######## mem_port_arbiter ########
===== src/rtl/mem_arb_pkg.sv =====
// Shared types and constants for the unified memory port arbiter.
// Holds the transaction FSM state encoding, the transaction owner encoding
// and the default fairness limit used when MEM_ARB_FAIR_EN is defined.
package mem_arb_pkg;

  typedef enum logic [1:0] {
    ST_IDLE     = 2'd0,
    ST_WAIT_GNT = 2'd1,
    ST_WAIT_RSP = 2'd2
  } arb_state_e;

  typedef enum logic {
    OWN_I = 1'b0,
    OWN_D = 1'b1
  } owner_e;

  localparam int unsigned STARVE_LIMIT_DEF = 32'd4;

  // Counter width able to hold values 0..limit (at least one bit).
  function automatic int unsigned ctr_width(input int unsigned limit);
    return (limit < 32'd1) ? 32'd1 : $clog2(limit + 32'd1);
  endfunction

endpackage


===== src/rtl/mem_arb_fair_ctr.sv =====
// Fetch starvation counter for mem_port_arbiter (built only with
// MEM_ARB_FAIR_EN). Counts data grants issued while a fetch is waiting and
// raises o_force_i once STARVE_LIMIT such grants have been made in a row.
module mem_arb_fair_ctr
  import mem_arb_pkg::*;
#(
  parameter int unsigned STARVE_LIMIT = STARVE_LIMIT_DEF
) (
  input  logic i_clk,
  input  logic i_rst_n,
  input  logic i_ireq,
  input  logic i_d_gnt,
  input  logic i_i_gnt,
  output logic o_force_i
);

  localparam int unsigned    CW    = ctr_width(STARVE_LIMIT);
  localparam logic [CW-1:0]  LIMIT = CW'(STARVE_LIMIT);
  localparam logic [CW-1:0]  ONE   = CW'(1);

  logic [CW-1:0] r_cnt;

  // Count data grants while fetch waits; clear on fetch grant or idle fetch.
  always_ff @(posedge i_clk or negedge i_rst_n) begin
    if (!i_rst_n) begin
      r_cnt <= '0;
    end else if (!i_ireq || i_i_gnt) begin
      r_cnt <= '0;
    end else if (i_d_gnt && (r_cnt != LIMIT)) begin
      r_cnt <= r_cnt + ONE;
    end else begin
      r_cnt <= r_cnt;
    end
  end

  assign o_force_i = (r_cnt >= LIMIT);

endmodule


===== src/rtl/mem_port_arbiter.sv =====
// Arbitrates an instruction-fetch port and a data port onto a single memory
// port with at most one outstanding transaction. Data wins ties; defining
// MEM_ARB_FAIR_EN adds a starvation counter that forces a fetch grant after
// STARVE_LIMIT consecutive data grants made while a fetch was waiting.
module mem_port_arbiter
  import mem_arb_pkg::*;
#(
  parameter int unsigned STARVE_LIMIT = STARVE_LIMIT_DEF
) (
  input  logic        clk_i,
  input  logic        reset_i,
  input  logic        i_req_i,
  input  logic [31:0] i_addr_i,
  output logic        i_gnt_o,
  output logic        i_rvalid_o,
  input  logic        d_req_i,
  input  logic        d_we_i,
  input  logic [31:0] d_addr_i,
  input  logic [31:0] d_wdata_i,
  input  logic [3:0]  d_be_i,
  output logic        d_gnt_o,
  output logic        d_rvalid_o,
  output logic [31:0] rdata_o,
  output logic        m_req_o,
  output logic        m_we_o,
  output logic [3:0]  m_be_o,
  output logic [31:0] m_addr_o,
  output logic [31:0] m_wdata_o,
  input  logic        m_gnt_i,
  input  logic        m_rvalid_i,
  input  logic [31:0] m_rdata_i
);

  arb_state_e  r_state;
  owner_e      r_owner;
  logic        r_m_req;
  logic        r_m_we;
  logic [3:0]  r_m_be;
  logic [31:0] r_m_addr;
  logic [31:0] r_m_wdata;

  logic        w_rsp;
  logic        w_arb_en;
  logic        w_force_i;
  logic        w_pick_i;
  logic        w_pick_d;

  // A response only counts while one is outstanding; it also frees the port.
  assign w_rsp    = (r_state == ST_WAIT_RSP) && m_rvalid_i;
  assign w_arb_en = (r_state == ST_IDLE) || w_rsp;

`ifdef MEM_ARB_FAIR_EN
  mem_arb_fair_ctr #(
    .STARVE_LIMIT (STARVE_LIMIT)
  ) u_fair_ctr (
    .i_clk     (clk_i),
    .i_rst_n   (reset_i),
    .i_ireq    (i_req_i),
    .i_d_gnt   (d_gnt_o),
    .i_i_gnt   (i_gnt_o),
    .o_force_i (w_force_i)
  );
`else
  logic w_unused_limit;
  assign w_unused_limit = (STARVE_LIMIT == 32'd0);
  assign w_force_i      = 1'b0;
`endif

  // Pick the winner: data first unless a starved fetch is being forced through.
  always_comb begin
    w_pick_i = 1'b0;
    w_pick_d = 1'b0;
    if (w_arb_en) begin
      if (i_req_i && (w_force_i || !d_req_i)) begin
        w_pick_i = 1'b1;
      end else if (d_req_i) begin
        w_pick_d = 1'b1;
      end else begin
        w_pick_i = 1'b0;
        w_pick_d = 1'b0;
      end
    end else begin
      w_pick_i = 1'b0;
      w_pick_d = 1'b0;
    end
  end

  assign i_gnt_o    = w_pick_i;
  assign d_gnt_o    = w_pick_d;
  assign i_rvalid_o = w_rsp && (r_owner == OWN_I);
  assign d_rvalid_o = w_rsp && (r_owner == OWN_D);
  assign rdata_o    = m_rdata_i;

  assign m_req_o    = r_m_req;
  assign m_we_o     = r_m_we;
  assign m_be_o     = r_m_be;
  assign m_addr_o   = r_m_addr;
  assign m_wdata_o  = r_m_wdata;

  // Transaction FSM: capture the winner, hold the request until accepted,
  // then wait for the response and immediately re-arbitrate on it.
  always_ff @(posedge clk_i or negedge reset_i) begin
    if (!reset_i) begin
      r_state   <= ST_IDLE;
      r_owner   <= OWN_I;
      r_m_req   <= 1'b0;
      r_m_we    <= 1'b0;
      r_m_be    <= 4'h0;
      r_m_addr  <= 32'h0;
      r_m_wdata <= 32'h0;
    end else begin
      case (r_state)
        ST_IDLE, ST_WAIT_RSP: begin
          if (w_pick_d) begin
            r_owner   <= OWN_D;
            r_m_req   <= 1'b1;
            r_m_we    <= d_we_i;
            r_m_be    <= d_be_i;
            r_m_addr  <= d_addr_i;
            r_m_wdata <= d_wdata_i;
            r_state   <= ST_WAIT_GNT;
          end else if (w_pick_i) begin
            r_owner   <= OWN_I;
            r_m_req   <= 1'b1;
            r_m_we    <= 1'b0;
            r_m_be    <= 4'hF;
            r_m_addr  <= i_addr_i;
            r_m_wdata <= 32'h0;
            r_state   <= ST_WAIT_GNT;
          end else if (w_rsp) begin
            r_state   <= ST_IDLE;
          end else begin
            r_state   <= r_state;
          end
        end
        ST_WAIT_GNT: begin
          if (m_gnt_i) begin
            r_m_req <= 1'b0;
            r_state <= ST_WAIT_RSP;
          end else begin
            r_state <= ST_WAIT_GNT;
          end
        end
        default: begin
          r_m_req <= 1'b0;
          r_state <= ST_IDLE;
        end
      endcase
    end
  end

endmodule


===== config.mk =====
export PLATFORM = sky130hd
export DESIGN_NAME = mem_port_arbiter
export DESIGN_NICKNAME = d
export VERILOG_FILES = /design/src/rtl/mem_arb_pkg.sv /design/src/rtl/mem_arb_fair_ctr.sv /design/src/rtl/mem_port_arbiter.sv
export SDC_FILE = /design/constraint.sdc
export NUM_CORES = 1
export LEC_CHECK = 0
export ABC_CLOCK_PERIOD_IN_PS = 3300
export CAP_MARGIN = 20
export CORE_MARGIN = 8
export CORE_UTILIZATION = 39
export CTS_CLUSTER_SIZE = 12
export DETAILED_ROUTE_END_ITERATION = 10
export PLACE_DENSITY = 0.87
export SKIP_CTS_REPAIR_TIMING = 1
export SYNTH_ARGS = -nofsm -noshare
export SYNTH_HDL_FRONTEND = slang
export SYNTH_SLANG_ARGS = --single-unit

===== constraint.sdc =====
create_clock -name clk_i -period 3.3 [get_ports clk_i]
set_input_delay 0.495 -clock clk_i [delete_from_list [all_inputs] [get_ports clk_i]]
set_output_delay 0.495 -clock clk_i [all_outputs]
set_load 0.01 [all_outputs]

==> ci_impl_report.md <==
## Synthesis and layout report

| Metric | Value |
|---|---|
| H-tree depth | `3` |
| Fin crit period | `~2.6 ns` |
| Fraction of registers with async set/reset | `1.00` |
| Vias in the first global route | `3,532` |
| Gp weighted congestion | `0.818` |
| CTS max path bufs | `2` |
| Power Dens Cells | `~860 mW/mm²` |
| Top FF cell, synth | `dfrtp_1` |
| Clock share of power | `0.165` |
| Yosys warns | `0` |
| Logic area | `between 0.001 and 0.0015 mm²` |
| Switching Fraction | `0.343` |
| P_comb | `roughly 2.3 mW` |
| Crit-path cells | `clkdlybuf4s50_1, nor2b_1, nand2_2, inv_2, clkdlybuf4s50_1` |
| Main logic family | `AND-OR/OR-AND gates` |
| Share of layout cells above drive strength 1 | `0.142` |
| Sequential share of power | `0.344` |
| First-pass GRT wire length | `18.6 mm` |
| Syn_nets | `approximately 430` |
| CP Max Fanout | `9` |
| Max incr delay on CP | `roughly 0.65 ns` |
| Worst Setup EP | `d_gnt_o` |
| Most frequent logic cell in the layout | `clkdlybuf4s50_1` |
| Status | `completed` |
| Max power group | `combinational cells` |
| Synthesis-to-finish area growth | `51.1%` |
| Yosys reg bits | `approximately 73` |
| Initial antenna violation count | `1` |
| Fill cells | `between 700 and 800` |
| 1st-pass router iterations | `4` |
| Maxcap violations | `0` |
| Post-layout util | `0.597` |
| Post-synth cell types | `26` |
| Post-Synthesis Cells | `292` |
| OpenROAD warning count | `26` |
| Max VDD drop | `about 0.45 mV` |
| Tot Pwr | `roughly 4.7 mW` |
| Logic pwr share | `0.491` |
| Top cells, area | `dfrtp_1 51%, o221a_2 10%, o41a_1 10%` |
| Cts bufs inserted | `9` |
| Vias/cell | `5.65` |
| Fp util | `0.395` |
| CTS tree | `built` |
| 1st-iter DRT viols | `around 160` |
==> layer usage <==
metal  global-route usage  vias up  part of all wire
met5                    0        -                 0
met4               0.0791        0             0.019
met3               0.0832       30              0.10
met2                0.298      158              0.48
met1                0.206     1502              0.40
li1                     -     1411                 -
==> layout make-up <==
type,instances,area share
clock inverters,6,0.0168
clock buffers,10,0.0235
well taps,111,0.0255
diodes,1,0.000460
flip-flops and latches,73,0.336
repair buffers,190,0.345
inverters,2,0.00138
multi-input cells,156,0.252
==> metrics by stage <==
stage          instance area [µm²]  cells  setup WS [ns]
2_1_floorplan                 3600    292           1.73
3_3_place_gp                  5220    532          0.755
3_5_place_dp                  5220    532          0.746
4_1_cts                       5440    548          0.725
5_1_grt                       5440    549          0.632
6_report                      5440    549          0.743
==> sequential cells by signal (all words and copies together) (netlist names) <==
register and count:
m_req_o 1, r_owner 1, m_addr_o 32, m_be_o 4
m_we_o 1, r_state 2, m_wdata_o 32
==> cell families (layout without fill, tap and decap cells) <==
group                  Yosys count  count (layout)
AOI/OAI and AO/OA              104             104
and+or+nand+nor                 52              52
buffers and inverters           63             208
DFF                             73              73
other                            0               1
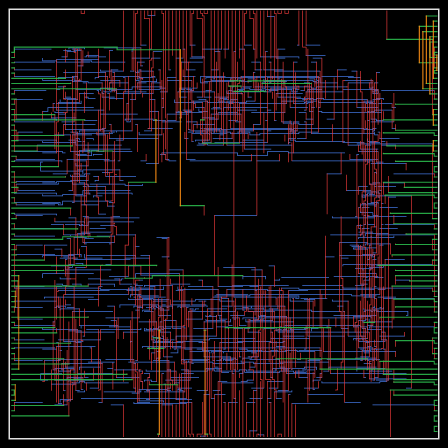
*Signal wires by layer, mem_port_arbiter*
Key: green = metal 3 [wire length 1,210 µm]; orange = metal 4 [wire length 227 µm]; blue = metal 1 [wire length 4,700 µm]; red = metal 2 [wire length 5,750 µm]
WL/cell: 21.7 µm
Vias: 3,101
global-route usage over all layers: 0.184
total wire length: 11.9 mm

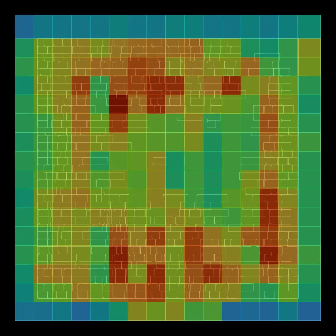
*Routing congestion map, mem_port_arbiter*
met1 layer usage reported by global route: 0.206
busiest grt layer: met2
met2 usage: 0.298


######## pri_enc_arb ########
--- src/rtl/pri_enc_pkg.sv ---
// Shared types and helpers for the pri_enc_arb arbiter.
//   state_t  : arbiter FSM state (IDLE, GRANT)
//   hsb_idx  : index of the highest set bit of a vector of up to 32 bits
//              (returns 0 for an all-zero vector)
package pri_enc_pkg;

   typedef enum logic {
      IDLE  = 1'b0,
      GRANT = 1'b1
   } state_t;

   localparam int MAX_N = 32;

   function automatic logic [4:0] hsb_idx(input logic [MAX_N-1:0] v);
      logic [4:0] r;
      r = '0;
      for (int i = 0; i < MAX_N; i++) begin
         if (v[i]) r = 5'(i);
      end
      return r;
   endfunction

endpackage

--- src/rtl/pri_enc_core.sv ---
// Combinational highest-set-bit encoder, parametrised on vector width.
// Ports:
//   i_vec : N-bit input vector
//   o_idx : W-bit index of the highest set bit (0 when i_vec is zero)
//   o_any : reduction-OR of i_vec
module pri_enc_core
   import pri_enc_pkg::*;
#(
   parameter  int N = 8,
   localparam int W = $clog2(N)
) (
   input  logic [N-1:0] i_vec,
   output logic [W-1:0] o_idx,
   output logic         o_any
);

   logic [4:0] w_hsb;

   assign w_hsb = hsb_idx(MAX_N'(i_vec));
   // Only bits below N can be set, so the result always fits in W bits.
   assign o_idx = w_hsb[W-1:0];
   assign o_any = |i_vec;

endmodule

--- src/rtl/pri_enc_arb.sv ---
// Registered priority arbiter with one-hot and binary grant outputs.
// Build option: define PRI_ENC_ARB_RR_EN for round-robin arbitration
// (last winner gets lowest priority); otherwise fixed priority, highest
// index wins.
// Ports:
//   clk     : clock, rising edge
//   rst     : synchronous active-high reset
//   req     : N-bit request vector
//   ack     : consumer accepts the current grant
//   valid   : a grant is being presented
//   gnt_idx : binary index of the granted requester
//   gnt_oh  : one-hot grant, zero when valid=0
//
// state | meaning
// ------+---------------------------------------------------------
// IDLE  | no grant presented; any request loads a winner
// GRANT | grant held until ack; ack re-arbitrates or returns IDLE
module pri_enc_arb
   import pri_enc_pkg::*;
#(
   parameter  int N = 8,
   localparam int W = $clog2(N)
) (
   input  logic         clk,
   input  logic         rst,
   input  logic [N-1:0] req,
   input  logic         ack,
   output logic         valid,
   output logic [W-1:0] gnt_idx,
   output logic [N-1:0] gnt_oh
);

   state_t         r_state;
   state_t         w_state_nxt;
   logic           w_load;
   logic [W-1:0]   r_idx;
   logic [N-1:0]   r_oh;
   logic [N-1:0]   w_search;
   logic [W-1:0]   w_enc;
   logic [W-1:0]   w_win;
   logic           w_any;

   pri_enc_core #(.N(N)) u_core (
      .i_vec (w_search),
      .o_idx (w_enc),
      .o_any (w_any)
   );

`ifdef PRI_ENC_ARB_RR_EN
   logic [W-1:0] r_ptr;

   // Rotate so that bit N-1 of the search vector is requester ptr-1 and
   // bit 0 is requester ptr itself; the encoder's highest bit then walks
   // downward from ptr-1 with wrap, leaving the last winner for last.
   always_comb begin
      w_search = '0;
      for (int j = 0; j < N; j++) begin
         int t;
         t = int'(r_ptr) + j;
         if (t >= N) t = t - N;
         w_search[j] = req[t[W-1:0]];
      end
   end

   always_comb begin
      int s;
      s = int'(r_ptr) + int'(w_enc);
      if (s >= N) s = s - N;
      w_win = s[W-1:0];
   end

   always_ff @(posedge clk) begin
      if (rst)         r_ptr <= W'(N-1);
      else if (w_load) r_ptr <= w_win;
   end
`else
   assign w_search = req;
   assign w_win    = w_enc;
`endif

   always_comb begin
      w_state_nxt = r_state;
      w_load      = 1'b0;
      case (r_state)
         IDLE: begin
            if (w_any) begin
               w_state_nxt = GRANT;
               w_load      = 1'b1;
            end
         end
         GRANT: begin
            if (ack) begin
               if (w_any) w_load = 1'b1;
               else       w_state_nxt = IDLE;
            end
         end
         default: w_state_nxt = IDLE;
      endcase
   end

   always_ff @(posedge clk) begin
      if (rst) begin
         r_state <= IDLE;
         r_idx   <= '0;
         r_oh    <= '0;
      end else begin
         r_state <= w_state_nxt;
         if (w_load) begin
            r_idx <= w_win;
            r_oh  <= N'(1) << w_win;
         end else if (w_state_nxt == IDLE) begin
            r_idx <= '0;
            r_oh  <= '0;
         end
      end
   end

   assign valid   = (r_state == GRANT);
   assign gnt_idx = r_idx;
   assign gnt_oh  = r_oh;

endmodule

--- config.mk ---
export PLATFORM = sky130hd
export DESIGN_NAME = pri_enc_arb
export DESIGN_NICKNAME = d
export VERILOG_FILES = /design/src/rtl/pri_enc_pkg.sv /design/src/rtl/pri_enc_core.sv /design/src/rtl/pri_enc_arb.sv
export SDC_FILE = /design/constraint.sdc
export NUM_CORES = 1
export LEC_CHECK = 0
export ABC_AREA = 1
export ABC_CLOCK_PERIOD_IN_PS = 1300
export CAP_MARGIN = 20
export CORE_MARGIN = 2
export CORE_UTILIZATION = 40
export DETAILED_ROUTE_END_ITERATION = 6
export PLACE_DENSITY_LB_ADDON = 0.2
export SLEW_MARGIN = 20
export SYNTH_ARGS = -nofsm -noshare
export SYNTH_HDL_FRONTEND = slang
export SYNTH_SLANG_ARGS = --single-unit
--- constraint.sdc ---
create_clock -name clk -period 1.3 [get_ports clk]
set_input_delay 0.195 -clock clk [delete_from_list [all_inputs] [get_ports clk]]
set_output_delay 0.195 -clock clk [all_outputs]
set_load 0.02 [all_outputs]
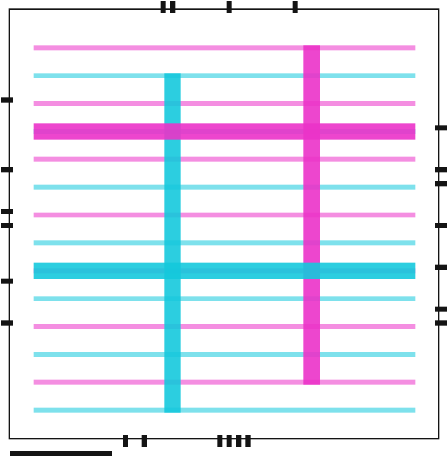
*PDN straps and rails, pri_enc_arb*
The bar under the picture is 10 µm long. Pins as bars on the die edge.
Key: cyan = VSS; magenta = VDD
The core has 13 rows. 2 straps on met5. 2 straps on met4.
core area: 0.00132 mm²
die width: 41.8 µm
DIE HEIGHT: 41.8 µm
Max VDD drop: 0.576 mV

==> ci_impl_report.md <==
## Synthesis and layout report

| Metric | Value |
|---|---|
| Registers | `12` |
| Port buffer count | `22` |
| Power Dens Cells | `just under 1000 mW/mm²` |
| Pint | `~630 µW` |
| 1st-iter DRT viols | `5` |
| Cts bufs inserted | `3` |
| Setup violators final | `0` |
| Hold Slack | `0.462 ns` |
| Most frequent logic cell in the layout | `nand2_1` |
| Ys cells | `about 77` |
| DP HPWL | `approximately 950 µm` |
| CP Class | `in -> reg` |
| Nature of the critical path endpoint | `flip-flop` |
| FF-to-FF Start | `valid$_SDFF_PP0_` |
| Clk. pwr | `~290 µW` |
| Comb/total area | `0.321` |
| Final hold violation count | `0` |
| Synth Cell Area | `about 570 µm²` |
| Top Ports | `23` |
| CTS max path bufs | `2` |
| CP max-delay cell | `clkdlybuf4s50_1` |
| CP Data Arrival Time | `1.33 ns` |
| Root Driver | `clkbuf_4` |
| Leakage power | `just over 0.4 nW` |
| Global-route usage over all layers | `0.158` |
| Post-CTS Resized | `12` |
| Fp util | `0.433` |
| CP Max Fanout | `4` |
| R2R setup slack | `approximately 0.2 ns` |
| Hold path start | `gnt_oh[0]$_SDFFE_PP0P_` |
| 1st-pass router iterations | `4` |
| Logic pwr share | `0.195` |
| Synthesized area per cell | `7.41 µm²` |
| Switching Fraction | `0.256` |
| Reg2Reg Capture Point | `gnt_oh[2]$_SDFFE_PP0P_` |
| Top cells, area | `dfxtp_1 42%, nand2_1 14%, a21oi_1 11%` |
| Hold_buf cts | `0` |
| Status | `completed` |
| Worst Setup SP | `req[2]` |
| Leading cell kind | `multi-input combinational cells` |
| Switching Power | `217 µW` |
| Critical path buffers and inverters | `2` |
| Mi-comb count | `between 50 and 60` |
| Placed insts | `119` |
| Post-synth cell types | `17` |
| Post-Synthesis Cells | `77` |
| RSZ-0062 raised after global routing | `no` |
| Overflow after GRT | `0` |
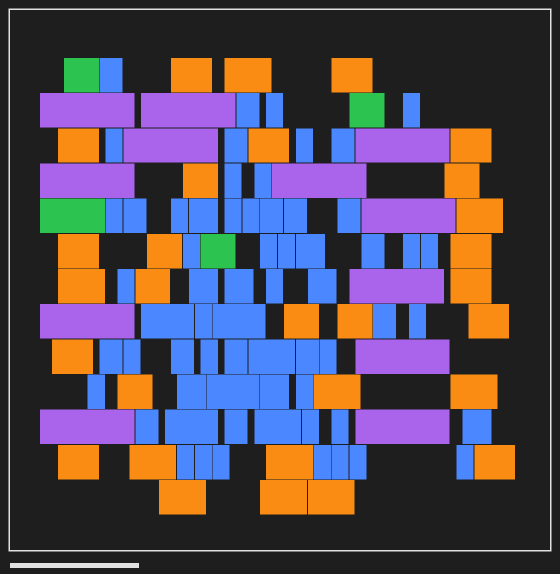
*Cells colored by class, pri_enc_arb*
The bar under the picture is 10 µm long.
Key: purple = sequential cells [cells 12]; blue = combinational and other logic [cells 63]; green = clock drivers and dummy loads [cells 4]; orange = remaining buffers and delay cells [cells 29]
final instance area: 872 µm²
Cell Rows: 13
sequential fraction of total cell area: 0.275
post-layout util: 0.662

[cells in the mapped netlist]
library cell,count
nand2_1,21
a21oi_1,12
dfxtp_1,12
inv_2,6
nor2_2,5
inv_1,3
nand3_1,3
nor2_1,3
nand2_4,2
nand4_1,2
nor2_4,2
buf_4,1
clkbuf_1,1
clkinv_2,1
nand2_2,1
nand3_2,1
nor3_2,1
[cell families (layout without fill, tap and decap cells)]
logic type | count (synthesis) | after routing | synth area share
AND/OR/NAND/NOR | 41 | 41 | 0.386
AND-OR/OR-AND | 12 | 12 | 0.105
flip-flops | 12 | 12 | 0.421
buffers and inverters | 12 | 43 | 0.0877
[stage by stage]
stage | cell area [µm²] | util | setup TNS [ns]
2_1_floorplan | 571 | - | 0
3_3_place_gp | 851 | 0.646 | -0.559
3_5_place_dp | 851 | 0.646 | -0.830
4_1_cts | 872 | 0.662 | 0
5_1_grt | 872 | 0.662 | 0
6_report | 872 | 0.662 | 0
[metal layers]
layer  vias to the layer above  wire [µm]  GRT usage
met5                         -          0          0
met4                         0         24     0.0645
met3                         5        117     0.0696
met2                        23        579      0.278
met1                       256        493      0.161
li1                        304          -          -

######## bmp280_spi_reader ########
--- config.mk ---
export PLATFORM = sky130hd
export DESIGN_NAME = bmp280_spi_reader
export DESIGN_NICKNAME = d
export VERILOG_FILES = /design/src/rtl/bmp280_spi_reader.sv
export SDC_FILE = /design/constraint.sdc
export NUM_CORES = 1
export LEC_CHECK = 0
export ABC_AREA = 1
export CORE_UTILIZATION = 45
export CTS_BUF_LIST = sky130_fd_sc_hd__clkbuf_4
export DETAILED_ROUTE_END_ITERATION = 16
export GPL_ROUTABILITY_DRIVEN = 1
export GPL_TIMING_DRIVEN = 0
export PLACE_DENSITY = 0.7
export SLEW_MARGIN = 25
export SYNTH_ARGS = -nofsm -noshare
export SYNTH_HDL_FRONTEND = slang
export SYNTH_SLANG_ARGS = --single-unit
--- constraint.sdc ---
create_clock -name clk -period 2.17 [get_ports clk]
set_input_delay 0.3255 -clock clk [delete_from_list [all_inputs] [get_ports clk]]
set_output_delay 0.3255 -clock clk [all_outputs]
set_load 0.05 [all_outputs]
--- src/rtl/bmp280_spi_reader.sv ---
// bmp280_spi_reader
// SPI mode-0 master that configures a BMP280 once and then periodically
// reads the raw pressure burst (0xF7..0xF9), presenting it as a 24-bit word.

module bmp280_spi_reader #(
    parameter int unsigned CLK_DIV        = 25,
    parameter int unsigned STARTUP_CYCLES = 100000,
    parameter int unsigned SAMPLE_PERIOD  = 5000000,
    parameter logic [7:0]  CTRL_MEAS      = 8'h27
) (
    input  logic        clk,
    input  logic        reset_n,
    output logic        spi_csb,
    output logic        spi_sck,
    output logic        spi_sdi,
    input  logic        spi_sdo,
    output logic [23:0] adc_p,
    output logic        adc_valid,
    output logic        busy,
    output logic        cfg_done
);

    // Outgoing frames, left-aligned so bit 31 is the first bit on the wire
    localparam logic [31:0] CFG_WORD  = {8'h74, CTRL_MEAS, 16'h0000};
    localparam logic [31:0] READ_WORD = 32'hF700_0000;

    typedef enum logic [1:0] {
        ST_STARTUP,
        ST_CFG,
        ST_WAIT,
        ST_READ
    } state_t;

    state_t      state;
    logic [31:0] cnt;
    logic [6:0]  half;
    logic [31:0] tx;
    logic [23:0] rx;
    logic        load_pending;
    logic [6:0]  last_half;

    // Index of the trailing SCK-low half period: 16 half periods per byte
    assign last_half = (state == ST_READ) ? 7'd64 : 7'd32;

    // Sequencer, SPI bit engine and result register
    always_ff @(posedge clk or negedge reset_n) begin
        if (!reset_n) begin
            state        <= ST_STARTUP;
            cnt          <= '0;
            half         <= '0;
            tx           <= '0;
            rx           <= '0;
            load_pending <= 1'b0;
            spi_csb      <= 1'b1;
            spi_sck      <= 1'b0;
            spi_sdi      <= 1'b0;
            adc_p        <= '0;
            adc_valid    <= 1'b0;
            busy         <= 1'b0;
            cfg_done     <= 1'b0;
        end else begin
            adc_valid <= 1'b0;
            if (load_pending) begin
                adc_p        <= rx;
                adc_valid    <= 1'b1;
                load_pending <= 1'b0;
            end

            case (state)
                ST_STARTUP: begin
                    if (cnt == STARTUP_CYCLES - 1) begin
                        state   <= ST_CFG;
                        cnt     <= '0;
                        half    <= '0;
                        tx      <= CFG_WORD;
                        spi_csb <= 1'b0;
                        busy    <= 1'b1;
                        spi_sck <= 1'b0;
                        spi_sdi <= CFG_WORD[31];
                    end else begin
                        cnt <= cnt + 32'd1;
                    end
                end

                ST_WAIT: begin
                    if (cnt == SAMPLE_PERIOD - 1) begin
                        state   <= ST_READ;
                        cnt     <= '0;
                        half    <= '0;
                        tx      <= READ_WORD;
                        spi_csb <= 1'b0;
                        busy    <= 1'b1;
                        spi_sck <= 1'b0;
                        spi_sdi <= READ_WORD[31];
                    end else begin
                        cnt <= cnt + 32'd1;
                    end
                end

                ST_CFG, ST_READ: begin
                    if (cnt == CLK_DIV - 1) begin
                        cnt <= '0;
                        if (half == last_half) begin
                            // Trailing low phase done: release chip select
                            spi_csb <= 1'b1;
                            busy    <= 1'b0;
                            spi_sck <= 1'b0;
                            spi_sdi <= 1'b0;
                            if (state == ST_READ) begin
                                load_pending <= 1'b1;
                            end else begin
                                cfg_done <= 1'b1;
                            end
                            state <= ST_WAIT;
                        end else begin
                            half <= half + 7'd1;
                            if (!half[0]) begin
                                // Rising SCK: sample the sensor; bytes 2..4 of a read carry data
                                spi_sck <= 1'b1;
                                if ((state == ST_READ) && (half >= 7'd16)) begin
                                    rx <= {rx[22:0], spi_sdo};
                                end
                            end else begin
                                // Falling SCK: launch the next outgoing bit
                                spi_sck <= 1'b0;
                                tx      <= {tx[30:0], 1'b0};
                                spi_sdi <= tx[30];
                            end
                        end
                    end else begin
                        cnt <= cnt + 32'd1;
                    end
                end

                default: begin
                    state <= ST_STARTUP;
                    cnt   <= '0;
                end
            endcase
        end
    end

endmodule
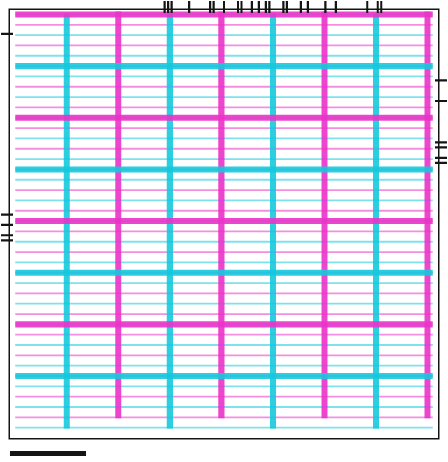
*PDN straps and rails, bmp280_spi_reader*
The bar under the picture is 20 µm long. Pins as bars on the die edge.
Key: cyan = VSS; magenta = VDD
33 signal pins sit on the boundary. 8 straps on met4. 8 straps on met5. The core has 40 rows.
die width: 113 µm
DIE HEIGHT: 113 µm

==> ci_impl_report.md <==
## Synthesis and layout report

| Metric | Value |
|---|---|
| Status | `completed` |
| Remaining DRCs | `0` |
| Share of layout cells above drive strength 1 | `0.118` |
| Logic pwr share | `0.016` |
| Max power group | `sequential cells` |
| Largest net degree at the start of global routing | `between 70 and 80` |
| Reg clk slew, reported paths | `~0.15 ns` |
| Yosys reg bits | `~110` |
| Fp util | `0.461` |
| Post-DP Area | `approximately 0.0060 mm²` |
| Yosys warns | `0` |
| Clock share of power | `0.304` |
| Max incr delay on CP | `approximately 0.42 ns` |
| EDFF count, synth | `0` |
| 1st-iter DRT viols | `301` |
| Worst Setup SP | `cnt[0]$_DFF_PN0_` |
| Sequential share of power | `0.680` |
| Clk latency late pin | `0.48 ns` |
| Top routing layer in use | `met4` |
| WL/cell | `about 13 µm` |
| Simple-Gate Fraction of Synth Area | `0.317` |
| Power Dens Cells | `between 400 and 500 mW/mm²` |
| RSZ-0062 raised after global routing | `yes` |
| Met2 usage | `0.311` |
| Total wire length | `11.4 mm` |
| Fill cells | `between 1k and 1.5k` |
| Synthesized area per cell | `roughly 8 µm²` |
| Top FF cell, synth | `dfrtp_1` |
| Most common cell on crit path | `nand2_1` |
| Leakage power | `around 3.3 nW` |
| Switching Power | `approximately 700 µW` |
| Final hold violation count | `0` |
| Global-route usage over all layers | `0.196` |
| First-pass GRT wire length | `roughly 20 mm` |
| Clk. pwr | `approximately 920 µW` |
| CP Class | `reg -> reg` |
| Fraction of registers with async set/reset | `1.00` |
| CP Launch Type | `flip-flop` |
| Port buffer count | `32` |
| Crit path max-delay family | `simple AND/OR/NAND/NOR gates` |
| Clk sinks | `111` |
| Routed wl met3 | `383 µm` |
| Vias | `roughly 4.4k` |
| Met3 Track Usage GR | `0.0461` |
| Busiest grt layer | `met2` |
| Synth Cell Area | `0.00551 mm²` |
| CTS tree | `built` |
| FA/HA/MAJ Cells, Area Fraction | `0.00908` |
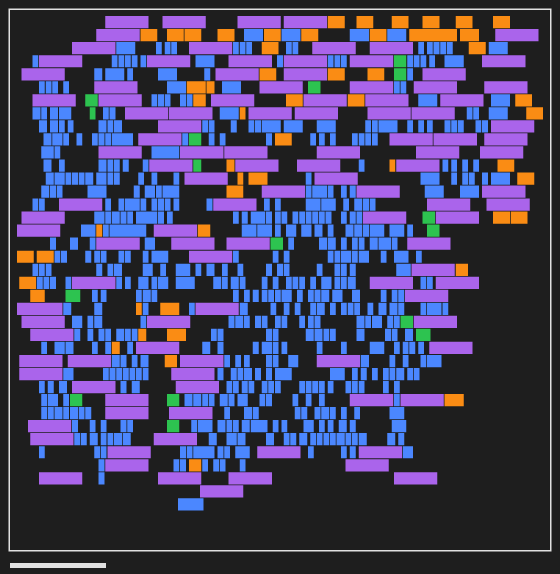
*Cells colored by class, bmp280_spi_reader*
The bar under the picture is 20 µm long.
Key: orange = remaining buffers and delay cells [cells 53]; green = clock drivers and dummy loads [cells 16]; blue = combinational and other logic [cells 558]; purple = sequential cells [cells 111]
post-layout util: 0.521
sequential fraction of total cell area: 0.446
core area: 0.0120 mm²
Cell Rows: 40
final instance area: 0.00623 mm²

sequential cells by signal, indices dropped and copies added (netlist names):
signal and count:
load_pending 1, adc_valid 1, half 7, spi_csb 1, rx 24, cfg_done 1
tx 15, state 2, cnt 32, adc_p 24, busy 1, spi_sdi 1
spi_sck 1
final cells by class:
class                           count  area (µm²)  area share
Multi-Input combinational cell    474        2340       0.376
Timing Repair Buffer               36         373      0.0599
Buffer                             17         118      0.0189
Tap cell                          147         184      0.0295
Clock buffer                       11        82.6      0.0133
Inverter                           84         315      0.0506
Sequential cell                   111        2780       0.446
Clock inverter                      5        33.8     0.00542
logic make-up after synthesis:
group | count (synthesis)
AND/OR/NAND/NOR | 414
flip-flops | 111
buffers and inverters | 101
multiplexers | 24
XOR/XNOR | 18
AND-OR/OR-AND | 14
adder cells (fa/ha/maj) | 4
path summary, 6_finish.rpt:
check	endpoint	cells past startpoint
min in group clk	rx[0]$_DFFE_PN0P_	3
setup / recovery	cnt[4]$_DFF_PN0_	12
max in group asynchronous	spi_csb$_DFFE_PN1P_	3
hold reg to reg	adc_valid$_DFF_PN0_	0
hold / removal	adc_p[15]$_DFFE_PN0P_	2
setup reg to reg	cnt[4]$_DFF_PN0_	12

######## seven_seg_scan_ctrl_flat ########
## config.mk

```make
export PLATFORM = sky130hd
export DESIGN_NAME = seven_seg_scan_ctrl_flat
export DESIGN_NICKNAME = d
export VERILOG_FILES = /design/src/rtl/seven_seg_pkg.sv /design/src/rtl/seven_seg_scan_ctrl_if.sv /design/src/rtl/hex_to_seg7.sv /design/src/rtl/seven_seg_scan_ctrl.sv /design/src/flat_wrapper.sv
export SDC_FILE = /design/constraint.sdc
export NUM_CORES = 1
export LEC_CHECK = 0
export ABC_CLOCK_PERIOD_IN_PS = 3400
export CORE_ASPECT_RATIO = 1.5
export CORE_MARGIN = 1
export CORE_UTILIZATION = 57
export CTS_BUF_LIST = sky130_fd_sc_hd__clkbuf_4 sky130_fd_sc_hd__clkbuf_8 sky130_fd_sc_hd__clkbuf_16
export DETAILED_ROUTE_END_ITERATION = 10
export HOLD_SLACK_MARGIN = 0.03
export PLACE_DENSITY_LB_ADDON = 0.25
export SYNTH_ARGS = -nofsm -noshare
export SYNTH_HDL_FRONTEND = slang
export SYNTH_HIERARCHICAL = 1
export SYNTH_SLANG_ARGS = --single-unit
```

## constraint.sdc

```tcl
create_clock -name clk -period 3.4 [get_ports clk]
set_input_delay 0.68 -clock clk [delete_from_list [all_inputs] [get_ports clk]]
set_output_delay 0.68 -clock clk [all_outputs]
set_load 0.03 [all_outputs]
```

## src/rtl/seven_seg_pkg.sv

```systemverilog
// Shared definitions for the 4-digit 7-segment scan controller.
//   SEG_BLANK / DIGIT_OFF : all-off patterns for the active-low display pins
//   HEX_GLYPH             : active-low {g,f,e,d,c,b,a} glyphs for nibbles 0..F
//   scan_state_e          : scan FSM state encodings
package seven_seg_pkg;

  localparam logic [6:0] SEG_BLANK = 7'h7F;
  localparam logic [3:0] DIGIT_OFF = 4'b1111;

  // Entry n is the glyph for nibble n (entry 15 written first).
  localparam logic [15:0][6:0] HEX_GLYPH = {
    7'h0E, 7'h06, 7'h21, 7'h46,   // F E d C
    7'h03, 7'h08, 7'h10, 7'h00,   // b A 9 8
    7'h78, 7'h02, 7'h12, 7'h19,   // 7 6 5 4
    7'h30, 7'h24, 7'h79, 7'h40    // 3 2 1 0
  };

  typedef enum logic [1:0] {
    ST_IDLE  = 2'd0,
    ST_BLANK = 2'd1,
    ST_DRIVE = 2'd2
  } scan_state_e;

endpackage

```

## src/rtl/seven_seg_scan_ctrl_if.sv

```systemverilog
// Load handshake between the value producer and the scan controller.
//   value_in   : 16-bit hex word, [3:0] -> digit 0 (rightmost)
//   dp_in      : decimal points, bit n -> digit n, 1 = lit
//   load_valid : producer has a word to load
//   load_ready : controller can accept a word
// master = producer, slave = scan controller.
interface seven_seg_scan_ctrl_if;
  logic [15:0] value_in;
  logic [3:0]  dp_in;
  logic        load_valid;
  logic        load_ready;

  modport master (output value_in, dp_in, load_valid, input load_ready);
  modport slave  (input value_in, dp_in, load_valid, output load_ready);
endinterface

```

## src/rtl/hex_to_seg7.sv

```systemverilog
// Combinational hex nibble -> active-low 7-segment glyph.
//   nibble : 4-bit value 0..F
//   seg    : active-low segments {g,f,e,d,c,b,a}
module hex_to_seg7
  import seven_seg_pkg::*;
(
  input  logic [3:0] nibble,
  output logic [6:0] seg
);

  assign seg = HEX_GLYPH[nibble];

endmodule

```

## src/rtl/seven_seg_scan_ctrl.sv

```systemverilog
// Time-multiplexed scan controller for a 4-digit common-anode display.
// Each digit slot lasts REFRESH_DIV cycles; the first BLANK_CYCLES of a slot
// keep every digit off to suppress ghosting. The displayed word is double
// buffered: a loaded word waits in a pending register and is copied to the
// shadow register at the frame boundary, so each frame is coherent.
//   clk, rst   : clock (rising edge), asynchronous active-high reset
//   en         : 1 = scan, 0 = dark with scan position held at digit 0
//   bus        : load handshake (value_in, dp_in, load_valid, load_ready)
//   digit_sel  : active-low digit enables, bit n = digit n
//   seg        : active-low segments {g,f,e,d,c,b,a}
//   dp         : active-low decimal point
//   frame_done : high for the cycle in which the digit-3 slot wraps
module seven_seg_scan_ctrl
  import seven_seg_pkg::*;
#(
  parameter int unsigned REFRESH_DIV  = 100000,
  parameter int unsigned BLANK_CYCLES = 1000
) (
  input  logic                      clk,
  input  logic                      rst,
  input  logic                      en,
  seven_seg_scan_ctrl_if.slave      bus,
  output logic [3:0]                digit_sel,
  output logic [6:0]                seg,
  output logic                      dp,
  output logic                      frame_done
);

  localparam int unsigned    CW        = $clog2(REFRESH_DIV);
  localparam logic [CW-1:0]  SLOT_LAST = CW'(REFRESH_DIV - 1);
  localparam logic [CW-1:0]  BLANK_LEN = CW'(BLANK_CYCLES);

  scan_state_e   state, state_next;
  logic [CW-1:0] cnt, cnt_next;
  logic [1:0]    idx, idx_next;

  logic [15:0]   pend_val, shadow_val;
  logic [3:0]    pend_dp, shadow_dp;
  logic          load_ready_q;

  logic          frame_wrap;
  logic [3:0]    nibble;
  logic [6:0]    glyph;
  logic [3:0]    digit_sel_d;
  logic [6:0]    seg_d;
  logic          dp_d;
  logic          frame_done_d;

  // ---------------- state register ----------------
  // NOTE: sequential state uses non-blocking assignments so every register
  // samples pre-edge values regardless of statement order.
  always_ff @(posedge clk or posedge rst) begin
    if (rst) begin
      state <= ST_IDLE;
      cnt   <= '0;
      idx   <= '0;
    end else begin
      state <= state_next;
      cnt   <= cnt_next;
      idx   <= idx_next;
    end
  end

  // ---------------- next-state logic ----------------
  // NOTE: every always_comb output gets a default first so no path can
  // leave it unassigned and infer a latch.
  always_comb begin
    state_next = state;
    cnt_next   = cnt;
    idx_next   = idx;
    if (!en) begin
      state_next = ST_IDLE;
      cnt_next   = '0;
      idx_next   = '0;
    end else begin
      if (state == ST_IDLE) begin
        cnt_next = '0;
        idx_next = '0;
      end else if (cnt == SLOT_LAST) begin
        cnt_next = '0;
        idx_next = idx + 2'd1;
      end else begin
        cnt_next = cnt + CW'(1);
      end
      state_next = (cnt_next < BLANK_LEN) ? ST_BLANK : ST_DRIVE;
    end
  end

  // ---------------- output decode ----------------
  assign frame_wrap = (state != ST_IDLE) && en && (idx == 2'd3) && (cnt == SLOT_LAST);
  assign nibble     = shadow_val[{idx, 2'b00} +: 4];

  hex_to_seg7 u_hex (
    .nibble (nibble),
    .seg    (glyph)
  );

  always_comb begin
    digit_sel_d = DIGIT_OFF;
    seg_d       = SEG_BLANK;
    dp_d        = 1'b1;
    // Gating with en blanks the pins on the cycle right after en falls.
    if (state == ST_DRIVE && en) begin
      digit_sel_d = ~(4'b0001 << idx);
      seg_d       = glyph;
      dp_d        = ~shadow_dp[idx];
    end
    // Registered from next-state values so the pulse lines up with the wrap cycle.
    frame_done_d = (state_next != ST_IDLE) && (idx_next == 2'd3) && (cnt_next == SLOT_LAST);
  end

  always_ff @(posedge clk or posedge rst) begin
    if (rst) begin
      digit_sel  <= DIGIT_OFF;
      seg        <= SEG_BLANK;
      dp         <= 1'b1;
      frame_done <= 1'b0;
    end else begin
      digit_sel  <= digit_sel_d;
      seg        <= seg_d;
      dp         <= dp_d;
      frame_done <= frame_done_d;
    end
  end

  // ---------------- double buffer / handshake ----------------
  // load_ready_q low means the pending register holds a word.
  // NOTE: pending and shadow registers are reset (not left uninitialised) so
  // the display shows 0000 after reset and a half-loaded word is discarded.
  always_ff @(posedge clk or posedge rst) begin
    if (rst) begin
      pend_val     <= '0;
      pend_dp      <= '0;
      shadow_val   <= '0;
      shadow_dp    <= '0;
      load_ready_q <= 1'b1;
    end else if (!load_ready_q) begin
      if (frame_wrap || state == ST_IDLE) begin
        shadow_val   <= pend_val;
        shadow_dp    <= pend_dp;
        load_ready_q <= 1'b1;
      end
    end else if (bus.load_valid) begin
      if (frame_wrap || state == ST_IDLE) begin
        // Boundary or idle: no frame in progress to tear, bypass the pending stage.
        shadow_val <= bus.value_in;
        shadow_dp  <= bus.dp_in;
      end else begin
        pend_val     <= bus.value_in;
        pend_dp      <= bus.dp_in;
        load_ready_q <= 1'b0;
      end
    end
  end

  assign bus.load_ready = load_ready_q;

endmodule

```

## src/flat_wrapper.sv

```systemverilog
// flat-port wrapper written by rule: the top's interface ports become plain ports
module seven_seg_scan_ctrl_flat import seven_seg_pkg::*;
#(
  parameter int unsigned REFRESH_DIV  = 100000,
  parameter int unsigned BLANK_CYCLES = 1000
)
  (clk, rst, en, digit_sel, seg, dp, frame_done, bus_value_in, bus_dp_in, bus_load_valid, bus_load_ready);
  seven_seg_scan_ctrl_if bus_i ();
  input  logic clk;
  input  logic rst;
  input  logic en;
  output logic [3:0] digit_sel;
  output logic [6:0] seg;
  output logic dp;
  output logic frame_done;
  input wire logic [$bits(bus_i.value_in)-1:0] bus_value_in;
  input wire logic [$bits(bus_i.dp_in)-1:0] bus_dp_in;
  input wire logic [$bits(bus_i.load_valid)-1:0] bus_load_valid;
  output wire logic [$bits(bus_i.load_ready)-1:0] bus_load_ready;
  assign bus_i.value_in = bus_value_in;
  assign bus_i.dp_in = bus_dp_in;
  assign bus_i.load_valid = bus_load_valid;
  assign bus_load_ready = bus_i.load_ready;
  seven_seg_scan_ctrl #(.REFRESH_DIV(REFRESH_DIV), .BLANK_CYCLES(BLANK_CYCLES)) u_core (.clk(clk), .rst(rst), .en(en), .bus(bus_i), .digit_sel(digit_sel), .seg(seg), .dp(dp), .frame_done(frame_done));
endmodule
```

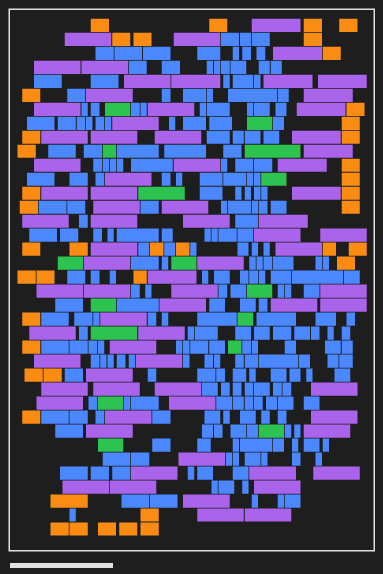
*Cells colored by class, seven_seg_scan_ctrl_flat*
The bar under the picture is 20 µm long.
Key: orange = remaining buffers and delay cells [cells 42]; green = clock drivers and dummy loads [cells 16]; blue = combinational and other logic [cells 256]; purple = sequential cells [cells 75]
final instance area: 0.00465 mm²
sequential fraction of total cell area: 0.407
core area: 0.00685 mm²

==> ci_impl_report.md <==
## Synthesis and layout report

| Metric | Value |
|---|---|
| Cts bufs inserted | `9` |
| Setup TNS | `0 ns` |
| Worst Setup EP | `u_core/pend_val[3]$_DFFE_PP0P_` |
| Slew Viols, Final | `0` |
| Tap cells | `roughly 80` |
| Status | `finished, violations left` |
| Remaining DRCs | `2` |
| Nets | `420` |
| Hold_buf cts | `0` |
| Synth Cell Area | `roughly 0.004 mm²` |
| Root Driver | `clkbuf_8` |
| Gp weighted congestion | `~1` |
| Max-area cell share | `0.385` |
| Synth cell count leaders | `62 x dfrtp_1, 34 x nor2_1, 31 x nand2_1` |
| Buffer share of cell area | `0.0903` |
| Violated checks | `DRC` |
| Post-synth seq share | `0.470` |
| Reg area | `0.00189 mm²` |
| Yosys warns | `6` |
| Total wire length | `around 7.6 mm` |
| Top cells, area | `dfrtp_1 38%, dfstp_2 8.5%, mux2_4 7.5%` |
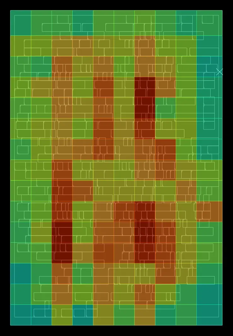
*Routing congestion map, seven_seg_scan_ctrl_flat*
busiest grt layer: met2
met1 layer usage reported by global route: 0.281
post-layout util: 0.679
WL/cell: 16.3 µm
met3 Track Usage GR: 0.0588

## layer usage
metal | up-vias | wire [µm] | GRT usage
li1 | 1305 | - | -
met1 | 1330 | 3290 | 0.281
met2 | 57 | 3840 | 0.382
met3 | 21 | 241 | 0.0588
met4 | 0 | 244 | 0.101
met5 | - | 0 | 0
## worst max-delay path, delay by kind of cell (launching register included)
family                   cells  cell delay (ns)
multiplexers                 1             0.34
buffers and inverters        1             0.24
AND-OR/OR-AND                1             0.19
adder cells (fa/ha/maj)      1             0.37
AND/OR/NAND/NOR              3             0.89
flip-flops                   1             0.53
## logic make-up (layout without fill, tap and decap cells)
group                      Yosys count  count (layout)
AOI/OAI and AO/OA                   47              47
xor gates and xnor gates            17              17
adders and majority gates           12              12
buffers and inverters               32              68
DFF                                 75              75
muxes                               52              52
and+or+nand+nor                    118             118
## power by group
group | total (mW) | internal, mW | switching (mW) | leakage [nW]
Combinational | 0.333 | 0.182 | 0.151 | 0.965
Clock | 0.792 | 0.467 | 0.326 | 0.124
Sequential | 1.04 | 0.983 | 0.0566 | 0.924
Total | 2.16 | 1.63 | 0.533 | 2.01

######## hwpe_vfpu_engine ########
$ cat src/rtl/hwpe_vfpu_pkg.sv
// Shared types and default sizes for the element-wise vector arithmetic engine.
package hwpe_vfpu_package;

  localparam int unsigned DEFAULT_DATA_WIDTH = 32;
  localparam int unsigned DEFAULT_LEN_WIDTH  = 16;
  localparam int unsigned OP_WIDTH           = 3;

  typedef enum logic [OP_WIDTH-1:0] {
    VFPU_ADD = 3'd0,
    VFPU_SUB = 3'd1,
    VFPU_MUL = 3'd2,
    VFPU_MIN = 3'd3,
    VFPU_MAX = 3'd4
  } vfpu_op_e;

  typedef enum logic [1:0] {
    ST_IDLE  = 2'd0,
    ST_RUN   = 2'd1,
    ST_DRAIN = 2'd2,
    ST_DONE  = 2'd3
  } vfpu_state_e;

endpackage

$ cat src/rtl/hwpe_vfpu_alu.sv
// Combinational integer op unit; unused encodings pass operand A through.
module hwpe_vfpu_alu
  import hwpe_vfpu_package::*;
#(
  parameter int unsigned DW = DEFAULT_DATA_WIDTH
) (
  input  logic [DW-1:0]       a_i,
  input  logic [DW-1:0]       b_i,
  input  logic [OP_WIDTH-1:0] op_i,
  output logic [DW-1:0]       res_o
);

  always_comb begin
    res_o = a_i;
    case (op_i)
      VFPU_ADD: res_o = a_i + b_i;
      VFPU_SUB: res_o = a_i - b_i;
      VFPU_MUL: res_o = a_i * b_i;
      VFPU_MIN: res_o = ($signed(a_i) < $signed(b_i)) ? a_i : b_i;
      VFPU_MAX: res_o = ($signed(a_i) < $signed(b_i)) ? b_i : a_i;
      default:  res_o = a_i;
    endcase
  end

endmodule

$ cat src/rtl/hwpe_vfpu_engine.sv
// Streaming engine: joins A/B operand streams, applies one op per pair through
// a 2-stage elastic pipeline and emits a result stream for a fixed-length job.
module hwpe_vfpu_engine
  import hwpe_vfpu_package::*;
#(
  parameter int unsigned DATA_WIDTH = DEFAULT_DATA_WIDTH,
  parameter int unsigned LEN_WIDTH  = DEFAULT_LEN_WIDTH
) (
  input  logic                  clk_i,
  input  logic                  rst_i,
  input  logic                  start_i,
  input  logic [LEN_WIDTH-1:0]  len_i,
  input  logic [OP_WIDTH-1:0]   op_i,
  input  logic                  a_valid_i,
  output logic                  a_ready_o,
  input  logic [DATA_WIDTH-1:0] a_data_i,
  input  logic                  b_valid_i,
  output logic                  b_ready_o,
  input  logic [DATA_WIDTH-1:0] b_data_i,
  output logic                  r_valid_o,
  input  logic                  r_ready_i,
  output logic [DATA_WIDTH-1:0] r_data_o,
  output logic                  busy_o,
  output logic                  done_o,
  output logic [LEN_WIDTH-1:0]  count_o
);

  vfpu_state_e           state_q, state_d;
  logic [LEN_WIDTH-1:0]  len_q, len_d;
  logic [OP_WIDTH-1:0]   op_q, op_d;
  logic [LEN_WIDTH-1:0]  acc_q, acc_d;
  logic [LEN_WIDTH-1:0]  cnt_q, cnt_d;
  logic                  s1_valid_q, s1_valid_d;
  logic [DATA_WIDTH-1:0] s1_a_q, s1_a_d, s1_b_q, s1_b_d;
  logic                  s2_valid_q, s2_valid_d;
  logic [DATA_WIDTH-1:0] s2_res_q, s2_res_d;
  logic                  busy_q, busy_d;
  logic                  done_q, done_d;

  logic                  s2_can_accept, s1_adv, s1_can_accept;
  logic                  join_fire, r_fire;
  logic [DATA_WIDTH-1:0] alu_res;

  hwpe_vfpu_alu #(.DW(DATA_WIDTH)) i_alu (
    .a_i   (s1_a_q),
    .b_i   (s1_b_q),
    .op_i  (op_q),
    .res_o (alu_res)
  );

  // Elastic handshakes: a stage moves when the one after it is empty or draining.
  assign r_fire        = s2_valid_q & r_ready_i;
  assign s2_can_accept = ~s2_valid_q | r_ready_i;
  assign s1_adv        = s1_valid_q & s2_can_accept;
  assign s1_can_accept = ~s1_valid_q | s1_adv;
  assign join_fire     = (state_q == ST_RUN) & a_valid_i & b_valid_i &
                         s1_can_accept & (acc_q < len_q);

  assign a_ready_o = join_fire;
  assign b_ready_o = join_fire;
  assign r_valid_o = s2_valid_q;
  assign r_data_o  = s2_res_q;
  assign busy_o    = busy_q;
  assign done_o    = done_q;
  assign count_o   = cnt_q;

  always_comb begin
    state_d    = state_q;
    len_d      = len_q;
    op_d       = op_q;
    acc_d      = acc_q + LEN_WIDTH'(join_fire);
    cnt_d      = cnt_q + LEN_WIDTH'(r_fire);
    s1_valid_d = join_fire ? 1'b1 : (s1_adv ? 1'b0 : s1_valid_q);
    s1_a_d     = join_fire ? a_data_i : s1_a_q;
    s1_b_d     = join_fire ? b_data_i : s1_b_q;
    s2_valid_d = s1_adv ? 1'b1 : (r_fire ? 1'b0 : s2_valid_q);
    s2_res_d   = s1_adv ? alu_res : s2_res_q;

    case (state_q)
      ST_IDLE: begin
        if (start_i) begin
          len_d   = len_i;
          op_d    = op_i;
          acc_d   = '0;
          cnt_d   = '0;
          state_d = (len_i == '0) ? ST_DONE : ST_RUN;
        end
      end
      ST_RUN:   if (acc_d == len_q) state_d = ST_DRAIN;
      ST_DRAIN: if (cnt_d == len_q) state_d = ST_DONE;
      default:  state_d = ST_IDLE;
    endcase

    done_d = (state_d == ST_DONE);
    busy_d = (state_d == ST_RUN) | (state_d == ST_DRAIN);
  end

  always_ff @(posedge clk_i) begin
    if (rst_i) begin
      state_q    <= ST_IDLE;
      len_q      <= '0;
      op_q       <= '0;
      acc_q      <= '0;
      cnt_q      <= '0;
      s1_valid_q <= 1'b0;
      s1_a_q     <= '0;
      s1_b_q     <= '0;
      s2_valid_q <= 1'b0;
      s2_res_q   <= '0;
      busy_q     <= 1'b0;
      done_q     <= 1'b0;
    end else begin
      state_q    <= state_d;
      len_q      <= len_d;
      op_q       <= op_d;
      acc_q      <= acc_d;
      cnt_q      <= cnt_d;
      s1_valid_q <= s1_valid_d;
      s1_a_q     <= s1_a_d;
      s1_b_q     <= s1_b_d;
      s2_valid_q <= s2_valid_d;
      s2_res_q   <= s2_res_d;
      busy_q     <= busy_d;
      done_q     <= done_d;
    end
  end

endmodule

$ cat config.mk
export PLATFORM = sky130hd
export DESIGN_NAME = hwpe_vfpu_engine
export DESIGN_NICKNAME = d
export VERILOG_FILES = /design/src/rtl/hwpe_vfpu_pkg.sv /design/src/rtl/hwpe_vfpu_alu.sv /design/src/rtl/hwpe_vfpu_engine.sv
export SDC_FILE = /design/constraint.sdc
export NUM_CORES = 2
export LEC_CHECK = 0
export CAP_MARGIN = 30
export CORE_MARGIN = 2
export CORE_UTILIZATION = 39
export CTS_BUF_LIST = sky130_fd_sc_hd__clkbuf_4 sky130_fd_sc_hd__clkbuf_8 sky130_fd_sc_hd__clkbuf_16
export DETAILED_ROUTE_END_ITERATION = 12
export MAX_ROUTING_LAYER = met4
export PLACE_DENSITY = 0.6
export SYNTH_ARGS = -nofsm -noshare
export SYNTH_HDL_FRONTEND = slang
export SYNTH_HIERARCHICAL = 1
export SYNTH_SLANG_ARGS = --single-unit
$ cat constraint.sdc
create_clock -name clk_i -period 22 [get_ports clk_i]
set_clock_uncertainty 0.05 [all_clocks]
set_input_delay 4.4 -clock clk_i [delete_from_list [all_inputs] [get_ports clk_i]]
set_output_delay 4.4 -clock clk_i [all_outputs]
set_load 0.005 [all_outputs]
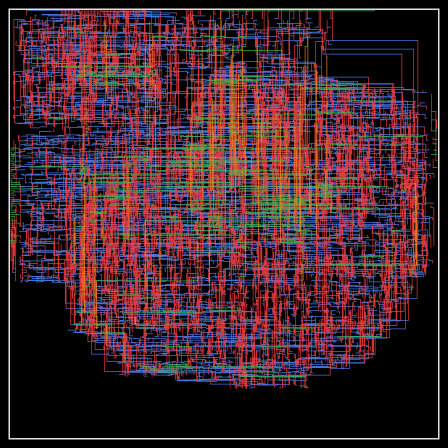
*Signal wires by layer, hwpe_vfpu_engine*
Key: orange = metal 4 [wire length 3,480 µm]; green = metal 3 [wire length 6,030 µm]; blue = metal 1 [wire length 40.2 mm]; red = metal 2 [wire length 43.9 mm]
total wire length: 93.6 mm
WL/cell: 21.8 µm

==> ci_impl_report.md <==
## Synthesis and layout report

| Metric | Value |
|---|---|
| Status | `completed` |
| CTS max path bufs | `2` |
| Placed insts | `roughly 4.3k` |
| Inverters, non-clock | `approximately 460` |
| Setup TNS | `0 ns` |
| Syn_nets | `3,996` |
| 1st-pass router iterations | `6` |
| Most frequent logic cell in the layout | `inv_1` |
| Top Layout Cells | `459 x inv_1, 410 x fa_1, 397 x nand2_1, 284 x and2_1, 206 x ha_1` |
| Final WS setup | `between 10 and 15 ns` |
| Peak Freq | `around 0.090 GHz` |
| Global-route usage over all layers | `0.266` |
| Max-area cell share | `0.294` |
| Top cells, area | `fa_1 29%, dfxtp_1 11%, ha_1 9.2%` |
| Fp util | `0.393` |
| Post-CTS Resized | `0` |
| Post-Synthesis Cells | `around 3.3k` |
| Clk latency late pin | `about 0.46 ns` |
| Buffer share of cell area | `0.0614` |
| Chip area line of the yosys report | `~0.028 mm²` |
| Power Dens Cells | `between 20 and 30 mW/mm²` |
| Ys cells | `roughly 3.3k` |
| Post-DP Area | `between 0.03 and 0.04 mm²` |
| First-pass GRT wire length | `146 mm` |
| OpenROAD warning count | `approximately 59` |
| Logic pwr share | `0.353` |
| Slew margin rel. | `0.311` |
| Synth cell count leaders | `459 x inv_1, 410 x fa_1, 397 x nand2_1` |
| Worst R2R Path Depth | `29` |
| Hold Slack | `between 0.4 and 0.5 ns` |
| Clk. pwr | `about 290 µW` |
| Post-synth seq share | `0.110` |
| Fill cells | `roughly 7.2k` |
| Main logic family | `adder cells` |
| EDFF count, synth | `0` |
| Fraction of registers with async set/reset | `0` |
| Post-layout util | `0.432` |
| Worst-Margin Slew | `between 1 and 1.5 ns` |
| DIE HEIGHT | `272 µm` |
| Simple-Gate Fraction of Synth Area | `0.210` |
| Logic area | `approximately 0.022 mm²` |
| Clk tree area frac | `0.0182` |
| Synthesis-to-finish area growth | `10.2%` |
| Final instance area | `approximately 0.03 mm²` |
| Synth Cell Area | `0.0279 mm²` |
| Max VDD drop | `~0.047 mV` |
| Clk sinks | `around 150` |
| CP max-delay cell | `clkdlybuf4s50_1` |
| Count leader, synth | `inv_1` |
| Xor/xnor share | `0.0528` |
| Vias in the first global route | `24.1k` |
| Final hold violation count | `0` |
| Max power group | `combinational cells` |
| CP Max Fanout | `25` |
| Reg area | `approximately 0.0031 mm²` |
| Vias | `23.4k` |
| Reg clk slew, reported paths | `0.07 ns` |
| Hold_buf cts | `0` |
| Cell Rows | `98` |
| Nature of the critical path endpoint | `output pin` |
| Slew Viols, Final | `0` |
| Leakage power | `roughly 14 nW` |
[layer usage]
metal / routed length [µm] / share of wire / track usage / up-vias
met5: 0 / 0 / - / -
met4: 3480 / 0.037 / 0.0934 / 0
met3: 6030 / 0.064 / 0.0313 / 179
met2: 43900 / 0.47 / 0.427 / 871
met1: 40200 / 0.43 / 0.346 / 11700
li1: - / - / - / 10600
[worst max-delay path by stage]
stage / from / cells past startpoint / slack [ns] / to
detailed placement: r_ready_i / 7 / 10.86 / a_ready_o
global placement: r_ready_i / 7 / 10.86 / a_ready_o
floorplan: r_ready_i / 7 / 11.99 / b_ready_o
finish: r_ready_i / 7 / 10.87 / a_ready_o
global route: r_ready_i / 7 / 10.75 / a_ready_o
CTS: r_ready_i / 7 / 10.85 / a_ready_o
[worst max-delay path, delay by kind of cell]
| kind | cells | cell delay [ns] |
|---|---|---|
| buffers and inverters | 3 | 1.51 |
| AOI/OAI and AO/OA | 2 | 0.47 |
| and+or+nand+nor | 2 | 0.31 |
[kinds of logic (layout without fill, tap and decap cells)]
family          after synthesis  count (layout)
fa+ha+maj                   616             616
flops                       153             153
buf+inv                     650             699
other cells                   0               1
compound gates              496             496
simple gates               1144            1144
xor+xnor                    159             159
mux                          73              73

######## nec_prefetch ########
===== config.mk =====
export PLATFORM = sky130hd
export DESIGN_NAME = nec_prefetch
export DESIGN_NICKNAME = d
export VERILOG_FILES = /design/src/rtl/nec_prefetch.sv
export SDC_FILE = /design/constraint.sdc
export NUM_CORES = 1
export LEC_CHECK = 0
export ABC_AREA = 1
export CORE_UTILIZATION = 45
export DETAILED_ROUTE_END_ITERATION = 12
export PLACE_DENSITY = 0.81
export SETUP_SLACK_MARGIN = 0.15
export SYNTH_ARGS = -nofsm -noshare
export SYNTH_HDL_FRONTEND = slang
export SYNTH_SLANG_ARGS = --single-unit

===== constraint.sdc =====
create_clock -name clk -period 3.6 [get_ports clk]
set_input_delay 0.36 -clock clk [delete_from_list [all_inputs] [get_ports clk]]
set_output_delay 0.36 -clock clk [all_outputs]
set_load 0.05 [all_outputs]

===== src/rtl/nec_prefetch.sv =====
// Instruction prefetch queue: fetches code from the bus into an 8-byte ring indexed by address[2:0].
// Optional 8-bit bus mode (one byte per ack, exact byte addresses): define NEC_PREFETCH_BUS8_EN.
module nec_prefetch #(
  parameter int ADDR_WIDTH     = 20,
  parameter int FETCH_MIN_FREE = 2
) (
  input  logic                  clk,
  input  logic                  reset_n,
  input  logic                  ce,
  input  logic [15:0]           ps,
  input  logic [15:0]           pc,
  input  logic [15:0]           new_pc,
  input  logic                  set_pc,
  output logic [7:0][7:0]       ipq,
  output logic [3:0]            ipq_len,
  output logic                  bus_req,
  output logic [ADDR_WIDTH-1:0] bus_addr,
  input  logic                  bus_ack,
  input  logic [15:0]           bus_data
);

  // Handshake: bus_req rises with bus_addr and both stay stable until a ce-qualified
  // cycle with bus_ack high completes the transfer; bus_req drops on that same edge.
  typedef enum logic [1:0] {ST_IDLE, ST_REQ, ST_DISCARD} state_e;

`ifdef NEC_PREFETCH_BUS8_EN
  localparam logic [3:0] MIN_FREE = 4'd1;
`else
  localparam logic [3:0] MIN_FREE = 4'(FETCH_MIN_FREE);
`endif

  state_e                state_q, state_d;
  logic [15:0]           fetch_pc_q, fetch_pc_d;
  logic [7:0][7:0]       ipq_q, ipq_d;
  logic                  bus_req_q, bus_req_d;
  logic [ADDR_WIDTH-1:0] bus_addr_q, bus_addr_d;

  logic [15:0]           fill;
  logic [3:0]            free;
  logic                  can_issue;
  logic                  issue;
  logic                  take_data;
  logic [19:0]           phys;
  logic [19:0]           phys_bus;
  logic [2:0]            slot;
  logic [2:0]            slot_n;

  // A pc outside [fetch_pc-8, fetch_pc] means the decoder ran ahead; report empty.
  assign fill      = fetch_pc_q - pc;
  assign ipq_len   = (fill > 16'd8) ? 4'd0 : fill[3:0];
  assign free      = 4'd8 - ipq_len;
  assign can_issue = (free >= MIN_FREE);

  assign phys   = {ps, 4'b0000} + {4'b0000, fetch_pc_q};
`ifdef NEC_PREFETCH_BUS8_EN
  assign phys_bus = phys;
`else
  assign phys_bus = {phys[19:1], 1'b0};
`endif

  assign slot   = fetch_pc_q[2:0];
  assign slot_n = slot + 3'd1;

  assign ipq      = ipq_q;
  assign bus_req  = bus_req_q;
  assign bus_addr = bus_addr_q;

  always_ff @(posedge clk) begin
    if (!reset_n) begin
      state_q <= ST_IDLE;
    end else if (ce) begin
      state_q <= state_d;
    end
  end

  always_comb begin
    state_d = state_q;
    unique case (state_q)
      ST_IDLE: begin
        if (!set_pc && can_issue) state_d = ST_REQ;
      end
      ST_REQ: begin
        if (bus_ack)     state_d = ST_IDLE;
        else if (set_pc) state_d = ST_DISCARD;
      end
      ST_DISCARD: begin
        if (bus_ack) state_d = ST_IDLE;
      end
      default: state_d = ST_IDLE;
    endcase
  end

  always_comb begin
    issue      = (state_q == ST_IDLE) && !set_pc && can_issue;
    take_data  = (state_q == ST_REQ) && bus_ack && !set_pc;
    fetch_pc_d = fetch_pc_q;
    ipq_d      = ipq_q;
    bus_req_d  = bus_req_q;
    bus_addr_d = bus_addr_q;

    if (issue) begin
      bus_req_d  = 1'b1;
      bus_addr_d = ADDR_WIDTH'(phys_bus);
    end else if ((state_q != ST_IDLE) && bus_ack) begin
      bus_req_d = 1'b0;
    end

    if (set_pc) begin
      fetch_pc_d = new_pc;
    end else if (take_data) begin
`ifdef NEC_PREFETCH_BUS8_EN
      ipq_d[slot] = bus_data[7:0];
      fetch_pc_d  = fetch_pc_q + 16'd1;
`else
      // An odd fetch_pc fetched the enclosing word; only its high byte is new.
      if (fetch_pc_q[0]) begin
        ipq_d[slot] = bus_data[15:8];
        fetch_pc_d  = fetch_pc_q + 16'd1;
      end else begin
        ipq_d[slot]   = bus_data[7:0];
        ipq_d[slot_n] = bus_data[15:8];
        fetch_pc_d    = fetch_pc_q + 16'd2;
      end
`endif
    end
  end

  always_ff @(posedge clk) begin
    if (!reset_n) begin
      fetch_pc_q <= 16'h0000;
      ipq_q      <= '0;
      bus_req_q  <= 1'b0;
      bus_addr_q <= '0;
    end else if (ce) begin
      fetch_pc_q <= fetch_pc_d;
      ipq_q      <= ipq_d;
      bus_req_q  <= bus_req_d;
      bus_addr_q <= bus_addr_d;
    end
  end

endmodule


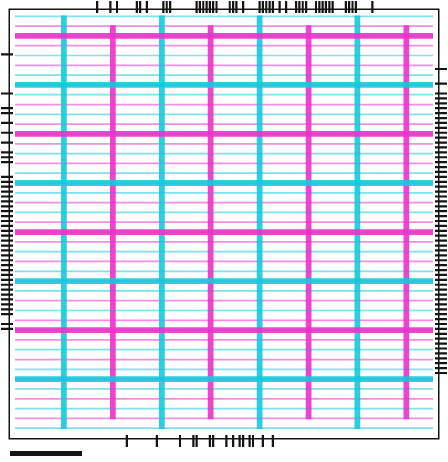
*PDN straps and rails, nec_prefetch*
The bar under the picture is 20 µm long. Pins as bars on the die edge.
Key: magenta = VDD; cyan = VSS
158 signal pins sit on the boundary. 8 straps on met4. The core has 42 rows.
DIE HEIGHT: 119 µm
core area: 0.0132 mm²
die width: 119 µm
Max VDD drop: 0.279 mV

==> ci_impl_report.md <==
## Synthesis and layout report

| Metric | Value |
|---|---|
| Status | `finished, violations left` |
| Violated checks | `setup timing` |
| Synth area leader | `dfxtp_1` |
| M1 wire length | `7.86 mm` |
| Logic area | `0.00364 mm²` |
| R2R setup slack | `0.04 ns` |
| Fill cells | `1,111` |
| Switching Fraction | `0.319` |
| Final WS setup | `-0.00231 ns` |
| EDFF count, synth | `0` |
| Total wire length | `~18 mm` |
| Ant diodes | `0` |
| Mi-comb count | `~630` |
| Comb/total area | `0.404` |
| Slew Viols, Final | `0` |
| Top FF cell, synth | `dfxtp_1` |
| Busiest grt layer | `met2` |
| Global-route usage over all layers | `0.252` |
| Post-CTS Resized | `38` |
| Sequential fraction of total cell area | `0.227` |
| FF-to-FF Start | `fetch_pc_q[0]$_SDFFE_PN0P_` |
| RSZ-0062 raised after global routing | `yes` |
| 1st-pass router iterations | `5` |
| Synth cell count leaders | `160 x nand2_1, 141 x inv_1, 113 x nor2_1` |
| Fraction of registers with async set/reset | `0` |
| Chip area line of the yosys report | `0.00613 mm²` |
| CP Launch Type | `input pin` |
| Max-area cell share | `0.333` |
| Top cells, area | `dfxtp_1 33%, nand2_1 9.8%, inv_1 8.6%` |
| CTS max path bufs | `2` |
| Root Driver | `clkbuf_16` |
| Met3 Track Usage GR | `0.0483` |
| Placed insts | `between 1k and 1.5k` |
| # Post-CTS Setup Buffers | `10` |
| Reg2Reg Capture Point | `state_q[0]$_SDFFE_PN0P_` |
| Leakage power | `3.82 nW` |
| H-tree depth | `3` |
| Setup violators final | `1` |
| CP Data Arrival Time | `around 3.8 ns` |
| Vias | `6,605` |
[placed cells by master (no fill, tap or decap), types with 24 or more instances in the layout]
| cell type | Yosys | layout |
|---|---|---|
| nor2_1 | 113 | 109 |
| nand2_2 | 10 | 24 |
| inv_1 | 141 | 129 |
| dfxtp_1 | 102 | 101 |
| clkdlybuf4s50_1 | 0 | 150 |
| buf_4 | 2 | 60 |
| nand4_1 | 24 | 24 |
| a21oi_1 | 85 | 80 |
| ha_1 | 36 | 25 |
| nand3_1 | 33 | 31 |
| nand2_1 | 160 | 142 |
| o21ai_0 | 87 | 86 |
[stage by stage]
step	TNS, ns	area [µm²]	hold slack, ns	util
finish	-0.00231	9010	0.446	0.680
CTS	0	8890	0.447	0.672
floorplan	-0.268	6180	0.495	-
detailed placement	-6.61	8290	0.436	0.626
global route	-2.74	9010	0.455	0.680
global placement	-4.84	8290	0.432	0.626
[power by group through the flow]
stage                     Clock (mW)  Combinational [mW]  Sequential, mW
after CTS                      0.988               0.752            1.19
after detailed placement           0               0.715            1.21
after global placement             0               0.706            1.21
after floorplan                    0               0.362            1.28
final                          0.978               0.780            1.19
after global routing            1.03               0.850            1.19

######## sha_bus_bridge ########
File: config.mk
export PLATFORM = sky130hd
export DESIGN_NAME = sha_bus_bridge
export DESIGN_NICKNAME = d
export VERILOG_FILES = /design/src/rtl/sha_bridge_pkg.sv /design/src/rtl/sha_bridge_fsm.sv /design/src/rtl/sha_bus_bridge.sv
export SDC_FILE = /design/constraint.sdc
export NUM_CORES = 1
export LEC_CHECK = 0
export CORE_AREA = 2 2 315 317
export CTS_BUF_LIST = sky130_fd_sc_hd__clkbuf_4
export CTS_CLUSTER_SIZE = 12
export DETAILED_ROUTE_END_ITERATION = 6
export DIE_AREA = 0 0 317 319
export PLACE_DENSITY_LB_ADDON = 0.25
export RECOVER_POWER = 100
export SLEW_MARGIN = 25
export SYNTH_ARGS = -nofsm -noshare
export SYNTH_HDL_FRONTEND = slang
export SYNTH_HIERARCHICAL = 1
export SYNTH_SLANG_ARGS = --single-unit
File: constraint.sdc
create_clock -name clk -period 2.5 [get_ports clk]
set_input_delay 0.5 -clock clk [delete_from_list [all_inputs] [get_ports clk]]
set_output_delay 0.5 -clock clk [all_outputs]
set_load 0.02 [all_outputs]
File: src/rtl/sha_bridge_pkg.sv
// ============================================================================
// Module : sha_bridge_pkg
// Brief  : Shared types and derived constants for the bus-to-SHA bridge.
// Rev    : 1.0  initial release
// ============================================================================
`default_nettype none

package sha_bridge_pkg;

  // Bridge control states
  typedef enum logic [1:0] {
    ST_IDLE = 2'd0,
    ST_RUN  = 2'd1,
    ST_DONE = 2'd2
  } bridge_state_t;

  // Default configuration
  localparam int DEF_BUS_W   = 8;
  localparam int DEF_MSG_W   = 512;
  localparam int DEF_DIG_W   = 256;
  localparam int DEF_TIMEOUT = 1023;

  // Number of bus words in a field of total_w bits
  function automatic int words(input int total_w, input int bus_w);
    return total_w / bus_w;
  endfunction

  // Address width for n words; never narrower than one bit
  function automatic int addr_w(input int n);
    return (n > 1) ? $clog2(n) : 1;
  endfunction

  // Derived constants for the default configuration
  localparam int MSG_WORDS = words(DEF_MSG_W, DEF_BUS_W);
  localparam int DIG_WORDS = words(DEF_DIG_W, DEF_BUS_W);
  localparam int MSG_AW    = addr_w(MSG_WORDS);
  localparam int DIG_AW    = addr_w(DIG_WORDS);

endpackage

`default_nettype wire

File: src/rtl/sha_bridge_fsm.sv
// ============================================================================
// Module : sha_bridge_fsm
// Brief  : IDLE/RUN/DONE control with watchdog; drives busy, done, err and
//          the core start pulse, all registered.
// Rev    : 1.0  initial release
// ============================================================================
`default_nettype none

module sha_bridge_fsm
  import sha_bridge_pkg::*;
#(
  parameter int TIMEOUT = DEF_TIMEOUT
) (
  input  logic          clk,
  input  logic          rst_n,
  input  logic          i_start,
  input  logic          i_wr_en,
  input  logic          i_wr_ok,
  input  logic          i_core_done,
  output bridge_state_t o_state,
  output logic          o_busy,
  output logic          o_done,
  output logic          o_err,
  output logic          o_core_start
);

  localparam int C_WD_W = $clog2(TIMEOUT + 1);

  bridge_state_t     r_state;
  logic [C_WD_W-1:0] r_wd;
  logic              r_busy;
  logic              r_done;
  logic              r_err;
  logic              r_core_start;
  logic [C_WD_W-1:0] w_wd_next;

  assign w_wd_next = r_wd + C_WD_W'(1);

  // State, watchdog and registered status outputs
  always_ff @(posedge clk or negedge rst_n) begin
    if (!rst_n) begin
      r_state      <= ST_IDLE;
      r_wd         <= '0;
      r_busy       <= 1'b0;
      r_done       <= 1'b0;
      r_err        <= 1'b0;
      r_core_start <= 1'b0;
    end else begin
      r_err        <= 1'b0;
      r_core_start <= 1'b0;
      case (r_state)
        ST_IDLE, ST_DONE: begin
          if (i_wr_en && !i_wr_ok) begin
            r_err <= 1'b1;
          end
          if (i_start) begin
            r_state      <= ST_RUN;
            r_core_start <= 1'b1;
            r_wd         <= '0;
            r_busy       <= 1'b1;
            r_done       <= 1'b0;
          end else if ((r_state == ST_DONE) && i_wr_en && i_wr_ok) begin
            // A buffer write invalidates the digest
            r_state <= ST_IDLE;
            r_done  <= 1'b0;
          end
        end
        ST_RUN: begin
          if (i_wr_en || i_start) begin
            r_err <= 1'b1;
          end
          if (i_core_done) begin
            r_state <= ST_DONE;
            r_busy  <= 1'b0;
            r_done  <= 1'b1;
            r_wd    <= '0;
          end else if (32'(w_wd_next) == TIMEOUT) begin
            // Count reaches TIMEOUT on this edge: err is high in that cycle
            r_state <= ST_IDLE;
            r_busy  <= 1'b0;
            r_err   <= 1'b1;
            r_wd    <= '0;
          end else begin
            r_wd <= w_wd_next;
          end
        end
        default: begin
          r_state <= ST_IDLE;
          r_busy  <= 1'b0;
          r_done  <= 1'b0;
        end
      endcase
    end
  end

  assign o_state      = r_state;
  assign o_busy       = r_busy;
  assign o_done       = r_done;
  assign o_err        = r_err;
  assign o_core_start = r_core_start;

endmodule

`default_nettype wire

File: src/rtl/sha_bus_bridge.sv
// ============================================================================
// Module : sha_bus_bridge
// Brief  : Loads a message block into a SHA-256 core one bus word at a time,
//          starts the core and returns the digest word by word.
//          Option macro SHA_BRIDGE_AUTOSTART_EN: a write to the last message
//          word in IDLE or DONE also starts a hash.
// Rev    : 1.0  initial release
// ============================================================================
`default_nettype none

module sha_bus_bridge
  import sha_bridge_pkg::*;
#(
  parameter int BUS_W   = DEF_BUS_W,
  parameter int MSG_W   = DEF_MSG_W,
  parameter int DIG_W   = DEF_DIG_W,
  parameter int TIMEOUT = DEF_TIMEOUT
) (
  input  logic                                  clk,
  input  logic                                  rst_n,
  input  logic                                  i_wr_en,
  input  logic [addr_w(words(MSG_W, BUS_W))-1:0] i_wr_addr,
  input  logic [BUS_W-1:0]                      i_wr_data,
  input  logic                                  i_start_req,
  input  logic                                  i_rd_en,
  input  logic [addr_w(words(DIG_W, BUS_W))-1:0] i_rd_addr,
  output logic [BUS_W-1:0]                      o_rd_data,
  output logic                                  o_rd_valid,
  output logic                                  o_busy,
  output logic                                  o_done,
  output logic                                  o_err,
  output logic [MSG_W-1:0]                      o_core_msg,
  output logic                                  o_core_start,
  input  logic                                  i_core_done,
  input  logic [DIG_W-1:0]                      i_core_digest
);

  localparam int C_MSG_WORDS = words(MSG_W, BUS_W);
  localparam int C_DIG_WORDS = words(DIG_W, BUS_W);
  localparam int C_MSG_IW    = addr_w(MSG_W);
  localparam int C_DIG_IW    = addr_w(DIG_W);

  bridge_state_t        w_state;
  logic                 w_wr_ok;
  logic                 w_rd_ok;
  logic                 w_start;
  logic [C_MSG_IW-1:0]  w_wr_base;
  logic [C_DIG_IW-1:0]  w_rd_base;
  logic [MSG_W-1:0]     r_msg;
  logic [DIG_W-1:0]     r_dig;
  logic [BUS_W-1:0]     r_rd_data;
  logic                 r_rd_valid;

  assign w_wr_ok   = (32'(i_wr_addr) < C_MSG_WORDS);
  assign w_rd_ok   = (32'(i_rd_addr) < C_DIG_WORDS);
  assign w_wr_base = C_MSG_IW'(i_wr_addr) * C_MSG_IW'(BUS_W);
  assign w_rd_base = C_DIG_IW'(i_rd_addr) * C_DIG_IW'(BUS_W);

`ifdef SHA_BRIDGE_AUTOSTART_EN
  assign w_start = i_start_req | (i_wr_en & (32'(i_wr_addr) == (C_MSG_WORDS - 1)));
`else
  assign w_start = i_start_req;
`endif

  sha_bridge_fsm #(
    .TIMEOUT (TIMEOUT)
  ) u_fsm (
    .clk          (clk),
    .rst_n        (rst_n),
    .i_start      (w_start),
    .i_wr_en      (i_wr_en),
    .i_wr_ok      (w_wr_ok),
    .i_core_done  (i_core_done),
    .o_state      (w_state),
    .o_busy       (o_busy),
    .o_done       (o_done),
    .o_err        (o_err),
    .o_core_start (o_core_start)
  );

  // Message buffer: writes accepted outside RUN; only reset clears it
  always_ff @(posedge clk or negedge rst_n) begin
    if (!rst_n) begin
      r_msg <= '0;
    end else if (i_wr_en && w_wr_ok && (w_state != ST_RUN)) begin
      r_msg[w_wr_base +: BUS_W] <= i_wr_data;
    end
  end

  // Digest register captures the core result only while a hash is running
  always_ff @(posedge clk or negedge rst_n) begin
    if (!rst_n) begin
      r_dig <= '0;
    end else if ((w_state == ST_RUN) && i_core_done) begin
      r_dig <= i_core_digest;
    end
  end

  // Registered read port: zero unless DONE and the address is in range
  always_ff @(posedge clk or negedge rst_n) begin
    if (!rst_n) begin
      r_rd_data  <= '0;
      r_rd_valid <= 1'b0;
    end else begin
      r_rd_valid <= i_rd_en;
      if (i_rd_en && (w_state == ST_DONE) && w_rd_ok) begin
        r_rd_data <= r_dig[w_rd_base +: BUS_W];
      end else begin
        r_rd_data <= '0;
      end
    end
  end

  assign o_rd_data  = r_rd_data;
  assign o_rd_valid = r_rd_valid;
  assign o_core_msg = r_msg;

endmodule

`default_nettype wire
==> ci_impl_report.md <==
## Synthesis and layout report

| Metric | Value |
|---|---|
| Status | `completed` |
| Post-synth seq share | `0.599` |
| Share of layout cells above drive strength 1 | `0.343` |
| Logic area | `around 0.013 mm²` |
| First-pass GRT wire length | `between 150 and 200 mm` |
| Slew margin rel. | `0.0845` |
| Fin crit period | `about 2.5 ns` |
| Synthesis-to-finish area growth | `47.2%` |
| OpenROAD warning count | `30` |
| Synthesized area per cell | `15.0 µm²` |
| Cell Rows | `~120` |
| Worst Setup EP | `o_core_msg[220]$_DFFE_PN0P_` |
| Overflow after GRT | `0` |
| Initial antenna violation count | `8` |
| Power Dens Cells | `742 mW/mm²` |
| Sequential fraction of total cell area | `0.407` |
| Top Ports | `~800` |
| FF-to-FF Start | `u_fsm/o_state[0]$_DFFE_PN0P_` |
| Crit path max-delay family | `simple AND/OR/NAND/NOR gates` |
| Non-clock buffers | `1,302` |
| R2R setup slack | `0.13 ns` |
| Yosys reg bits | `slightly below 800` |
| Post-Synthesis Cells | `2,212` |
| Vias | `around 25k` |
| Vias/cell | `4.94` |
| Placed insts | `roughly 4.4k` |
| Slew Viols, Final | `0` |
| Worst R2R Path Depth | `9` |
| Remaining DRCs | `0` |
| Gp weighted congestion | `slightly below 0.9` |
| Max incr delay on CP | `about 0.63 ns` |
| Fraction of registers with async set/reset | `1.00` |
| Yosys warns | `6` |
| Clk sinks | `793` |
| DP HPWL | `between 80 and 90 mm` |
| Ys cells | `about 2.2k` |
| Count leader, synth | `dfrtp_1` |
| Buffer share of cell area | `0.245` |
| CTS tree | `built` |
| Post-layout util | `0.499` |
| Worst EP required | `about 3.4 ns` |
| Cts bufs inserted | `206` |
| Fp util | `0.339` |
| Chip area line of the yosys report | `approximately 0.033 mm²` |
| Fill cells | `8,638` |
| Setup TNS | `0 ns` |
| Worst clock skew | `0.0417 ns` |
| Hold Path Class | `in -> reg` |
| Total wire length | `120 mm` |
| Routed Antenna Nets | `0` |
| Largest net degree at the start of global routing | `just under 80` |
| # Post-CTS Setup Buffers | `0` |
| Post-DP Area | `between 0.04 and 0.05 mm²` |
| Final instance area | `0.0487 mm²` |
| Final hold violation count | `0` |
| Hold Path End | `r_dig[239]$_DFFE_PN0P_` |
| Tap cells | `1,287` |
| Clk latency late pin | `1.10 ns` |
| Post-synth cell types | `around 73` |
| Leading cell kind | `registers` |
| Crit-path cells | `dlygate4sd3_1, or3_1, clkbuf_4, o31ai_1, nand3_1, clkbuf_2, or2_1, mux2_1` |
| Hold Slack | `approximately 0.16 ns` |
| Largest register FFs | `512` |
| Fin cells | `5,029` |
| RSZ-0062 raised after global routing | `no` |
| Maxcap violations | `0` |
| EDFF count, synth | `0` |
| Synth cell count leaders | `793 x dfrtp_1, 601 x mux2_2, 121 x mux2_1` |
[report_power, final]
group | leakage (nW) | internal (mW) | switching, mW | total (mW)
Sequential | 10.4 | 15.3 | 1.38 | 16.7
Clock | 1.52 | 5.76 | 5.38 | 11.1
Combinational | 12.3 | 4.41 | 3.92 | 8.33
Total | 24.1 | 25.5 | 10.7 | 36.2
[logic make-up after synthesis]
kind of cell,synth area share
AND/OR/NAND/NOR,0.0499
buffers and inverters,0.0171
other,0.000113
adder cells (fa/ha/maj),0.00189
AND-OR/OR-AND,0.0330
flip-flops,0.599
XOR/XNOR,0.00287
multiplexers,0.296
[cells in the final DEF, fill, tap and decap left out, types with 64 or more instances in the layout]
master	n
clkbuf_4	318
mux4_2	64
o21ai_0	74
mux2_1	120
mux2_2	600
clkdlybuf4s50_1	265
dfrtp_1	791
buf_4	113
dlygate4sd3_1	258
dlygate4sd2_1	481
[metal layers]
layer  track usage  part of all wire  vias up
met2         0.423              0.51      976
met3        0.0665             0.074      220
met4        0.0941             0.038        4
li1              -                 -    10900
met5             0           0.00028        -
met1         0.267              0.37    12800
[repair_timing]
item	CTS	global route
hold buffers	256	0
endpoints found under the setup margin	525	1
hold endpoints to repair	1054	0
gates cloned	0	0
gates resized	664	1
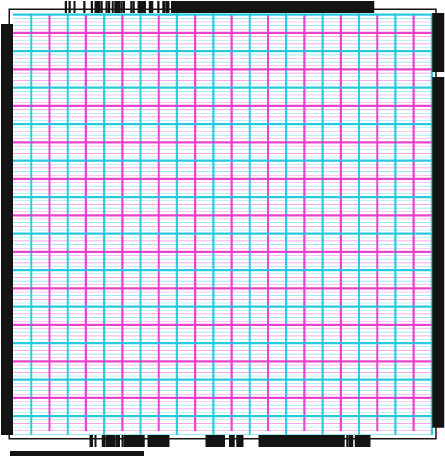
*PDN straps and rails, sha_bus_bridge*
The bar under the picture is 100 µm long. Pins as bars on the die edge.
Key: cyan = VSS; magenta = VDD
The core has 115 rows. 23 straps on met4. 116 met1 rails follow the rows.
core area: 0.0977 mm²
DIE HEIGHT: 319 µm


######## ser_spi_iw_rx ########
### Signal wires by layer, ser_spi_iw_rx

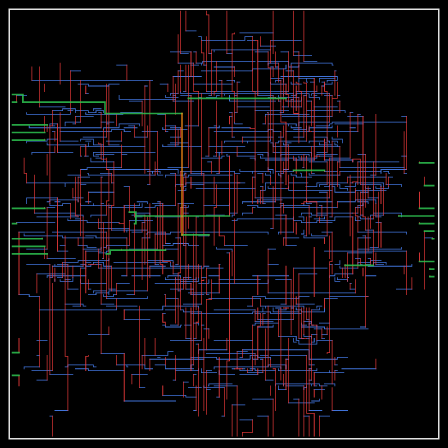
### src/rtl/ser_spi_iw_rx.sv
// rtl/ser_spi_iw_rx.sv - SPI mode-0 slave byte receiver with frame-marker detection
//
// Purpose:
//   Oversamples the host SPI pins (sclk/mosi/ss) in the clk domain and assembles
//   MSB-first words. Each completed word appears on dout_iw with a one-cycle
//   done_iw strobe. Two consecutive MARKER words close a frame (frame_end).
//   The grid result byte on din is returned to the host on miso, MSB first.
//
// Ports:
//   clk        in   system clock (sclk must be <= clk/4)
//   rst        in   asynchronous active-low reset
//   sclk       in   SPI clock from host (async)
//   mosi       in   SPI data from host (async)
//   ss         in   SPI slave select, active low (async)
//   din        in   result word, sampled at each word start
//   miso       out  SPI data to host, 0 while deselected
//   dout_iw    out  last complete received word
//   done_iw    out  one-cycle strobe, dout_iw updated
//   frame_end  out  one-cycle strobe on the second consecutive MARKER
//   byte_cnt   out  words accepted since reset or last frame_end

module ser_spi_iw_rx #(
   parameter int                DATA_W      = 8,
   parameter int                SYNC_STAGES = 2,
   parameter logic [DATA_W-1:0] MARKER      = DATA_W'(128),
   parameter int                CNT_W       = 16
) (
   input  logic              clk,
   input  logic              rst,
   input  logic              sclk,
   input  logic              mosi,
   input  logic              ss,
   input  logic [DATA_W-1:0] din,
   output logic              miso,
   output logic [DATA_W-1:0] dout_iw,
   output logic              done_iw,
   output logic              frame_end,
   output logic [CNT_W-1:0]  byte_cnt
);

   localparam int              BIT_W    = (DATA_W > 1) ? $clog2(DATA_W) : 1;
   localparam logic [BIT_W-1:0] LAST_BIT = BIT_W'(DATA_W - 1);

   typedef enum logic {
      IDLE  = 1'b0,
      SHIFT = 1'b1
   } state_t;

   // ------------------------------------------------------------------
   // Pin synchronizers plus one extra stage on sclk/ss for edge detection
   // ------------------------------------------------------------------
   logic [SYNC_STAGES-1:0] sclk_sync_q, sclk_sync_d;
   logic [SYNC_STAGES-1:0] mosi_sync_q, mosi_sync_d;
   logic [SYNC_STAGES-1:0] ss_sync_q,   ss_sync_d;
   logic                   sclk_dly_q,  sclk_dly_d;
   logic                   ss_dly_q,    ss_dly_d;

   logic sclk_s, mosi_s, ss_s;
   logic sclk_rise, sclk_fall, ss_fall;

   always_comb begin
      sclk_sync_d = {sclk_sync_q[SYNC_STAGES-2:0], sclk};
      mosi_sync_d = {mosi_sync_q[SYNC_STAGES-2:0], mosi};
      ss_sync_d   = {ss_sync_q[SYNC_STAGES-2:0], ss};
      sclk_dly_d  = sclk_sync_q[SYNC_STAGES-1];
      ss_dly_d    = ss_sync_q[SYNC_STAGES-1];
   end

   assign sclk_s    = sclk_sync_q[SYNC_STAGES-1];
   assign mosi_s    = mosi_sync_q[SYNC_STAGES-1];
   assign ss_s      = ss_sync_q[SYNC_STAGES-1];
   assign sclk_rise = sclk_s & ~sclk_dly_q;
   assign sclk_fall = ~sclk_s & sclk_dly_q;
   assign ss_fall   = ~ss_s & ss_dly_q;

   // Idle levels after reset: sclk low, ss high, so no false edge is seen.
   always_ff @(posedge clk or negedge rst) begin
      if (!rst) begin
         sclk_sync_q <= '0;
         mosi_sync_q <= '0;
         ss_sync_q   <= '1;
         sclk_dly_q  <= 1'b0;
         ss_dly_q    <= 1'b1;
      end else begin
         sclk_sync_q <= sclk_sync_d;
         mosi_sync_q <= mosi_sync_d;
         ss_sync_q   <= ss_sync_d;
         sclk_dly_q  <= sclk_dly_d;
         ss_dly_q    <= ss_dly_d;
      end
   end

   // ------------------------------------------------------------------
   // Protocol state
   // ------------------------------------------------------------------
   state_t             state_q,    state_d;
   logic [BIT_W-1:0]   bit_cnt_q,  bit_cnt_d;
   logic [DATA_W-1:0]  rx_sr_q,    rx_sr_d;
   logic [DATA_W-1:0]  tx_sr_q,    tx_sr_d;
   logic               miso_q,     miso_d;
   logic [DATA_W-1:0]  dout_q,     dout_d;
   logic               done_q,     done_d;
   logic               fe_q,       fe_d;
   logic               mk_q,       mk_d;
   logic [CNT_W-1:0]   byte_cnt_q, byte_cnt_d;
   logic [DATA_W-1:0]  rx_word;

   always_comb begin
      state_d    = state_q;
      bit_cnt_d  = bit_cnt_q;
      rx_sr_d    = rx_sr_q;
      tx_sr_d    = tx_sr_q;
      miso_d     = miso_q;
      dout_d     = dout_q;
      done_d     = 1'b0;
      fe_d       = 1'b0;
      mk_d       = mk_q;
      byte_cnt_d = byte_cnt_q;
      rx_word    = {rx_sr_q[DATA_W-2:0], mosi_s};

      case (state_q)
         IDLE: begin
            bit_cnt_d = '0;
            miso_d    = 1'b0;
            if (ss_fall) begin
               state_d = SHIFT;
               tx_sr_d = din;
               miso_d  = din[DATA_W-1];
            end
         end

         SHIFT: begin
            // Deselect has priority over a coincident sclk rise; any partial
            // word is dropped without touching dout_iw or byte_cnt.
            if (ss_s) begin
               state_d   = IDLE;
               bit_cnt_d = '0;
               miso_d    = 1'b0;
            end else if (sclk_rise) begin
               rx_sr_d = rx_word;
               if (bit_cnt_q == LAST_BIT) begin
                  bit_cnt_d = '0;
                  dout_d    = rx_word;
                  done_d    = 1'b1;
                  if ((rx_word == MARKER) && mk_q) begin
                     // Second marker closes the frame and is not counted.
                     fe_d       = 1'b1;
                     mk_d       = 1'b0;
                     byte_cnt_d = '0;
                  end else begin
                     mk_d       = (rx_word == MARKER);
                     byte_cnt_d = byte_cnt_q + CNT_W'(1);
                  end
               end else begin
                  bit_cnt_d = bit_cnt_q + BIT_W'(1);
               end
            end else if (sclk_fall) begin
               if (bit_cnt_q != '0) begin
                  tx_sr_d = {tx_sr_q[DATA_W-2:0], 1'b0};
                  miso_d  = tx_sr_q[DATA_W-2];
               end else begin
                  // Falling edge after a completed word: start the next one.
                  tx_sr_d = din;
                  miso_d  = din[DATA_W-1];
               end
            end
         end

         default: begin
            state_d = IDLE;
         end
      endcase
   end

   always_ff @(posedge clk or negedge rst) begin
      if (!rst) begin
         state_q    <= IDLE;
         bit_cnt_q  <= '0;
         rx_sr_q    <= '0;
         tx_sr_q    <= '0;
         miso_q     <= 1'b0;
         dout_q     <= '0;
         done_q     <= 1'b0;
         fe_q       <= 1'b0;
         mk_q       <= 1'b0;
         byte_cnt_q <= '0;
      end else begin
         state_q    <= state_d;
         bit_cnt_q  <= bit_cnt_d;
         rx_sr_q    <= rx_sr_d;
         tx_sr_q    <= tx_sr_d;
         miso_q     <= miso_d;
         dout_q     <= dout_d;
         done_q     <= done_d;
         fe_q       <= fe_d;
         mk_q       <= mk_d;
         byte_cnt_q <= byte_cnt_d;
      end
   end

   assign miso      = miso_q;
   assign dout_iw   = dout_q;
   assign done_iw   = done_q;
   assign frame_end = fe_q;
   assign byte_cnt  = byte_cnt_q;

endmodule

### config.mk
export PLATFORM = sky130hd
export DESIGN_NAME = ser_spi_iw_rx
export DESIGN_NICKNAME = d
export VERILOG_FILES = /design/src/rtl/ser_spi_iw_rx.sv
export SDC_FILE = /design/constraint.sdc
export NUM_CORES = 1
export LEC_CHECK = 0
export ABC_AREA = 1
export CORE_UTILIZATION = 45
export DETAILED_ROUTE_END_ITERATION = 6
export HOLD_SLACK_MARGIN = 0.12
export PLACE_DENSITY = 0.78
export SLEW_MARGIN = 20
export SYNTH_ARGS = -nofsm -noshare
export SYNTH_HDL_FRONTEND = slang
export SYNTH_SLANG_ARGS = --single-unit
### constraint.sdc
create_clock -name clk -period 3.9 [get_ports clk]
set_input_delay 0.78 -clock clk [delete_from_list [all_inputs] [get_ports clk]]
set_output_delay 0.78 -clock clk [all_outputs]
set_load 0.01 [all_outputs]
==> ci_impl_report.md <==
## Synthesis and layout report

| Metric | Value |
|---|---|
| Synth cell count leaders | `68 x nand2_1, 51 x dfrtp_1, 38 x nor2_1` |
| CP Max Fanout | `8` |
| Final hold violation count | `0` |
| Area fraction in mux cells | `0` |
| Post-Synthesis Cells | `about 290` |
| 1st-iter DRT viols | `161` |
| Most frequent logic cell in the layout | `nand2_1` |
| Logic area | `around 990 µm²` |
| Tap cells | `approximately 70` |
| Top Layout Cells | `68 x nand2_1, 51 x dfrtp_1, 38 x nor2_1, 38 x clkdlybuf4s50_1, 28 x inv_1` |
| Hold Path Class | `reg -> reg` |
| Registers | `~54` |
| Tot Pwr | `roughly 1.1 mW` |
| Fp util | `0.479` |
| M1 wire length | `2.28 mm` |
| Post-layout util | `0.588` |
| Worst clock skew | `~0.0051 ns` |
| Slew Viols, Final | `0` |
| Count leader, synth | `nand2_1` |
| Yosys reg bits | `approximately 54` |
| Crit path max-delay family | `buffers and inverters` |
| First-pass GRT wire length | `8.77 mm` |
| EDFF count, synth | `0` |
| Synth Cell Area | `0.00251 mm²` |
| Largest net degree at the start of global routing | `42` |
| Met2 usage | `0.312` |
| Chip area line of the yosys report | `0.00251 mm²` |
| Met1 layer usage reported by global route | `0.243` |
| Final WS setup | `1.76 ns` |
| Routed wl met3 | `around 160 µm` |
| Leakage power | `1.46 nW` |
| Fraction of registers with async set/reset | `1.00` |
| Status | `completed` |
| H-tree depth | `2` |
| Top FF cell, synth | `dfrtp_1` |
| Port buffer count | `39` |
| CP Class | `reg -> out` |
| Root Driver | `clkbuf_8` |
| Pre-CTS WS | `between 2 and 2.5 ns` |
| CP Data Arrival Time | `approximately 1.4 ns` |
| Ys cells | `roughly 290` |
| Synthesis-to-finish area growth | `22.6%` |
| Top cells, area | `dfrtp_1 51%, nand2_1 10%, nor2_1 5.7%` |
| Nets | `~340` |
| Critical path buffers and inverters | `1` |
Notes on 'Signal wires by layer' of ser_spi_iw_rx above:
Key: orange = metal 4 [wire length 21.8 µm]; green = metal 3 [wire length 164 µm]; blue = metal 1 [wire length 2,280 µm]; red = metal 2 [wire length 2,250 µm]
Vias: 1,957
global-route usage over all layers: 0.185
total wire length: 4.72 mm
WL/cell: 11.9 µm

## path summary, 6_finish.rpt
kind	from	end	slack, ns	depth (start not counted)
worst min-delay path	mosi_sync_q[0]$_DFF_PN0_	mosi_sync_q[1]$_DFF_PN0_	0.35	0
min in group asynchronous	rst	dout_iw[4]$_DFFE_PN0P_	0.60	1
worst max register to register	bit_cnt_q[0]$_DFFE_PN0P_	byte_cnt[5]$_DFFE_PN0P_	2.08	7
worst max-delay path	byte_cnt[7]$_DFFE_PN0P_	byte_cnt[7]	1.76	1
max in group asynchronous	rst	byte_cnt[14]$_DFFE_PN0P_	2.58	2
worst min register to register	mosi_sync_q[0]$_DFF_PN0_	mosi_sync_q[1]$_DFF_PN0_	0.35	0
## report_power, final
part           total [mW]  internal [mW]  switching, mW
clock network       0.431          0.257          0.174
registers           0.618          0.594         0.0244
logic              0.0871         0.0360         0.0511
total                1.14          0.887          0.250
## sequential cells by signal (all words and copies together), names as in the netlist
name         count
mk_q             1
bit_cnt_q        3
dout_iw          8
ss_sync_q        2
sclk_sync_q      2
mosi_sync_q      2
byte_cnt        16
miso             1
frame_end        1
state_q          1
ss_dly_q         1
done_iw          1
sclk_dly_q       1
tx_sr_q          7
rx_sr_q          7

######## simon_input_capture_flat ########
### PDN straps and rails, simon_input_capture_flat

The bar under the picture is 20 µm long. Pins as bars on the die edge.
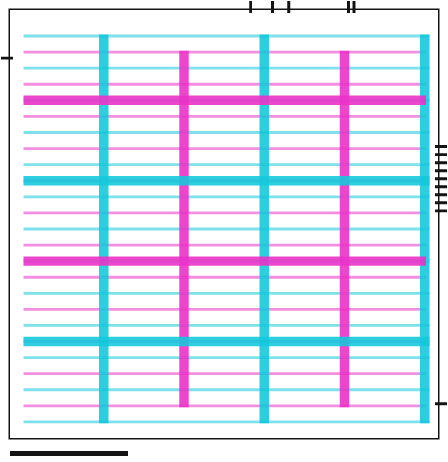
### Cells colored by class, simon_input_capture_flat

The bar under the picture is 20 µm long.
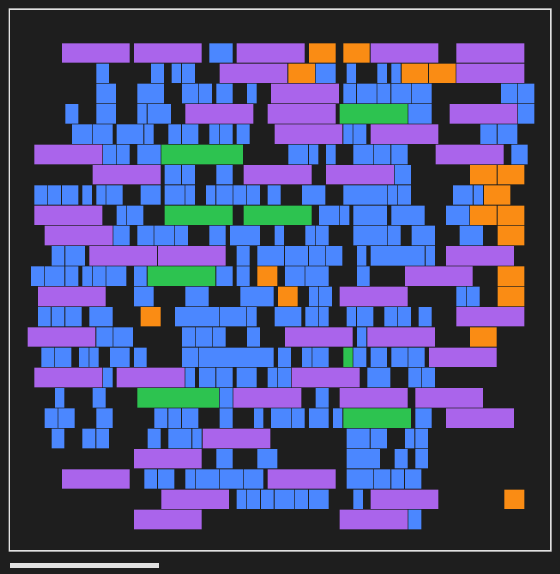
### Clock distribution, simon_input_capture_flat

The bar under the picture is 20 µm long.
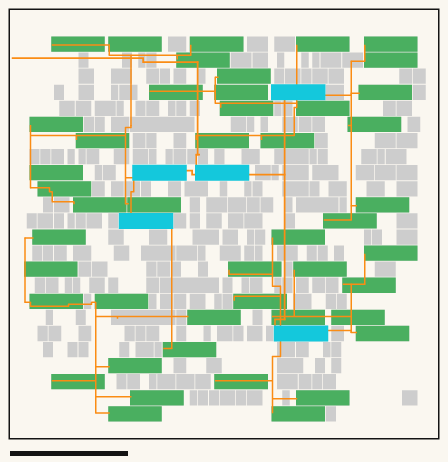
## config.mk

```make
export PLATFORM = sky130hd
export DESIGN_NAME = simon_input_capture_flat
export DESIGN_NICKNAME = d
export VERILOG_FILES = /design/src/rtl/simon_input_capture_pkg.sv /design/src/rtl/simon_input_capture_if.sv /design/src/rtl/simon_btn_edge.sv /design/src/rtl/simon_input_capture.sv /design/src/flat_wrapper.sv
export SDC_FILE = /design/constraint.sdc
export NUM_CORES = 1
export LEC_CHECK = 0
export CAP_MARGIN = 20
export CORE_MARGIN = 2
export CORE_UTILIZATION = 55
export CTS_BUF_LIST = sky130_fd_sc_hd__clkbuf_16
export CTS_CLUSTER_DIAMETER = 80
export DETAILED_ROUTE_END_ITERATION = 8
export PLACE_DENSITY_LB_ADDON = 0.25
export SLEW_MARGIN = 40
export SYNTH_ARGS = -nofsm -noshare
export SYNTH_HDL_FRONTEND = slang
export SYNTH_HIERARCHICAL = 1
export SYNTH_SLANG_ARGS = --single-unit
```

## constraint.sdc

```tcl
create_clock -name sysclk -period 3.8 [get_ports sysclk]
set_input_delay 0.38 -clock sysclk [delete_from_list [all_inputs] [get_ports sysclk]]
set_output_delay 0.38 -clock sysclk [all_outputs]
set_load 0.02 [all_outputs]
```

## src/rtl/simon_input_capture_pkg.sv

```systemverilog
// ----------------------------------------------------------------
// simon_input_capture_pkg : colour codes, state encoding, timeout default
// Rev 1.0
// ----------------------------------------------------------------
`default_nettype none

package simon_input_capture_pkg;

  localparam logic [1:0] COLOR_GREEN  = 2'd0;
  localparam logic [1:0] COLOR_RED    = 2'd1;
  localparam logic [1:0] COLOR_YELLOW = 2'd2;
  localparam logic [1:0] COLOR_BLUE   = 2'd3;

  localparam int unsigned DEFAULT_TIMEOUT_CYCLES = 32'd250_000_000;

  typedef enum logic [1:0] {
    ST_IDLE         = 2'd0,
    ST_WAIT_PRESS   = 2'd1,
    ST_WAIT_RELEASE = 2'd2
  } state_t;

  // Only meaningful for a one-hot input; anything else maps to green.
  function automatic logic [1:0] encode_color(input logic [3:0] btn);
    logic [1:0] c;
    c = COLOR_GREEN;
    case (btn)
      4'b0010: c = COLOR_RED;
      4'b0100: c = COLOR_YELLOW;
      4'b1000: c = COLOR_BLUE;
      default: c = COLOR_GREEN;
    endcase
    return c;
  endfunction

endpackage

`default_nettype wire

```

## src/rtl/simon_input_capture_if.sv

```systemverilog
// ----------------------------------------------------------------
// simon_input_capture_if : valid/ready colour-event handshake
// Rev 1.0
// ----------------------------------------------------------------
`default_nettype none

interface simon_input_capture_if;
  logic       press_valid;
  logic       press_ready;
  logic [1:0] press_color;

  modport master (output press_valid, output press_color, input press_ready);
  modport slave  (input press_valid, input press_color, output press_ready);
endinterface

`default_nettype wire

```

## src/rtl/simon_btn_edge.sv

```systemverilog
// ----------------------------------------------------------------
// simon_btn_edge : registers previous button levels, reports rises and one-hot
// Rev 1.0
// ----------------------------------------------------------------
`default_nettype none

module simon_btn_edge #(
  parameter int NUM_BTN = 4
) (
  input  logic               sysclk,
  input  logic               rst_n,
  input  logic [NUM_BTN-1:0] clean_btn,
  output logic [NUM_BTN-1:0] rise,
  output logic               onehot
);

  logic [NUM_BTN-1:0] r_btn_prev;

  always_ff @(posedge sysclk or negedge rst_n) begin
    if (!rst_n) r_btn_prev <= '0;
    else        r_btn_prev <= clean_btn;
  end

  assign rise   = clean_btn & ~r_btn_prev;
  assign onehot = $onehot(clean_btn);

endmodule

`default_nettype wire

```

## src/rtl/simon_input_capture.sv

```systemverilog
// ----------------------------------------------------------------
// simon_input_capture : debounced buttons -> validated player colour events
// Rev 1.0
// ----------------------------------------------------------------
`default_nettype none

module simon_input_capture
  import simon_input_capture_pkg::*;
#(
  parameter int          NUM_BTN        = 4,
  parameter int unsigned TIMEOUT_CYCLES = DEFAULT_TIMEOUT_CYCLES,
  parameter int          CNT_W          = 32
) (
  input  logic                  sysclk,
  input  logic                  rst_n,
  input  logic [NUM_BTN-1:0]    clean_btn,
  input  logic                  arm,
  simon_input_capture_if.master press,
  output logic                  timeout,
  output logic [NUM_BTN-1:0]    led_echo
);

  localparam logic [CNT_W-1:0] C_TO_LAST = CNT_W'(TIMEOUT_CYCLES - 32'd1);
  localparam logic [CNT_W-1:0] C_CNT_MAX = {CNT_W{1'b1}};

  state_t             r_state, w_state_next;
  logic [CNT_W-1:0]   r_counter, w_counter_next;
  logic               r_valid, w_valid_next;
  logic [1:0]         r_color, w_color_next;
  logic [NUM_BTN-1:0] r_led, w_led_next;
  logic               r_timeout, w_timeout_next;

  logic [NUM_BTN-1:0] w_rise;
  logic               w_onehot;
  logic               w_accept;
  logic               w_chord;
  logic               w_timeout_hit;

  simon_btn_edge #(.NUM_BTN(NUM_BTN)) u_btn_edge (
    .sysclk    (sysclk),
    .rst_n     (rst_n),
    .clean_btn (clean_btn),
    .rise      (w_rise),
    .onehot    (w_onehot)
  );

  assign w_accept      = (w_rise != '0) && w_onehot;
  assign w_chord       = (w_rise != '0) && !w_onehot;
  assign w_timeout_hit = (TIMEOUT_CYCLES != 0) && (r_counter == C_TO_LAST);

  always_ff @(posedge sysclk or negedge rst_n) begin
    if (!rst_n) begin
      r_state   <= ST_IDLE;
      r_counter <= '0;
      r_valid   <= 1'b0;
      r_color   <= COLOR_GREEN;
      r_led     <= '0;
      r_timeout <= 1'b0;
    end else begin
      r_state   <= w_state_next;
      r_counter <= w_counter_next;
      r_valid   <= w_valid_next;
      r_color   <= w_color_next;
      r_led     <= w_led_next;
      r_timeout <= w_timeout_next;
    end
  end

  always_comb begin
    w_state_next   = r_state;
    w_counter_next = r_counter;
    w_valid_next   = r_valid;
    w_color_next   = r_color;
    w_led_next     = r_led;
    w_timeout_next = 1'b0;

    if (r_valid && press.press_ready) w_valid_next = 1'b0;

    case (r_state)
      ST_IDLE: begin
        w_counter_next = '0;
        w_led_next     = '0;
        if (arm) w_state_next = ST_WAIT_PRESS;
      end

      ST_WAIT_PRESS: begin
        if (r_counter != C_CNT_MAX) w_counter_next = r_counter + CNT_W'(1);
        if (!arm) begin
          w_state_next   = ST_IDLE;
          w_counter_next = '0;
        end else if (w_accept) begin
          // Accepted press beats a coincident timeout.
          w_valid_next = 1'b1;
          w_color_next = encode_color(clean_btn);
          w_led_next   = clean_btn;
          w_state_next = ST_WAIT_RELEASE;
        end else if (w_timeout_hit) begin
          w_timeout_next = 1'b1;
          w_counter_next = '0;
          w_state_next   = ST_IDLE;
        end else if (w_chord) begin
          w_led_next   = '0;
          w_state_next = ST_WAIT_RELEASE;
        end
      end

      ST_WAIT_RELEASE: begin
        if ((clean_btn == '0) && !r_valid) begin
          w_led_next     = '0;
          w_counter_next = '0;
          w_state_next   = arm ? ST_WAIT_PRESS : ST_IDLE;
        end
      end

      default: begin
        w_state_next   = ST_IDLE;
        w_counter_next = '0;
        w_led_next     = '0;
      end
    endcase
  end

  assign press.press_valid = r_valid;
  assign press.press_color = r_color;
  assign timeout           = r_timeout;
  assign led_echo          = r_led;

endmodule

`default_nettype wire
```

## src/flat_wrapper.sv

```systemverilog
// flat-port wrapper written by rule: the top's interface ports become plain ports
module simon_input_capture_flat import simon_input_capture_pkg::*;
#(
  parameter int          NUM_BTN        = 4,
  parameter int unsigned TIMEOUT_CYCLES = DEFAULT_TIMEOUT_CYCLES,
  parameter int          CNT_W          = 32
)
  (sysclk, rst_n, clean_btn, arm, timeout, led_echo, press_press_valid, press_press_color, press_press_ready);
  simon_input_capture_if press_i ();
  input  logic sysclk;
  input  logic rst_n;
  input  logic [NUM_BTN-1:0] clean_btn;
  input  logic arm;
  output logic timeout;
  output logic [NUM_BTN-1:0] led_echo;
  output wire logic [$bits(press_i.press_valid)-1:0] press_press_valid;
  output wire logic [$bits(press_i.press_color)-1:0] press_press_color;
  input wire logic [$bits(press_i.press_ready)-1:0] press_press_ready;
  assign press_press_valid = press_i.press_valid;
  assign press_press_color = press_i.press_color;
  assign press_i.press_ready = press_press_ready;
  simon_input_capture #(.NUM_BTN(NUM_BTN), .TIMEOUT_CYCLES(TIMEOUT_CYCLES), .CNT_W(CNT_W)) u_core (.sysclk(sysclk), .rst_n(rst_n), .clean_btn(clean_btn), .arm(arm), .press(press_i), .timeout(timeout), .led_echo(led_echo));
endmodule
```

==> ci_impl_report.md <==
## Synthesis and layout report

| Metric | Value |
|---|---|
| Inverters, non-clock | `6` |
| Chip area line of the yosys report | `0.00257 mm²` |
| Reg clk slew, reported paths | `0.06 ns` |
| Status | `completed` |
| Power Dens Cells | `431 mW/mm²` |
| Vias | `~2.2k` |
| Setup violators final | `0` |
| Post-CTS Resized | `0` |
| Hold Slack | `~0.097 ns` |
| Routed wl met3 | `between 150 and 200 µm` |
| Logic area | `between 0.001 and 0.0015 mm²` |
| Worst Setup EP | `u_core/r_counter[14]$_DFFE_PN0P_` |
| OpenROAD warning count | `26` |
| Cell Rows | `24` |
| # Post-CTS Setup Buffers | `0` |
| Overflow after GRT | `0` |
| CP Max Fanout | `21` |
| CP Launch Type | `input pin` |
| Sequential share of power | `0.419` |
| Worst Setup SP | `clean_btn[2]` |
| Clk sinks | `46` |
| Buffer share of cell area | `0.0576` |
| Post-DP Area | `between 0.002 and 0.003 mm²` |
| Yosys warns | `6` |
Notes on 'PDN straps and rails' of simon_input_capture_flat above:
Key: magenta = VDD; cyan = VSS
25 met1 rails follow the rows. The core has 24 rows. 16 signal pins sit on the boundary. 4 straps on met5. 5 straps on met4.
die width: 72.4 µm
Max VDD drop: 0.276 mV

Notes on 'Cells colored by class' of simon_input_capture_flat above:
Key: green = clock drivers and dummy loads [cells 8]; purple = sequential cells [cells 46]; orange = remaining buffers and delay cells [cells 18]; blue = combinational and other logic [cells 221]
core area: 0.00444 mm²
post-layout util: 0.665
final instance area: 0.00295 mm²
sequential fraction of total cell area: 0.390

Notes on 'Clock distribution' of simon_input_capture_flat above:
Key: green = flip-flops [count 46]; cyan = clock drivers [count 5]; orange = clock wires [length 549 µm]
There are 6 routed clock nets. Position of the flops: all over the die.
clock share of power: 0.435
Clk. pwr: 554 µW
clk latency late pin: 0.28 ns
worst clock skew: 0.00349 ns

==> synthesized netlist by cell type, drive strengths merged (3+ instances only) <==
cell / number / share of area
dfrtp: 46 / 0.45
nor4: 3 / 0.0073
a22oi: 4 / 0.012
clkbuf: 3 / 0.0044
o21ai: 23 / 0.049
inv: 6 / 0.0087
a21oi: 29 / 0.056
nand3: 16 / 0.033
or3: 19 / 0.046
ha: 3 / 0.015
nor3: 4 / 0.0078
o31ai: 11 / 0.032
nor4b: 3 / 0.010
and3: 5 / 0.012
nand2: 24 / 0.035
or4: 13 / 0.038
xnor2: 3 / 0.010
buf: 7 / 0.015
nor2: 14 / 0.020
nor2b: 6 / 0.015
nand4: 6 / 0.015
or4b: 3 / 0.012
o41ai: 5 / 0.024
==> critical path: cells and delay by family <==
family	cells	cell delay, ns
buffers and inverters	2	0.89
AND-OR/OR-AND	3	0.50
AND/OR/NAND/NOR	1	0.30
adder cells (fa/ha/maj)	3	0.97
==> logic make-up (layout without fill, tap and decap cells) <==
group,after synthesis,after routing,share of synthesized area
fa+ha+maj,4,4,0.0224
mux,1,1,0.00389
buf+inv,16,32,0.0277
simple gates,127,127,0.286
xor+xnor,5,5,0.0170
compound gates,78,78,0.196
flops,46,46,0.447

######## ifetch_stage ########
### PDN straps and rails, ifetch_stage

The bar under the picture is 50 µm long. Pins as bars on the die edge.
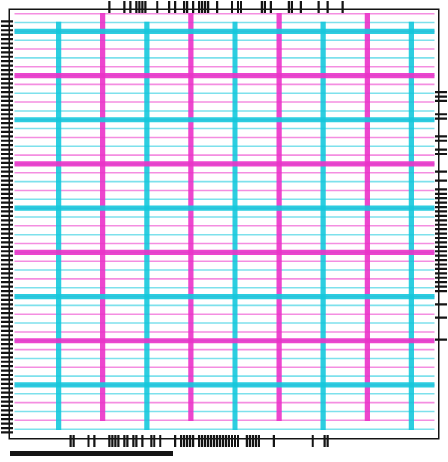
### Cells colored by class, ifetch_stage

The bar under the picture is 50 µm long.
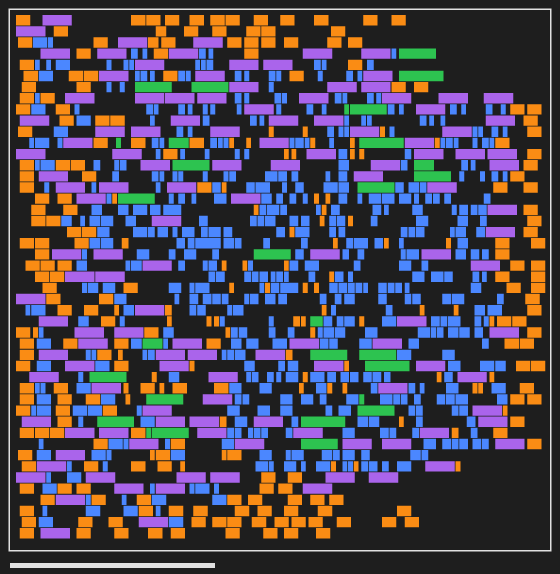
### Clock distribution, ifetch_stage

The bar under the picture is 50 µm long.
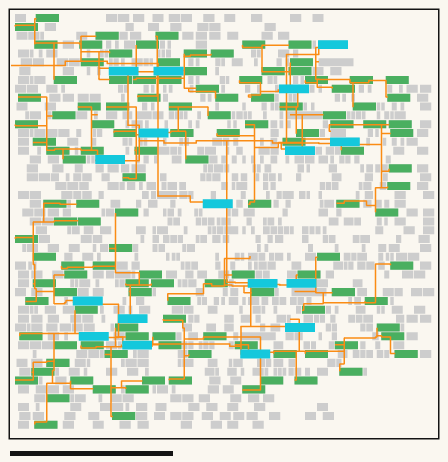
**config.mk**
```make
export PLATFORM = sky130hd
export DESIGN_NAME = ifetch_stage
export DESIGN_NICKNAME = d
export VERILOG_FILES = /design/src/rtl/ifetch_stage.sv
export SDC_FILE = /design/constraint.sdc
export NUM_CORES = 1
export LEC_CHECK = 0
export ABC_CLOCK_PERIOD_IN_PS = 5200
export CORE_UTILIZATION = 35
export DETAILED_ROUTE_END_ITERATION = 10
export GPL_TIMING_DRIVEN = 0
export SYNTH_ARGS = -nofsm -noshare
export SYNTH_HDL_FRONTEND = slang
export SYNTH_SLANG_ARGS = --single-unit
```
**constraint.sdc**
```tcl
create_clock -name clock -period 5.2 [get_ports clock]
set_input_delay 0.78 -clock clock [delete_from_list [all_inputs] [get_ports clock]]
set_output_delay 0.78 -clock clock [all_outputs]
set_load 0.02 [all_outputs]
```
**src/rtl/ifetch_stage.sv**
```systemverilog
// Instruction-fetch stage: owns the PC, drives the sync-ROM address, and holds the IF/ID register.
// Redirects from EX win over stalls, and stalls win over ID jumps.
module ifetch_stage #(
  parameter logic [31:0] RESET_PC    = 32'h0000_0000,
  parameter int          IMEM_ADDR_W = 14
) (
  input  logic                   clock,
  input  logic                   reset,
  input  logic                   stall,
  input  logic                   redirect_valid,
  input  logic [31:0]            redirect_pc,
  input  logic                   jump,
  input  logic [25:0]            Jump_PC,
  output logic [IMEM_ADDR_W-1:0] imem_addr,
  input  logic [31:0]            imem_rdata,
  output logic [31:0]            Instruction,
  output logic [31:0]            opcplus4,
  output logic [31:0]            id_pc,
  output logic                   id_valid,
  output logic                   adderr
);

  logic [31:0] r_pc;
  logic [31:0] r_instr;
  logic [31:0] r_opcplus4;
  logic [31:0] r_id_pc;
  logic        r_id_valid;
  logic        r_adderr;

  logic [31:0] w_pc_plus4;
  logic [31:0] w_pc_next;
  logic        w_jump_taken;
  logic        w_bubble;
  logic        w_misaligned;

  assign w_pc_plus4   = r_pc + 32'd4;
  assign w_jump_taken = jump && r_id_valid && !stall;
  assign w_bubble     = redirect_valid || w_jump_taken;
  assign w_misaligned = redirect_valid && (redirect_pc[1:0] != 2'b00);

  always_comb begin
    w_pc_next = w_pc_plus4;
    if (reset)
      w_pc_next = RESET_PC;
    else if (redirect_valid)
      w_pc_next = {redirect_pc[31:2], 2'b00};
    else if (stall)
      w_pc_next = r_pc;
    else if (jump && r_id_valid)
      w_pc_next = {r_opcplus4[31:28], Jump_PC, 2'b00};
  end

  // The ROM is addressed with next-PC so its registered output lines up with r_pc.
  assign imem_addr = w_pc_next[IMEM_ADDR_W+1:2];

  always_ff @(posedge clock) begin
    r_pc <= w_pc_next;
  end

  always_ff @(posedge clock) begin
    if (reset) begin
      r_instr    <= 32'd0;
      r_opcplus4 <= 32'd0;
      r_id_pc    <= 32'd0;
      r_id_valid <= 1'b0;
      r_adderr   <= 1'b0;
    end else begin
      r_adderr <= w_misaligned;
      if (w_bubble) begin
        r_instr    <= 32'd0;
        r_id_valid <= 1'b0;
      end else if (!stall) begin
        r_instr    <= imem_rdata;
        r_id_pc    <= r_pc;
        r_opcplus4 <= w_pc_plus4;
        r_id_valid <= 1'b1;
      end
    end
  end

  assign Instruction = r_instr;
  assign opcplus4    = r_opcplus4;
  assign id_pc       = r_id_pc;
  assign id_valid    = r_id_valid;
  assign adderr      = r_adderr;

endmodule
```
==> ci_impl_report.md <==
## Synthesis and layout report

| Metric | Value |
|---|---|
| Nature of the critical path endpoint | `output pin` |
| CP Data Arrival Time | `approximately 3.8 ns` |
| Routed wl met3 | `between 2 and 3 mm` |
| Sequential Power | `roughly 1.1 mW` |
| Switching Fraction | `0.256` |
| Worst Setup EP | `imem_addr[9]` |
| OpenROAD warning count | `26` |
| Placed insts | `between 1k and 1.5k` |
| Met2 usage | `0.430` |
| Logic pwr share | `0.157` |
| Most frequent logic cell in the layout | `clkdlybuf4s50_1` |
| Synth Cell Area | `0.00589 mm²` |
| Switching Power | `between 700 and 800 µW` |
| Hold Path End | `r_pc[1]$_SDFFE_PP0N_` |
| 1st-iter DRT viols | `~470` |
| Final WS setup | `0.607 ns` |
| Hold Slack | `about 0.43 ns` |
| Most common cell on crit path | `clkbuf_1` |
| Synthesis-to-finish area growth | `49.4%` |
| Final period util | `0.883` |
| Peak Freq | `roughly 0.22 GHz` |
| CP Max Fanout | `10` |
| Busiest grt layer | `met2` |
| CP Launch Type | `input pin` |
| Top Ports | `207` |
| Vias/cell | `approximately 5.6` |
| Remaining DRCs | `0` |
| 1st-pass router iterations | `6` |
| Routed Antenna Nets | `0` |
| Overflow after GRT | `0` |
| Crit path max-delay family | `buffers and inverters` |
| FF-to-FF Start | `id_valid$_SDFFE_PP0N_` |
| WL met2 | `10.8 mm` |
| Top FF cell, synth | `dfxtp_1` |
| Reg clk slew, reported paths | `roughly 0.050 ns` |
| Worst-Margin Slew | `between 1 and 1.5 ns` |
| Setup violators final | `0` |
| Crit-path cells | `clkbuf_1, a211oi_2, clkbuf_1, clkbuf_1, nand2_1, o32ai_1, clkdlybuf4s50_1` |
| Post-Synthesis Cells | `just over 700` |
| Maxcap violations | `0` |
| DP HPWL | `roughly 17 mm` |
| Top cells, area | `dfxtp_1 44%, nand2_1 6.1%, mux2i_1 5.4%` |
| Ant diodes | `0` |
| Synthesized area per cell | `around 8.2 µm²` |
| Hold path start | `r_pc[1]$_SDFFE_PP0N_` |
| Slew Viols, Final | `0` |
| Worst EP required | `approximately 4.4 ns` |
| Pre-CTS WS | `0.678 ns` |
| P_comb | `between 400 and 500 µW` |
| Share of layout cells above drive strength 1 | `0.0392` |
| Met3 Track Usage GR | `0.0949` |
| Largest net degree at the start of global routing | `17` |
| Sequential share of power | `0.386` |
| WL/cell | `20.3 µm` |
| Yosys reg bits | `between 100 and 150` |
| Fin cells | `approximately 1.2k` |
| Synth area leader | `dfxtp_1` |
| Max-area cell share | `0.435` |
| Post-CTS Resized | `0` |
| Total wire length | `around 24 mm` |
| Final hold violation count | `0` |
| Port buffer count | `202` |
| Top routing layer in use | `met4` |
| Status | `completed` |
| Vias in the first global route | `around 6.3k` |
| Critical path buffers and inverters | `4` |
| Yosys warns | `0` |
| Met1 layer usage reported by global route | `0.337` |
About 'PDN straps and rails' of ifetch_stage:
Key: magenta = VDD; cyan = VSS
207 signal pins sit on the boundary. 9 straps on met4. 48 met1 rails follow the rows. 9 straps on met5. The core has 47 rows.
DIE HEIGHT: 132 µm
Max VDD drop: 0.231 mV
core area: 0.0165 mm²
die width: 132 µm

About 'Cells colored by class' of ifetch_stage:
Key: orange = remaining buffers and delay cells [cells 278]; green = clock drivers and dummy loads [cells 29]; blue = combinational and other logic [cells 510]; purple = sequential cells [cells 128]
post-layout util: 0.532
final instance area: 0.00879 mm²
sequential fraction of total cell area: 0.291
Cell Rows: 47

About 'Clock distribution' of ifetch_stage:
Key: cyan = clock drivers [count 17]; green = flip-flops [count 128]; orange = clock wires [length 1,790 µm]
There are 18 routed clock nets.
Clk. pwr: 1.26 mW
worst clock skew: 0.00712 ns
clock share of power: 0.457

==> flip-flops by register name, summed over array words and instances, names as in the netlist <==
signal	cells
Instruction	32
id_valid	1
adderr	1
r_pc	32
id_pc	30
opcplus4	32
==> area by class of cell <==
class	instances	area (µm²)	area share
Multi-Input combinational cell	500	2990	0.340
Sequential cell	128	2560	0.291
Timing Repair Buffer	202	2020	0.230
Clock buffer	24	482	0.0548
Buffer	76	300	0.0341
Tap cell	220	275	0.0313
Clock inverter	5	129	0.0147
Inverter	10	37.5	0.00427
==> kinds of logic (layout without fill, tap and decap cells) <==
kind of cell / count (synthesis) / after routing / share of synthesized area
and+or+nand+nor: 268 / 268 / 0.220
AOI/OAI and AO/OA: 193 / 193 / 0.222
DFF: 128 / 128 / 0.435
buffers and inverters: 86 / 317 / 0.0574
muxes: 32 / 32 / 0.0544
xor gates and xnor gates: 6 / 6 / 0.00893
adders and majority gates: 1 / 1 / 0.00213
==> stage by stage <==
stage	power, mW	instance area, µm²
CTS	2.78	8790
global placement	1.52	8180
floorplan	1.29	5890
detailed placement	1.52	8180
global route	2.86	8790
finish	2.77	8790

######## incr_skid_stage ########
<file path="src/rtl/incr_skid_stage.sv">
// incr_skid_stage: 2-entry skid buffer that increments each accepted value and counts output transfers
module incr_skid_stage #(
    parameter int WIDTH = 8,
    parameter int CNT_W = 16
) (
    input  logic             clk,
    input  logic             reset,
    input  logic [WIDTH-1:0] in_data,
    input  logic             in_valid,
    output logic             in_ready,
    output logic [WIDTH-1:0] out_data,
    output logic             out_wrap,
    output logic             out_valid,
    input  logic             out_ready,
    output logic [CNT_W-1:0] xfer_count
);
    typedef enum logic [1:0] {EMPTY, ONE, FULL} state_t;
    state_t state, state_nxt;
    logic [WIDTH:0] head, tail, inc;
    logic push, pop;
    assign inc = {&in_data, in_data + WIDTH'(1)};
    // Occupancy register
    always_ff @(posedge clk or posedge reset)
        if (reset) state <= EMPTY;
        else state <= state_nxt;
    // Handshakes, next occupancy and zero-gated head outputs
    always_comb begin
        in_ready  = !reset && state != FULL;
        out_valid = state != EMPTY;
        push      = in_valid && in_ready;
        pop       = out_valid && out_ready;
        out_data  = out_valid ? head[WIDTH-1:0] : '0;
        out_wrap  = out_valid && head[WIDTH];
        state_nxt = (push && !pop) ? (state == EMPTY ? ONE : FULL) :
                    (pop && !push) ? (state == FULL ? ONE : EMPTY) : state;
    end
    // Head holds the oldest entry; tail only fills when a push lands behind a head that stays
    always_ff @(posedge clk or posedge reset)
        if (reset) begin
            head <= '0;
            tail <= '0;
        end else begin
            if (push && (state == EMPTY || (state == ONE && pop))) head <= inc;
            else if (pop && state == FULL) head <= tail;
            if (push && state == ONE && !pop) tail <= inc;
        end
    // Saturating count of completed output transfers
    always_ff @(posedge clk or posedge reset)
        if (reset) xfer_count <= '0;
        else if (pop && xfer_count != '1) xfer_count <= xfer_count + CNT_W'(1);
endmodule

</file>
<file path="config.mk">
export PLATFORM = sky130hd
export DESIGN_NAME = incr_skid_stage
export DESIGN_NICKNAME = d
export VERILOG_FILES = /design/src/rtl/incr_skid_stage.sv
export SDC_FILE = /design/constraint.sdc
export NUM_CORES = 1
export LEC_CHECK = 0
export CORE_MARGIN = 3
export CORE_UTILIZATION = 35
export CTS_CLUSTER_DIAMETER = 80
export DETAILED_ROUTE_END_ITERATION = 6
export PLACE_DENSITY = 0.61
export SLEW_MARGIN = 15
export SYNTH_ARGS = -nofsm -noshare
export SYNTH_HDL_FRONTEND = slang
export SYNTH_SLANG_ARGS = --single-unit
export TNS_END_PERCENT = 30
</file>
<file path="constraint.sdc">
create_clock -name clk -period 1.67 [get_ports clk]
set_input_delay 0.4175 -clock clk [delete_from_list [all_inputs] [get_ports clk]]
set_output_delay 0.4175 -clock clk [all_outputs]
set_load 0.03 [all_outputs]
</file>
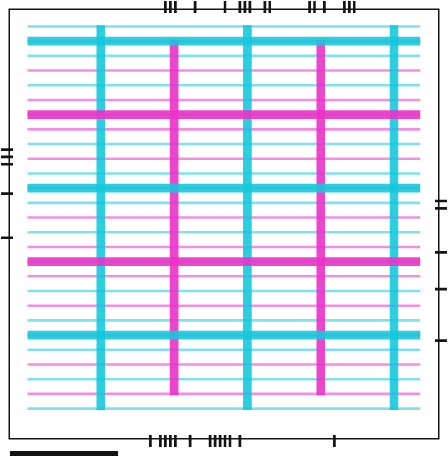
*PDN straps and rails, incr_skid_stage*
The bar under the picture is 20 µm long. Pins as bars on the die edge.
Key: magenta = VDD; cyan = VSS
5 straps on met5. 39 signal pins sit on the boundary. The core has 26 rows. 27 met1 rails follow the rows. 5 straps on met4.
DIE HEIGHT: 79.2 µm
die width: 79.2 µm

==> ci_impl_report.md <==
## Synthesis and layout report

| Metric | Value |
|---|---|
| Syn_nets | `roughly 190` |
| CP Max Fanout | `5` |
| Top cells, area | `dfrtp_1 48%, mux2i_1 7.5%, xnor2_1 5.1%` |
| Clk sinks | `36` |
| Share of layout cells above drive strength 1 | `0.254` |
| Met3 Track Usage GR | `0.0340` |
| Hold Path Class | `reg -> reg` |
| Most frequent logic cell in the layout | `dfrtp_1` |
| Violated checks | `setup timing` |
| Status | `finished, violations left` |
| Largest register FFs | `16` |
| Core area | `between 0.005 and 0.006 mm²` |
| Final WS setup | `-0.0278 ns` |
| Hold Slack | `about 0.48 ns` |
| RSZ-0062 raised after global routing | `yes` |
| Leading cell kind | `multi-input combinational cells` |
| Reg with most FFs | `xfer_count` |
| Setup violators final | `1` |
| Top Ports | `39` |
| Count leader, synth | `dfrtp_1` |
| Hold_buf cts | `0` |
| Fin crit period | `1.70 ns` |
| Post-synth seq share | `0.480` |
| Post-CTS Resized | `approximately 54` |
| Top routing layer in use | `met4` |
| Post-synth cell types | `36` |
| Vias | `around 1.5k` |
| Power Dens Cells | `1330 mW/mm²` |
| Clock Buffer Count | `6` |
final timing paths:
kind / startpoint / to / depth (start not counted)
worst min register to register: tail[6]$_DFFE_PP0P_ / tail[6]$_DFFE_PP0P_ / 2
min in group asynchronous: reset / xfer_count[14]$_DFFE_PP0P_ / 4
worst max-delay path: state[1]$_DFFE_PP0P_ / in_ready / 4
max in group asynchronous: reset / tail[5]$_DFFE_PP0P_ / 4
worst max register to register: state[1]$_DFFE_PP0P_ / state[0]$_DFFE_PP0P_ / 7
worst min-delay path: tail[6]$_DFFE_PP0P_ / tail[6]$_DFFE_PP0P_ / 2
power by group:
group	internal, mW	leakage, nW	switching, mW
sequential	1.15	0.463	0.200
combinational	0.641	0.840	0.830
clock	0.329	0.0510	0.310
total	2.12	1.35	1.34
cell families after synthesis:
logic type / after synthesis / synth area share
AOI/OAI and AO/OA: 22 / 0.0861
xor gates and xnor gates: 19 / 0.0887
adders and majority gates: 3 / 0.0200
buffers and inverters: 11 / 0.0260
DFF: 36 / 0.480
muxes: 15 / 0.0827
and+or+nand+nor: 68 / 0.216
per-stage QoR:
stage               instances  utilization
floorplan                 174            -
global placement          302        0.488
detailed placement        302        0.488
CTS                       311        0.500
global route              314        0.506
finish                    314        0.506

######## inport_phit_deser ########
[src/rtl/noc_pkg.sv]
// Shared NoC definitions: flit type encoding, default link geometry and the
// packet-framing state used by the input-port deserializer.
package noc_pkg;

    localparam int FLIT_SIZE_DEF = 2;
    localparam int PHIT_SIZE_DEF = 16;

    typedef logic [1:0] flit_type_t;

    // Same layout as the type field of the input-port flit buffer: {tail, head}.
    localparam flit_type_t FT_BODY     = 2'b00;
    localparam flit_type_t FT_HEAD     = 2'b01;
    localparam flit_type_t FT_TAIL     = 2'b10;
    localparam flit_type_t FT_HEADTAIL = 2'b11;

    typedef enum logic {
        IDLE   = 1'b0,
        IN_PKT = 1'b1
    } frame_state_e;

    function automatic flit_type_t flit_type(input logic head, input logic tail);
        return {tail, head};
    endfunction

endpackage

[src/rtl/inport_phit_deser.sv]
// Router input-port link deserializer: packs flit_size phits into a flit, holds
// it until the flit buffer accepts it, and flags packet-framing violations.
module inport_phit_deser
    import noc_pkg::*;
#(
    parameter int flit_size = FLIT_SIZE_DEF,
    parameter int phit_size = PHIT_SIZE_DEF
) (
    input  logic                           clk,
    input  logic                           reset,
    input  logic [phit_size-1:0]           phit_in,
    input  logic                           phit_valid,
    input  logic                           phit_head,
    input  logic                           phit_tail,
    input  logic                           buf_full,
    output logic                           link_ready,
    output logic [flit_size*phit_size-1:0] outdata,
    output logic                           new_o,
    output logic                           out_head,
    output logic                           out_tail,
    output logic                           proto_err
);

    localparam int CNT_W  = $clog2(flit_size);
    localparam int FLIT_W = flit_size * phit_size;
    localparam logic [CNT_W-1:0] CNT_LAST = CNT_W'(flit_size - 1);

    logic [CNT_W-1:0]  cnt_q, cnt_d;
    logic [FLIT_W-1:0] asm_q, asm_d;
    logic [FLIT_W-1:0] outdata_q, outdata_d;
    flit_type_t        asm_type_q, asm_type_d;
    flit_type_t        out_type_q, out_type_d;
    logic              pending_q, pending_d;
    frame_state_e      state_q;
    logic              proto_err_q;

    logic last_phit, accept, first_phit, complete;

    // A waiting flit only blocks the phit that would complete the next one.
    assign last_phit  = (cnt_q == CNT_LAST);
    assign link_ready = ~(pending_q & buf_full & last_phit);
    assign accept     = phit_valid & link_ready;
    assign first_phit = accept & (cnt_q == '0);
    assign complete   = accept & last_phit;
    assign new_o      = pending_q & ~buf_full;

    always_comb begin
        cnt_d      = cnt_q;
        asm_d      = asm_q;
        asm_type_d = asm_type_q;
        outdata_d  = outdata_q;
        out_type_d = out_type_q;
        pending_d  = pending_q;

        if (new_o) begin
            pending_d = 1'b0;
        end

        if (accept) begin
            asm_d[int'(cnt_q)*phit_size +: phit_size] = phit_in;
            cnt_d = last_phit ? '0 : cnt_q + 1'b1;
            if (first_phit) begin
                asm_type_d = flit_type(phit_head, phit_tail);
            end
        end

        // A completion on the same edge as a transfer re-arms pending with the new flit.
        if (complete) begin
            outdata_d  = asm_d;
            out_type_d = asm_type_q;
            pending_d  = 1'b1;
        end
    end

    always_ff @(posedge clk or negedge reset) begin
        if (!reset) begin
            cnt_q      <= '0;
            asm_type_q <= FT_BODY;
            outdata_q  <= '0;
            out_type_q <= FT_BODY;
            pending_q  <= 1'b0;
        end else begin
            cnt_q      <= cnt_d;
            asm_type_q <= asm_type_d;
            outdata_q  <= outdata_d;
            out_type_q <= out_type_d;
            pending_q  <= pending_d;
        end
    end

    // Partial-flit storage is only read after a full flit is collected.
    always_ff @(posedge clk) begin
        asm_q <= asm_d;
    end

    // Framing is judged on the first phit, where the type bits are valid.
    always_ff @(posedge clk or negedge reset) begin
        if (!reset) begin
            state_q     <= IDLE;
            proto_err_q <= 1'b0;
        end else if (first_phit) begin
            case (state_q)
                IDLE: begin
                    if (!phit_head) begin
                        proto_err_q <= 1'b1;
                    end else if (!phit_tail) begin
                        state_q <= IN_PKT;
                    end
                end
                IN_PKT: begin
                    if (phit_head) begin
                        proto_err_q <= 1'b1;
                    end
                    if (phit_tail) begin
                        state_q <= IDLE;
                    end
                end
                default: state_q <= IDLE;
            endcase
        end
    end

    assign outdata   = outdata_q;
    assign out_head  = (out_type_q & FT_HEAD) != FT_BODY;
    assign out_tail  = (out_type_q & FT_TAIL) != FT_BODY;
    assign proto_err = proto_err_q;

endmodule
[config.mk]
export PLATFORM = sky130hd
export DESIGN_NAME = inport_phit_deser
export DESIGN_NICKNAME = d
export VERILOG_FILES = /design/src/rtl/noc_pkg.sv /design/src/rtl/inport_phit_deser.sv
export SDC_FILE = /design/constraint.sdc
export NUM_CORES = 1
export LEC_CHECK = 0
export CAP_MARGIN = 15
export CELL_PAD_IN_SITES_DETAIL_PLACEMENT = 0
export CELL_PAD_IN_SITES_GLOBAL_PLACEMENT = 2
export CORE_ASPECT_RATIO = 1.25
export CORE_UTILIZATION = 25
export DETAILED_ROUTE_END_ITERATION = 16
export GPL_ROUTABILITY_DRIVEN = 0
export HOLD_SLACK_MARGIN = 0.06
export PLACE_DENSITY = 0.65
export SETUP_SLACK_MARGIN = 0.3
export SYNTH_ARGS = -nofsm -noshare
export SYNTH_HDL_FRONTEND = slang
export SYNTH_SLANG_ARGS = --single-unit
[constraint.sdc]
create_clock -name clk -period 1.5 [get_ports clk]
set_input_delay 0.225 -clock clk [delete_from_list [all_inputs] [get_ports clk]]
set_output_delay 0.225 -clock clk [all_outputs]
set_load 0.01 [all_outputs]
==> ci_impl_report.md <==
## Synthesis and layout report

| Metric | Value |
|---|---|
| Status | `completed` |
| Worst Setup SP | `pending_q$_DFFE_PN0P_` |
| Leakage power | `between 1 and 1.5 nW` |
| Routed Antenna Nets | `0` |
| R2R setup slack | `between 0.08 and 0.09 ns` |
| Remaining DRCs | `0` |
| Max incr delay on CP | `around 0.40 ns` |
| Hold_buf cts | `1` |
| Post-DP Area | `about 0.0028 mm²` |
| Fp util | `0.262` |
| RSZ-0062 raised after global routing | `yes` |
| Top Layout Cells | `56 x nand2_1, 40 x dfrtp_1, 19 x clkdlybuf4s50_1, 18 x clkbuf_2, 18 x clkdlybuf4s15_1` |
| 1st-iter DRT viols | `roughly 62` |
| Port buffer count | `~58` |
| Post-CTS Resized | `74` |
| Ant diodes | `0` |
| 1st-pass router iterations | `4` |
| Placed insts | `between 300 and 400` |
| Synth cell count leaders | `57 x nand2_1, 40 x dfrtp_1, 30 x mux2_2` |
| Final instance area | `just over 0.003 mm²` |
| Synth Cell Area | `0.00207 mm²` |
| CP Class | `reg -> reg` |
| Die width | `between 80 and 90 µm` |
| Count leader, synth | `nand2_1` |
| H-tree depth | `2` |
| FF-to-FF Start | `pending_q$_DFFE_PN0P_` |
| DIE HEIGHT | `between 100 and 150 µm` |
| Most common cell on crit path | `buf_4` |
| Fraction of registers with async set/reset | `0.714` |
| Synth area leader | `dfrtp_1` |
| Top cells, area | `dfrtp_1 48%, mux2_2 16%, dfxtp_1 16%` |
| Fin crit period | `between 1 and 1.5 ns` |
| Cell Rows | `36` |
| CP Max Fanout | `6` |
| Initial antenna violation count | `0` |
| Maxcap violations | `0` |
| Tot Pwr | `5.02 mW` |
| Top Ports | `about 59` |
| Synthesis-to-finish area growth | `48.3%` |
| Synthesized area per cell | `12.4 µm²` |
| Max VDD drop | `~0.70 mV` |
| OpenROAD warning count | `29` |
| DP HPWL | `~2.9 mm` |
| Crit path depth | `5` |
| Root Driver | `clkbuf_8` |
| First-pass GRT wire length | `around 7.5 mm` |
| Hold Path End | `pending_q$_DFFE_PN0P_` |
| CP max-delay cell | `dfrtp_1` |
| Fill cells | `~780` |
| Slew margin rel. | `0.843` |
| Worst Setup EP | `outdata[3]$_DFFE_PN0P_` |
| Setup violators final | `0` |
| Largest register FFs | `32` |
==> kinds of logic after synthesis <==
group | count (synthesis) | synth area share
AOI/OAI and AO/OA | 4 | 0.0164
buffers and inverters | 9 | 0.0357
xor gates and xnor gates | 1 | 0.00424
and+or+nand+nor | 63 | 0.119
DFF | 56 | 0.640
muxes | 34 | 0.185
==> layer usage <==
metal	track usage	up-vias	part of all wire
met4	0.0369	0	0.010
met1	0.139	699	0.46
met5	0	-	0
met3	0.0375	4	0.057
li1	-	698	-
met2	0.175	46	0.47
==> cell type report <==
cell class / count / area, µm² / area share
flip-flops and latches: 56 / 1320 / 0.431
well taps: 95 / 119 / 0.0388
multi-input cells: 102 / 749 / 0.245
clock buffers: 8 / 100 / 0.0327
repair buffers: 85 / 774 / 0.253
==> power by group <==
| part | leakage (nW) | switching [mW] | internal (mW) |
|---|---|---|---|
| clock network | 0.0515 | 0.474 | 0.423 |
| registers | 0.612 | 0.286 | 2.05 |
| logic | 0.797 | 0.723 | 1.07 |
| total | 1.46 | 1.48 | 3.54 |
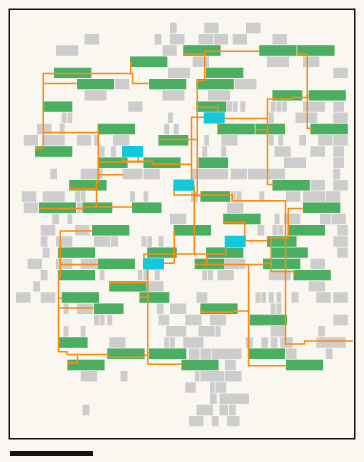
*Clock distribution, inport_phit_deser*
The bar under the picture is 20 µm long.
Key: orange = clock wires [length 716 µm]; green = flip-flops [count 56]; cyan = clock drivers [count 5]
There are 6 routed clock nets.
clk latency late pin: 0.30 ns
Clk. pwr: 897 µW
worst clock skew: 0.00571 ns

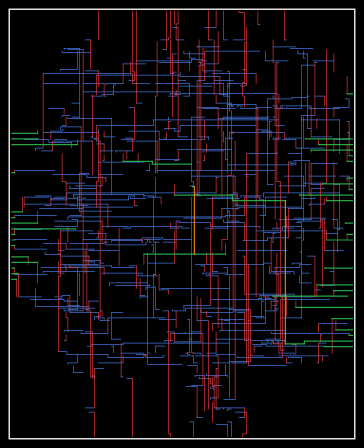
*Signal wires by layer, inport_phit_deser*
Key: red = metal 2 [wire length 2,410 µm]; blue = metal 1 [wire length 2,350 µm]; green = metal 3 [wire length 290 µm]; orange = metal 4 [wire length 51.0 µm]
Vias: 1,447
total wire length: 5.10 mm
WL/cell: 14.7 µm
global-route usage over all layers: 0.110


######## pipe_stage_reg ########
### PDN straps and rails, pipe_stage_reg

The bar under the picture is 50 µm long. Pins as bars on the die edge.
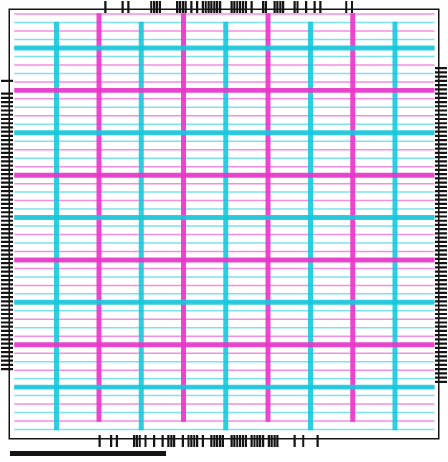
<file path="src/rtl/pipe_stage_reg.sv">
// pipe_stage_reg: elastic valid/ready pipeline register with a 2-entry skid buffer, flush and bubble zeroing.
// Latency: 1 cycle from in_fire to outputs when empty; in_ready is registered (no comb ready path).
// Backpressure: absorbs one extra beat in the skid entry, then drops in_ready. Optional macro PIPE_STAGE_STATS_EN adds stall/flush counters.
module pipe_stage_reg #(
  parameter int CTRL_W   = 5,
  parameter int DATA_W   = 32,
  parameter int NUM_DATA = 3,
  parameter int EXTRA_W  = 6
) (
  input  logic                       clk,
  input  logic                       rst_n,
  input  logic                       flush,
  input  logic                       in_valid,
  output logic                       in_ready,
  input  logic [CTRL_W-1:0]          in_ctrl,
  input  logic [NUM_DATA*DATA_W-1:0] in_data,
  input  logic [EXTRA_W-1:0]         in_extra,
  output logic                       out_valid,
  input  logic                       out_ready,
  output logic [CTRL_W-1:0]          out_ctrl,
  output logic [NUM_DATA*DATA_W-1:0] out_data,
  output logic [EXTRA_W-1:0]         out_extra,
  output logic [1:0]                 occupancy
`ifdef PIPE_STAGE_STATS_EN
  ,
  output logic [15:0]                stall_cnt,
  output logic [15:0]                flush_cnt
`endif
);

  typedef enum logic [1:0] {
    ST_EMPTY = 2'd0,
    ST_BUSY  = 2'd1,
    ST_FULL  = 2'd2
  } state_t;

  state_t state;
  state_t state_nxt;

  logic in_fire;
  logic out_fire;
  logic load_main_in;
  logic load_main_skid;
  logic load_skid;

  logic [CTRL_W-1:0]          main_ctrl;
  logic [NUM_DATA*DATA_W-1:0] main_data;
  logic [EXTRA_W-1:0]         main_extra;
  logic [CTRL_W-1:0]          skid_ctrl;
  logic [NUM_DATA*DATA_W-1:0] skid_data;
  logic [EXTRA_W-1:0]         skid_extra;

  assign in_fire  = in_valid & in_ready;
  assign out_fire = out_valid & out_ready;

  // State register; in_ready is derived from the next state so it never sees out_ready combinationally.
  always_ff @(posedge clk or negedge rst_n) begin
    if (!rst_n) begin
      state    <= ST_EMPTY;
      in_ready <= 1'b0;
    end else begin
      state    <= state_nxt;
      in_ready <= (state_nxt != ST_FULL);
    end
  end

  // Next-state: occupancy bookkeeping, with flush overriding everything.
  always_comb begin
    state_nxt = state;
    case (state)
      ST_EMPTY: begin
        if (in_fire) state_nxt = ST_BUSY;
      end
      ST_BUSY: begin
        if (in_fire && !out_ready)      state_nxt = ST_FULL;
        else if (!in_fire && out_ready) state_nxt = ST_EMPTY;
      end
      ST_FULL: begin
        if (out_ready) state_nxt = ST_BUSY;
      end
      default: state_nxt = ST_EMPTY;
    endcase
    if (flush) state_nxt = ST_EMPTY;
  end

  // Outputs and datapath load strobes; out_valid is implied by BUSY/FULL so out_ready stands in for out_fire there.
  always_comb begin
    out_valid      = 1'b0;
    occupancy      = 2'd0;
    load_main_in   = 1'b0;
    load_main_skid = 1'b0;
    load_skid      = 1'b0;
    case (state)
      ST_EMPTY: begin
        load_main_in = in_fire & ~flush;
      end
      ST_BUSY: begin
        out_valid    = 1'b1;
        occupancy    = 2'd1;
        load_main_in = in_fire & out_ready & ~flush;
        load_skid    = in_fire & ~out_ready & ~flush;
      end
      ST_FULL: begin
        out_valid      = 1'b1;
        occupancy      = 2'd2;
        load_main_skid = out_ready & ~flush;
      end
      default: begin
        out_valid = 1'b0;
        occupancy = 2'd0;
      end
    endcase
  end

  // Main/skid storage; a flushed beat is never loaded, and main keeps its old value so out_data holds through bubbles.
  always_ff @(posedge clk or negedge rst_n) begin
    if (!rst_n) begin
      main_ctrl  <= '0;
      main_data  <= '0;
      main_extra <= '0;
      skid_ctrl  <= '0;
      skid_data  <= '0;
      skid_extra <= '0;
    end else begin
      if (load_main_in) begin
        main_ctrl  <= in_ctrl;
        main_data  <= in_data;
        main_extra <= in_extra;
      end else if (load_main_skid) begin
        main_ctrl  <= skid_ctrl;
        main_data  <= skid_data;
        main_extra <= skid_extra;
      end
      if (load_skid) begin
        skid_ctrl  <= in_ctrl;
        skid_data  <= in_data;
        skid_extra <= in_extra;
      end
    end
  end

  // Bubbles carry zero control so no write or memory action leaks downstream.
  assign out_ctrl  = out_valid ? main_ctrl : '0;
  assign out_data  = main_data;
  assign out_extra = main_extra;

`ifdef PIPE_STAGE_STATS_EN
  // Saturating stall and flush event counters.
  always_ff @(posedge clk or negedge rst_n) begin
    if (!rst_n) begin
      stall_cnt <= 16'h0000;
      flush_cnt <= 16'h0000;
    end else begin
      if (out_valid && !out_ready && (stall_cnt != 16'hFFFF)) stall_cnt <= stall_cnt + 16'd1;
      if (flush && (occupancy != 2'd0) && (flush_cnt != 16'hFFFF)) flush_cnt <= flush_cnt + 16'd1;
    end
  end
`endif

endmodule

</file>
<file path="config.mk">
export PLATFORM = sky130hd
export DESIGN_NAME = pipe_stage_reg
export DESIGN_NICKNAME = d
export VERILOG_FILES = /design/src/rtl/pipe_stage_reg.sv
export SDC_FILE = /design/constraint.sdc
export NUM_CORES = 1
export LEC_CHECK = 0
export CAP_MARGIN = 20
export CORE_UTILIZATION = 50
export DETAILED_ROUTE_END_ITERATION = 6
export GPL_ROUTABILITY_DRIVEN = 0
export GPL_TIMING_DRIVEN = 0
export PLACE_DENSITY = 0.81
export SLEW_MARGIN = 20
export SYNTH_ARGS = -nofsm -noshare
export SYNTH_HDL_FRONTEND = slang
export SYNTH_SLANG_ARGS = --single-unit
</file>
<file path="constraint.sdc">
create_clock -name clk -period 2.32 [get_ports clk]
set_clock_uncertainty 0.05 [all_clocks]
set_input_delay 0.464 -clock clk [delete_from_list [all_inputs] [get_ports clk]]
set_output_delay 0.464 -clock clk [all_outputs]
set_load 0.1 [all_outputs]
</file>
==> ci_impl_report.md <==
## Synthesis and layout report

| Metric | Value |
|---|---|
| Status | `completed` |
| Routed Antenna Nets | `0` |
| Worst-Margin Slew | `a little over 1 ns` |
| Crit-path cells | `dlygate4sd2_1` |
| CP Max Fanout | `2` |
| Total wire length | `around 22 mm` |
| CP Class | `reg -> out` |
| Synth Cell Area | `0.00915 mm²` |
| Post-synth cell types | `27` |
| Post-synth seq share | `0.593` |
| R2R setup slack | `0.14 ns` |
| OpenROAD warning count | `30` |
| Setup violators final | `0` |
| Max-area cell share | `0.593` |
| Power Dens Cells | `1280 mW/mm²` |
| Top Layout Cells | `214 x dfrtp_1, 110 x nand2_1, 109 x clkdlybuf4s50_1, 108 x mux2i_1, 99 x dlygate4sd2_1` |
| Fp util | `0.510` |
| Overflow after GRT | `0` |
| Vias in the first global route | `slightly below 7k` |
| Die area | `around 0.019 mm²` |
| Post-Synthesis Cells | `724` |
| Logic pwr share | `0.408` |
| EDFF count, synth | `0` |
| Max incr delay on CP | `0.87 ns` |
| Vias/cell | `between 5 and 6` |
| Slew margin rel. | `0.324` |
| Xor/xnor share | `0.000957` |
| Worst EP required | `approximately 1.8 ns` |
| Switching Power | `roughly 7.1 mW` |
| Reg2Reg Capture Point | `skid_data[87]$_DFFE_PN0P_` |
| CP Launch Type | `flip-flop` |
| Worst Setup SP | `out_extra[0]$_DFFE_PN0P_` |
| Most frequent logic cell in the layout | `dfrtp_1` |
| Worst R2R Path Depth | `7` |
| Pint | `about 9 mW` |
| Final hold violation count | `0` |
| Fraction of registers with async set/reset | `1.00` |
| Fin crit period | `approximately 2.3 ns` |
| Clock share of power | `0.237` |
| Port buffer count | `approximately 220` |
Notes on 'PDN straps and rails' of pipe_stage_reg above:
Key: magenta = VDD; cyan = VSS
223 signal pins sit on the boundary. The core has 49 rows. 50 met1 rails follow the rows. 9 straps on met5.
core area: 0.0180 mm²
Max VDD drop: 0.882 mV
DIE HEIGHT: 137 µm
die width: 137 µm

-- per-stage QoR --
step	cell area [µm²]	power, mW	TNS (ns)
floorplan	9180	10.8	0
global placement	11700	12.5	-1932.10
detailed placement	11700	12.6	-84.82
CTS	12500	16.2	0
global route	12500	16.7	0
finish	12500	16.0	0
-- repair_timing --
item | 4_1_cts | 5_1_grt
endpoints found under the hold margin | 31 | 0
hold buffers | 1 | 0
pin swaps | 2 | 0
setup buffers | 4 | 0
setup endpoints to repair | 325 | 17
gates resized | 164 | 12
-- flip-flops by register name (all words and copies together), names as in the netlist --
signal,count
skid_data,96
state,2
out_data,96
skid_ctrl,5
skid_extra,6
in_ready,1
out_extra,6
main_ctrl,5
-- metal layers --
layer	wire length [µm]	vias up	global-route usage
li1	-	3037	-
met5	0	-	0
met2	9910	208	0.383
met4	440	0	0.0525
met3	2140	33	0.0872
met1	9020	3206	0.292
-- layout make-up --
type,count,area [µm²],share of cell area
buffer,47,269,0.0215
clock buffer,39,758,0.0606
clock inverter,3,43.8,0.00350
inverter,3,13.8,0.00110
multi-input combinational,457,3480,0.278
sequential,217,5430,0.434
tap,229,287,0.0229
timing repair buffer,228,2220,0.178

######## frame_protocol_monitor_flat ########
### PDN straps and rails, frame_protocol_monitor_flat

The bar under the picture is 20 µm long. Pins as bars on the die edge.
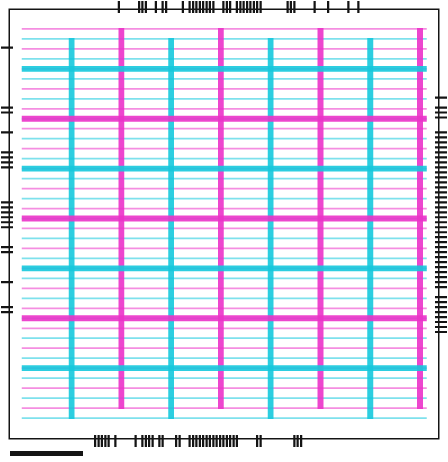
### Cells colored by class, frame_protocol_monitor_flat

The bar under the picture is 20 µm long.
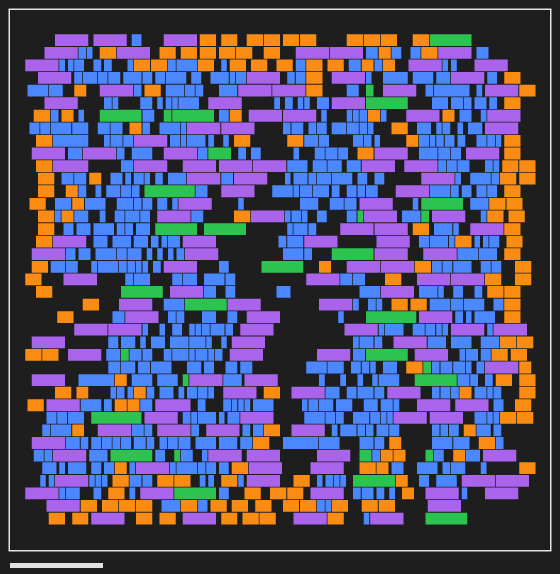
### config.mk
export PLATFORM = sky130hd
export DESIGN_NAME = frame_protocol_monitor_flat
export DESIGN_NICKNAME = d
export VERILOG_FILES = /design/src/rtl/frame_monitor_pkg.sv /design/src/rtl/frame_protocol_monitor_if.sv /design/src/rtl/frame_monitor_channel.sv /design/src/rtl/frame_protocol_monitor.sv /design/src/flat_wrapper.sv
export SDC_FILE = /design/constraint.sdc
export NUM_CORES = 1
export LEC_CHECK = 0
export CAP_MARGIN = 20
export CORE_MARGIN = 3
export CORE_UTILIZATION = 51
export DETAILED_ROUTE_END_ITERATION = 16
export PLACE_DENSITY = 0.8
export SETUP_SLACK_MARGIN = 0.3
export SYNTH_ARGS = -nofsm -noshare
export SYNTH_HDL_FRONTEND = slang
export SYNTH_HIERARCHICAL = 1
export SYNTH_SLANG_ARGS = --single-unit
export TNS_END_PERCENT = 5
### constraint.sdc
create_clock -name i_clk -period 2.4 [get_ports i_clk]
set_input_delay 0.36 -clock i_clk [delete_from_list [all_inputs] [get_ports i_clk]]
set_output_delay 0.36 -clock i_clk [all_outputs]
set_load 0.01 [all_outputs]
### src/rtl/frame_monitor_pkg.sv
// Shared types and error-bit indices for the frame protocol monitor.
package frame_monitor_pkg;

  localparam int ERR_W               = 6;
  localparam int ERR_EOP_NO_SOP      = 0;
  localparam int ERR_DOUBLE_SOP      = 1;
  localparam int ERR_MARKER_NO_VALID = 2;
  localparam int ERR_TOO_LONG        = 3;
  localparam int ERR_TOO_SHORT       = 4;
  localparam int ERR_SINGLE_BEAT     = 5;

  typedef enum logic {
    IDLE     = 1'b0,
    IN_FRAME = 1'b1
  } state_t;

endpackage

### src/rtl/frame_protocol_monitor_if.sv
// Per-channel valid/SOP/EOP tap bundle shared by the source and the monitor.
interface frame_protocol_monitor_if #(
  parameter int NUM_CH = 4
) ();
  logic [NUM_CH-1:0] validIn;
  logic [NUM_CH-1:0] sopIn;
  logic [NUM_CH-1:0] eopIn;

  modport master (output validIn, sopIn, eopIn);
  modport slave  (input  validIn, sopIn, eopIn);
endinterface

### src/rtl/frame_monitor_channel.sv
// One channel of the frame protocol monitor: FSM, length tracking, error
// pulse/sticky registers and a wrapping completed-frame counter.
//   state    | meaning
//   IDLE     | waiting for a valid SOP beat
//   IN_FRAME | SOP seen, counting beats until EOP
module frame_monitor_channel
  import frame_monitor_pkg::*;
#(
  parameter int MIN_LEN           = 2,
  parameter int MAX_LEN           = 16,
  parameter int CNT_W             = 16,
  parameter int ALLOW_SINGLE_BEAT = 0
) (
  input  logic             i_clk,
  input  logic             i_srst,
  input  logic             i_valid,
  input  logic             i_sop,
  input  logic             i_eop,
  input  logic             i_clearErr,
  output logic             o_inFrame,
  output logic [ERR_W-1:0] o_errPulse,
  output logic [ERR_W-1:0] o_errSticky,
  output logic [CNT_W-1:0] o_frameCount
);

  localparam int LEN_W = $clog2(MAX_LEN + 2);
  localparam logic [LEN_W-1:0] LEN_MAX = LEN_W'(MAX_LEN);
  localparam logic [LEN_W-1:0] LEN_SAT = LEN_W'(MAX_LEN + 1);

  state_t           r_state;
  logic [LEN_W-1:0] r_len;
  logic [ERR_W-1:0] r_pulse;
  logic [ERR_W-1:0] r_sticky;
  logic [CNT_W-1:0] r_count;

  state_t           w_state_nxt;
  logic [LEN_W-1:0] w_len_nxt;
  logic [ERR_W-1:0] w_pulse_nxt;
  logic             w_count_inc;

  always_comb begin
    w_state_nxt = r_state;
    w_len_nxt   = r_len;
    w_pulse_nxt = '0;
    w_count_inc = 1'b0;
    if (!i_valid) begin
      w_pulse_nxt[ERR_MARKER_NO_VALID] = i_sop | i_eop;
    end else if (r_state == IN_FRAME && !i_sop) begin
      if (i_eop) begin
        w_state_nxt = IDLE;
        w_len_nxt   = '0;
        w_count_inc = 1'b1;
        w_pulse_nxt[ERR_TOO_SHORT] = (int'(r_len) + 1 < MIN_LEN);
        // len==SAT means TOO_LONG was already flagged on an earlier beat
        w_pulse_nxt[ERR_TOO_LONG]  = (r_len == LEN_MAX);
      end else if (r_len != LEN_SAT) begin
        w_len_nxt = r_len + 1'b1;
        w_pulse_nxt[ERR_TOO_LONG] = (r_len == LEN_MAX);
      end
    end else begin
      // IDLE beat, or an SOP that abandons the open frame and restarts here
      w_pulse_nxt[ERR_DOUBLE_SOP] = (r_state == IN_FRAME);
      w_state_nxt = IDLE;
      w_len_nxt   = '0;
      case ({i_sop, i_eop})
        2'b10: begin
          w_state_nxt = IN_FRAME;
          w_len_nxt   = LEN_W'(1);
        end
        2'b01: w_pulse_nxt[ERR_EOP_NO_SOP] = 1'b1;
        2'b11: begin
          if (ALLOW_SINGLE_BEAT != 0) begin
            w_count_inc = 1'b1;
            w_pulse_nxt[ERR_TOO_SHORT] = (MIN_LEN > 1);
          end else begin
            w_pulse_nxt[ERR_SINGLE_BEAT] = 1'b1;
          end
        end
        default: ;
      endcase
    end
  end

  always_ff @(posedge i_clk) begin
    if (i_srst) begin
      r_state  <= IDLE;
      r_len    <= '0;
      r_pulse  <= '0;
      r_sticky <= '0;
      r_count  <= '0;
    end else begin
      r_state  <= w_state_nxt;
      r_len    <= w_len_nxt;
      r_pulse  <= w_pulse_nxt;
      r_sticky <= (r_sticky & ~{ERR_W{i_clearErr}}) | w_pulse_nxt;
      r_count  <= r_count + CNT_W'(w_count_inc);
    end
  end

  assign o_inFrame    = (r_state == IN_FRAME);
  assign o_errPulse   = r_pulse;
  assign o_errSticky  = r_sticky;
  assign o_frameCount = r_count;

endmodule

### src/rtl/frame_protocol_monitor.sv
// Multi-channel passive checker for the valid/SOP/EOP frame protocol.
module frame_protocol_monitor
  import frame_monitor_pkg::*;
#(
  parameter int NUM_CH            = 4,
  parameter int MIN_LEN           = 2,
  parameter int MAX_LEN           = 16,
  parameter int CNT_W             = 16,
  parameter int ALLOW_SINGLE_BEAT = 0
) (
  input  logic                    i_clk,
  input  logic                    i_srst,
  frame_protocol_monitor_if.slave tap,
  input  logic                    i_clearErr,
  output logic [NUM_CH-1:0]       o_inFrame,
  output logic [NUM_CH*ERR_W-1:0] o_errPulse,
  output logic [NUM_CH*ERR_W-1:0] o_errSticky,
  output logic                    o_anyErr,
  output logic [NUM_CH*CNT_W-1:0] o_frameCount
);

  generate
    if (MIN_LEN < 1 || MAX_LEN < MIN_LEN) begin : g_bad_len
      $error("frame_protocol_monitor: need 1 <= MIN_LEN <= MAX_LEN");
    end
  endgenerate

  for (genvar c = 0; c < NUM_CH; c++) begin : g_ch
    frame_monitor_channel #(
      .MIN_LEN          (MIN_LEN),
      .MAX_LEN          (MAX_LEN),
      .CNT_W            (CNT_W),
      .ALLOW_SINGLE_BEAT(ALLOW_SINGLE_BEAT)
    ) u_ch (
      .i_clk       (i_clk),
      .i_srst      (i_srst),
      .i_valid     (tap.validIn[c]),
      .i_sop       (tap.sopIn[c]),
      .i_eop       (tap.eopIn[c]),
      .i_clearErr  (i_clearErr),
      .o_inFrame   (o_inFrame[c]),
      .o_errPulse  (o_errPulse[c*ERR_W +: ERR_W]),
      .o_errSticky (o_errSticky[c*ERR_W +: ERR_W]),
      .o_frameCount(o_frameCount[c*CNT_W +: CNT_W])
    );
  end

  assign o_anyErr = |o_errSticky;

endmodule

### src/flat_wrapper.sv
// flat-port wrapper written by rule: the top's interface ports become plain ports
module frame_protocol_monitor_flat import frame_monitor_pkg::*;
#(
  parameter int NUM_CH            = 4,
  parameter int MIN_LEN           = 2,
  parameter int MAX_LEN           = 16,
  parameter int CNT_W             = 16,
  parameter int ALLOW_SINGLE_BEAT = 0
)
  (i_clk, i_srst, i_clearErr, o_inFrame, o_errPulse, o_errSticky, o_anyErr, o_frameCount, tap_validIn, tap_sopIn, tap_eopIn);
  frame_protocol_monitor_if #(.NUM_CH(NUM_CH)) tap_i ();
  input  logic i_clk;
  input  logic i_srst;
  input  logic i_clearErr;
  output logic [NUM_CH-1:0] o_inFrame;
  output logic [NUM_CH*ERR_W-1:0] o_errPulse;
  output logic [NUM_CH*ERR_W-1:0] o_errSticky;
  output logic o_anyErr;
  output logic [NUM_CH*CNT_W-1:0] o_frameCount;
  input wire logic [$bits(tap_i.validIn)-1:0] tap_validIn;
  input wire logic [$bits(tap_i.sopIn)-1:0] tap_sopIn;
  input wire logic [$bits(tap_i.eopIn)-1:0] tap_eopIn;
  assign tap_i.validIn = tap_validIn;
  assign tap_i.sopIn = tap_sopIn;
  assign tap_i.eopIn = tap_eopIn;
  frame_protocol_monitor #(.NUM_CH(NUM_CH), .MIN_LEN(MIN_LEN), .MAX_LEN(MAX_LEN), .CNT_W(CNT_W), .ALLOW_SINGLE_BEAT(ALLOW_SINGLE_BEAT)) u_core (.i_clk(i_clk), .i_srst(i_srst), .tap(tap_i), .i_clearErr(i_clearErr), .o_inFrame(o_inFrame), .o_errPulse(o_errPulse), .o_errSticky(o_errSticky), .o_anyErr(o_anyErr), .o_frameCount(o_frameCount));
endmodule
==> ci_impl_report.md <==
## Synthesis and layout report

| Metric | Value |
|---|---|
| FA/HA/MAJ Cells, Area Fraction | `0.0400` |
| Worst-Margin Slew | `0.806 ns` |
| Hold path start | `u_core/g_ch[1].u_ch/o_errSticky[3]$_SDFF_PP0_` |
| Top Ports | `~130` |
| Reg clk slew, reported paths | `~0.060 ns` |
| Sequential Power | `approximately 2.3 mW` |
| Synth Cell Area | `roughly 0.0062 mm²` |
| Hold_buf cts | `0` |
| Xor/xnor share | `0.0182` |
| Fin crit period | `2.11 ns` |
| Max-area cell share | `0.436` |
| Peak Freq | `around 0.47 GHz` |
| Setup violators final | `0` |
| Die area | `~0.014 mm²` |
| Total wire length | `16.0 mm` |
| Vias | `around 5.8k` |
| 1st-iter DRT viols | `approximately 490` |
| Global-route usage over all layers | `0.235` |
| R2R setup slack | `0.32 ns` |
| DP HPWL | `~11 mm` |
| Worst Setup EP | `u_core/g_ch[0].u_ch/o_frameCount[12]$_SDFF_PP0_` |
| EDFF count, synth | `0` |
| Yosys aoi share | `0.117` |
| Hold Path Class | `reg -> reg` |
| Fraction of registers with async set/reset | `0` |
| Area fraction in mux cells | `0.0412` |
| CP Data Arrival Time | `around 2.4 ns` |
| Worst Setup SP | `tap_eopIn[0]` |
| Reg2Reg Capture Point | `u_core/g_ch[0].u_ch/o_frameCount[12]$_SDFF_PP0_` |
| Top FF cell, synth | `dfxtp_1` |
| Final hold violation count | `0` |
| Leakage power | `roughly 3.1 nW` |
| Status | `completed` |
| Hold Slack | `0.481 ns` |
| CP Class | `in -> reg` |
| Synth area leader | `dfxtp_1` |
| P_comb | `304 µW` |
| Most common cell on crit path | `ha_1` |
| Maxcap violations | `0` |
| Simple-Gate Fraction of Synth Area | `0.309` |
| Hold Path Cell Cnt | `2` |
| Post-synth seq share | `0.436` |
| Synth cell count leaders | `136 x dfxtp_1, 64 x nor2_1, 39 x nor2b_1` |
| Root Driver | `clkbuf_16` |
| 1st-pass router iterations | `5` |
| Gp weighted congestion | `between 0.8 and 0.9` |
| Ys cells | `about 690` |
| Crit-path cells | `clkdlybuf4s50_1, nand2_1, nor3_1, ha_1, ha_1, nand3_2, nor4_2, mux2_1` |
| OpenROAD warning count | `36` |
| CP Max Fanout | `8` |
| Port buffer count | `roughly 130` |
| Top cells, area | `dfxtp_1 44%, ha_1 4.0%, nor2b_1 3.9%` |
| Crit path max-delay family | `simple AND/OR/NAND/NOR gates` |
| Reg area | `approximately 0.0027 mm²` |
| Most frequent logic cell in the layout | `dfxtp_1` |
| Yosys warns | `6` |
| Chip area line of the yosys report | `between 0.006 and 0.007 mm²` |
| Sequential share of power | `0.446` |
| Logic area | `0.00342 mm²` |
| Synthesized area per cell | `~9 µm²` |
Notes on 'PDN straps and rails' of frame_protocol_monitor_flat above:
Key: cyan = VSS; magenta = VDD
The core has 39 rows. 7 straps on met5. 8 straps on met4. 132 signal pins sit on the boundary.
Max VDD drop: 0.407 mV
core area: 0.0117 mm²
die width: 117 µm

Notes on 'Cells colored by class' of frame_protocol_monitor_flat above:
Key: blue = combinational and other logic [cells 519]; green = clock drivers and dummy loads [cells 31]; purple = sequential cells [cells 136]; orange = remaining buffers and delay cells [cells 162]
Cell Rows: 39
final instance area: 0.00854 mm²
sequential fraction of total cell area: 0.319

flip-flops by register name (all words and copies together), names as in the netlist:
register and cells:
u_core/g_ch.u_ch/o_errPulse 24, u_core/g_ch.u_ch/o_frameCount 64, u_core/g_ch.u_ch/r_len 20, u_core/g_ch.u_ch/o_inFrame 4, u_core/g_ch.u_ch/o_errSticky 24
cell type report:
type	instances	share of cell area
clock buffer	21	0.0527
clock inverter	10	0.0149
inverter	26	0.0114
multi-input combinational	493	0.400
sequential	136	0.319
tap	143	0.0209
timing repair buffer	162	0.180
metal layers:
metal | global-route usage | wire (µm) | vias up
li1 | - | - | 2790
met1 | 0.295 | 6810 | 2737
met2 | 0.394 | 7980 | 203
met3 | 0.0580 | 930 | 26
met4 | 0.0795 | 311 | 0
met5 | 0 | 0 | -
timing repair:
action	in CTS	in global routing
gates resized	11	15
endpoints found under the setup margin	12	34
gates cloned	0	0
pin swaps	1	4
through the flow:
stage                     utilization  setup slack, ns  total power, mW
after floorplan                     -            0.304             2.51
after global placement          0.668          -0.0264             2.65
after detailed placement        0.668           -0.129             2.66
after CTS                       0.723            0.239             5.22
after global routing            0.729            0.191             5.38
final                           0.729            0.294             5.19

######## random_engine_sched ########
### PDN straps and rails, random_engine_sched

The bar under the picture is 20 µm long. Pins as bars on the die edge.
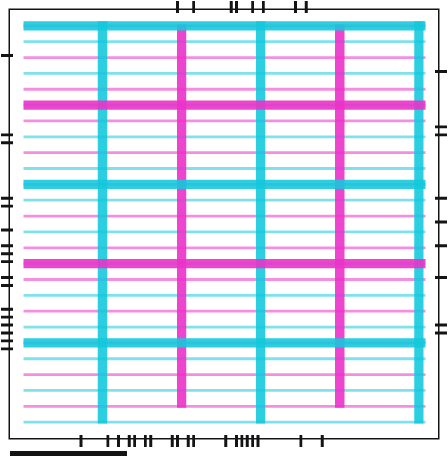
### Cells colored by class, random_engine_sched

The bar under the picture is 20 µm long.
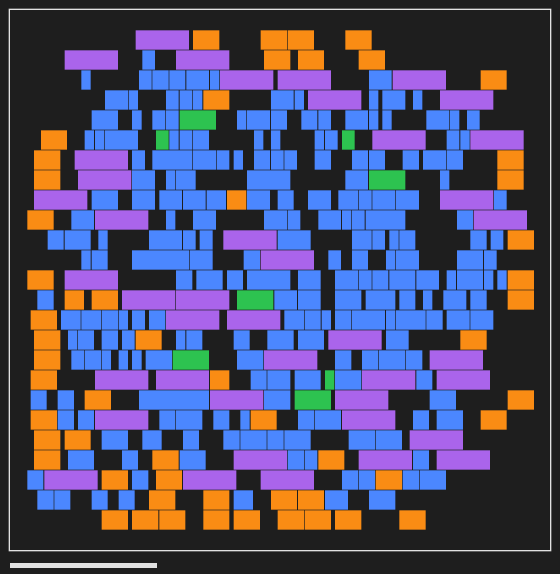
`config.mk`:
```
export PLATFORM = sky130hd
export DESIGN_NAME = random_engine_sched
export DESIGN_NICKNAME = d
export VERILOG_FILES = /design/src/rtl/random_engine_pkg.sv /design/src/rtl/random_engine_sched_register.sv /design/src/rtl/random_engine_sched.sv
export SDC_FILE = /design/constraint.sdc
export NUM_CORES = 1
export LEC_CHECK = 0
export CAP_MARGIN = 20
export CORE_MARGIN = 2
export CORE_UTILIZATION = 50
export CTS_CLUSTER_SIZE = 12
export DETAILED_ROUTE_END_ITERATION = 7
export PLACE_DENSITY = 0.79
export SLEW_MARGIN = 20
export SYNTH_ARGS = -nofsm -noshare
export SYNTH_HDL_FRONTEND = slang
export SYNTH_SLANG_ARGS = --single-unit
```
`constraint.sdc`:
```
create_clock -name clk -period 4.59 [get_ports clk]
set_input_delay 1.1475 -clock clk [delete_from_list [all_inputs] [get_ports clk]]
set_output_delay 1.1475 -clock clk [all_outputs]
set_load 0.005 [all_outputs]
```
`src/rtl/random_engine_pkg.sv`:
```
// Shared encodings for the random engine scheduler: FSM states and run modes.
package random_engine_pkg;

  typedef enum logic [1:0] {
    ST_IDLE = 2'd0,
    ST_SEED = 2'd1,
    ST_RUN  = 2'd2
  } state_e;

  typedef enum logic [1:0] {
    MODE_CONT  = 2'd0,
    MODE_BURST = 2'd1,
    MODE_STEP  = 2'd2,
    MODE_RSVD  = 2'd3
  } mode_e;

  // A mode value is usable for a run unless it is the reserved encoding.
  function automatic logic mode_valid(input logic [1:0] m);
    return m != MODE_RSVD;
  endfunction

endpackage

```
`src/rtl/random_engine_sched_register.sv`:
```
// Generic enabled register with synchronous active-low reset to zero.
module random_engine_sched_register #(
  parameter int W = 1
) (
  input  logic         clk,
  input  logic         rst,
  input  logic         en,
  input  logic [W-1:0] d,
  output logic [W-1:0] q
);

  // Clear on reset, otherwise load d when enabled.
  always_ff @(posedge clk) begin
    if (!rst) begin
      q <= '0;
    end else if (en) begin
      q <= d;
    end
  end

endmodule

```
`src/rtl/random_engine_sched.sv`:
```
// Run scheduler for a bank of LFSR channels: IDLE -> (SEED) -> RUN -> IDLE,
// with continuous, fixed-length burst and single-step modes.
module random_engine_sched
  import random_engine_pkg::*;
#(
  parameter int NUM_CH = 4,
  parameter int CNT_W  = 16
) (
  input  logic              clk,
  input  logic              rst,
  input  logic              start,
  input  logic              stop,
  input  logic [1:0]        mode,
  input  logic [CNT_W-1:0]  burst_len,
  input  logic [NUM_CH-1:0] ch_mask,
  input  logic              reseed,
  output logic              active,
  output logic [NUM_CH-1:0] lfsr_en,
  output logic [NUM_CH-1:0] seed_load,
  output logic              done,
  output logic [CNT_W-1:0]  count
);

  localparam logic [CNT_W-1:0] CNT_ONE = {{(CNT_W-1){1'b0}}, 1'b1};
  localparam logic [CNT_W-1:0] CNT_MAX = {CNT_W{1'b1}};

  logic [1:0]        state_q, state_d;
  logic [1:0]        mode_q;
  logic [CNT_W-1:0]  len_q;
  logic [NUM_CH-1:0] mask_q;
  logic [CNT_W-1:0]  count_q, count_d;
  logic              done_q, done_d;

  logic accept;
  logic in_run;
  logic in_seed;
  logic run_step;
  logic count_en;

  assign in_run   = (state_q == ST_RUN);
  assign in_seed  = (state_q == ST_SEED);
  // An enable is issued in every RUN cycle unless stop cancels it.
  assign run_step = in_run && !stop;

  // Start is only honoured in IDLE with a legal, non-empty configuration.
  always_comb begin
    accept = 1'b0;
    if ((state_q == ST_IDLE) && start && mode_valid(mode) && (ch_mask != '0)
        && ((mode != MODE_BURST) || (burst_len != '0))) begin
      accept = 1'b1;
    end
  end

  // Next state, count and completion pulse.
  always_comb begin
    state_d  = state_q;
    count_d  = count_q;
    count_en = 1'b0;
    done_d   = 1'b0;
    unique case (state_q)
      ST_IDLE: begin
        if (accept) begin
          state_d  = reseed ? ST_SEED : ST_RUN;
          count_d  = '0;
          count_en = 1'b1;
        end
      end
      ST_SEED: begin
        state_d = stop ? ST_IDLE : ST_RUN;
      end
      ST_RUN: begin
        if (stop) begin
          // Abort wins over any completion this cycle.
          state_d = ST_IDLE;
        end else begin
          count_en = 1'b1;
          // Saturation only matters in CONT; finite modes end before wrap.
          count_d  = (count_q == CNT_MAX) ? count_q : count_q + CNT_ONE;
          if (mode_q == MODE_STEP) begin
            state_d = ST_IDLE;
            done_d  = 1'b1;
          end else if ((mode_q == MODE_BURST) && (count_q == len_q - CNT_ONE)) begin
            state_d = ST_IDLE;
            done_d  = 1'b1;
          end
        end
      end
      default: begin
        state_d = ST_IDLE;
      end
    endcase
  end

  random_engine_sched_register #(.W(2)) u_state_reg (
    .clk(clk), .rst(rst), .en(1'b1), .d(state_d), .q(state_q)
  );

  random_engine_sched_register #(.W(2)) u_mode_reg (
    .clk(clk), .rst(rst), .en(accept), .d(mode), .q(mode_q)
  );

  random_engine_sched_register #(.W(CNT_W)) u_len_reg (
    .clk(clk), .rst(rst), .en(accept), .d(burst_len), .q(len_q)
  );

  random_engine_sched_register #(.W(NUM_CH)) u_mask_reg (
    .clk(clk), .rst(rst), .en(accept), .d(ch_mask), .q(mask_q)
  );

  random_engine_sched_register #(.W(CNT_W)) u_count_reg (
    .clk(clk), .rst(rst), .en(count_en), .d(count_d), .q(count_q)
  );

  random_engine_sched_register #(.W(1)) u_done_reg (
    .clk(clk), .rst(rst), .en(1'b1), .d(done_d), .q(done_q)
  );

  // Per-channel strobes; rst gating keeps outputs quiet while reset is held.
  for (genvar gi = 0; gi < NUM_CH; gi++) begin : g_ch
    assign lfsr_en[gi]   = rst && run_step && mask_q[gi];
    assign seed_load[gi] = rst && in_seed && mask_q[gi];
  end

  assign active = rst && (state_q != ST_IDLE);
  assign done   = rst && done_q;
  assign count  = count_q;

endmodule

```
==> ci_impl_report.md <==
## Synthesis and layout report

| Metric | Value |
|---|---|
| Synthesis-to-finish area growth | `27.2%` |
| Comb/total area | `0.498` |
| Top Ports | `53` |
| Most common cell on crit path | `clkdlybuf4s50_1` |
| Pre-CTS WS | `0.730 ns` |
| Worst Setup SP | `rst` |
| Mi-comb count | `between 200 and 250` |
| Final period util | `0.833` |
| Die area | `roughly 0.0054 mm²` |
| Met1 layer usage reported by global route | `0.276` |
| CP Launch Type | `input pin` |
| EDFF count, synth | `0` |
| Registers | `slightly above 40` |
| 1st-iter DRT viols | `approximately 80` |
| Synthesized area per cell | `slightly below 9 µm²` |
| Yosys reg bits | `41` |
| Switching Fraction | `0.292` |
| Pint | `570 µW` |
| Largest net degree at the start of global routing | `33` |
| Vias in the first global route | `between 1.5k and 2k` |
| Clk tree area frac | `0.0269` |
| Fp util | `0.514` |
| WL/cell | `14.4 µm` |
| Post-synth cell types | `47` |
| Worst-Margin Slew | `~0.6 ns` |
| Hold path start | `u_mode_reg.q[1]$_SDFFE_PN0P_` |
| Post-Synthesis Cells | `about 270` |
| Hold Slack | `0.535 ns` |
| Non-clock buffers | `55` |
| Status | `completed` |
| Fraction of registers with async set/reset | `0` |
| Crit-path cells | `clkdlybuf4s50_1, nor3b_1, and2_1, clkdlybuf4s50_1` |
| Met3 Track Usage GR | `0.0521` |
| Inverters, non-clock | `7` |
| Top cells, area | `dfxtp_1 34%, mux2i_1 11%, nor2b_1 6.2%` |
| Ant diodes | `0` |
| Syn_nets | `around 300` |
| Ys cells | `~270` |
| Switching Power | `around 240 µW` |
| Tap cells | `54` |
| Worst clock skew | `~0.0025 ns` |
| Setup violators final | `0` |
| RSZ-0062 raised after global routing | `no` |
| H-tree depth | `2` |
| Clock share of power | `0.290` |
| Share of layout cells above drive strength 1 | `0.0586` |
| Nets | `about 350` |
| Power Dens Cells | `262 mW/mm²` |
| OpenROAD warning count | `26` |
| Maxcap violations | `0` |
| Hold Path Class | `reg -> reg` |
| Sequential share of power | `0.487` |
| Gp weighted congestion | `about 0.9` |
| FF-to-FF Start | `u_len_reg.q[0]$_SDFFE_PN0P_` |
| Clock Buffer Count | `6` |
| Logic area | `approximately 0.0015 mm²` |
Notes on 'PDN straps and rails' of random_engine_sched above:
Key: cyan = VSS; magenta = VDD
5 straps on met5. 5 straps on met4. 26 met1 rails follow the rows. The core has 25 rows. 53 signal pins sit on the boundary.
Max VDD drop: 0.139 mV
core area: 0.00469 mm²
DIE HEIGHT: 73.4 µm
die width: 73.4 µm

Notes on 'Cells colored by class' of random_engine_sched above:
Key: purple = sequential cells [cells 41]; blue = combinational and other logic [cells 220]; orange = remaining buffers and delay cells [cells 55]; green = clock drivers and dummy loads [cells 8]
final instance area: 0.00307 mm²
post-layout util: 0.654
sequential fraction of total cell area: 0.268

-- registers in the layout (all words and copies together) (netlist names) --
name and cells:
u_count_reg.q 16, u_done_reg.q 1, u_len_reg.q 16, u_mask_reg.q 4, u_mode_reg.q 2, u_state_reg.q 2
-- cell families (layout without fill, tap and decap cells) --
family,count (synthesis),count (layout),share of synthesized area
and+or+nand+nor,120,120,0.292
adders and majority gates,2,2,0.0104
buffers and inverters,20,70,0.0332
AOI/OAI and AO/OA,32,32,0.0908
muxes,29,29,0.121
DFF,41,41,0.340
xor gates and xnor gates,30,30,0.112
-- cells in the final DEF (no fill, tap or decap), types with 9 or more instances in the layout --
master and instances:
dfxtp_1 41, nor2_1 21, xnor2_1 12, clkdlybuf4s50_1 52, nand3_1 9, nor2b_1 24, xor2_1 17, a21oi_1 9
nand2_1 13, mux2i_1 27
-- layer usage --
metal	wire length, µm	share of wire
met5	0	0
met4	63	0.012
met3	182	0.033
met2	2560	0.47
met1	2630	0.48
-- through the flow --
step	area, µm²	cells	utilization	power, mW
after global placement	2990	370	0.636	0.574
after global routing	3070	378	0.654	0.848
after detailed placement	2990	370	0.636	0.579
after floorplan	2410	274	-	0.520
after CTS	3070	378	0.654	0.808
final	3070	378	0.654	0.805

######## charge_meter ########
==> src/rtl/charge_meter.sv <==
// Charge measurement stage: loads the controller's current reference into the DAC,
// waits for settling, then averages 2**LOG2_AVG ADC conversions into a q_measured sample.
module charge_meter #(
    parameter int BUS_WIDTH     = 10,
    parameter int ADC_WIDTH     = 12,
    parameter int SETTLE_CYCLES = 16,
    parameter int LOG2_AVG      = 2,
    parameter int ADC_TIMEOUT   = 255
) (
    input  logic                 clk,
    input  logic                 rst,
    input  logic                 enable,
    input  logic [BUS_WIDTH-1:0] i_ref,
    output logic [BUS_WIDTH-1:0] dac_code,
    output logic                 dac_load,
    output logic                 adc_start,
    input  logic                 adc_done,
    input  logic [ADC_WIDTH-1:0] adc_data,
    output logic [BUS_WIDTH-1:0] q_measured,
    output logic                 ready,
    output logic                 adc_timeout
);

    localparam int ACC_W   = ADC_WIDTH + LOG2_AVG;
    localparam int CNT_W   = LOG2_AVG + 1;
    localparam int TMR_MAX = (SETTLE_CYCLES > ADC_TIMEOUT) ? SETTLE_CYCLES : ADC_TIMEOUT;
    localparam int TMR_W   = $clog2(TMR_MAX + 1);

    localparam logic [CNT_W-1:0] NUM_AVG     = CNT_W'(2 ** LOG2_AVG);
    localparam logic [TMR_W-1:0] SETTLE_LAST = TMR_W'(SETTLE_CYCLES - 1);
    localparam logic [TMR_W-1:0] TO_LAST     = TMR_W'(ADC_TIMEOUT - 1);

    typedef enum logic [2:0] {
        IDLE, LATCH, SETTLE, CONVERT, WAIT_ADC, REPORT
    } state_t;

    state_t               state_q, state_d;
    logic [ACC_W-1:0]     acc_q, acc_d;
    logic [CNT_W-1:0]     cnt_q, cnt_d;
    logic [TMR_W-1:0]     tmr_q, tmr_d;
    logic [BUS_WIDTH-1:0] dac_code_q, dac_code_d;
    logic [BUS_WIDTH-1:0] q_meas_q, q_meas_d;
    logic                 dac_load_q, dac_load_d;
    logic                 adc_start_q, adc_start_d;
    logic                 ready_q, ready_d;
    logic                 timeout_q, timeout_d;

    // Average and rescale to the bus: the top BUS_WIDTH bits of the sum, truncated.
    function automatic logic [BUS_WIDTH-1:0] scale_acc(input logic [ACC_W-1:0] a);
        return a[ACC_W-1 -: BUS_WIDTH];
    endfunction

    always_comb begin
        state_d     = state_q;
        acc_d       = acc_q;
        cnt_d       = cnt_q;
        tmr_d       = tmr_q;
        dac_code_d  = dac_code_q;
        q_meas_d    = q_meas_q;
        timeout_d   = timeout_q;
        dac_load_d  = 1'b0;
        adc_start_d = 1'b0;
        ready_d     = 1'b0;

        case (state_q)
            IDLE: begin
                if (!enable)         timeout_d = 1'b0;
                else if (!timeout_q) state_d   = LATCH;
            end
            LATCH: begin
                acc_d   = '0;
                cnt_d   = '0;
                tmr_d   = '0;
                state_d = SETTLE;
            end
            SETTLE: begin
                if (tmr_q == SETTLE_LAST) state_d = CONVERT;
                else                      tmr_d   = tmr_q + TMR_W'(1);
            end
            CONVERT: begin
                tmr_d   = '0;
                state_d = WAIT_ADC;
            end
            WAIT_ADC: begin
                if (adc_done) begin
                    acc_d   = acc_q + ACC_W'(adc_data);
                    cnt_d   = cnt_q + CNT_W'(1);
                    state_d = (cnt_d == NUM_AVG) ? REPORT : CONVERT;
                end else if (tmr_q == TO_LAST) begin
                    timeout_d = 1'b1;
                    state_d   = IDLE;
                end else begin
                    tmr_d = tmr_q + TMR_W'(1);
                end
            end
            REPORT:  state_d = enable ? LATCH : IDLE;
            default: state_d = IDLE;
        endcase

        // Dropping enable mid-measurement abandons it outright.
        if (state_q != IDLE && !enable) begin
            state_d   = IDLE;
            timeout_d = timeout_q;
        end

        // Outputs are registered from the state being entered so they align with it.
        dac_load_d  = (state_d == LATCH);
        adc_start_d = (state_d == CONVERT);
        ready_d     = (state_d == REPORT);
        if (state_d == LATCH)  dac_code_d = i_ref;
        if (state_d == REPORT) q_meas_d   = scale_acc(acc_d);
    end

    always_ff @(posedge clk or posedge rst) begin
        if (rst) begin
            state_q     <= IDLE;
            acc_q       <= '0;
            cnt_q       <= '0;
            tmr_q       <= '0;
            dac_code_q  <= '0;
            q_meas_q    <= '0;
            dac_load_q  <= 1'b0;
            adc_start_q <= 1'b0;
            ready_q     <= 1'b0;
            timeout_q   <= 1'b0;
        end else begin
            state_q     <= state_d;
            acc_q       <= acc_d;
            cnt_q       <= cnt_d;
            tmr_q       <= tmr_d;
            dac_code_q  <= dac_code_d;
            q_meas_q    <= q_meas_d;
            dac_load_q  <= dac_load_d;
            adc_start_q <= adc_start_d;
            ready_q     <= ready_d;
            timeout_q   <= timeout_d;
        end
    end

    assign dac_code    = dac_code_q;
    assign dac_load    = dac_load_q;
    assign adc_start   = adc_start_q;
    assign q_measured  = q_meas_q;
    assign ready       = ready_q;
    assign adc_timeout = timeout_q;

endmodule

==> config.mk <==
export PLATFORM = sky130hd
export DESIGN_NAME = charge_meter
export DESIGN_NICKNAME = d
export VERILOG_FILES = /design/src/rtl/charge_meter.sv
export SDC_FILE = /design/constraint.sdc
export NUM_CORES = 1
export LEC_CHECK = 0
export CORE_ASPECT_RATIO = 0.75
export CORE_UTILIZATION = 45
export CTS_CLUSTER_SIZE = 40
export DETAILED_ROUTE_END_ITERATION = 7
export PLACE_DENSITY_LB_ADDON = 0.1
export SLEW_MARGIN = 40
export SYNTH_ARGS = -nofsm -noshare
export SYNTH_HDL_FRONTEND = slang
export SYNTH_SLANG_ARGS = --single-unit
==> constraint.sdc <==
create_clock -name clk -period 2.8 [get_ports clk]
set_input_delay 0.7 -clock clk [delete_from_list [all_inputs] [get_ports clk]]
set_output_delay 0.7 -clock clk [all_outputs]
set_load 0.1 [all_outputs]
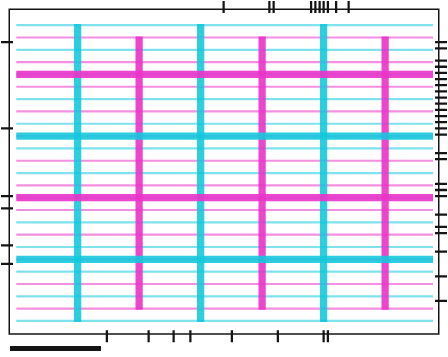
*PDN straps and rails, charge_meter*
The bar under the picture is 20 µm long. Pins as bars on the die edge.
Key: cyan = VSS; magenta = VDD
4 straps on met5. 25 met1 rails follow the rows. The core has 24 rows. 50 signal pins sit on the boundary. 6 straps on met4.
DIE HEIGHT: 71.3 µm
Max VDD drop: 0.407 mV
core area: 0.00601 mm²
die width: 94.5 µm

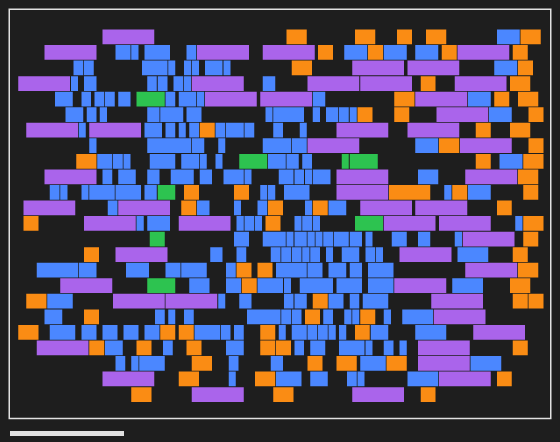
*Cells colored by class, charge_meter*
The bar under the picture is 20 µm long.
Key: green = clock drivers and dummy loads [cells 8]; blue = combinational and other logic [cells 215]; orange = remaining buffers and delay cells [cells 76]; purple = sequential cells [cells 52]
final instance area: 0.00367 mm²
sequential fraction of total cell area: 0.354
Cell Rows: 24

==> ci_impl_report.md <==
## Synthesis and layout report

| Metric | Value |
|---|---|
| Hold Path Cell Cnt | `2` |
| Yosys reg bits | `around 52` |
| Final period util | `0.959` |
| Buffer share of cell area | `0.176` |
| H-tree depth | `2` |
| Fraction of registers with async set/reset | `1.00` |
| Ys cells | `about 280` |
| Post-Synthesis Cells | `around 280` |
| Top routing layer in use | `met4` |
| Initial antenna violation count | `0` |
| Non-clock buffers | `around 76` |
| 1st-pass router iterations | `4` |
| Slew Viols, Final | `0` |
| Most frequent logic cell in the layout | `dfrtp_1` |
| CP Launch Type | `input pin` |
| Met2 usage | `0.262` |
| CP Class | `in -> reg` |
| Post-DP Area | `around 0.0036 mm²` |
| Largest register FFs | `14` |
| Max-area cell share | `0.451` |
| Reg2Reg Capture Point | `q_measured[5]$_DFFE_PP0N_` |
| Comb/total area | `0.410` |
| Status | `completed` |
| Routed wl met3 | `~280 µm` |
| Reg with most FFs | `acc_q` |
| Worst Setup SP | `adc_data[0]` |
| Worst clock skew | `0.00545 ns` |
| Top Layout Cells | `52 x dfrtp_1, 50 x buf_4, 33 x nand2_1, 26 x o21ai_0, 25 x clkdlybuf4s50_1` |
| Fin cells | `approximately 430` |
| Fp util | `0.480` |
| Tot Pwr | `between 3 and 4 mW` |
| Post-layout util | `0.612` |
| Synthesis-to-finish area growth | `27.3%` |
| WL met2 | `around 2.3 mm` |
| Leading cell kind | `multi-input combinational cells` |
| Top FF cell, synth | `dfrtp_1` |
| Vias/cell | `5.11` |
| Setup TNS | `0 ns` |
| Syn_nets | `321` |
| Inverters, non-clock | `9` |
| EDFF count, synth | `0` |
| Largest net degree at the start of global routing | `53` |
| First-pass GRT wire length | `between 10 and 15 mm` |
| Ant diodes | `0` |
| Post-CTS Resized | `0` |
| 1st-iter DRT viols | `116` |
| WL/cell | `13.9 µm` |
| Reg area | `between 0.001 and 0.0015 mm²` |
| DP HPWL | `about 4.4 mm` |
| Setup violators final | `0` |
| FF-to-FF Start | `state_q[0]$_DFF_PP0_` |
| Power Dens Cells | `around 950 mW/mm²` |
| Share of layout cells above drive strength 1 | `0.256` |
| # Post-CTS Setup Buffers | `0` |
| Yosys warns | `0` |
| Hold_buf cts | `0` |
| Nature of the critical path endpoint | `flip-flop` |
| Mi-comb count | `approximately 210` |
[critical path, cell delays in order]
cell and delay [ns]:
clkdlybuf4s50_1 0.40, ha_1 0.22, fa_1 0.42, a21o_1 0.20, nand3_1 0.11, a21oi_1 0.11
or2_2 0.33, o31ai_2 0.25, mux2_4 0.18
[how the worst max path moves through the flow]
stage,end,cells after the start
2_1_floorplan,q_measured[6]$_DFFE_PP0N_,8
3_3_place_gp,q_measured[6]$_DFFE_PP0N_,9
3_5_place_dp,q_measured[6]$_DFFE_PP0N_,9
4_1_cts,q_measured[6]$_DFFE_PP0N_,9
5_1_grt,q_measured[4]$_DFFE_PP0N_,9
6_report,q_measured[4]$_DFFE_PP0N_,9
[power by group]
group	internal, mW	switching, mW
clock network	0.178	0.247
logic	0.604	1.38
registers	0.937	0.153
total	1.72	1.78
[cell families after synthesis]
logic type	Yosys count	synth area share
AND-OR/OR-AND	73	0.167
XOR/XNOR	13	0.0395
adder cells (fa/ha/maj)	17	0.0763
buffers and inverters	20	0.0360
flip-flops	52	0.451
multiplexers	20	0.0850
AND/OR/NAND/NOR	83	0.145

######## serial_adder_ctrl ########
$ cat src/rtl/serial_adder_ctrl.sv
// Bit-serial N-bit adder with valid/ready handshakes on both sides.
// One full-adder cell (two half adders plus an OR) is stepped LSB-first
// across the operands, one bit per clock, and the carry is held in a register.
module serial_adder_ctrl #(
  parameter int unsigned N = 8
) (
  input  logic         clk,
  input  logic         rst_n,
  input  logic         in_valid,
  output logic         in_ready,
  input  logic [N-1:0] a,
  input  logic [N-1:0] b,
  input  logic         cin,
  output logic         out_valid,
  input  logic         out_ready,
  output logic [N-1:0] sum,
  output logic         cout,
  output logic         ovf,
  output logic         busy
);

  localparam int unsigned CNT_W = $clog2(N);

  typedef enum logic [1:0] {
    S_IDLE = 2'd0,
    S_RUN  = 2'd1,
    S_DONE = 2'd2
  } state_t;

  state_t             state;
  logic [N-1:0]       a_sr;
  logic [N-1:0]       b_sr;
  logic [N-1:0]       sum_sr;
  logic               carry;
  logic [CNT_W-1:0]   cnt;

  logic               ha0_s;
  logic               ha0_c;
  logic               ha1_c;
  logic               fa_s;
  logic               fa_c;
  logic [N-1:0]       sum_next;

  // Full-adder cell: first half adder on the operand bits, second on the carry, OR of the two carries.
  assign ha0_s    = a_sr[0] ^ b_sr[0];
  assign ha0_c    = a_sr[0] & b_sr[0];
  assign fa_s     = ha0_s ^ carry;
  assign ha1_c    = ha0_s & carry;
  assign fa_c     = ha0_c | ha1_c;
  assign sum_next = {fa_s, sum_sr[N-1:1]};

  // Control FSM and datapath; all outputs are registered alongside the state.
  always_ff @(posedge clk or negedge rst_n) begin
    if (!rst_n) begin
      state     <= S_IDLE;
      a_sr      <= '0;
      b_sr      <= '0;
      sum_sr    <= '0;
      carry     <= 1'b0;
      cnt       <= '0;
      sum       <= '0;
      cout      <= 1'b0;
      ovf       <= 1'b0;
      in_ready  <= 1'b1;
      out_valid <= 1'b0;
      busy      <= 1'b0;
    end else begin
      unique case (state)
        S_IDLE: begin
          if (in_valid) begin
            a_sr     <= a;
            b_sr     <= b;
            carry    <= cin;
            cnt      <= '0;
            state    <= S_RUN;
            in_ready <= 1'b0;
            busy     <= 1'b1;
          end
        end
        S_RUN: begin
          a_sr   <= a_sr >> 1;
          b_sr   <= b_sr >> 1;
          sum_sr <= sum_next;
          carry  <= fa_c;
          if (cnt == CNT_W'(N - 1)) begin
            // Old carry register is the carry into the MSB; compare it with the MSB carry-out.
            sum       <= sum_next;
            cout      <= fa_c;
            ovf       <= carry ^ fa_c;
            state     <= S_DONE;
            out_valid <= 1'b1;
          end else begin
            cnt <= cnt + CNT_W'(1);
          end
        end
        S_DONE: begin
          if (out_ready) begin
            state     <= S_IDLE;
            out_valid <= 1'b0;
            busy      <= 1'b0;
            in_ready  <= 1'b1;
          end
        end
        default: begin
          state     <= S_IDLE;
          out_valid <= 1'b0;
          busy      <= 1'b0;
          in_ready  <= 1'b1;
        end
      endcase
    end
  end

endmodule

$ cat config.mk
export PLATFORM = sky130hd
export DESIGN_NAME = serial_adder_ctrl
export DESIGN_NICKNAME = d
export VERILOG_FILES = /design/src/rtl/serial_adder_ctrl.sv
export SDC_FILE = /design/constraint.sdc
export NUM_CORES = 1
export LEC_CHECK = 0
export ABC_AREA = 1
export CELL_PAD_IN_SITES_DETAIL_PLACEMENT = 0
export CELL_PAD_IN_SITES_GLOBAL_PLACEMENT = 1
export CORE_MARGIN = 2
export CORE_UTILIZATION = 41
export CTS_CLUSTER_SIZE = 12
export DETAILED_ROUTE_END_ITERATION = 7
export HOLD_SLACK_MARGIN = 0.1
export MAX_ROUTING_LAYER = met4
export PLACE_DENSITY_LB_ADDON = 0.08
export SETUP_SLACK_MARGIN = 0.3
export SLEW_MARGIN = 20
export SYNTH_ARGS = -nofsm -noshare
export SYNTH_HDL_FRONTEND = slang
export SYNTH_SLANG_ARGS = --single-unit
$ cat constraint.sdc
create_clock -name clk -period 1.8 [get_ports clk]
set_input_delay 0.27 -clock clk [delete_from_list [all_inputs] [get_ports clk]]
set_output_delay 0.27 -clock clk [all_outputs]
set_load 0.05 [all_outputs]
==> ci_impl_report.md <==
## Synthesis and layout report

| Metric | Value |
|---|---|
| Yosys reg bits | `approximately 42` |
| Sequential fraction of total cell area | `0.443` |
| Sequential Power | `~1.6 mW` |
| Worst R2R Path Depth | `6` |
| Hold_buf cts | `1` |
| Pre-CTS WS | `0.372 ns` |
| Vias | `around 1.5k` |
| Hold Path Cell Cnt | `2` |
| Setup TNS | `0 ns` |
| Slew Viols, Final | `0` |
| Reg clk slew, reported paths | `0.08 ns` |
| Cell Rows | `24` |
| Critical path buffers and inverters | `1` |
| Status | `completed` |
| Syn_nets | `approximately 250` |
| OpenROAD warning count | `26` |
| Clk latency late pin | `slightly below 0.3 ns` |
| Area fraction in mux cells | `0` |
| First-pass GRT wire length | `around 6.8 mm` |
| Logic pwr share | `0.468` |
| 1st-pass router iterations | `5` |
| Xor/xnor share | `0.00458` |
| # Post-CTS Setup Buffers | `0` |
| Hold Slack | `0.468 ns` |
| Yosys warns | `0` |
| Synth cell count leaders | `116 x nand2_1, 41 x dfrtp_1, 19 x nand3_1` |
| Nets | `a little under 300` |
| Simple-Gate Fraction of Synth Area | `0.296` |
| Tap cells | `about 52` |
| CTS max path bufs | `2` |
| Synthesis-to-finish area growth | `24.6%` |
[worst max path at each step]
stage | to | slack [ns] | cells after the start
2_1_floorplan | sum[3]$_DFFE_PN0P_ | 0.60 | 5
3_3_place_gp | ovf | 0.40 | 1
3_5_place_dp | carry$_DFFE_PN0P_ | 0.37 | 5
4_1_cts | sum[0] | 0.34 | 1
5_1_grt | sum[3] | 0.30 | 1
6_report | ovf | 0.35 | 1
[metal layers]
layer / up-vias / global-route usage / routed length [µm]
met3: 6 / 0.0458 / 186
met5: - / - / 0
li1: 785 / - / -
met1: 684 / 0.238 / 1910
met4: 0 / 0.0629 / 59
met2: 32 / 0.252 / 1540
[flip-flops by register name (all words and copies together) (netlist names)]
name,cells
cout,1
in_ready,1
cnt,3
sum,8
carry,1
busy,1
state,2
sum_sr,7
b_sr,8
ovf,1
a_sr,8
out_valid,1
[cell usage in the layout (no fill, tap or decap), types with 2 or more instances in the layout]
cell / count
buf_4: 8
clkbuf_8: 6
clkdlybuf4s15_1: 3
clkdlybuf4s50_1: 19
dfrtp_1: 40
dlygate4sd2_1: 7
ha_1: 2
inv_1: 14
inv_2: 2
nand2_1: 116
nand3_1: 19
o21ai_0: 12
o21ai_1: 4
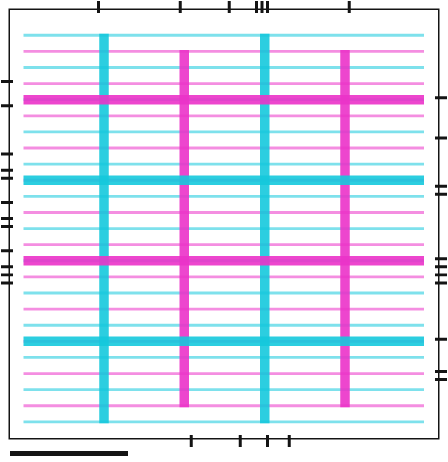
*PDN straps and rails, serial_adder_ctrl*
The bar under the picture is 20 µm long. Pins as bars on the die edge.
Key: magenta = VDD; cyan = VSS
The core has 24 rows. 4 straps on met5. 4 straps on met4. 25 met1 rails follow the rows. 34 signal pins sit on the boundary.
core area: 0.00441 mm²
Max VDD drop: 1.01 mV
DIE HEIGHT: 72.3 µm
die width: 72.3 µm


######## lane_detect_counter ########
### Cells colored by class, lane_detect_counter

The bar under the picture is 50 µm long.
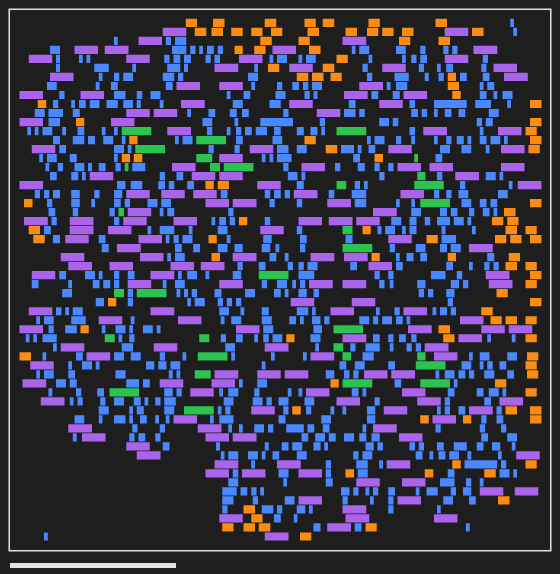
### Clock distribution, lane_detect_counter

The bar under the picture is 50 µm long.
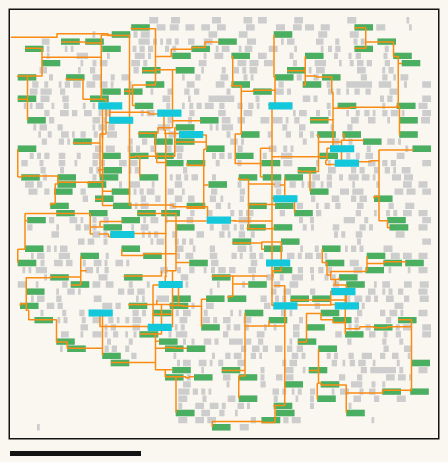
--- config.mk ---
export PLATFORM = sky130hd
export DESIGN_NAME = lane_detect_counter
export DESIGN_NICKNAME = d
export VERILOG_FILES = /design/src/rtl/lane_detect_counter.sv
export SDC_FILE = /design/constraint.sdc
export NUM_CORES = 1
export LEC_CHECK = 0
export CELL_PAD_IN_SITES_DETAIL_PLACEMENT = 1
export CELL_PAD_IN_SITES_GLOBAL_PLACEMENT = 1
export CORE_MARGIN = 2
export CORE_UTILIZATION = 30
export DETAILED_ROUTE_END_ITERATION = 16
export PLACE_DENSITY_LB_ADDON = 0.1
export SLEW_MARGIN = 20
export SYNTH_ARGS = -nofsm -noshare
export SYNTH_HDL_FRONTEND = slang
export SYNTH_SLANG_ARGS = --single-unit
--- constraint.sdc ---
create_clock -name clk -period 2.2 [get_ports clk]
set_input_delay 0.44 -clock clk [delete_from_list [all_inputs] [get_ports clk]]
set_output_delay 0.44 -clock clk [all_outputs]
set_load 0.01 [all_outputs]
--- src/rtl/lane_detect_counter.sv ---
// lane_detect_counter: synchronise, debounce and edge-detect four loop detectors, then keep
// saturating running totals and per-phase window counts. Define LANE_STUCK_EN for stuck flags.
module lane_detect_counter #(
  parameter int unsigned DEB_CYCLES   = 500_000,
  parameter int unsigned TOT_MAX      = 9999,
  parameter int unsigned TOT_W        = 14,
  parameter int unsigned WIN_W        = 4,
  parameter int unsigned STUCK_CYCLES = 3_000_000
) (
  input  logic                 clk,
  input  logic                 reset,
  input  logic [3:0]           detect,
  input  logic [3:0]           win_clr,
  output logic [3:0]           car_pulse,
  output logic [4*TOT_W-1:0]   count_total,
  output logic [4*WIN_W-1:0]   count_win,
  output logic [3:0]           stuck
);

  localparam int unsigned DebW = (DEB_CYCLES > 2) ? $clog2(DEB_CYCLES) : 1;
  localparam logic [DebW-1:0]  DebLast = DebW'(DEB_CYCLES - 1);
  localparam logic [TOT_W-1:0] TotMax  = TOT_W'(TOT_MAX);
  localparam logic [WIN_W-1:0] WinMax  = '1;

  if ((TOT_MAX >> TOT_W) != 0 || DEB_CYCLES == 0 || STUCK_CYCLES == 0) begin : g_param_err
    $error("lane_detect_counter: illegal parameter combination");
  end

  logic [3:0]       sync1_q, sync2_q;
  logic [3:0]       stable_q, stable_d, stable_dly_q, pulse_q;
  logic [DebW-1:0]  deb_cnt_q [4];
  logic [DebW-1:0]  deb_cnt_d [4];
  logic [TOT_W-1:0] total_q [4];
  logic [TOT_W-1:0] total_d [4];
  logic [WIN_W-1:0] win_q [4];
  logic [WIN_W-1:0] win_d [4];

  // Timer runs only while the synchronised level disagrees with the accepted one.
  always_comb begin
    stable_d = stable_q;
    for (int i = 0; i < 4; i++) begin
      deb_cnt_d[i] = '0;
      if (sync2_q[i] != stable_q[i]) begin
        if (deb_cnt_q[i] == DebLast) begin
          stable_d[i] = sync2_q[i];
        end else begin
          deb_cnt_d[i] = deb_cnt_q[i] + 1'b1;
        end
      end
    end
  end

  always_comb begin
    for (int i = 0; i < 4; i++) begin
      total_d[i] = total_q[i];
      win_d[i]   = win_q[i];
      if (pulse_q[i] && (total_q[i] != TotMax)) begin
        total_d[i] = total_q[i] + 1'b1;
      end
      // A car arriving with the phase change belongs to the new phase.
      if (win_clr[i]) begin
        win_d[i] = pulse_q[i] ? WIN_W'(1) : '0;
      end else if (pulse_q[i] && (win_q[i] != WinMax)) begin
        win_d[i] = win_q[i] + 1'b1;
      end
    end
  end

  always_ff @(posedge clk) begin
    if (reset) begin
      sync1_q      <= '0;
      sync2_q      <= '0;
      stable_q     <= '0;
      stable_dly_q <= '0;
      pulse_q      <= '0;
      for (int i = 0; i < 4; i++) begin
        deb_cnt_q[i] <= '0;
        total_q[i]   <= '0;
        win_q[i]     <= '0;
      end
    end else begin
      sync1_q      <= detect;
      sync2_q      <= sync1_q;
      stable_q     <= stable_d;
      stable_dly_q <= stable_q;
      pulse_q      <= stable_q & ~stable_dly_q;
      for (int i = 0; i < 4; i++) begin
        deb_cnt_q[i] <= deb_cnt_d[i];
        total_q[i]   <= total_d[i];
        win_q[i]     <= win_d[i];
      end
    end
  end

  always_comb begin
    car_pulse   = pulse_q;
    count_total = '0;
    count_win   = '0;
    for (int i = 0; i < 4; i++) begin
      count_total[i*TOT_W +: TOT_W] = total_q[i];
      count_win[i*WIN_W +: WIN_W]   = win_q[i];
    end
  end

`ifdef LANE_STUCK_EN
  localparam int unsigned StuckW = (STUCK_CYCLES > 2) ? $clog2(STUCK_CYCLES) : 1;
  localparam logic [StuckW-1:0] StuckLast = StuckW'(STUCK_CYCLES - 1);

  logic [StuckW-1:0] stuck_cnt_q [4];
  logic [StuckW-1:0] stuck_cnt_d [4];
  logic [3:0]        stuck_q, stuck_d;

  // Timer saturates once the flag is raised; a debounced low clears both.
  always_comb begin
    stuck_d = stuck_q;
    for (int i = 0; i < 4; i++) begin
      stuck_cnt_d[i] = stuck_cnt_q[i];
      if (!stable_q[i]) begin
        stuck_cnt_d[i] = '0;
        stuck_d[i]     = 1'b0;
      end else if (stuck_cnt_q[i] == StuckLast) begin
        stuck_d[i] = 1'b1;
      end else begin
        stuck_cnt_d[i] = stuck_cnt_q[i] + 1'b1;
      end
    end
  end

  always_ff @(posedge clk) begin
    if (reset) begin
      stuck_q <= '0;
      for (int i = 0; i < 4; i++) begin
        stuck_cnt_q[i] <= '0;
      end
    end else begin
      stuck_q <= stuck_d;
      for (int i = 0; i < 4; i++) begin
        stuck_cnt_q[i] <= stuck_cnt_d[i];
      end
    end
  end

  assign stuck = stuck_q;
`else
  assign stuck = 4'b0000;
`endif

endmodule
==> ci_impl_report.md <==
## Synthesis and layout report

| Metric | Value |
|---|---|
| Status | `completed` |
| Final WS setup | `between 0.15 and 0.2 ns` |
| Top Layout Cells | `168 x dfxtp_1, 96 x nor2_1, 84 x clkdlybuf4s50_1, 53 x a21oi_1, 51 x nand2_1` |
| Remaining DRCs | `0` |
| H-tree depth | `4` |
| Max incr delay on CP | `0.61 ns` |
| Max-area cell share | `0.443` |
| Final hold violation count | `0` |
| Synthesis-to-finish area growth | `24.8%` |
| Hold Path Class | `in -> reg` |
| Met1 layer usage reported by global route | `0.203` |
| Buffer share of cell area | `0.110` |
| Clk tree area frac | `0.0580` |
| Synth Cell Area | `around 0.0076 mm²` |
| Non-clock buffers | `between 100 and 150` |
| FA/HA/MAJ Cells, Area Fraction | `0.0198` |
| Top FF cell, synth | `dfxtp_1` |
| Simple-Gate Fraction of Synth Area | `0.306` |
| Leakage power | `between 2 and 3 nW` |
| Reg clk slew, reported paths | `~0.07 ns` |
| Die area | `0.0266 mm²` |
| Slew Viols, Final | `0` |
| Fp util | `0.303` |
| Setup TNS | `0 ns` |
| Synth cell count leaders | `168 x dfxtp_1, 96 x nor2_1, 53 x a21oi_1` |
| Top Ports | `~90` |
| Cell Rows | `a little under 60` |
| Post-Synthesis Cells | `between 800 and 900` |
| Root Driver | `clkbuf_16` |
| Vias/cell | `approximately 4.9` |
| Yosys aoi share | `0.0919` |
About 'Cells colored by class' of lane_detect_counter:
Key: orange = remaining buffers and delay cells [cells 111]; green = clock drivers and dummy loads [cells 32]; blue = combinational and other logic [cells 660]; purple = sequential cells [cells 168]
final instance area: 0.00946 mm²
core area: 0.0250 mm²
sequential fraction of total cell area: 0.355

About 'Clock distribution' of lane_detect_counter:
Key: cyan = clock drivers [count 17]; green = flip-flops [count 168]; orange = clock wires [length 2,500 µm]
Position of the flops: all over the die. There are 18 routed clock nets.
clock share of power: 0.474
worst clock skew: 0.0139 ns
Clk. pwr: 2.84 mW
clk latency late pin: 0.43 ns

## worst paths after layout
path | slack (ns) | to | depth (start not counted) | startpoint
max | 0.19 | car_pulse[0] | 1 | car_pulse[0]$_SDFF_PP0_
min | 0.37 | sync1_q[2]$_SDFF_PP0_ | 2 | reset
max reg2reg | 0.28 | total_q[1][1]$_SDFFE_PP0P_ | 5 | total_q[1][0]$_SDFFE_PP0P_
min reg2reg | 0.39 | car_pulse[1]$_SDFF_PP0_ | 1 | stable_dly_q[1]$_SDFF_PP0_
## where the power goes
part	switching [mW]	internal (mW)	total, mW
registers	0.00615	3.05	3.06
logic	0.0591	0.0333	0.0925
clock network	1.32	1.52	2.84
total	1.38	4.61	5.99
## metrics by stage
| step | power [mW] | utilization | hold WS (ns) | area (µm²) |
|---|---|---|---|---|
| 2_1_floorplan | 3.18 | - | 0.367 | 7600 |
| 3_3_place_gp | 3.22 | 0.356 | 0.372 | 8910 |
| 3_5_place_dp | 3.22 | 0.356 | 0.376 | 8910 |
| 4_1_cts | 6.11 | 0.378 | 0.353 | 9460 |
| 5_1_grt | 6.23 | 0.378 | 0.362 | 9460 |
| 6_report | 5.99 | 0.378 | 0.367 | 9460 |

######## board_reset_status ########
## src/rtl/board_reset_status.sv

```systemverilog
// Board reset sequencer: synchronises reset release, waits for a stable PLL lock, then drives status LEDs.
// Optional heartbeat LED is built only when HEARTBEAT_EN is defined.
module board_reset_status #(
  parameter int SYNC_STAGES   = 2,
  parameter int NUM_FLAGS     = 4,
  parameter int CLK_FREQ      = 100_000_000,
  parameter int STRETCH_MS    = 50,
  parameter int LOCK_WAIT_CYC = 1024,
  parameter int HB_HZ         = 1
) (
  input  logic                 clk_i,
  input  logic                 rst_i,
  input  logic                 pll_locked_i,
  input  logic [NUM_FLAGS-1:0] flag_i,
  input  logic [NUM_FLAGS-1:0] sticky_i,
  input  logic                 clr_i,
  output logic                 sys_rst_o,
  output logic                 rst_done_o,
  output logic [NUM_FLAGS-1:0] led_o,
  output logic                 any_err_o,
  output logic                 hb_led_o
);

  localparam int STRETCH_CYC = CLK_FREQ / 1000 * STRETCH_MS;
  localparam int SW          = $clog2(STRETCH_CYC + 1);
  localparam int LW          = $clog2(LOCK_WAIT_CYC + 1);

  generate
    if ((SYNC_STAGES < 2) || (NUM_FLAGS < 1) || (NUM_FLAGS > 16) || ((CLK_FREQ % 1000) != 0) ||
        (STRETCH_CYC < 1) || (LOCK_WAIT_CYC < 1) || (HB_HZ < 1)) begin : g_param_check
      $error("board_reset_status: illegal parameter set");
    end
  endgenerate

  typedef enum logic [1:0] {
    ST_HOLD      = 2'd0,
    ST_WAIT_LOCK = 2'd1,
    ST_RUN       = 2'd2
  } state_t;

  state_t                       state_r;
  logic [SYNC_STAGES-1:0]       sync_r;
  logic                         lock_meta_r;
  logic                         lock_s_r;
  logic [LW-1:0]                lock_cnt_r;
  logic [NUM_FLAGS-1:0][SW-1:0] cnt_r;
  logic [NUM_FLAGS-1:0][SW-1:0] cnt_next_s;
  logic [NUM_FLAGS-1:0]         led_r;
  logic [NUM_FLAGS-1:0]         led_next_s;
  logic                         any_r;
  logic                         run_s;

  assign run_s = (state_r == ST_RUN);

  // reset-release synchroniser: ones ripple in once rst_i drops
  always_ff @(posedge clk_i or posedge rst_i) begin
    if (rst_i) sync_r <= '0;
    else       sync_r <= {sync_r[SYNC_STAGES-2:0], 1'b1};
  end

  // two-stage synchroniser for the asynchronous PLL lock
  always_ff @(posedge clk_i or posedge rst_i) begin
    if (rst_i) begin
      lock_meta_r <= 1'b0;
      lock_s_r    <= 1'b0;
    end else begin
      lock_meta_r <= pll_locked_i;
      lock_s_r    <= lock_meta_r;
    end
  end

  // sequencer FSM: any lock loss restarts the lock-stability count
  always_ff @(posedge clk_i or posedge rst_i) begin
    if (rst_i) begin
      state_r    <= ST_HOLD;
      lock_cnt_r <= '0;
    end else begin
      case (state_r)
        ST_HOLD: begin
          if (sync_r[SYNC_STAGES-1]) begin
            state_r    <= ST_WAIT_LOCK;
            lock_cnt_r <= '0;
          end
        end
        ST_WAIT_LOCK: begin
          if (!lock_s_r) begin
            lock_cnt_r <= '0;
          end else if (lock_cnt_r == LW'(LOCK_WAIT_CYC - 1)) begin
            state_r    <= ST_RUN;
            lock_cnt_r <= '0;
          end else begin
            lock_cnt_r <= lock_cnt_r + LW'(1);
          end
        end
        ST_RUN: begin
          if (!lock_s_r) begin
            state_r    <= ST_WAIT_LOCK;
            lock_cnt_r <= '0;
          end
        end
        default: begin
          state_r    <= ST_HOLD;
          lock_cnt_r <= '0;
        end
      endcase
    end
  end

  assign sys_rst_o  = (state_r != ST_RUN);
  assign rst_done_o = (state_r == ST_RUN);

  // next indicator state; a flag in the same cycle as clr_i wins
  always_comb begin
    for (int i = 0; i < NUM_FLAGS; i++) begin
      cnt_next_s[i] = '0;
      led_next_s[i] = 1'b0;
      if (run_s) begin
        if (sticky_i[i]) begin
          led_next_s[i] = flag_i[i] | (led_r[i] & ~clr_i);
        end else begin
          if (flag_i[i])              cnt_next_s[i] = SW'(STRETCH_CYC);
          else if (clr_i)             cnt_next_s[i] = '0;
          else if (cnt_r[i] != '0)    cnt_next_s[i] = cnt_r[i] - SW'(1);
          else                        cnt_next_s[i] = '0;
          led_next_s[i] = (cnt_next_s[i] != '0);
        end
      end else begin
        cnt_next_s[i] = '0;
        led_next_s[i] = 1'b0;
      end
    end
  end

  // indicator registers; any_err tracks the same next value so it lines up with led_o
  always_ff @(posedge clk_i or posedge rst_i) begin
    if (rst_i) begin
      cnt_r <= '0;
      led_r <= '0;
      any_r <= 1'b0;
    end else begin
      cnt_r <= cnt_next_s;
      led_r <= led_next_s;
      any_r <= |led_next_s;
    end
  end

  assign led_o     = led_r;
  assign any_err_o = any_r;

`ifdef HEARTBEAT_EN
  localparam int HB_HALF = CLK_FREQ / (2 * HB_HZ);
  localparam int HW      = $clog2(HB_HALF + 1);

  logic [HW-1:0] hb_cnt_r;
  logic          hb_r;

  // heartbeat half-period counter, parked at zero outside RUN
  always_ff @(posedge clk_i or posedge rst_i) begin
    if (rst_i) begin
      hb_cnt_r <= '0;
      hb_r     <= 1'b0;
    end else if (!run_s) begin
      hb_cnt_r <= '0;
      hb_r     <= 1'b0;
    end else if (hb_cnt_r == HW'(HB_HALF - 1)) begin
      hb_cnt_r <= '0;
      hb_r     <= ~hb_r;
    end else begin
      hb_cnt_r <= hb_cnt_r + HW'(1);
    end
  end

  assign hb_led_o = hb_r;
`else
  assign hb_led_o = 1'b0;
`endif

endmodule

```

## config.mk

```make
export PLATFORM = sky130hd
export DESIGN_NAME = board_reset_status
export DESIGN_NICKNAME = d
export VERILOG_FILES = /design/src/rtl/board_reset_status.sv
export SDC_FILE = /design/constraint.sdc
export NUM_CORES = 1
export LEC_CHECK = 0
export CORE_MARGIN = 3
export CORE_UTILIZATION = 58
export CTS_BUF_LIST = sky130_fd_sc_hd__clkbuf_8
export DETAILED_ROUTE_END_ITERATION = 10
export PLACE_DENSITY_LB_ADDON = 0.08
export SETUP_SLACK_MARGIN = 0.3
export SLEW_MARGIN = 20
export SYNTH_ARGS = -nofsm -noshare
export SYNTH_HDL_FRONTEND = slang
export SYNTH_SLANG_ARGS = --single-unit
```

## constraint.sdc

```tcl
create_clock -name clk_i -period 3.3 [get_ports clk_i]
set_input_delay 0.33 -clock clk_i [delete_from_list [all_inputs] [get_ports clk_i]]
set_output_delay 0.33 -clock clk_i [all_outputs]
set_load 0.005 [all_outputs]
```

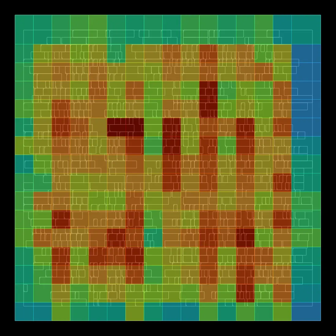
*Routing congestion map, board_reset_status*
busiest grt layer: met2
met2 usage: 0.413
post-layout util: 0.705
met1 layer usage reported by global route: 0.379

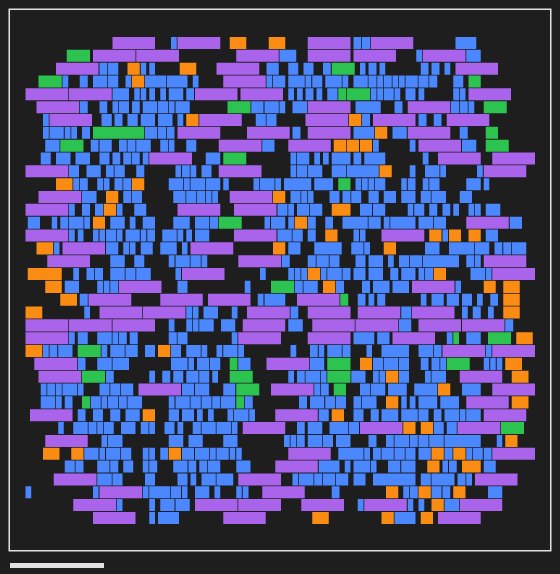
*Cells colored by class, board_reset_status*
The bar under the picture is 20 µm long.
Key: green = clock drivers and dummy loads [cells 31]; purple = sequential cells [cells 114]; blue = combinational and other logic [cells 628]; orange = remaining buffers and delay cells [cells 67]
Cell Rows: 38
core area: 0.0112 mm²

==> ci_impl_report.md <==
## Synthesis and layout report

| Metric | Value |
|---|---|
| Status | `completed` |
| Vias | `roughly 6.1k` |
| Ant diodes | `0` |
| Top Ports | `20` |
| WL met2 | `about 7.7 mm` |
| Hold Slack | `~0.35 ns` |
| Setup violators final | `0` |
| Fraction of registers with async set/reset | `1.00` |
| Routed wl met3 | `~970 µm` |
| Final period util | `0.985` |
| Pint | `~2.1 mW` |
| Sequential share of power | `0.523` |
| Top routing layer in use | `met4` |
| Post-synth seq share | `0.418` |
| 1st-pass router iterations | `5` |
| Logic pwr share | `0.032` |
| Main logic family | `simple AND/OR/NAND/NOR gates` |
| Remaining DRCs | `0` |
| Worst EP required | `3.62 ns` |
| Logic area | `about 0.0038 mm²` |
| FA/HA/MAJ Cells, Area Fraction | `0.0165` |
| M1 wire length | `approximately 7.7 mm` |
| OpenROAD warning count | `35` |
| Worst clock skew | `about 0.0069 ns` |
| Root Driver | `clkbuf_8` |
| Placed insts | `approximately 940` |
| Switching Fraction | `0.231` |
| Gp weighted congestion | `0.905` |
| Xor/xnor share | `0.0989` |
| Overflow after GRT | `0` |
| Final WS setup | `between 0.04 and 0.05 ns` |
| Most frequent logic cell in the layout | `nor2_1` |
| Yosys warns | `0` |
| Routed Antenna Nets | `0` |
| Yosys reg bits | `114` |
| Hold Path Class | `in -> reg` |
| Area fraction in mux cells | `0` |
| Peak Freq | `roughly 0.31 GHz` |
| Reg area | `0.00285 mm²` |
| Synth cell count leaders | `146 x nor2_1, 114 x dfrtp_1, 47 x xnor2_1` |
| Switching Power | `roughly 620 µW` |
| Hold Path Cell Cnt | `1` |
| Hold path start | `pll_locked_i` |
| Post-synth cell types | `between 70 and 80` |
| Synth area leader | `dfrtp_1` |
| Cts bufs inserted | `17` |
| Worst R2R Path Depth | `11` |
| First-pass GRT wire length | `between 20 and 30 mm` |
| Clock share of power | `0.445` |
| CP Max Fanout | `4` |
| Largest net degree at the start of global routing | `approximately 120` |
| Max-area cell share | `0.418` |
| CTS tree | `built` |
| Worst Setup SP | `cnt_r[23]$_DFF_PP0_` |
| Die area | `around 0.013 mm²` |
| Hold_buf cts | `0` |
| Yosys aoi share | `0.141` |
| Simple-Gate Fraction of Synth Area | `0.289` |
| Share of layout cells above drive strength 1 | `0.140` |
| CP Data Arrival Time | `3.57 ns` |
| Chip area line of the yosys report | `around 0.0068 mm²` |
| Syn_nets | `between 800 and 900` |
| Initial antenna violation count | `0` |
| Worst Setup EP | `any_err_o$_DFF_PP0_` |
| Slew margin rel. | `0.499` |
| R2R setup slack | `just under 0.05 ns` |
| Slew Viols, Final | `0` |
| Fp util | `0.610` |
| Fin crit period | `around 3.3 ns` |
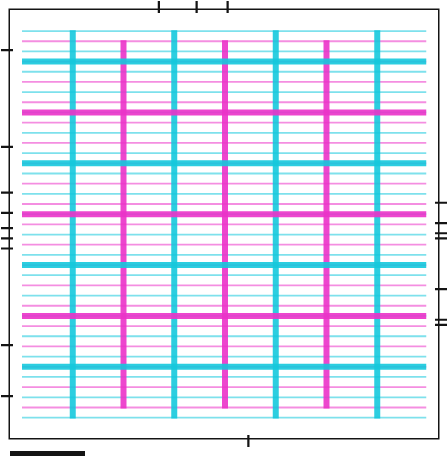
*PDN straps and rails, board_reset_status*
The bar under the picture is 20 µm long. Pins as bars on the die edge.
Key: magenta = VDD; cyan = VSS
7 straps on met4. 39 met1 rails follow the rows. 20 signal pins sit on the boundary.
die width: 114 µm
Max VDD drop: 0.325 mV
DIE HEIGHT: 114 µm

[cell type report]
cell class,instances,area share
timing repair buffer,67,0.0722
tap,140,0.0223
sequential,114,0.362
multi-input combinational,609,0.487
inverter,19,0.00954
clock inverter,11,0.0113
clock buffer,20,0.0350
[what timing repair did]
action / 4_1_cts / 5_1_grt
resized: 20 / 6
setup endpoints to repair: 1 / 1
pin swaps: 5 / 6
hold endpoints to repair: 0 / 0
setup buffers: 5 / 3
[registers in the layout, summed over array words and instances, names as in the netlist]
register,count
any_err_o,1
lock_meta_r,1
lock_s_r,1
sync_r,2
cnt_r,92
state_r,2
lock_cnt_r,11
led_o,4
[power groups by stage]
stage	logic [mW]	clock network, mW	registers, mW
final	0.0863	1.20	1.41
after global placement	0.0853	0	1.43
after floorplan	0.0507	0	1.43
after detailed placement	0.0873	0	1.43
after CTS	0.0881	1.23	1.41
after global routing	0.0986	1.29	1.41
[worst max-delay path, cell delays in order, from the launching register on]
cell,delay [ns]
dfrtp_1,0.40
inv_2,0.09
ha_4,0.13
or4b_4,0.49
buf_6,0.14
buf_4,0.13
nor2_4,0.14
a21boi_1,0.11
or3_1,0.38
or4_4,0.54
o21ba_4,0.20
or4_1,0.39

######## add8_rr_arbiter_flat ########
### Clock distribution, add8_rr_arbiter_flat

The bar under the picture is 20 µm long.
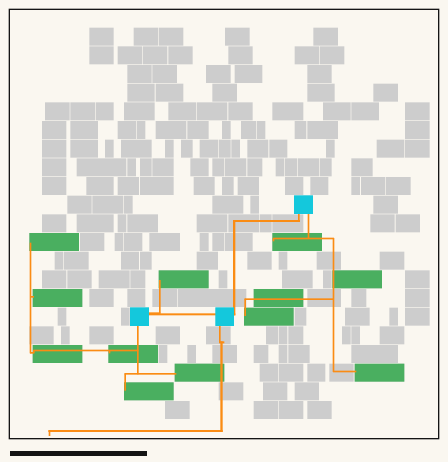
### Signal wires by layer, add8_rr_arbiter_flat

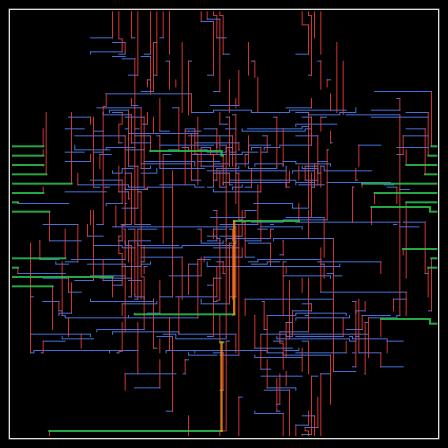
`config.mk`:
```
export PLATFORM = sky130hd
export DESIGN_NAME = add8_rr_arbiter_flat
export DESIGN_NICKNAME = d
export VERILOG_FILES = /design/src/rtl/add8_rr_arbiter_pkg.sv /design/src/rtl/add8_rr_arbiter_if.sv /design/src/rtl/add8_rr_arbiter_coreir_add.sv /design/src/rtl/add8_rr_arbiter.sv /design/src/flat_wrapper.sv
export SDC_FILE = /design/constraint.sdc
export NUM_CORES = 1
export LEC_CHECK = 0
export CELL_PAD_IN_SITES_DETAIL_PLACEMENT = 0
export CELL_PAD_IN_SITES_GLOBAL_PLACEMENT = 1
export CORE_MARGIN = 1
export CORE_UTILIZATION = 33
export DETAILED_ROUTE_END_ITERATION = 8
export HOLD_SLACK_MARGIN = 0.06
export PLACE_DENSITY = 0.82
export SLEW_MARGIN = 20
export SYNTH_ARGS = -nofsm -noshare
export SYNTH_HDL_FRONTEND = slang
export SYNTH_HIERARCHICAL = 1
export SYNTH_SLANG_ARGS = --single-unit
```
`constraint.sdc`:
```
create_clock -name CLK -period 6 [get_ports CLK]
set_input_delay 1.2 -clock CLK [delete_from_list [all_inputs] [get_ports CLK]]
set_output_delay 1.2 -clock CLK [all_outputs]
set_load 0.1 [all_outputs]
```
`src/rtl/add8_rr_arbiter_pkg.sv`:
```
// Shared types for the two-requester adder arbiter.
package add8_arb_pkg;

  localparam int NUM_REQ = 2;

  typedef enum logic {
    IDLE = 1'b0,
    BUSY = 1'b1
  } state_t;

  // requester id: 0 or 1
  typedef logic req_id_t;

endpackage

```
`src/rtl/add8_rr_arbiter_if.sv`:
```
// Request/response bundle between two clients and the shared-adder arbiter.
interface add8_rr_arbiter_if #(parameter int WIDTH = 8);
  logic             req0_valid;
  logic             req0_ready;
  logic [WIDTH-1:0] req0_a;
  logic [WIDTH-1:0] req0_b;
  logic             req1_valid;
  logic             req1_ready;
  logic [WIDTH-1:0] req1_a;
  logic [WIDTH-1:0] req1_b;
  logic             rsp0_valid;
  logic             rsp0_ready;
  logic             rsp1_valid;
  logic             rsp1_ready;
  logic [WIDTH-1:0] rsp_sum;
  logic             rsp_cout;

  // client side
  modport master (
    output req0_valid, req0_a, req0_b, req1_valid, req1_a, req1_b,
    output rsp0_ready, rsp1_ready,
    input  req0_ready, req1_ready, rsp0_valid, rsp1_valid, rsp_sum, rsp_cout
  );

  // arbiter side
  modport slave (
    input  req0_valid, req0_a, req0_b, req1_valid, req1_a, req1_b,
    input  rsp0_ready, rsp1_ready,
    output req0_ready, req1_ready, rsp0_valid, rsp1_valid, rsp_sum, rsp_cout
  );
endinterface

```
`src/rtl/add8_rr_arbiter_coreir_add.sv`:
```
// Plain combinational adder, the area-critical datapath being shared.
module coreir_add #(
  parameter int width = 16
) (
  input  logic [width-1:0] in0,
  input  logic [width-1:0] in1,
  output logic [width-1:0] out
);
  assign out = in0 + in1;
endmodule

```
`src/rtl/add8_rr_arbiter.sv`:
```
// Round-robin arbiter sharing one adder between two requesters, with a
// single registered result slot that can be drained and refilled in one cycle.
module add8_rr_arbiter
  import add8_arb_pkg::*;
#(
  parameter int WIDTH = 8
) (
  input logic CLK,
  input logic RESET,
  add8_rr_arbiter_if.slave bus
);

  state_t           state, state_nxt;
  req_id_t          owner, last_grant, gnt;
  logic             accept_ok, owner_rdy, xfer;
  logic [WIDTH-1:0] op_a, op_b, add_out;
  logic [WIDTH-1:0] sum_q;
  logic             cout_q;

  // slot frees up this cycle if empty or if the owner is draining it now;
  // reset blocks any handshake in the same cycle
  always_comb begin
    owner_rdy = (owner == 1'b1) ? bus.rsp1_ready : bus.rsp0_ready;
    accept_ok = !RESET && ((state == IDLE) || owner_rdy);
  end

  // round-robin pick: a lone requester wins, on a tie the one not served last
  always_comb begin
    gnt = 1'b0;
    if (bus.req0_valid && bus.req1_valid) gnt = ~last_grant;
    else if (bus.req1_valid)              gnt = 1'b1;
    bus.req0_ready = accept_ok && bus.req0_valid && (gnt == 1'b0);
    bus.req1_ready = accept_ok && bus.req1_valid && (gnt == 1'b1);
    xfer           = bus.req0_ready || bus.req1_ready;
  end

  // operand mux steered by the grant feeds the shared adder
  always_comb begin
    op_a = gnt ? bus.req1_a : bus.req0_a;
    op_b = gnt ? bus.req1_b : bus.req0_b;
  end

  coreir_add #(.width(WIDTH)) u_add (
    .in0 (op_a),
    .in1 (op_b),
    .out (add_out)
  );

  // state register
  always_ff @(posedge CLK) begin
    if (RESET) state <= IDLE;
    else       state <= state_nxt;
  end

  // next state: a transfer always fills the slot, a bare drain empties it
  always_comb begin
    state_nxt = state;
    if (xfer)                           state_nxt = BUSY;
    else if (state == BUSY && owner_rdy) state_nxt = IDLE;
  end

  // response valid only toward the current owner
  always_comb begin
    bus.rsp0_valid = (state == BUSY) && (owner == 1'b0);
    bus.rsp1_valid = (state == BUSY) && (owner == 1'b1);
  end

  // result slot and round-robin history; held while the owner stalls
  always_ff @(posedge CLK) begin
    if (RESET) begin
      sum_q      <= '0;
      cout_q     <= 1'b0;
      owner      <= 1'b0;
      last_grant <= 1'b1;
    end else if (xfer) begin
      sum_q      <= add_out;
      cout_q     <= (add_out < op_a);
      owner      <= gnt;
      last_grant <= gnt;
    end
  end

  assign bus.rsp_sum  = sum_q;
  assign bus.rsp_cout = cout_q;

endmodule

```
`src/flat_wrapper.sv`:
```
// flat-port wrapper written by rule: the top's interface ports become plain ports
module add8_rr_arbiter_flat import add8_arb_pkg::*;
#(
  parameter int WIDTH = 8
)
  (CLK, RESET, bus_req0_valid, bus_req0_a, bus_req0_b, bus_req1_valid, bus_req1_a, bus_req1_b, bus_rsp0_ready, bus_rsp1_ready, bus_req0_ready, bus_req1_ready, bus_rsp0_valid, bus_rsp1_valid, bus_rsp_sum, bus_rsp_cout);
  add8_rr_arbiter_if #(.WIDTH(WIDTH)) bus_i ();
  input logic CLK;
  input logic RESET;
  input wire logic [$bits(bus_i.req0_valid)-1:0] bus_req0_valid;
  input wire logic [$bits(bus_i.req0_a)-1:0] bus_req0_a;
  input wire logic [$bits(bus_i.req0_b)-1:0] bus_req0_b;
  input wire logic [$bits(bus_i.req1_valid)-1:0] bus_req1_valid;
  input wire logic [$bits(bus_i.req1_a)-1:0] bus_req1_a;
  input wire logic [$bits(bus_i.req1_b)-1:0] bus_req1_b;
  input wire logic [$bits(bus_i.rsp0_ready)-1:0] bus_rsp0_ready;
  input wire logic [$bits(bus_i.rsp1_ready)-1:0] bus_rsp1_ready;
  output wire logic [$bits(bus_i.req0_ready)-1:0] bus_req0_ready;
  output wire logic [$bits(bus_i.req1_ready)-1:0] bus_req1_ready;
  output wire logic [$bits(bus_i.rsp0_valid)-1:0] bus_rsp0_valid;
  output wire logic [$bits(bus_i.rsp1_valid)-1:0] bus_rsp1_valid;
  output wire logic [$bits(bus_i.rsp_sum)-1:0] bus_rsp_sum;
  output wire logic [$bits(bus_i.rsp_cout)-1:0] bus_rsp_cout;
  assign bus_i.req0_valid = bus_req0_valid;
  assign bus_i.req0_a = bus_req0_a;
  assign bus_i.req0_b = bus_req0_b;
  assign bus_i.req1_valid = bus_req1_valid;
  assign bus_i.req1_a = bus_req1_a;
  assign bus_i.req1_b = bus_req1_b;
  assign bus_i.rsp0_ready = bus_rsp0_ready;
  assign bus_i.rsp1_ready = bus_rsp1_ready;
  assign bus_req0_ready = bus_i.req0_ready;
  assign bus_req1_ready = bus_i.req1_ready;
  assign bus_rsp0_valid = bus_i.rsp0_valid;
  assign bus_rsp1_valid = bus_i.rsp1_valid;
  assign bus_rsp_sum = bus_i.rsp_sum;
  assign bus_rsp_cout = bus_i.rsp_cout;
  add8_rr_arbiter #(.WIDTH(WIDTH)) u_core (.CLK(CLK), .RESET(RESET), .bus(bus_i));
endmodule
```
==> ci_impl_report.md <==
## Synthesis and layout report

| Metric | Value |
|---|---|
| Peak Freq | `between 0.2 and 0.25 GHz` |
| Total wire length | `approximately 2.8 mm` |
| Final WS setup | `~1.2 ns` |
| RSZ-0062 raised after global routing | `no` |
| Worst clock skew | `between 0.0008 and 0.0009 ns` |
| Share of layout cells above drive strength 1 | `0.120` |
| Ys cells | `~130` |
| Post-CTS Resized | `0` |
| Post-layout util | `0.521` |
| Remaining DRCs | `0` |
| Port buffer count | `50` |
| Cell Rows | `21` |
| Registers | `12` |
| Hold Path Class | `reg -> reg` |
| Reg clk slew, reported paths | `~0.070 ns` |
| OpenROAD warning count | `26` |
| Hold_buf cts | `0` |
| Chip area line of the yosys report | `about 0.0012 mm²` |
| Nature of the critical path endpoint | `output pin` |
| Reg area | `roughly 240 µm²` |
| Placed insts | `between 200 and 250` |
| Clock Buffer Count | `4` |
| Hold path start | `u_core/bus.rsp_cout$_SDFFE_PP0P_` |
| Worst Setup SP | `RESET` |
| Status | `completed` |
| Max VDD drop | `roughly 0.14 mV` |
| Largest net degree at the start of global routing | `19` |
| EDFF count, synth | `0` |
| Die width | `between 60 and 70 µm` |
| Final period util | `0.795` |
| Maxcap violations | `0` |
| Non-clock buffers | `50` |
| Worst Setup EP | `bus_req0_ready` |
| Post-synth cell types | `37` |
| Nets | `between 200 and 250` |
| Top cells, area | `dfxtp_1 20%, ha_1 15%, mux2i_1 11%` |
| Pre-CTS WS | `roughly 1.1 ns` |
| Worst R2R Path Depth | `10` |
| Fill cells | `~330` |
| Fraction of registers with async set/reset | `0` |
| Post-synth seq share | `0.200` |
| Clk tree area frac | `0.0204` |
| R2R setup slack | `2.55 ns` |
| Hold Slack | `just under 0.5 ns` |
| Sequential fraction of total cell area | `0.135` |
| Vias in the first global route | `1,133` |
| Setup violators final | `0` |
| Buffer share of cell area | `0.280` |
| CTS max path bufs | `2` |
| Tap cells | `~46` |
| Comb/total area | `0.503` |
| Die area | `0.00389 mm²` |
| Leakage power | `approximately 0.74 nW` |
## Picture notes: 'Clock distribution' of add8_rr_arbiter_flat
Key: cyan = clock drivers [count 3]; orange = clock wires [length 191 µm]; green = flip-flops [count 12]
There are 4 routed clock nets.
clk latency late pin: 0.28 ns
clock share of power: 0.151

## Picture notes: 'Signal wires by layer' of add8_rr_arbiter_flat
Key: orange = metal 4 [wire length 26.5 µm]; red = metal 2 [wire length 1,330 µm]; blue = metal 1 [wire length 1,210 µm]; green = metal 3 [wire length 183 µm]
Vias: 1,136
global-route usage over all layers: 0.146
WL/cell: 12.0 µm

worst max-delay path, cell delays in order:
cell	delay (ns)
clkdlybuf4s50_1	0.66
a21oi_1	0.33
nand2_1	0.14
nor2_1	0.10
clkdlybuf4s50_1	1.13
metal layers:
metal	vias up	share of wire	GRT usage
met5	-	0	0
met4	0	0.0095	0.0465
met3	4	0.067	0.0625
met2	31	0.49	0.254
met1	518	0.44	0.160
li1	583	-	-
where the power goes:
part / switching (mW) / total (mW) / leakage (nW) / internal [mW]
logic: 0.162 / 0.265 / 0.621 / 0.103
registers: 0.00600 / 0.0957 / 0.0990 / 0.0897
clock network: 0.0273 / 0.0642 / 0.0210 / 0.0370
total: 0.195 / 0.425 / 0.740 / 0.230
cell families after synthesis:
| logic type | after synthesis | share of synthesized area |
|---|---|---|
| compound gates | 33 | 0.216 |
| simple gates | 26 | 0.109 |
| mux | 25 | 0.224 |
| buf+inv | 17 | 0.0593 |
| fa+ha+maj | 15 | 0.162 |
| flops | 12 | 0.200 |
| xor+xnor | 4 | 0.0291 |
state kept, by name, indices dropped and copies added, names as in the netlist:
signal / count
u_core/bus.rsp_sum: 8
u_core/bus.rsp_cout: 1
u_core/last_grant: 1
u_core/owner: 1
u_core/state: 1

######## reservation_station ########
### Signal wires by layer, reservation_station

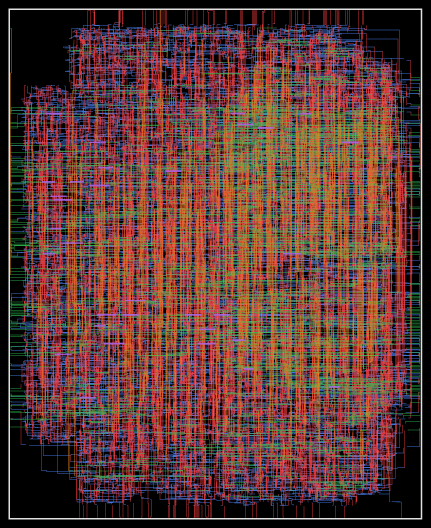
### Cells colored by class, reservation_station

The bar under the picture is 100 µm long.
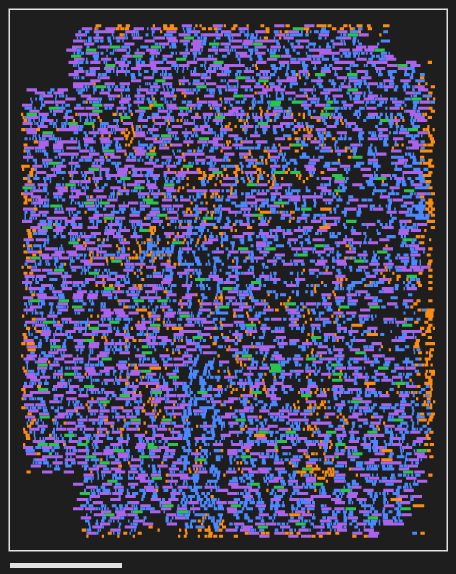
`src/rtl/reservation_station.sv`:
```
// Reservation station: holds renamed instructions until both operands arrive,
// then dispatches the lowest-index ready entry to the ALU operand registers.
module reservation_station #(
  parameter int RS_SIZE = 8,
  parameter int ROB_W   = 4
) (
  input  logic             clk,
  input  logic             rst,
  input  logic             rdy,
  input  logic             issue_valid,
  input  logic [5:0]       issue_op,
  input  logic [ROB_W-1:0] issue_rd_rename,
  input  logic [31:0]      issue_pc,
  input  logic [31:0]      issue_imm,
  input  logic             issue_rs1_busy,
  input  logic             issue_rs2_busy,
  input  logic [ROB_W-1:0] issue_rs1_rename,
  input  logic [ROB_W-1:0] issue_rs2_rename,
  input  logic [31:0]      issue_rs1_value,
  input  logic [31:0]      issue_rs2_value,
  input  logic             alu_broadcast,
  input  logic [ROB_W-1:0] alu_rd_rename,
  input  logic [31:0]      alu_result,
  input  logic             lsb_broadcast,
  input  logic [ROB_W-1:0] lsb_rd_rename,
  input  logic [31:0]      lsb_result,
  input  logic             rollback,
  output logic             rs_full,
  output logic             alu_enable,
  output logic [5:0]       out_op,
  output logic [ROB_W-1:0] out_rd_rename,
  output logic [31:0]      out_pc,
  output logic [31:0]      out_imm,
  output logic [31:0]      out_rs1_value,
  output logic [31:0]      out_rs2_value
);
  localparam int IDX_W = $clog2(RS_SIZE);

  logic [RS_SIZE-1:0] valid, qj_busy, qk_busy;
  logic [5:0]         op [RS_SIZE];
  logic [ROB_W-1:0]   rd [RS_SIZE];
  logic [ROB_W-1:0]   qj [RS_SIZE];
  logic [ROB_W-1:0]   qk [RS_SIZE];
  logic [31:0]        pc [RS_SIZE];
  logic [31:0]        imm [RS_SIZE];
  logic [31:0]        vj [RS_SIZE];
  logic [31:0]        vk [RS_SIZE];

  logic             disp_found;
  logic [IDX_W-1:0] disp_idx, free_idx;

  assign rs_full = &valid;

  function automatic logic alu_hit(input logic [ROB_W-1:0] tag);
    return alu_broadcast && (alu_rd_rename == tag);
  endfunction

  function automatic logic lsb_hit(input logic [ROB_W-1:0] tag);
    return lsb_broadcast && (lsb_rd_rename == tag);
  endfunction

  // Scanning downward lets the lowest matching index overwrite earlier picks.
  always_comb begin
    disp_found = 1'b0;
    disp_idx   = '0;
    free_idx   = '0;
    for (int i = RS_SIZE - 1; i >= 0; i--) begin
      if (valid[i] && !qj_busy[i] && !qk_busy[i]) begin
        disp_found = 1'b1;
        disp_idx   = IDX_W'(i);
      end
      if (!valid[i]) free_idx = IDX_W'(i);
    end
  end

  always_ff @(posedge clk or posedge rst) begin
    if (rst) begin
      valid         <= '0;
      qj_busy       <= '0;
      qk_busy       <= '0;
      alu_enable    <= 1'b0;
      out_op        <= '0;
      out_rd_rename <= '0;
      out_pc        <= '0;
      out_imm       <= '0;
      out_rs1_value <= '0;
      out_rs2_value <= '0;
      for (int i = 0; i < RS_SIZE; i++) begin
        op[i]  <= '0;
        rd[i]  <= '0;
        qj[i]  <= '0;
        qk[i]  <= '0;
        pc[i]  <= '0;
        imm[i] <= '0;
        vj[i]  <= '0;
        vk[i]  <= '0;
      end
    end else if (rdy) begin
      if (rollback) begin
        valid      <= '0;
        alu_enable <= 1'b0;
      end else begin
        alu_enable <= disp_found;
        if (disp_found) begin
          out_op          <= op[disp_idx];
          out_rd_rename   <= rd[disp_idx];
          out_pc          <= pc[disp_idx];
          out_imm         <= imm[disp_idx];
          out_rs1_value   <= vj[disp_idx];
          out_rs2_value   <= vk[disp_idx];
          valid[disp_idx] <= 1'b0;
        end
        // Wakeup: ALU result is checked first so it wins a same-tag collision.
        for (int i = 0; i < RS_SIZE; i++) begin
          if (valid[i] && qj_busy[i]) begin
            if (alu_hit(qj[i])) begin
              vj[i] <= alu_result;
              qj_busy[i] <= 1'b0;
            end else if (lsb_hit(qj[i])) begin
              vj[i] <= lsb_result;
              qj_busy[i] <= 1'b0;
            end
          end
          if (valid[i] && qk_busy[i]) begin
            if (alu_hit(qk[i])) begin
              vk[i] <= alu_result;
              qk_busy[i] <= 1'b0;
            end else if (lsb_hit(qk[i])) begin
              vk[i] <= lsb_result;
              qk_busy[i] <= 1'b0;
            end
          end
        end
        // The issue slot is always invalid, so it never collides with wakeup or dispatch.
        if (issue_valid && !rs_full) begin
          valid[free_idx] <= 1'b1;
          op[free_idx]    <= issue_op;
          rd[free_idx]    <= issue_rd_rename;
          pc[free_idx]    <= issue_pc;
          imm[free_idx]   <= issue_imm;
          qj[free_idx]    <= issue_rs1_rename;
          qk[free_idx]    <= issue_rs2_rename;
          if (issue_rs1_busy && alu_hit(issue_rs1_rename)) begin
            vj[free_idx] <= alu_result;
            qj_busy[free_idx] <= 1'b0;
          end else if (issue_rs1_busy && lsb_hit(issue_rs1_rename)) begin
            vj[free_idx] <= lsb_result;
            qj_busy[free_idx] <= 1'b0;
          end else begin
            vj[free_idx] <= issue_rs1_value;
            qj_busy[free_idx] <= issue_rs1_busy;
          end
          if (issue_rs2_busy && alu_hit(issue_rs2_rename)) begin
            vk[free_idx] <= alu_result;
            qk_busy[free_idx] <= 1'b0;
          end else if (issue_rs2_busy && lsb_hit(issue_rs2_rename)) begin
            vk[free_idx] <= lsb_result;
            qk_busy[free_idx] <= 1'b0;
          end else begin
            vk[free_idx] <= issue_rs2_value;
            qk_busy[free_idx] <= issue_rs2_busy;
          end
        end
      end
    end
  end
endmodule

```
`config.mk`:
```
export PLATFORM = sky130hd
export DESIGN_NAME = reservation_station
export DESIGN_NICKNAME = d
export VERILOG_FILES = /design/src/rtl/reservation_station.sv
export SDC_FILE = /design/constraint.sdc
export NUM_CORES = 2
export LEC_CHECK = 0
export CELL_PAD_IN_SITES_DETAIL_PLACEMENT = 0
export CELL_PAD_IN_SITES_GLOBAL_PLACEMENT = 1
export CORE_ASPECT_RATIO = 1.25
export CORE_MARGIN = 10
export CORE_UTILIZATION = 40
export CTS_CLUSTER_SIZE = 8
export DETAILED_ROUTE_END_ITERATION = 16
export GPL_TIMING_DRIVEN = 0
export PLACE_DENSITY_LB_ADDON = 0.15
export SYNTH_ARGS = -nofsm -noshare
export SYNTH_HDL_FRONTEND = slang
export SYNTH_SLANG_ARGS = --single-unit
export TNS_END_PERCENT = 10
```
`constraint.sdc`:
```
create_clock -name clk -period 67.3 [get_ports clk]
set_input_delay 13.46 -clock clk [delete_from_list [all_inputs] [get_ports clk]]
set_output_delay 13.46 -clock clk [all_outputs]
set_load 0.02 [all_outputs]
```
==> ci_impl_report.md <==
## Synthesis and layout report

| Metric | Value |
|---|---|
| Status | `finished, violations left` |
| Violated checks | `capacitance limit, slew limit` |
| Nets | `just over 8k` |
| Yosys warns | `0` |
| Setup TNS | `0 ns` |
| Post-DP Area | `0.0734 mm²` |
| Placed insts | `10.0k` |
| Post-CTS Resized | `0` |
| Post-synth cell types | `between 70 and 80` |
| Critical path buffers and inverters | `4` |
| Hold path start | `pc[29]$_DFFE_PP0P_` |
| Hold Path Class | `reg -> reg` |
| Fp util | `0.403` |
| Most common cell on crit path | `buf_2` |
| 1st-iter DRT viols | `9,119` |
| Crit path depth | `10` |
| Switching Fraction | `0.325` |
| Area fraction in mux cells | `0.0579` |
| Peak Freq | `between 0.05 and 0.06 GHz` |
| Maxcap violations | `15` |
| Worst clock skew | `0.0422 ns` |
| FF-to-FF Start | `qj_busy[0]$_DFFE_PP0P_` |
| Clk. pwr | `about 860 µW` |
| Final instance area | `0.0784 mm²` |
| Hold Path End | `pc[29]$_DFFE_PP0P_` |
| Routed Antenna Nets | `0` |
| Vias in the first global route | `approximately 67k` |
| Post-layout util | `0.466` |
| DP HPWL | `269 mm` |
| EDFF count, synth | `0` |
| Ys cells | `roughly 7.6k` |
| Worst R2R Path Depth | `9` |
| Final period util | `0.270` |
| Top FF cell, synth | `dfrtp_1` |
| Worst-Margin Slew | `around 1.6 ns` |
| OpenROAD warning count | `about 40` |
| CTS max path bufs | `3` |
| DIE HEIGHT | `480 µm` |
| 1st-pass router iterations | `9` |
| Largest net degree at the start of global routing | `about 130` |
| Hold_buf cts | `0` |
| Most frequent logic cell in the layout | `nand2_1` |
| Fraction of registers with async set/reset | `1.00` |
| CP max-delay cell | `nand2_1` |
| Crit-path cells | `clkdlybuf4s50_1, buf_2, buf_2, xor2_1, nor3_1, nand3_1, nand2_1, buf_1, o22ai_1, a221oi_1` |
| Sequential share of power | `0.430` |
| Root Driver | `clkbuf_16` |
| Logic pwr share | `0.203` |
| Synth Cell Area | `approximately 0.068 mm²` |
| Post-synth seq share | `0.491` |
| Reg clk slew, reported paths | `about 0.050 ns` |
| Busiest grt layer | `met2` |
| Gp weighted congestion | `1.00` |
| Remaining DRCs | `0` |
| Worst EP required | `a little under 70 ns` |
| H-tree depth | `4` |
| Sequential Power | `1.01 mW` |
| Cts bufs inserted | `approximately 180` |
| Yosys reg bits | `roughly 1.3k` |
| Hold Path Cell Cnt | `2` |
| Overflow after GRT | `0` |
| Hold Slack | `about 0.46 ns` |
| Slew Viols, Final | `around 150` |
| Leakage power | `roughly 36 nW` |
| Worst Setup SP | `alu_rd_rename[0]` |
| Max power group | `sequential cells` |
| Pre-CTS WS | `approximately 50 ns` |
| Post-Synthesis Cells | `roughly 7.6k` |
## Picture notes: 'Signal wires by layer' of reservation_station
Key: orange = metal 4 [wire length 36.3 mm]; purple = metal 5 [wire length 425 µm]; red = metal 2 [wire length 165 mm]; blue = metal 1 [wire length 137 mm]; green = metal 3 [wire length 46.1 mm]
global-route usage over all layers: 0.399
Vias: 68.2k
WL/cell: 37.7 µm
total wire length: 386 mm

## Picture notes: 'Cells colored by class' of reservation_station
Key: blue = combinational and other logic [cells 5,381]; green = clock drivers and dummy loads [cells 199]; orange = remaining buffers and delay cells [cells 1,089]; purple = sequential cells [cells 1,331]
sequential fraction of total cell area: 0.425
Cell Rows: 168

## final cells by class
cell class	instances	area, µm²
antenna	28	70.1
buffer	846	3500
clock buffer	186	4650
clock inverter	13	214
fill	16600	89800
inverter	23	93.8
multi-input combinational	5358	31000
sequential	1331	33300
tap	2210	2770
timing repair buffer	243	2700
## cell usage after synthesis, drive strengths merged, types with 70 or more instances
| cell | instances | area share |
|---|---|---|
| nand3 | 79 | 0.0058 |
| mux2i | 229 | 0.037 |
| buf | 247 | 0.018 |
| mux2 | 128 | 0.021 |
| xor2 | 84 | 0.011 |
| o22a | 70 | 0.0090 |
| o21ai | 319 | 0.024 |
| o22ai | 372 | 0.034 |
| clkbuf | 599 | 0.033 |
| a221oi | 464 | 0.061 |
| o221ai | 197 | 0.025 |
| nor2 | 509 | 0.028 |
| dfrtp | 1331 | 0.49 |
| a22oi | 168 | 0.019 |
| nand2 | 2106 | 0.12 |
| a21oi | 252 | 0.019 |
## state kept, by name (all words and copies together) (netlist names), 4 cells and up
name,cells
imm,256
pc,256
vj,256
vk,256
op,48
out_imm,32
out_pc,32
out_rs1_value,32
out_rs2_value,32
qj,32
qk,32
rd,32
qj_busy,8
qk_busy,8
valid,8
out_op,6
out_rd_rename,4

######## mux_8way_16 ########
==> config.mk <==
export PLATFORM = sky130hd
export DESIGN_NAME = mux_8way_16
export DESIGN_NICKNAME = d
export VERILOG_FILES = /design/src/rtl/mux_8way_16_pkg.sv /design/src/rtl/mux_8way_16_mux_2way.sv /design/src/rtl/mux_8way_16.sv
export SDC_FILE = /design/constraint.sdc
export NUM_CORES = 1
export LEC_CHECK = 0
export CAP_MARGIN = 15
export CORE_MARGIN = 1
export CORE_UTILIZATION = 37
export CTS_BUF_LIST = sky130_fd_sc_hd__clkbuf_4 sky130_fd_sc_hd__clkbuf_8
export CTS_CLUSTER_DIAMETER = 150
export DETAILED_ROUTE_END_ITERATION = 16
export HOLD_SLACK_MARGIN = 0.15
export PLACE_DENSITY = 0.91
export SYNTH_ARGS = -nofsm -noshare
export SYNTH_HDL_FRONTEND = slang
export SYNTH_HIERARCHICAL = 1
export SYNTH_SLANG_ARGS = --single-unit
==> constraint.sdc <==
create_clock -name clk -period 2.3 [get_ports clk]
set_clock_uncertainty 0.2 [all_clocks]
set_input_delay 0.575 -clock clk [delete_from_list [all_inputs] [get_ports clk]]
set_output_delay 0.575 -clock clk [all_outputs]
set_load 0.1 [all_outputs]
==> src/rtl/mux_8way_16_pkg.sv <==
// Shared constants for the registered 8:1 word multiplexer: default data width
// and the select codes that pick each data input.
package mux_8way_16_pkg;

    localparam int WIDTH_DEFAULT = 16;

    localparam logic [2:0] SEL_I1 = 3'd0;
    localparam logic [2:0] SEL_I2 = 3'd1;
    localparam logic [2:0] SEL_I3 = 3'd2;
    localparam logic [2:0] SEL_I4 = 3'd3;
    localparam logic [2:0] SEL_I5 = 3'd4;
    localparam logic [2:0] SEL_I6 = 3'd5;
    localparam logic [2:0] SEL_I7 = 3'd6;
    localparam logic [2:0] SEL_I8 = 3'd7;

endpackage

==> src/rtl/mux_8way_16_mux_2way.sv <==
// Combinational WIDTH-bit 2:1 multiplexer; the leaf cell of the 8:1 tree.
module mux_2way #(
    parameter int WIDTH = 16
) (
    input  logic [WIDTH-1:0] a,
    input  logic [WIDTH-1:0] b,
    input  logic             sel,
    output logic [WIDTH-1:0] y
);

    // With sel known, only the chosen operand reaches y, so junk on the
    // other operand cannot leak through.
    assign y = sel ? b : a;

endmodule

==> src/rtl/mux_8way_16.sv <==
// Registered 8-input word multiplexer: a three-level tree of 2:1 muxes
// (S3 at the leaves, S1 at the root) feeding a synchronously reset register.
module mux_8way_16
    import mux_8way_16_pkg::*;
#(
    parameter int WIDTH = WIDTH_DEFAULT
) (
    input  logic             clk,
    input  logic             rst_n,
    output logic [WIDTH-1:0] O,
    input  logic             S1,
    input  logic             S2,
    input  logic             S3,
    input  logic [WIDTH-1:0] I1,
    input  logic [WIDTH-1:0] I2,
    input  logic [WIDTH-1:0] I3,
    input  logic [WIDTH-1:0] I4,
    input  logic [WIDTH-1:0] I5,
    input  logic [WIDTH-1:0] I6,
    input  logic [WIDTH-1:0] I7,
    input  logic [WIDTH-1:0] I8
);

    logic [WIDTH-1:0] lvl0_y [4];
    logic [WIDTH-1:0] lvl1_y [2];
    logic [WIDTH-1:0] next_o;

    mux_2way #(.WIDTH(WIDTH)) u_l0_0 (.a(I1), .b(I2), .sel(S3), .y(lvl0_y[0]));
    mux_2way #(.WIDTH(WIDTH)) u_l0_1 (.a(I3), .b(I4), .sel(S3), .y(lvl0_y[1]));
    mux_2way #(.WIDTH(WIDTH)) u_l0_2 (.a(I5), .b(I6), .sel(S3), .y(lvl0_y[2]));
    mux_2way #(.WIDTH(WIDTH)) u_l0_3 (.a(I7), .b(I8), .sel(S3), .y(lvl0_y[3]));

    mux_2way #(.WIDTH(WIDTH)) u_l1_0 (.a(lvl0_y[0]), .b(lvl0_y[1]), .sel(S2), .y(lvl1_y[0]));
    mux_2way #(.WIDTH(WIDTH)) u_l1_1 (.a(lvl0_y[2]), .b(lvl0_y[3]), .sel(S2), .y(lvl1_y[1]));

    mux_2way #(.WIDTH(WIDTH)) u_l2_0 (.a(lvl1_y[0]), .b(lvl1_y[1]), .sel(S1), .y(next_o));

    // Reset wins over capture on the same edge.
    always_ff @(posedge clk) begin
        if (!rst_n) begin
            O <= '0;
        end else begin
            O <= next_o;
        end
    end

endmodule

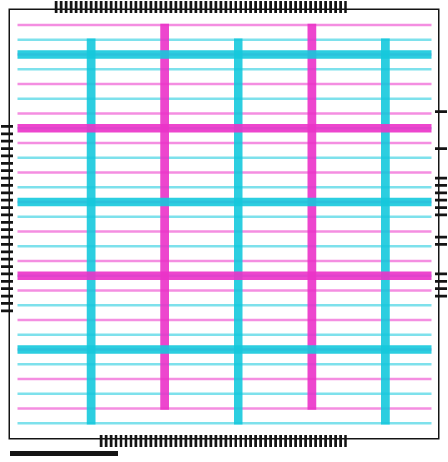
*PDN straps and rails, mux_8way_16*
The bar under the picture is 20 µm long. Pins as bars on the die edge.
Key: cyan = VSS; magenta = VDD
5 straps on met5. The core has 27 rows. 28 met1 rails follow the rows. 149 signal pins sit on the boundary.
Max VDD drop: 0.280 mV
DIE HEIGHT: 78.9 µm
core area: 0.00561 mm²

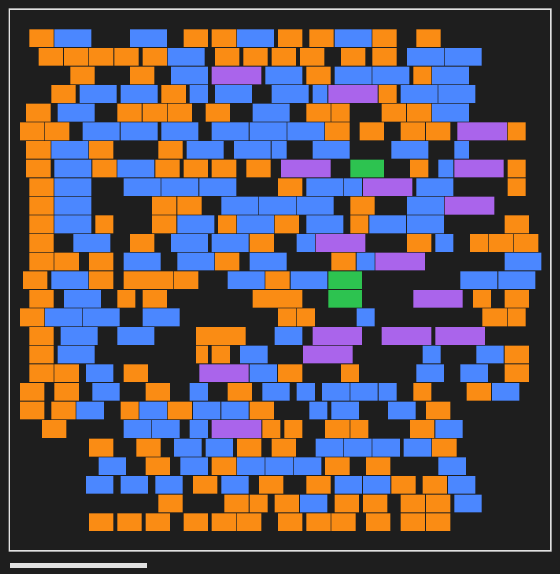
*Cells colored by class, mux_8way_16*
The bar under the picture is 20 µm long.
Key: green = clock drivers [cells 3]; blue = combinational and other logic [cells 128]; purple = sequential cells [cells 16]; orange = remaining buffers and delay cells [cells 158]
sequential fraction of total cell area: 0.0881
post-layout util: 0.649
final instance area: 0.00364 mm²
Cell Rows: 27

==> ci_impl_report.md <==
## Synthesis and layout report

| Metric | Value |
|---|---|
| Synthesized area per cell | `around 14 µm²` |
| Yosys warns | `6` |
| First-pass GRT wire length | `~9.0 mm` |
| Hold Path End | `O[9]$_SDFF_PN0_` |
| Clock share of power | `0.153` |
| Post-synth seq share | `0.146` |
| 1st-iter DRT viols | `25` |
| Slew margin rel. | `0.679` |
| Final hold violation count | `0` |
| Status | `completed` |
| Final WS setup | `between 0.2 and 0.25 ns` |
| Vias | `about 1.7k` |
| Logic pwr share | `0.617` |
| Top cells, area | `mux2_4 48%, mux2_2 22%, dfxtp_1 15%` |
| Sequential share of power | `0.231` |
| EDFF count, synth | `0` |
| Routed Antenna Nets | `0` |
==> cell usage in the layout, fill, tap and decap left out <==
master / count
and2_1: 4
clkbuf_8: 3
and2_2: 12
buf_2: 1
mux2_4: 70
mux2_2: 42
dfxtp_1: 16
clkdlybuf4s50_1: 130
buf_4: 24
buf_12: 3
==> final cells by class <==
type	instances	area, µm²
Fill cell	489	1970
Multi-Input combinational cell	128	1640
Timing Repair Buffer	158	1550
Sequential cell	16	320
Tap cell	72	90.1
Clock buffer	3	41.3
==> worst max-delay path: stages <==
cell and delay (ns):
buf_4 0.16, buf_12 0.22, mux2_4 0.31, mux2_4 0.29, mux2_4 0.25, and2_2 0.18
==> per-layer routing <==
layer  GRT usage  vias to the layer above  routed length, µm
li1            -                      869                  -
met1       0.197                      785               2240
met2       0.396                       50               3470
met3      0.0172                       10                177
met4      0.0636                        0                131
met5           0                        -                  0
==> cell families after synthesis <==
family        share of synthesized area
buf+inv                           0.105
flops                             0.146
mux                               0.696
simple gates                     0.0526
==> per-stage QoR <==
step / instance area [µm²] / TNS (ns)
final: 3640 / 0
after CTS: 3640 / 0
after global routing: 3640 / 0
after detailed placement: 3600 / -0.0526
after floorplan: 2190 / 0
after global placement: 3600 / -0.00280

######## vga_screen_mux ########
## src/rtl/vga_screen_mux.sv

```systemverilog
// vga_screen_mux
//   Frame-synchronous selector for several VGA sources (game board, win/lose
//   screens, overlays). The displayed source only changes at the start of a
//   vsync pulse of the current source, so the monitor never sees a torn frame
//   or a broken sync. Non-base sources can blink at a programmable frame rate.
//   All outputs are registered: one dclk of latency for colour and sync alike.
//
// Parameters
//   NSRC          number of sources (2..8); index 0 is the base screen
//   CW            bits per colour channel
//   BLINK_FRAMES  frames per blink half-period (>= 1)
//   VS_ACTIVE_LOW 1: sync pulses are low, 0: sync pulses are high
//
// Ports
//   dclk                      pixel clock
//   clr                       synchronous active-high reset
//   req[NSRC]                 per-source display request, highest index wins
//   blink_en                  blank non-base sources every other half-period
//   red_in/green_in/blue_in   flattened colours, source i at [i*CW +: CW]
//   hsync_in/vsync_in[NSRC]   per-source sync
//   red/green/blue[CW]        registered colour of the selected source
//   hsync/vsync               registered sync of the selected source
//   cur_sel                   index of the source currently being sampled
//   switched                  one-cycle pulse when the new source first shows
module vga_screen_mux #(
  parameter int NSRC          = 3,
  parameter int CW            = 4,
  parameter int BLINK_FRAMES  = 30,
  parameter int VS_ACTIVE_LOW = 1
) (
  input  logic                      dclk,
  input  logic                      clr,
  input  logic [NSRC-1:0]           req,
  input  logic                      blink_en,
  input  logic [NSRC*CW-1:0]        red_in,
  input  logic [NSRC*CW-1:0]        green_in,
  input  logic [NSRC*CW-1:0]        blue_in,
  input  logic [NSRC-1:0]           hsync_in,
  input  logic [NSRC-1:0]           vsync_in,
  output logic [CW-1:0]             red,
  output logic [CW-1:0]             green,
  output logic [CW-1:0]             blue,
  output logic                      hsync,
  output logic                      vsync,
  output logic [$clog2(NSRC)-1:0]   cur_sel,
  output logic                      switched
);

  localparam int SW = $clog2(NSRC);
  localparam int FW = $clog2(BLINK_FRAMES + 1);
  // Level of a sync pulse and the idle level between pulses.
  localparam logic PULSE = (VS_ACTIVE_LOW != 0) ? 1'b0 : 1'b1;
  localparam logic IDLE  = ~PULSE;
  localparam logic [FW-1:0] WRAP = FW'(BLINK_FRAMES - 1);

  // Registered state
  logic [SW-1:0] cur_sel_q, cur_sel_d;
  logic          vs_prev_q, vs_prev_d;
  logic [FW-1:0] fcnt_q, fcnt_d;
  logic          blink_hide_q, blink_hide_d;
  logic          sw_pend_q, sw_pend_d;
  logic          switched_q, switched_d;
  logic [CW-1:0] red_q, red_d;
  logic [CW-1:0] green_q, green_d;
  logic [CW-1:0] blue_q, blue_d;
  logic          hsync_q, hsync_d;
  logic          vsync_q, vsync_d;

  // Combinational helpers
  logic [CW-1:0] src_r_s, src_g_s, src_b_s;
  logic          src_hs_s, src_vs_s;
  logic [SW-1:0] target_s;
  logic          fe_s;
  logic          switch_s;
  logic          hide_s;

  // Source multiplexer: pick colour and sync of the currently selected source.
  always_comb begin
    src_r_s  = '0;
    src_g_s  = '0;
    src_b_s  = '0;
    src_hs_s = IDLE;
    src_vs_s = IDLE;
    for (int i = 0; i < NSRC; i++) begin
      src_r_s  = (cur_sel_q == SW'(i)) ? red_in[i*CW +: CW]   : src_r_s;
      src_g_s  = (cur_sel_q == SW'(i)) ? green_in[i*CW +: CW] : src_g_s;
      src_b_s  = (cur_sel_q == SW'(i)) ? blue_in[i*CW +: CW]  : src_b_s;
      src_hs_s = (cur_sel_q == SW'(i)) ? hsync_in[i]          : src_hs_s;
      src_vs_s = (cur_sel_q == SW'(i)) ? vsync_in[i]          : src_vs_s;
    end
  end

  // Priority encoder: highest requesting index, base screen when none.
  always_comb begin
    target_s = '0;
    for (int i = 1; i < NSRC; i++) begin
      target_s = req[i] ? SW'(i) : target_s;
    end
  end

  // Frame edge, switch decision and blanking condition.
  always_comb begin
    fe_s     = (src_vs_s == PULSE) && (vs_prev_q != PULSE);
    switch_s = fe_s && (target_s != cur_sel_q);
    hide_s   = blink_en && blink_hide_q && (cur_sel_q != '0);
  end

  // Next-state logic for selection, blink counter and output pipeline.
  always_comb begin
    cur_sel_d    = cur_sel_q;
    vs_prev_d    = src_vs_s;
    fcnt_d       = fcnt_q;
    blink_hide_d = blink_hide_q;
    // The new source is sampled one cycle after the switch and shows one
    // cycle later still, so the pulse is delayed through sw_pend.
    sw_pend_d    = switch_s;
    switched_d   = sw_pend_q;

    if (switch_s) begin
      // A switch restarts the blink phase so every new screen starts visible.
      cur_sel_d    = target_s;
      fcnt_d       = '0;
      blink_hide_d = 1'b0;
    end else if (fe_s) begin
      if (fcnt_q == WRAP) begin
        fcnt_d       = '0;
        blink_hide_d = ~blink_hide_q;
      end else begin
        fcnt_d       = fcnt_q + FW'(1);
        blink_hide_d = blink_hide_q;
      end
    end else begin
      fcnt_d       = fcnt_q;
      blink_hide_d = blink_hide_q;
    end

    // Sync is never blanked so the monitor keeps lock while blinking.
    red_d   = hide_s ? '0 : src_r_s;
    green_d = hide_s ? '0 : src_g_s;
    blue_d  = hide_s ? '0 : src_b_s;
    hsync_d = src_hs_s;
    vsync_d = src_vs_s;
  end

  // State and output registers with synchronous reset.
  always_ff @(posedge dclk) begin
    if (clr) begin
      cur_sel_q    <= '0;
      vs_prev_q    <= IDLE;
      fcnt_q       <= '0;
      blink_hide_q <= 1'b0;
      sw_pend_q    <= 1'b0;
      switched_q   <= 1'b0;
      red_q        <= '0;
      green_q      <= '0;
      blue_q       <= '0;
      hsync_q      <= IDLE;
      vsync_q      <= IDLE;
    end else begin
      cur_sel_q    <= cur_sel_d;
      vs_prev_q    <= vs_prev_d;
      fcnt_q       <= fcnt_d;
      blink_hide_q <= blink_hide_d;
      sw_pend_q    <= sw_pend_d;
      switched_q   <= switched_d;
      red_q        <= red_d;
      green_q      <= green_d;
      blue_q       <= blue_d;
      hsync_q      <= hsync_d;
      vsync_q      <= vsync_d;
    end
  end

  assign red      = red_q;
  assign green    = green_q;
  assign blue     = blue_q;
  assign hsync    = hsync_q;
  assign vsync    = vsync_q;
  assign cur_sel  = cur_sel_q;
  assign switched = switched_q;

endmodule

```

## config.mk

```make
export PLATFORM = sky130hd
export DESIGN_NAME = vga_screen_mux
export DESIGN_NICKNAME = d
export VERILOG_FILES = /design/src/rtl/vga_screen_mux.sv
export SDC_FILE = /design/constraint.sdc
export NUM_CORES = 1
export LEC_CHECK = 0
export ABC_AREA = 1
export CORE_MARGIN = 2
export CORE_UTILIZATION = 42
export DETAILED_ROUTE_END_ITERATION = 8
export MAX_ROUTING_LAYER = met4
export PLACE_DENSITY = 0.84
export SYNTH_ARGS = -nofsm -noshare
export SYNTH_HDL_FRONTEND = slang
export SYNTH_SLANG_ARGS = --single-unit
```

## constraint.sdc

```tcl
create_clock -name dclk -period 2 [get_ports dclk]
set_input_delay 0.6 -clock dclk [delete_from_list [all_inputs] [get_ports dclk]]
set_output_delay 0.6 -clock dclk [all_outputs]
set_load 0.05 [all_outputs]
```

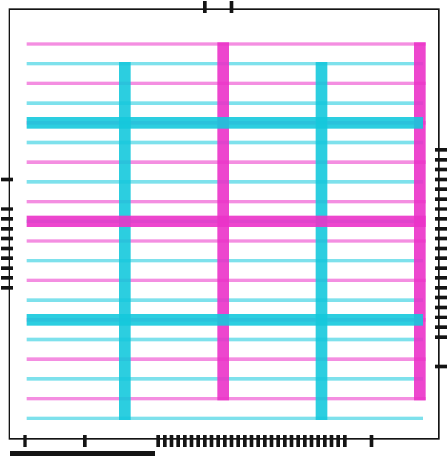
*PDN straps and rails, vga_screen_mux*
The bar under the picture is 20 µm long. Pins as bars on the die edge.
Key: magenta = VDD; cyan = VSS
65 signal pins sit on the boundary. The core has 19 rows. 20 met1 rails follow the rows. 4 straps on met4. 3 straps on met5.
die width: 59.1 µm
Max VDD drop: 0.336 mV

==> ci_impl_report.md <==
## Synthesis and layout report

| Metric | Value |
|---|---|
| Status | `completed` |
| Worst R2R Path Depth | `7` |
| Top FF cell, synth | `dfxtp_1` |
| 1st-pass router iterations | `4` |
| Top cells, area | `dfxtp_1 38%, nand2_1 15%, nand3_1 11%` |
| Remaining DRCs | `0` |
| DP HPWL | `2.47 mm` |
| RSZ-0062 raised after global routing | `no` |
| Fin crit period | `1.71 ns` |
| Slew Viols, Final | `0` |
| Vias | `around 1.4k` |
| Hold_buf cts | `0` |
| Top Ports | `between 60 and 70` |
| Yosys warns | `0` |
| Vias/cell | `slightly below 5` |
| Post-synth cell types | `28` |
| Most frequent logic cell in the layout | `nand2_1` |
| Syn_nets | `approximately 230` |
| R2R setup slack | `0.46 ns` |
| Fill cells | `between 200 and 300` |
| Max incr delay on CP | `about 0.6 ns` |
| Leakage power | `0.944 nW` |
| Cts bufs inserted | `3` |
| # Post-CTS Setup Buffers | `0` |
| Ys cells | `approximately 180` |
| Post-Synthesis Cells | `between 150 and 200` |
| Reg area | `around 480 µm²` |
| Fin cells | `about 280` |
| Logic area | `639 µm²` |
| Busiest grt layer | `met2` |
| Worst clock skew | `between 0.005 and 0.006 ns` |
| EDFF count, synth | `0` |
| Largest net degree at the start of global routing | `16` |
| Max-area cell share | `0.377` |
| Hold Path Class | `reg -> reg` |
| Ant diodes | `0` |
| Power Dens Cells | `655 mW/mm²` |
| Share of layout cells above drive strength 1 | `0.175` |
| Routed Antenna Nets | `0` |
| Hold Path End | `switched$_SDFF_PP0_` |
| Routed wl met3 | `~220 µm` |
| Post-synth seq share | `0.377` |
| Worst EP required | `roughly 1.4 ns` |
| Critical path buffers and inverters | `1` |
| Synthesis-to-finish area growth | `53.2%` |
| Vias in the first global route | `1,217` |
| Maxcap violations | `0` |
| Worst-Margin Slew | `~0.43 ns` |
| 1st-iter DRT viols | `roughly 55` |
| FF-to-FF Start | `cur_sel[1]$_SDFFE_PP0P_` |
| CP max-delay cell | `dfxtp_1` |
| M1 wire length | `between 1 and 1.5 mm` |
| Synth cell count leaders | `50 x nand2_1, 28 x nand3_1, 27 x inv_1` |
| Die area | `0.00349 mm²` |
| OpenROAD warning count | `28` |
| Worst Setup EP | `cur_sel[1]` |
| Final hold violation count | `0` |
| Worst Setup SP | `cur_sel[1]$_SDFFE_PP0P_` |
| WL met2 | `1.46 mm` |
| Hold path start | `sw_pend_q$_SDFF_PP0_` |
| Root Driver | `clkbuf_4` |
| Met2 usage | `0.327` |
| CTS tree | `built` |
| Setup TNS | `0 ns` |
| Fraction of registers with async set/reset | `0` |
| CP Data Arrival Time | `1.11 ns` |
| Yosys reg bits | `24` |
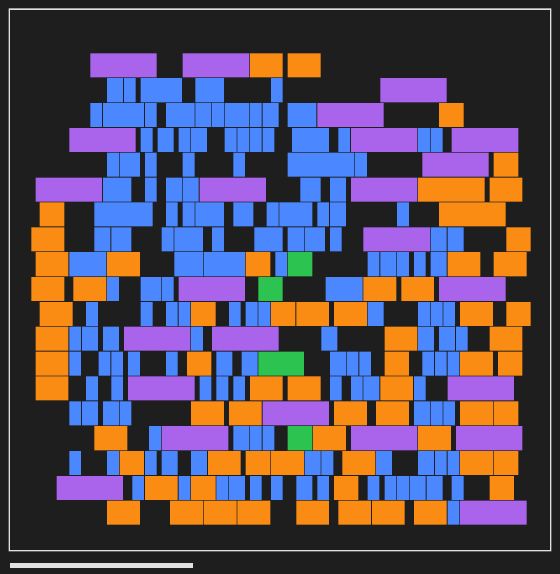
*Cells colored by class, vga_screen_mux*
The bar under the picture is 20 µm long.
Key: green = clock drivers and dummy loads [cells 4]; blue = combinational and other logic [cells 152]; orange = remaining buffers and delay cells [cells 66]; purple = sequential cells [cells 24]
core area: 0.00283 mm²
final instance area: 0.00195 mm²
Cell Rows: 19

layout make-up:
type,instances,area share
flip-flops and latches,24,0.246
well taps,31,0.0199
inverters,32,0.0628
clock buffers,4,0.0186
multi-input cells,120,0.327
repair buffers,66,0.325
logic make-up after synthesis:
group,after synthesis,share of synthesized area
adder cells (fa/ha/maj),2,0.0196
buffers and inverters,37,0.122
XOR/XNOR,3,0.0206
flip-flops,24,0.377
AND/OR/NAND/NOR,99,0.378
AND-OR/OR-AND,16,0.0834
registers in the layout, indices dropped and copies added, names as in the netlist, 2 cells and up:
signal   cells
red          4
cur_sel      2
fcnt_q       5
green        4
blue         4
metrics by stage:
step	hold WS, ns	setup slack [ns]	total power [mW]	area (µm²)
after floorplan	0.388	0.457	0.849	1270
after global placement	0.391	0.127	1.03	1920
after detailed placement	0.392	0.105	1.04	1920
after CTS	0.411	0.273	1.30	1950
after global routing	0.417	0.240	1.36	1950
final	0.410	0.291	1.28	1950
report_power, final:
| part | leakage, nW | switching (mW) | internal, mW |
|---|---|---|---|
| combinational | 0.725 | 0.278 | 0.199 |
| clock | 0.0210 | 0.144 | 0.111 |
| sequential | 0.198 | 0.0269 | 0.519 |
| total | 0.944 | 0.449 | 0.830 |


==> notes/layouts.md <==
Pictures saved along the way, in no particular order.

Signal wires by layer.
image #1
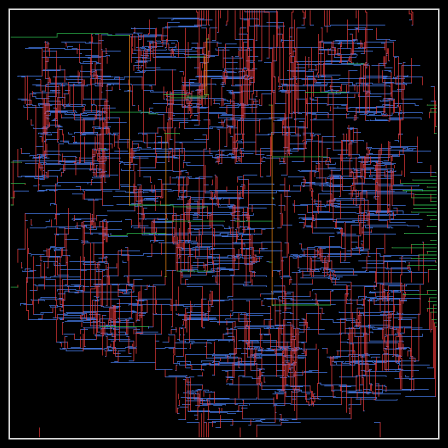
image #2
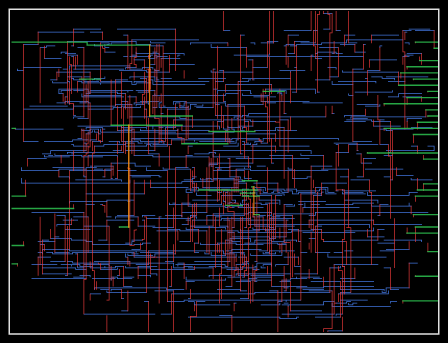
image #3
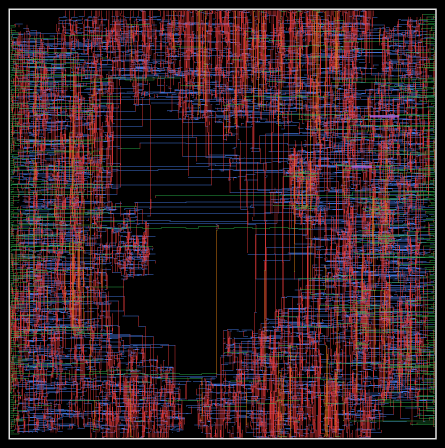
image #4
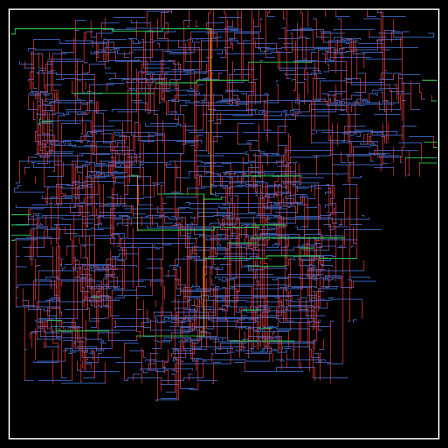
image #5
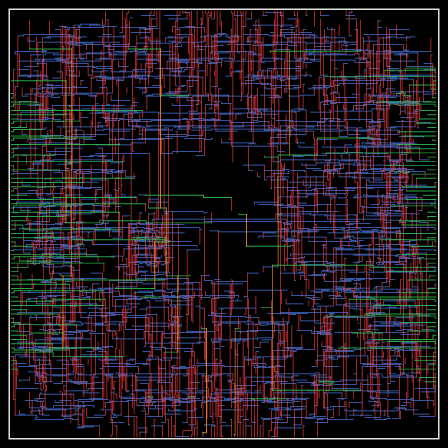
image #6
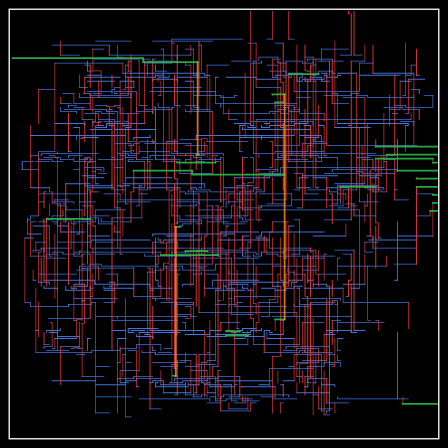
For charge_meter, see image #2.
For pipe_stage_reg, see image #5.
For sha_bus_bridge, see image #3.
For lane_detect_counter, see image #1.
For simon_input_capture_flat, see image #6.
For bmp280_spi_reader, see image #4.
The one with the most wire is image #3.

Key to image #4:
Key: red = metal 2 [wire length 5,310 µm]; green = metal 3 [wire length 384 µm]; orange = metal 4 [wire length 93.8 µm]; blue = metal 1 [wire length 5,640 µm]


==> notes/layouts.md <==
Pictures saved along the way, in no particular order.

Routing congestion map.
Plate I
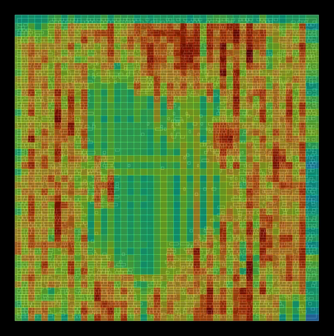
Plate II
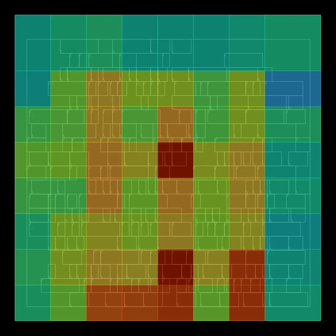
Plate III
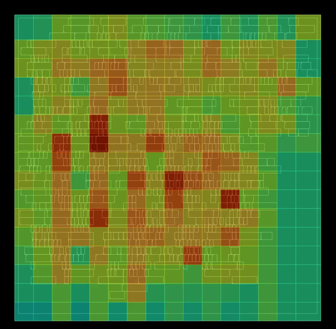
Plate IV
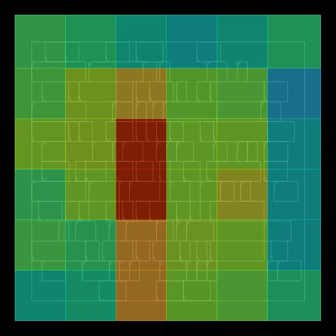
Plate V
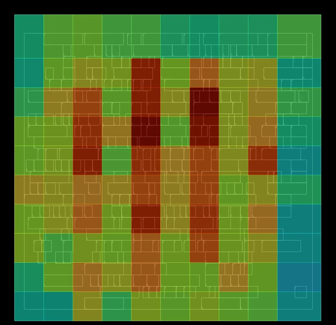
Plate VI
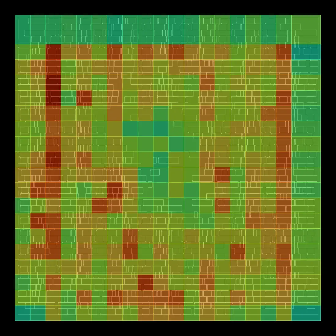
pipe_stage_reg -> Plate VI
pri_enc_arb -> Plate IV
bmp280_spi_reader -> Plate III
vga_screen_mux -> Plate II
simon_input_capture_flat -> Plate V
sha_bus_bridge -> Plate I

Power figures rest on the tool's default switching activity, not on a simulated workload.
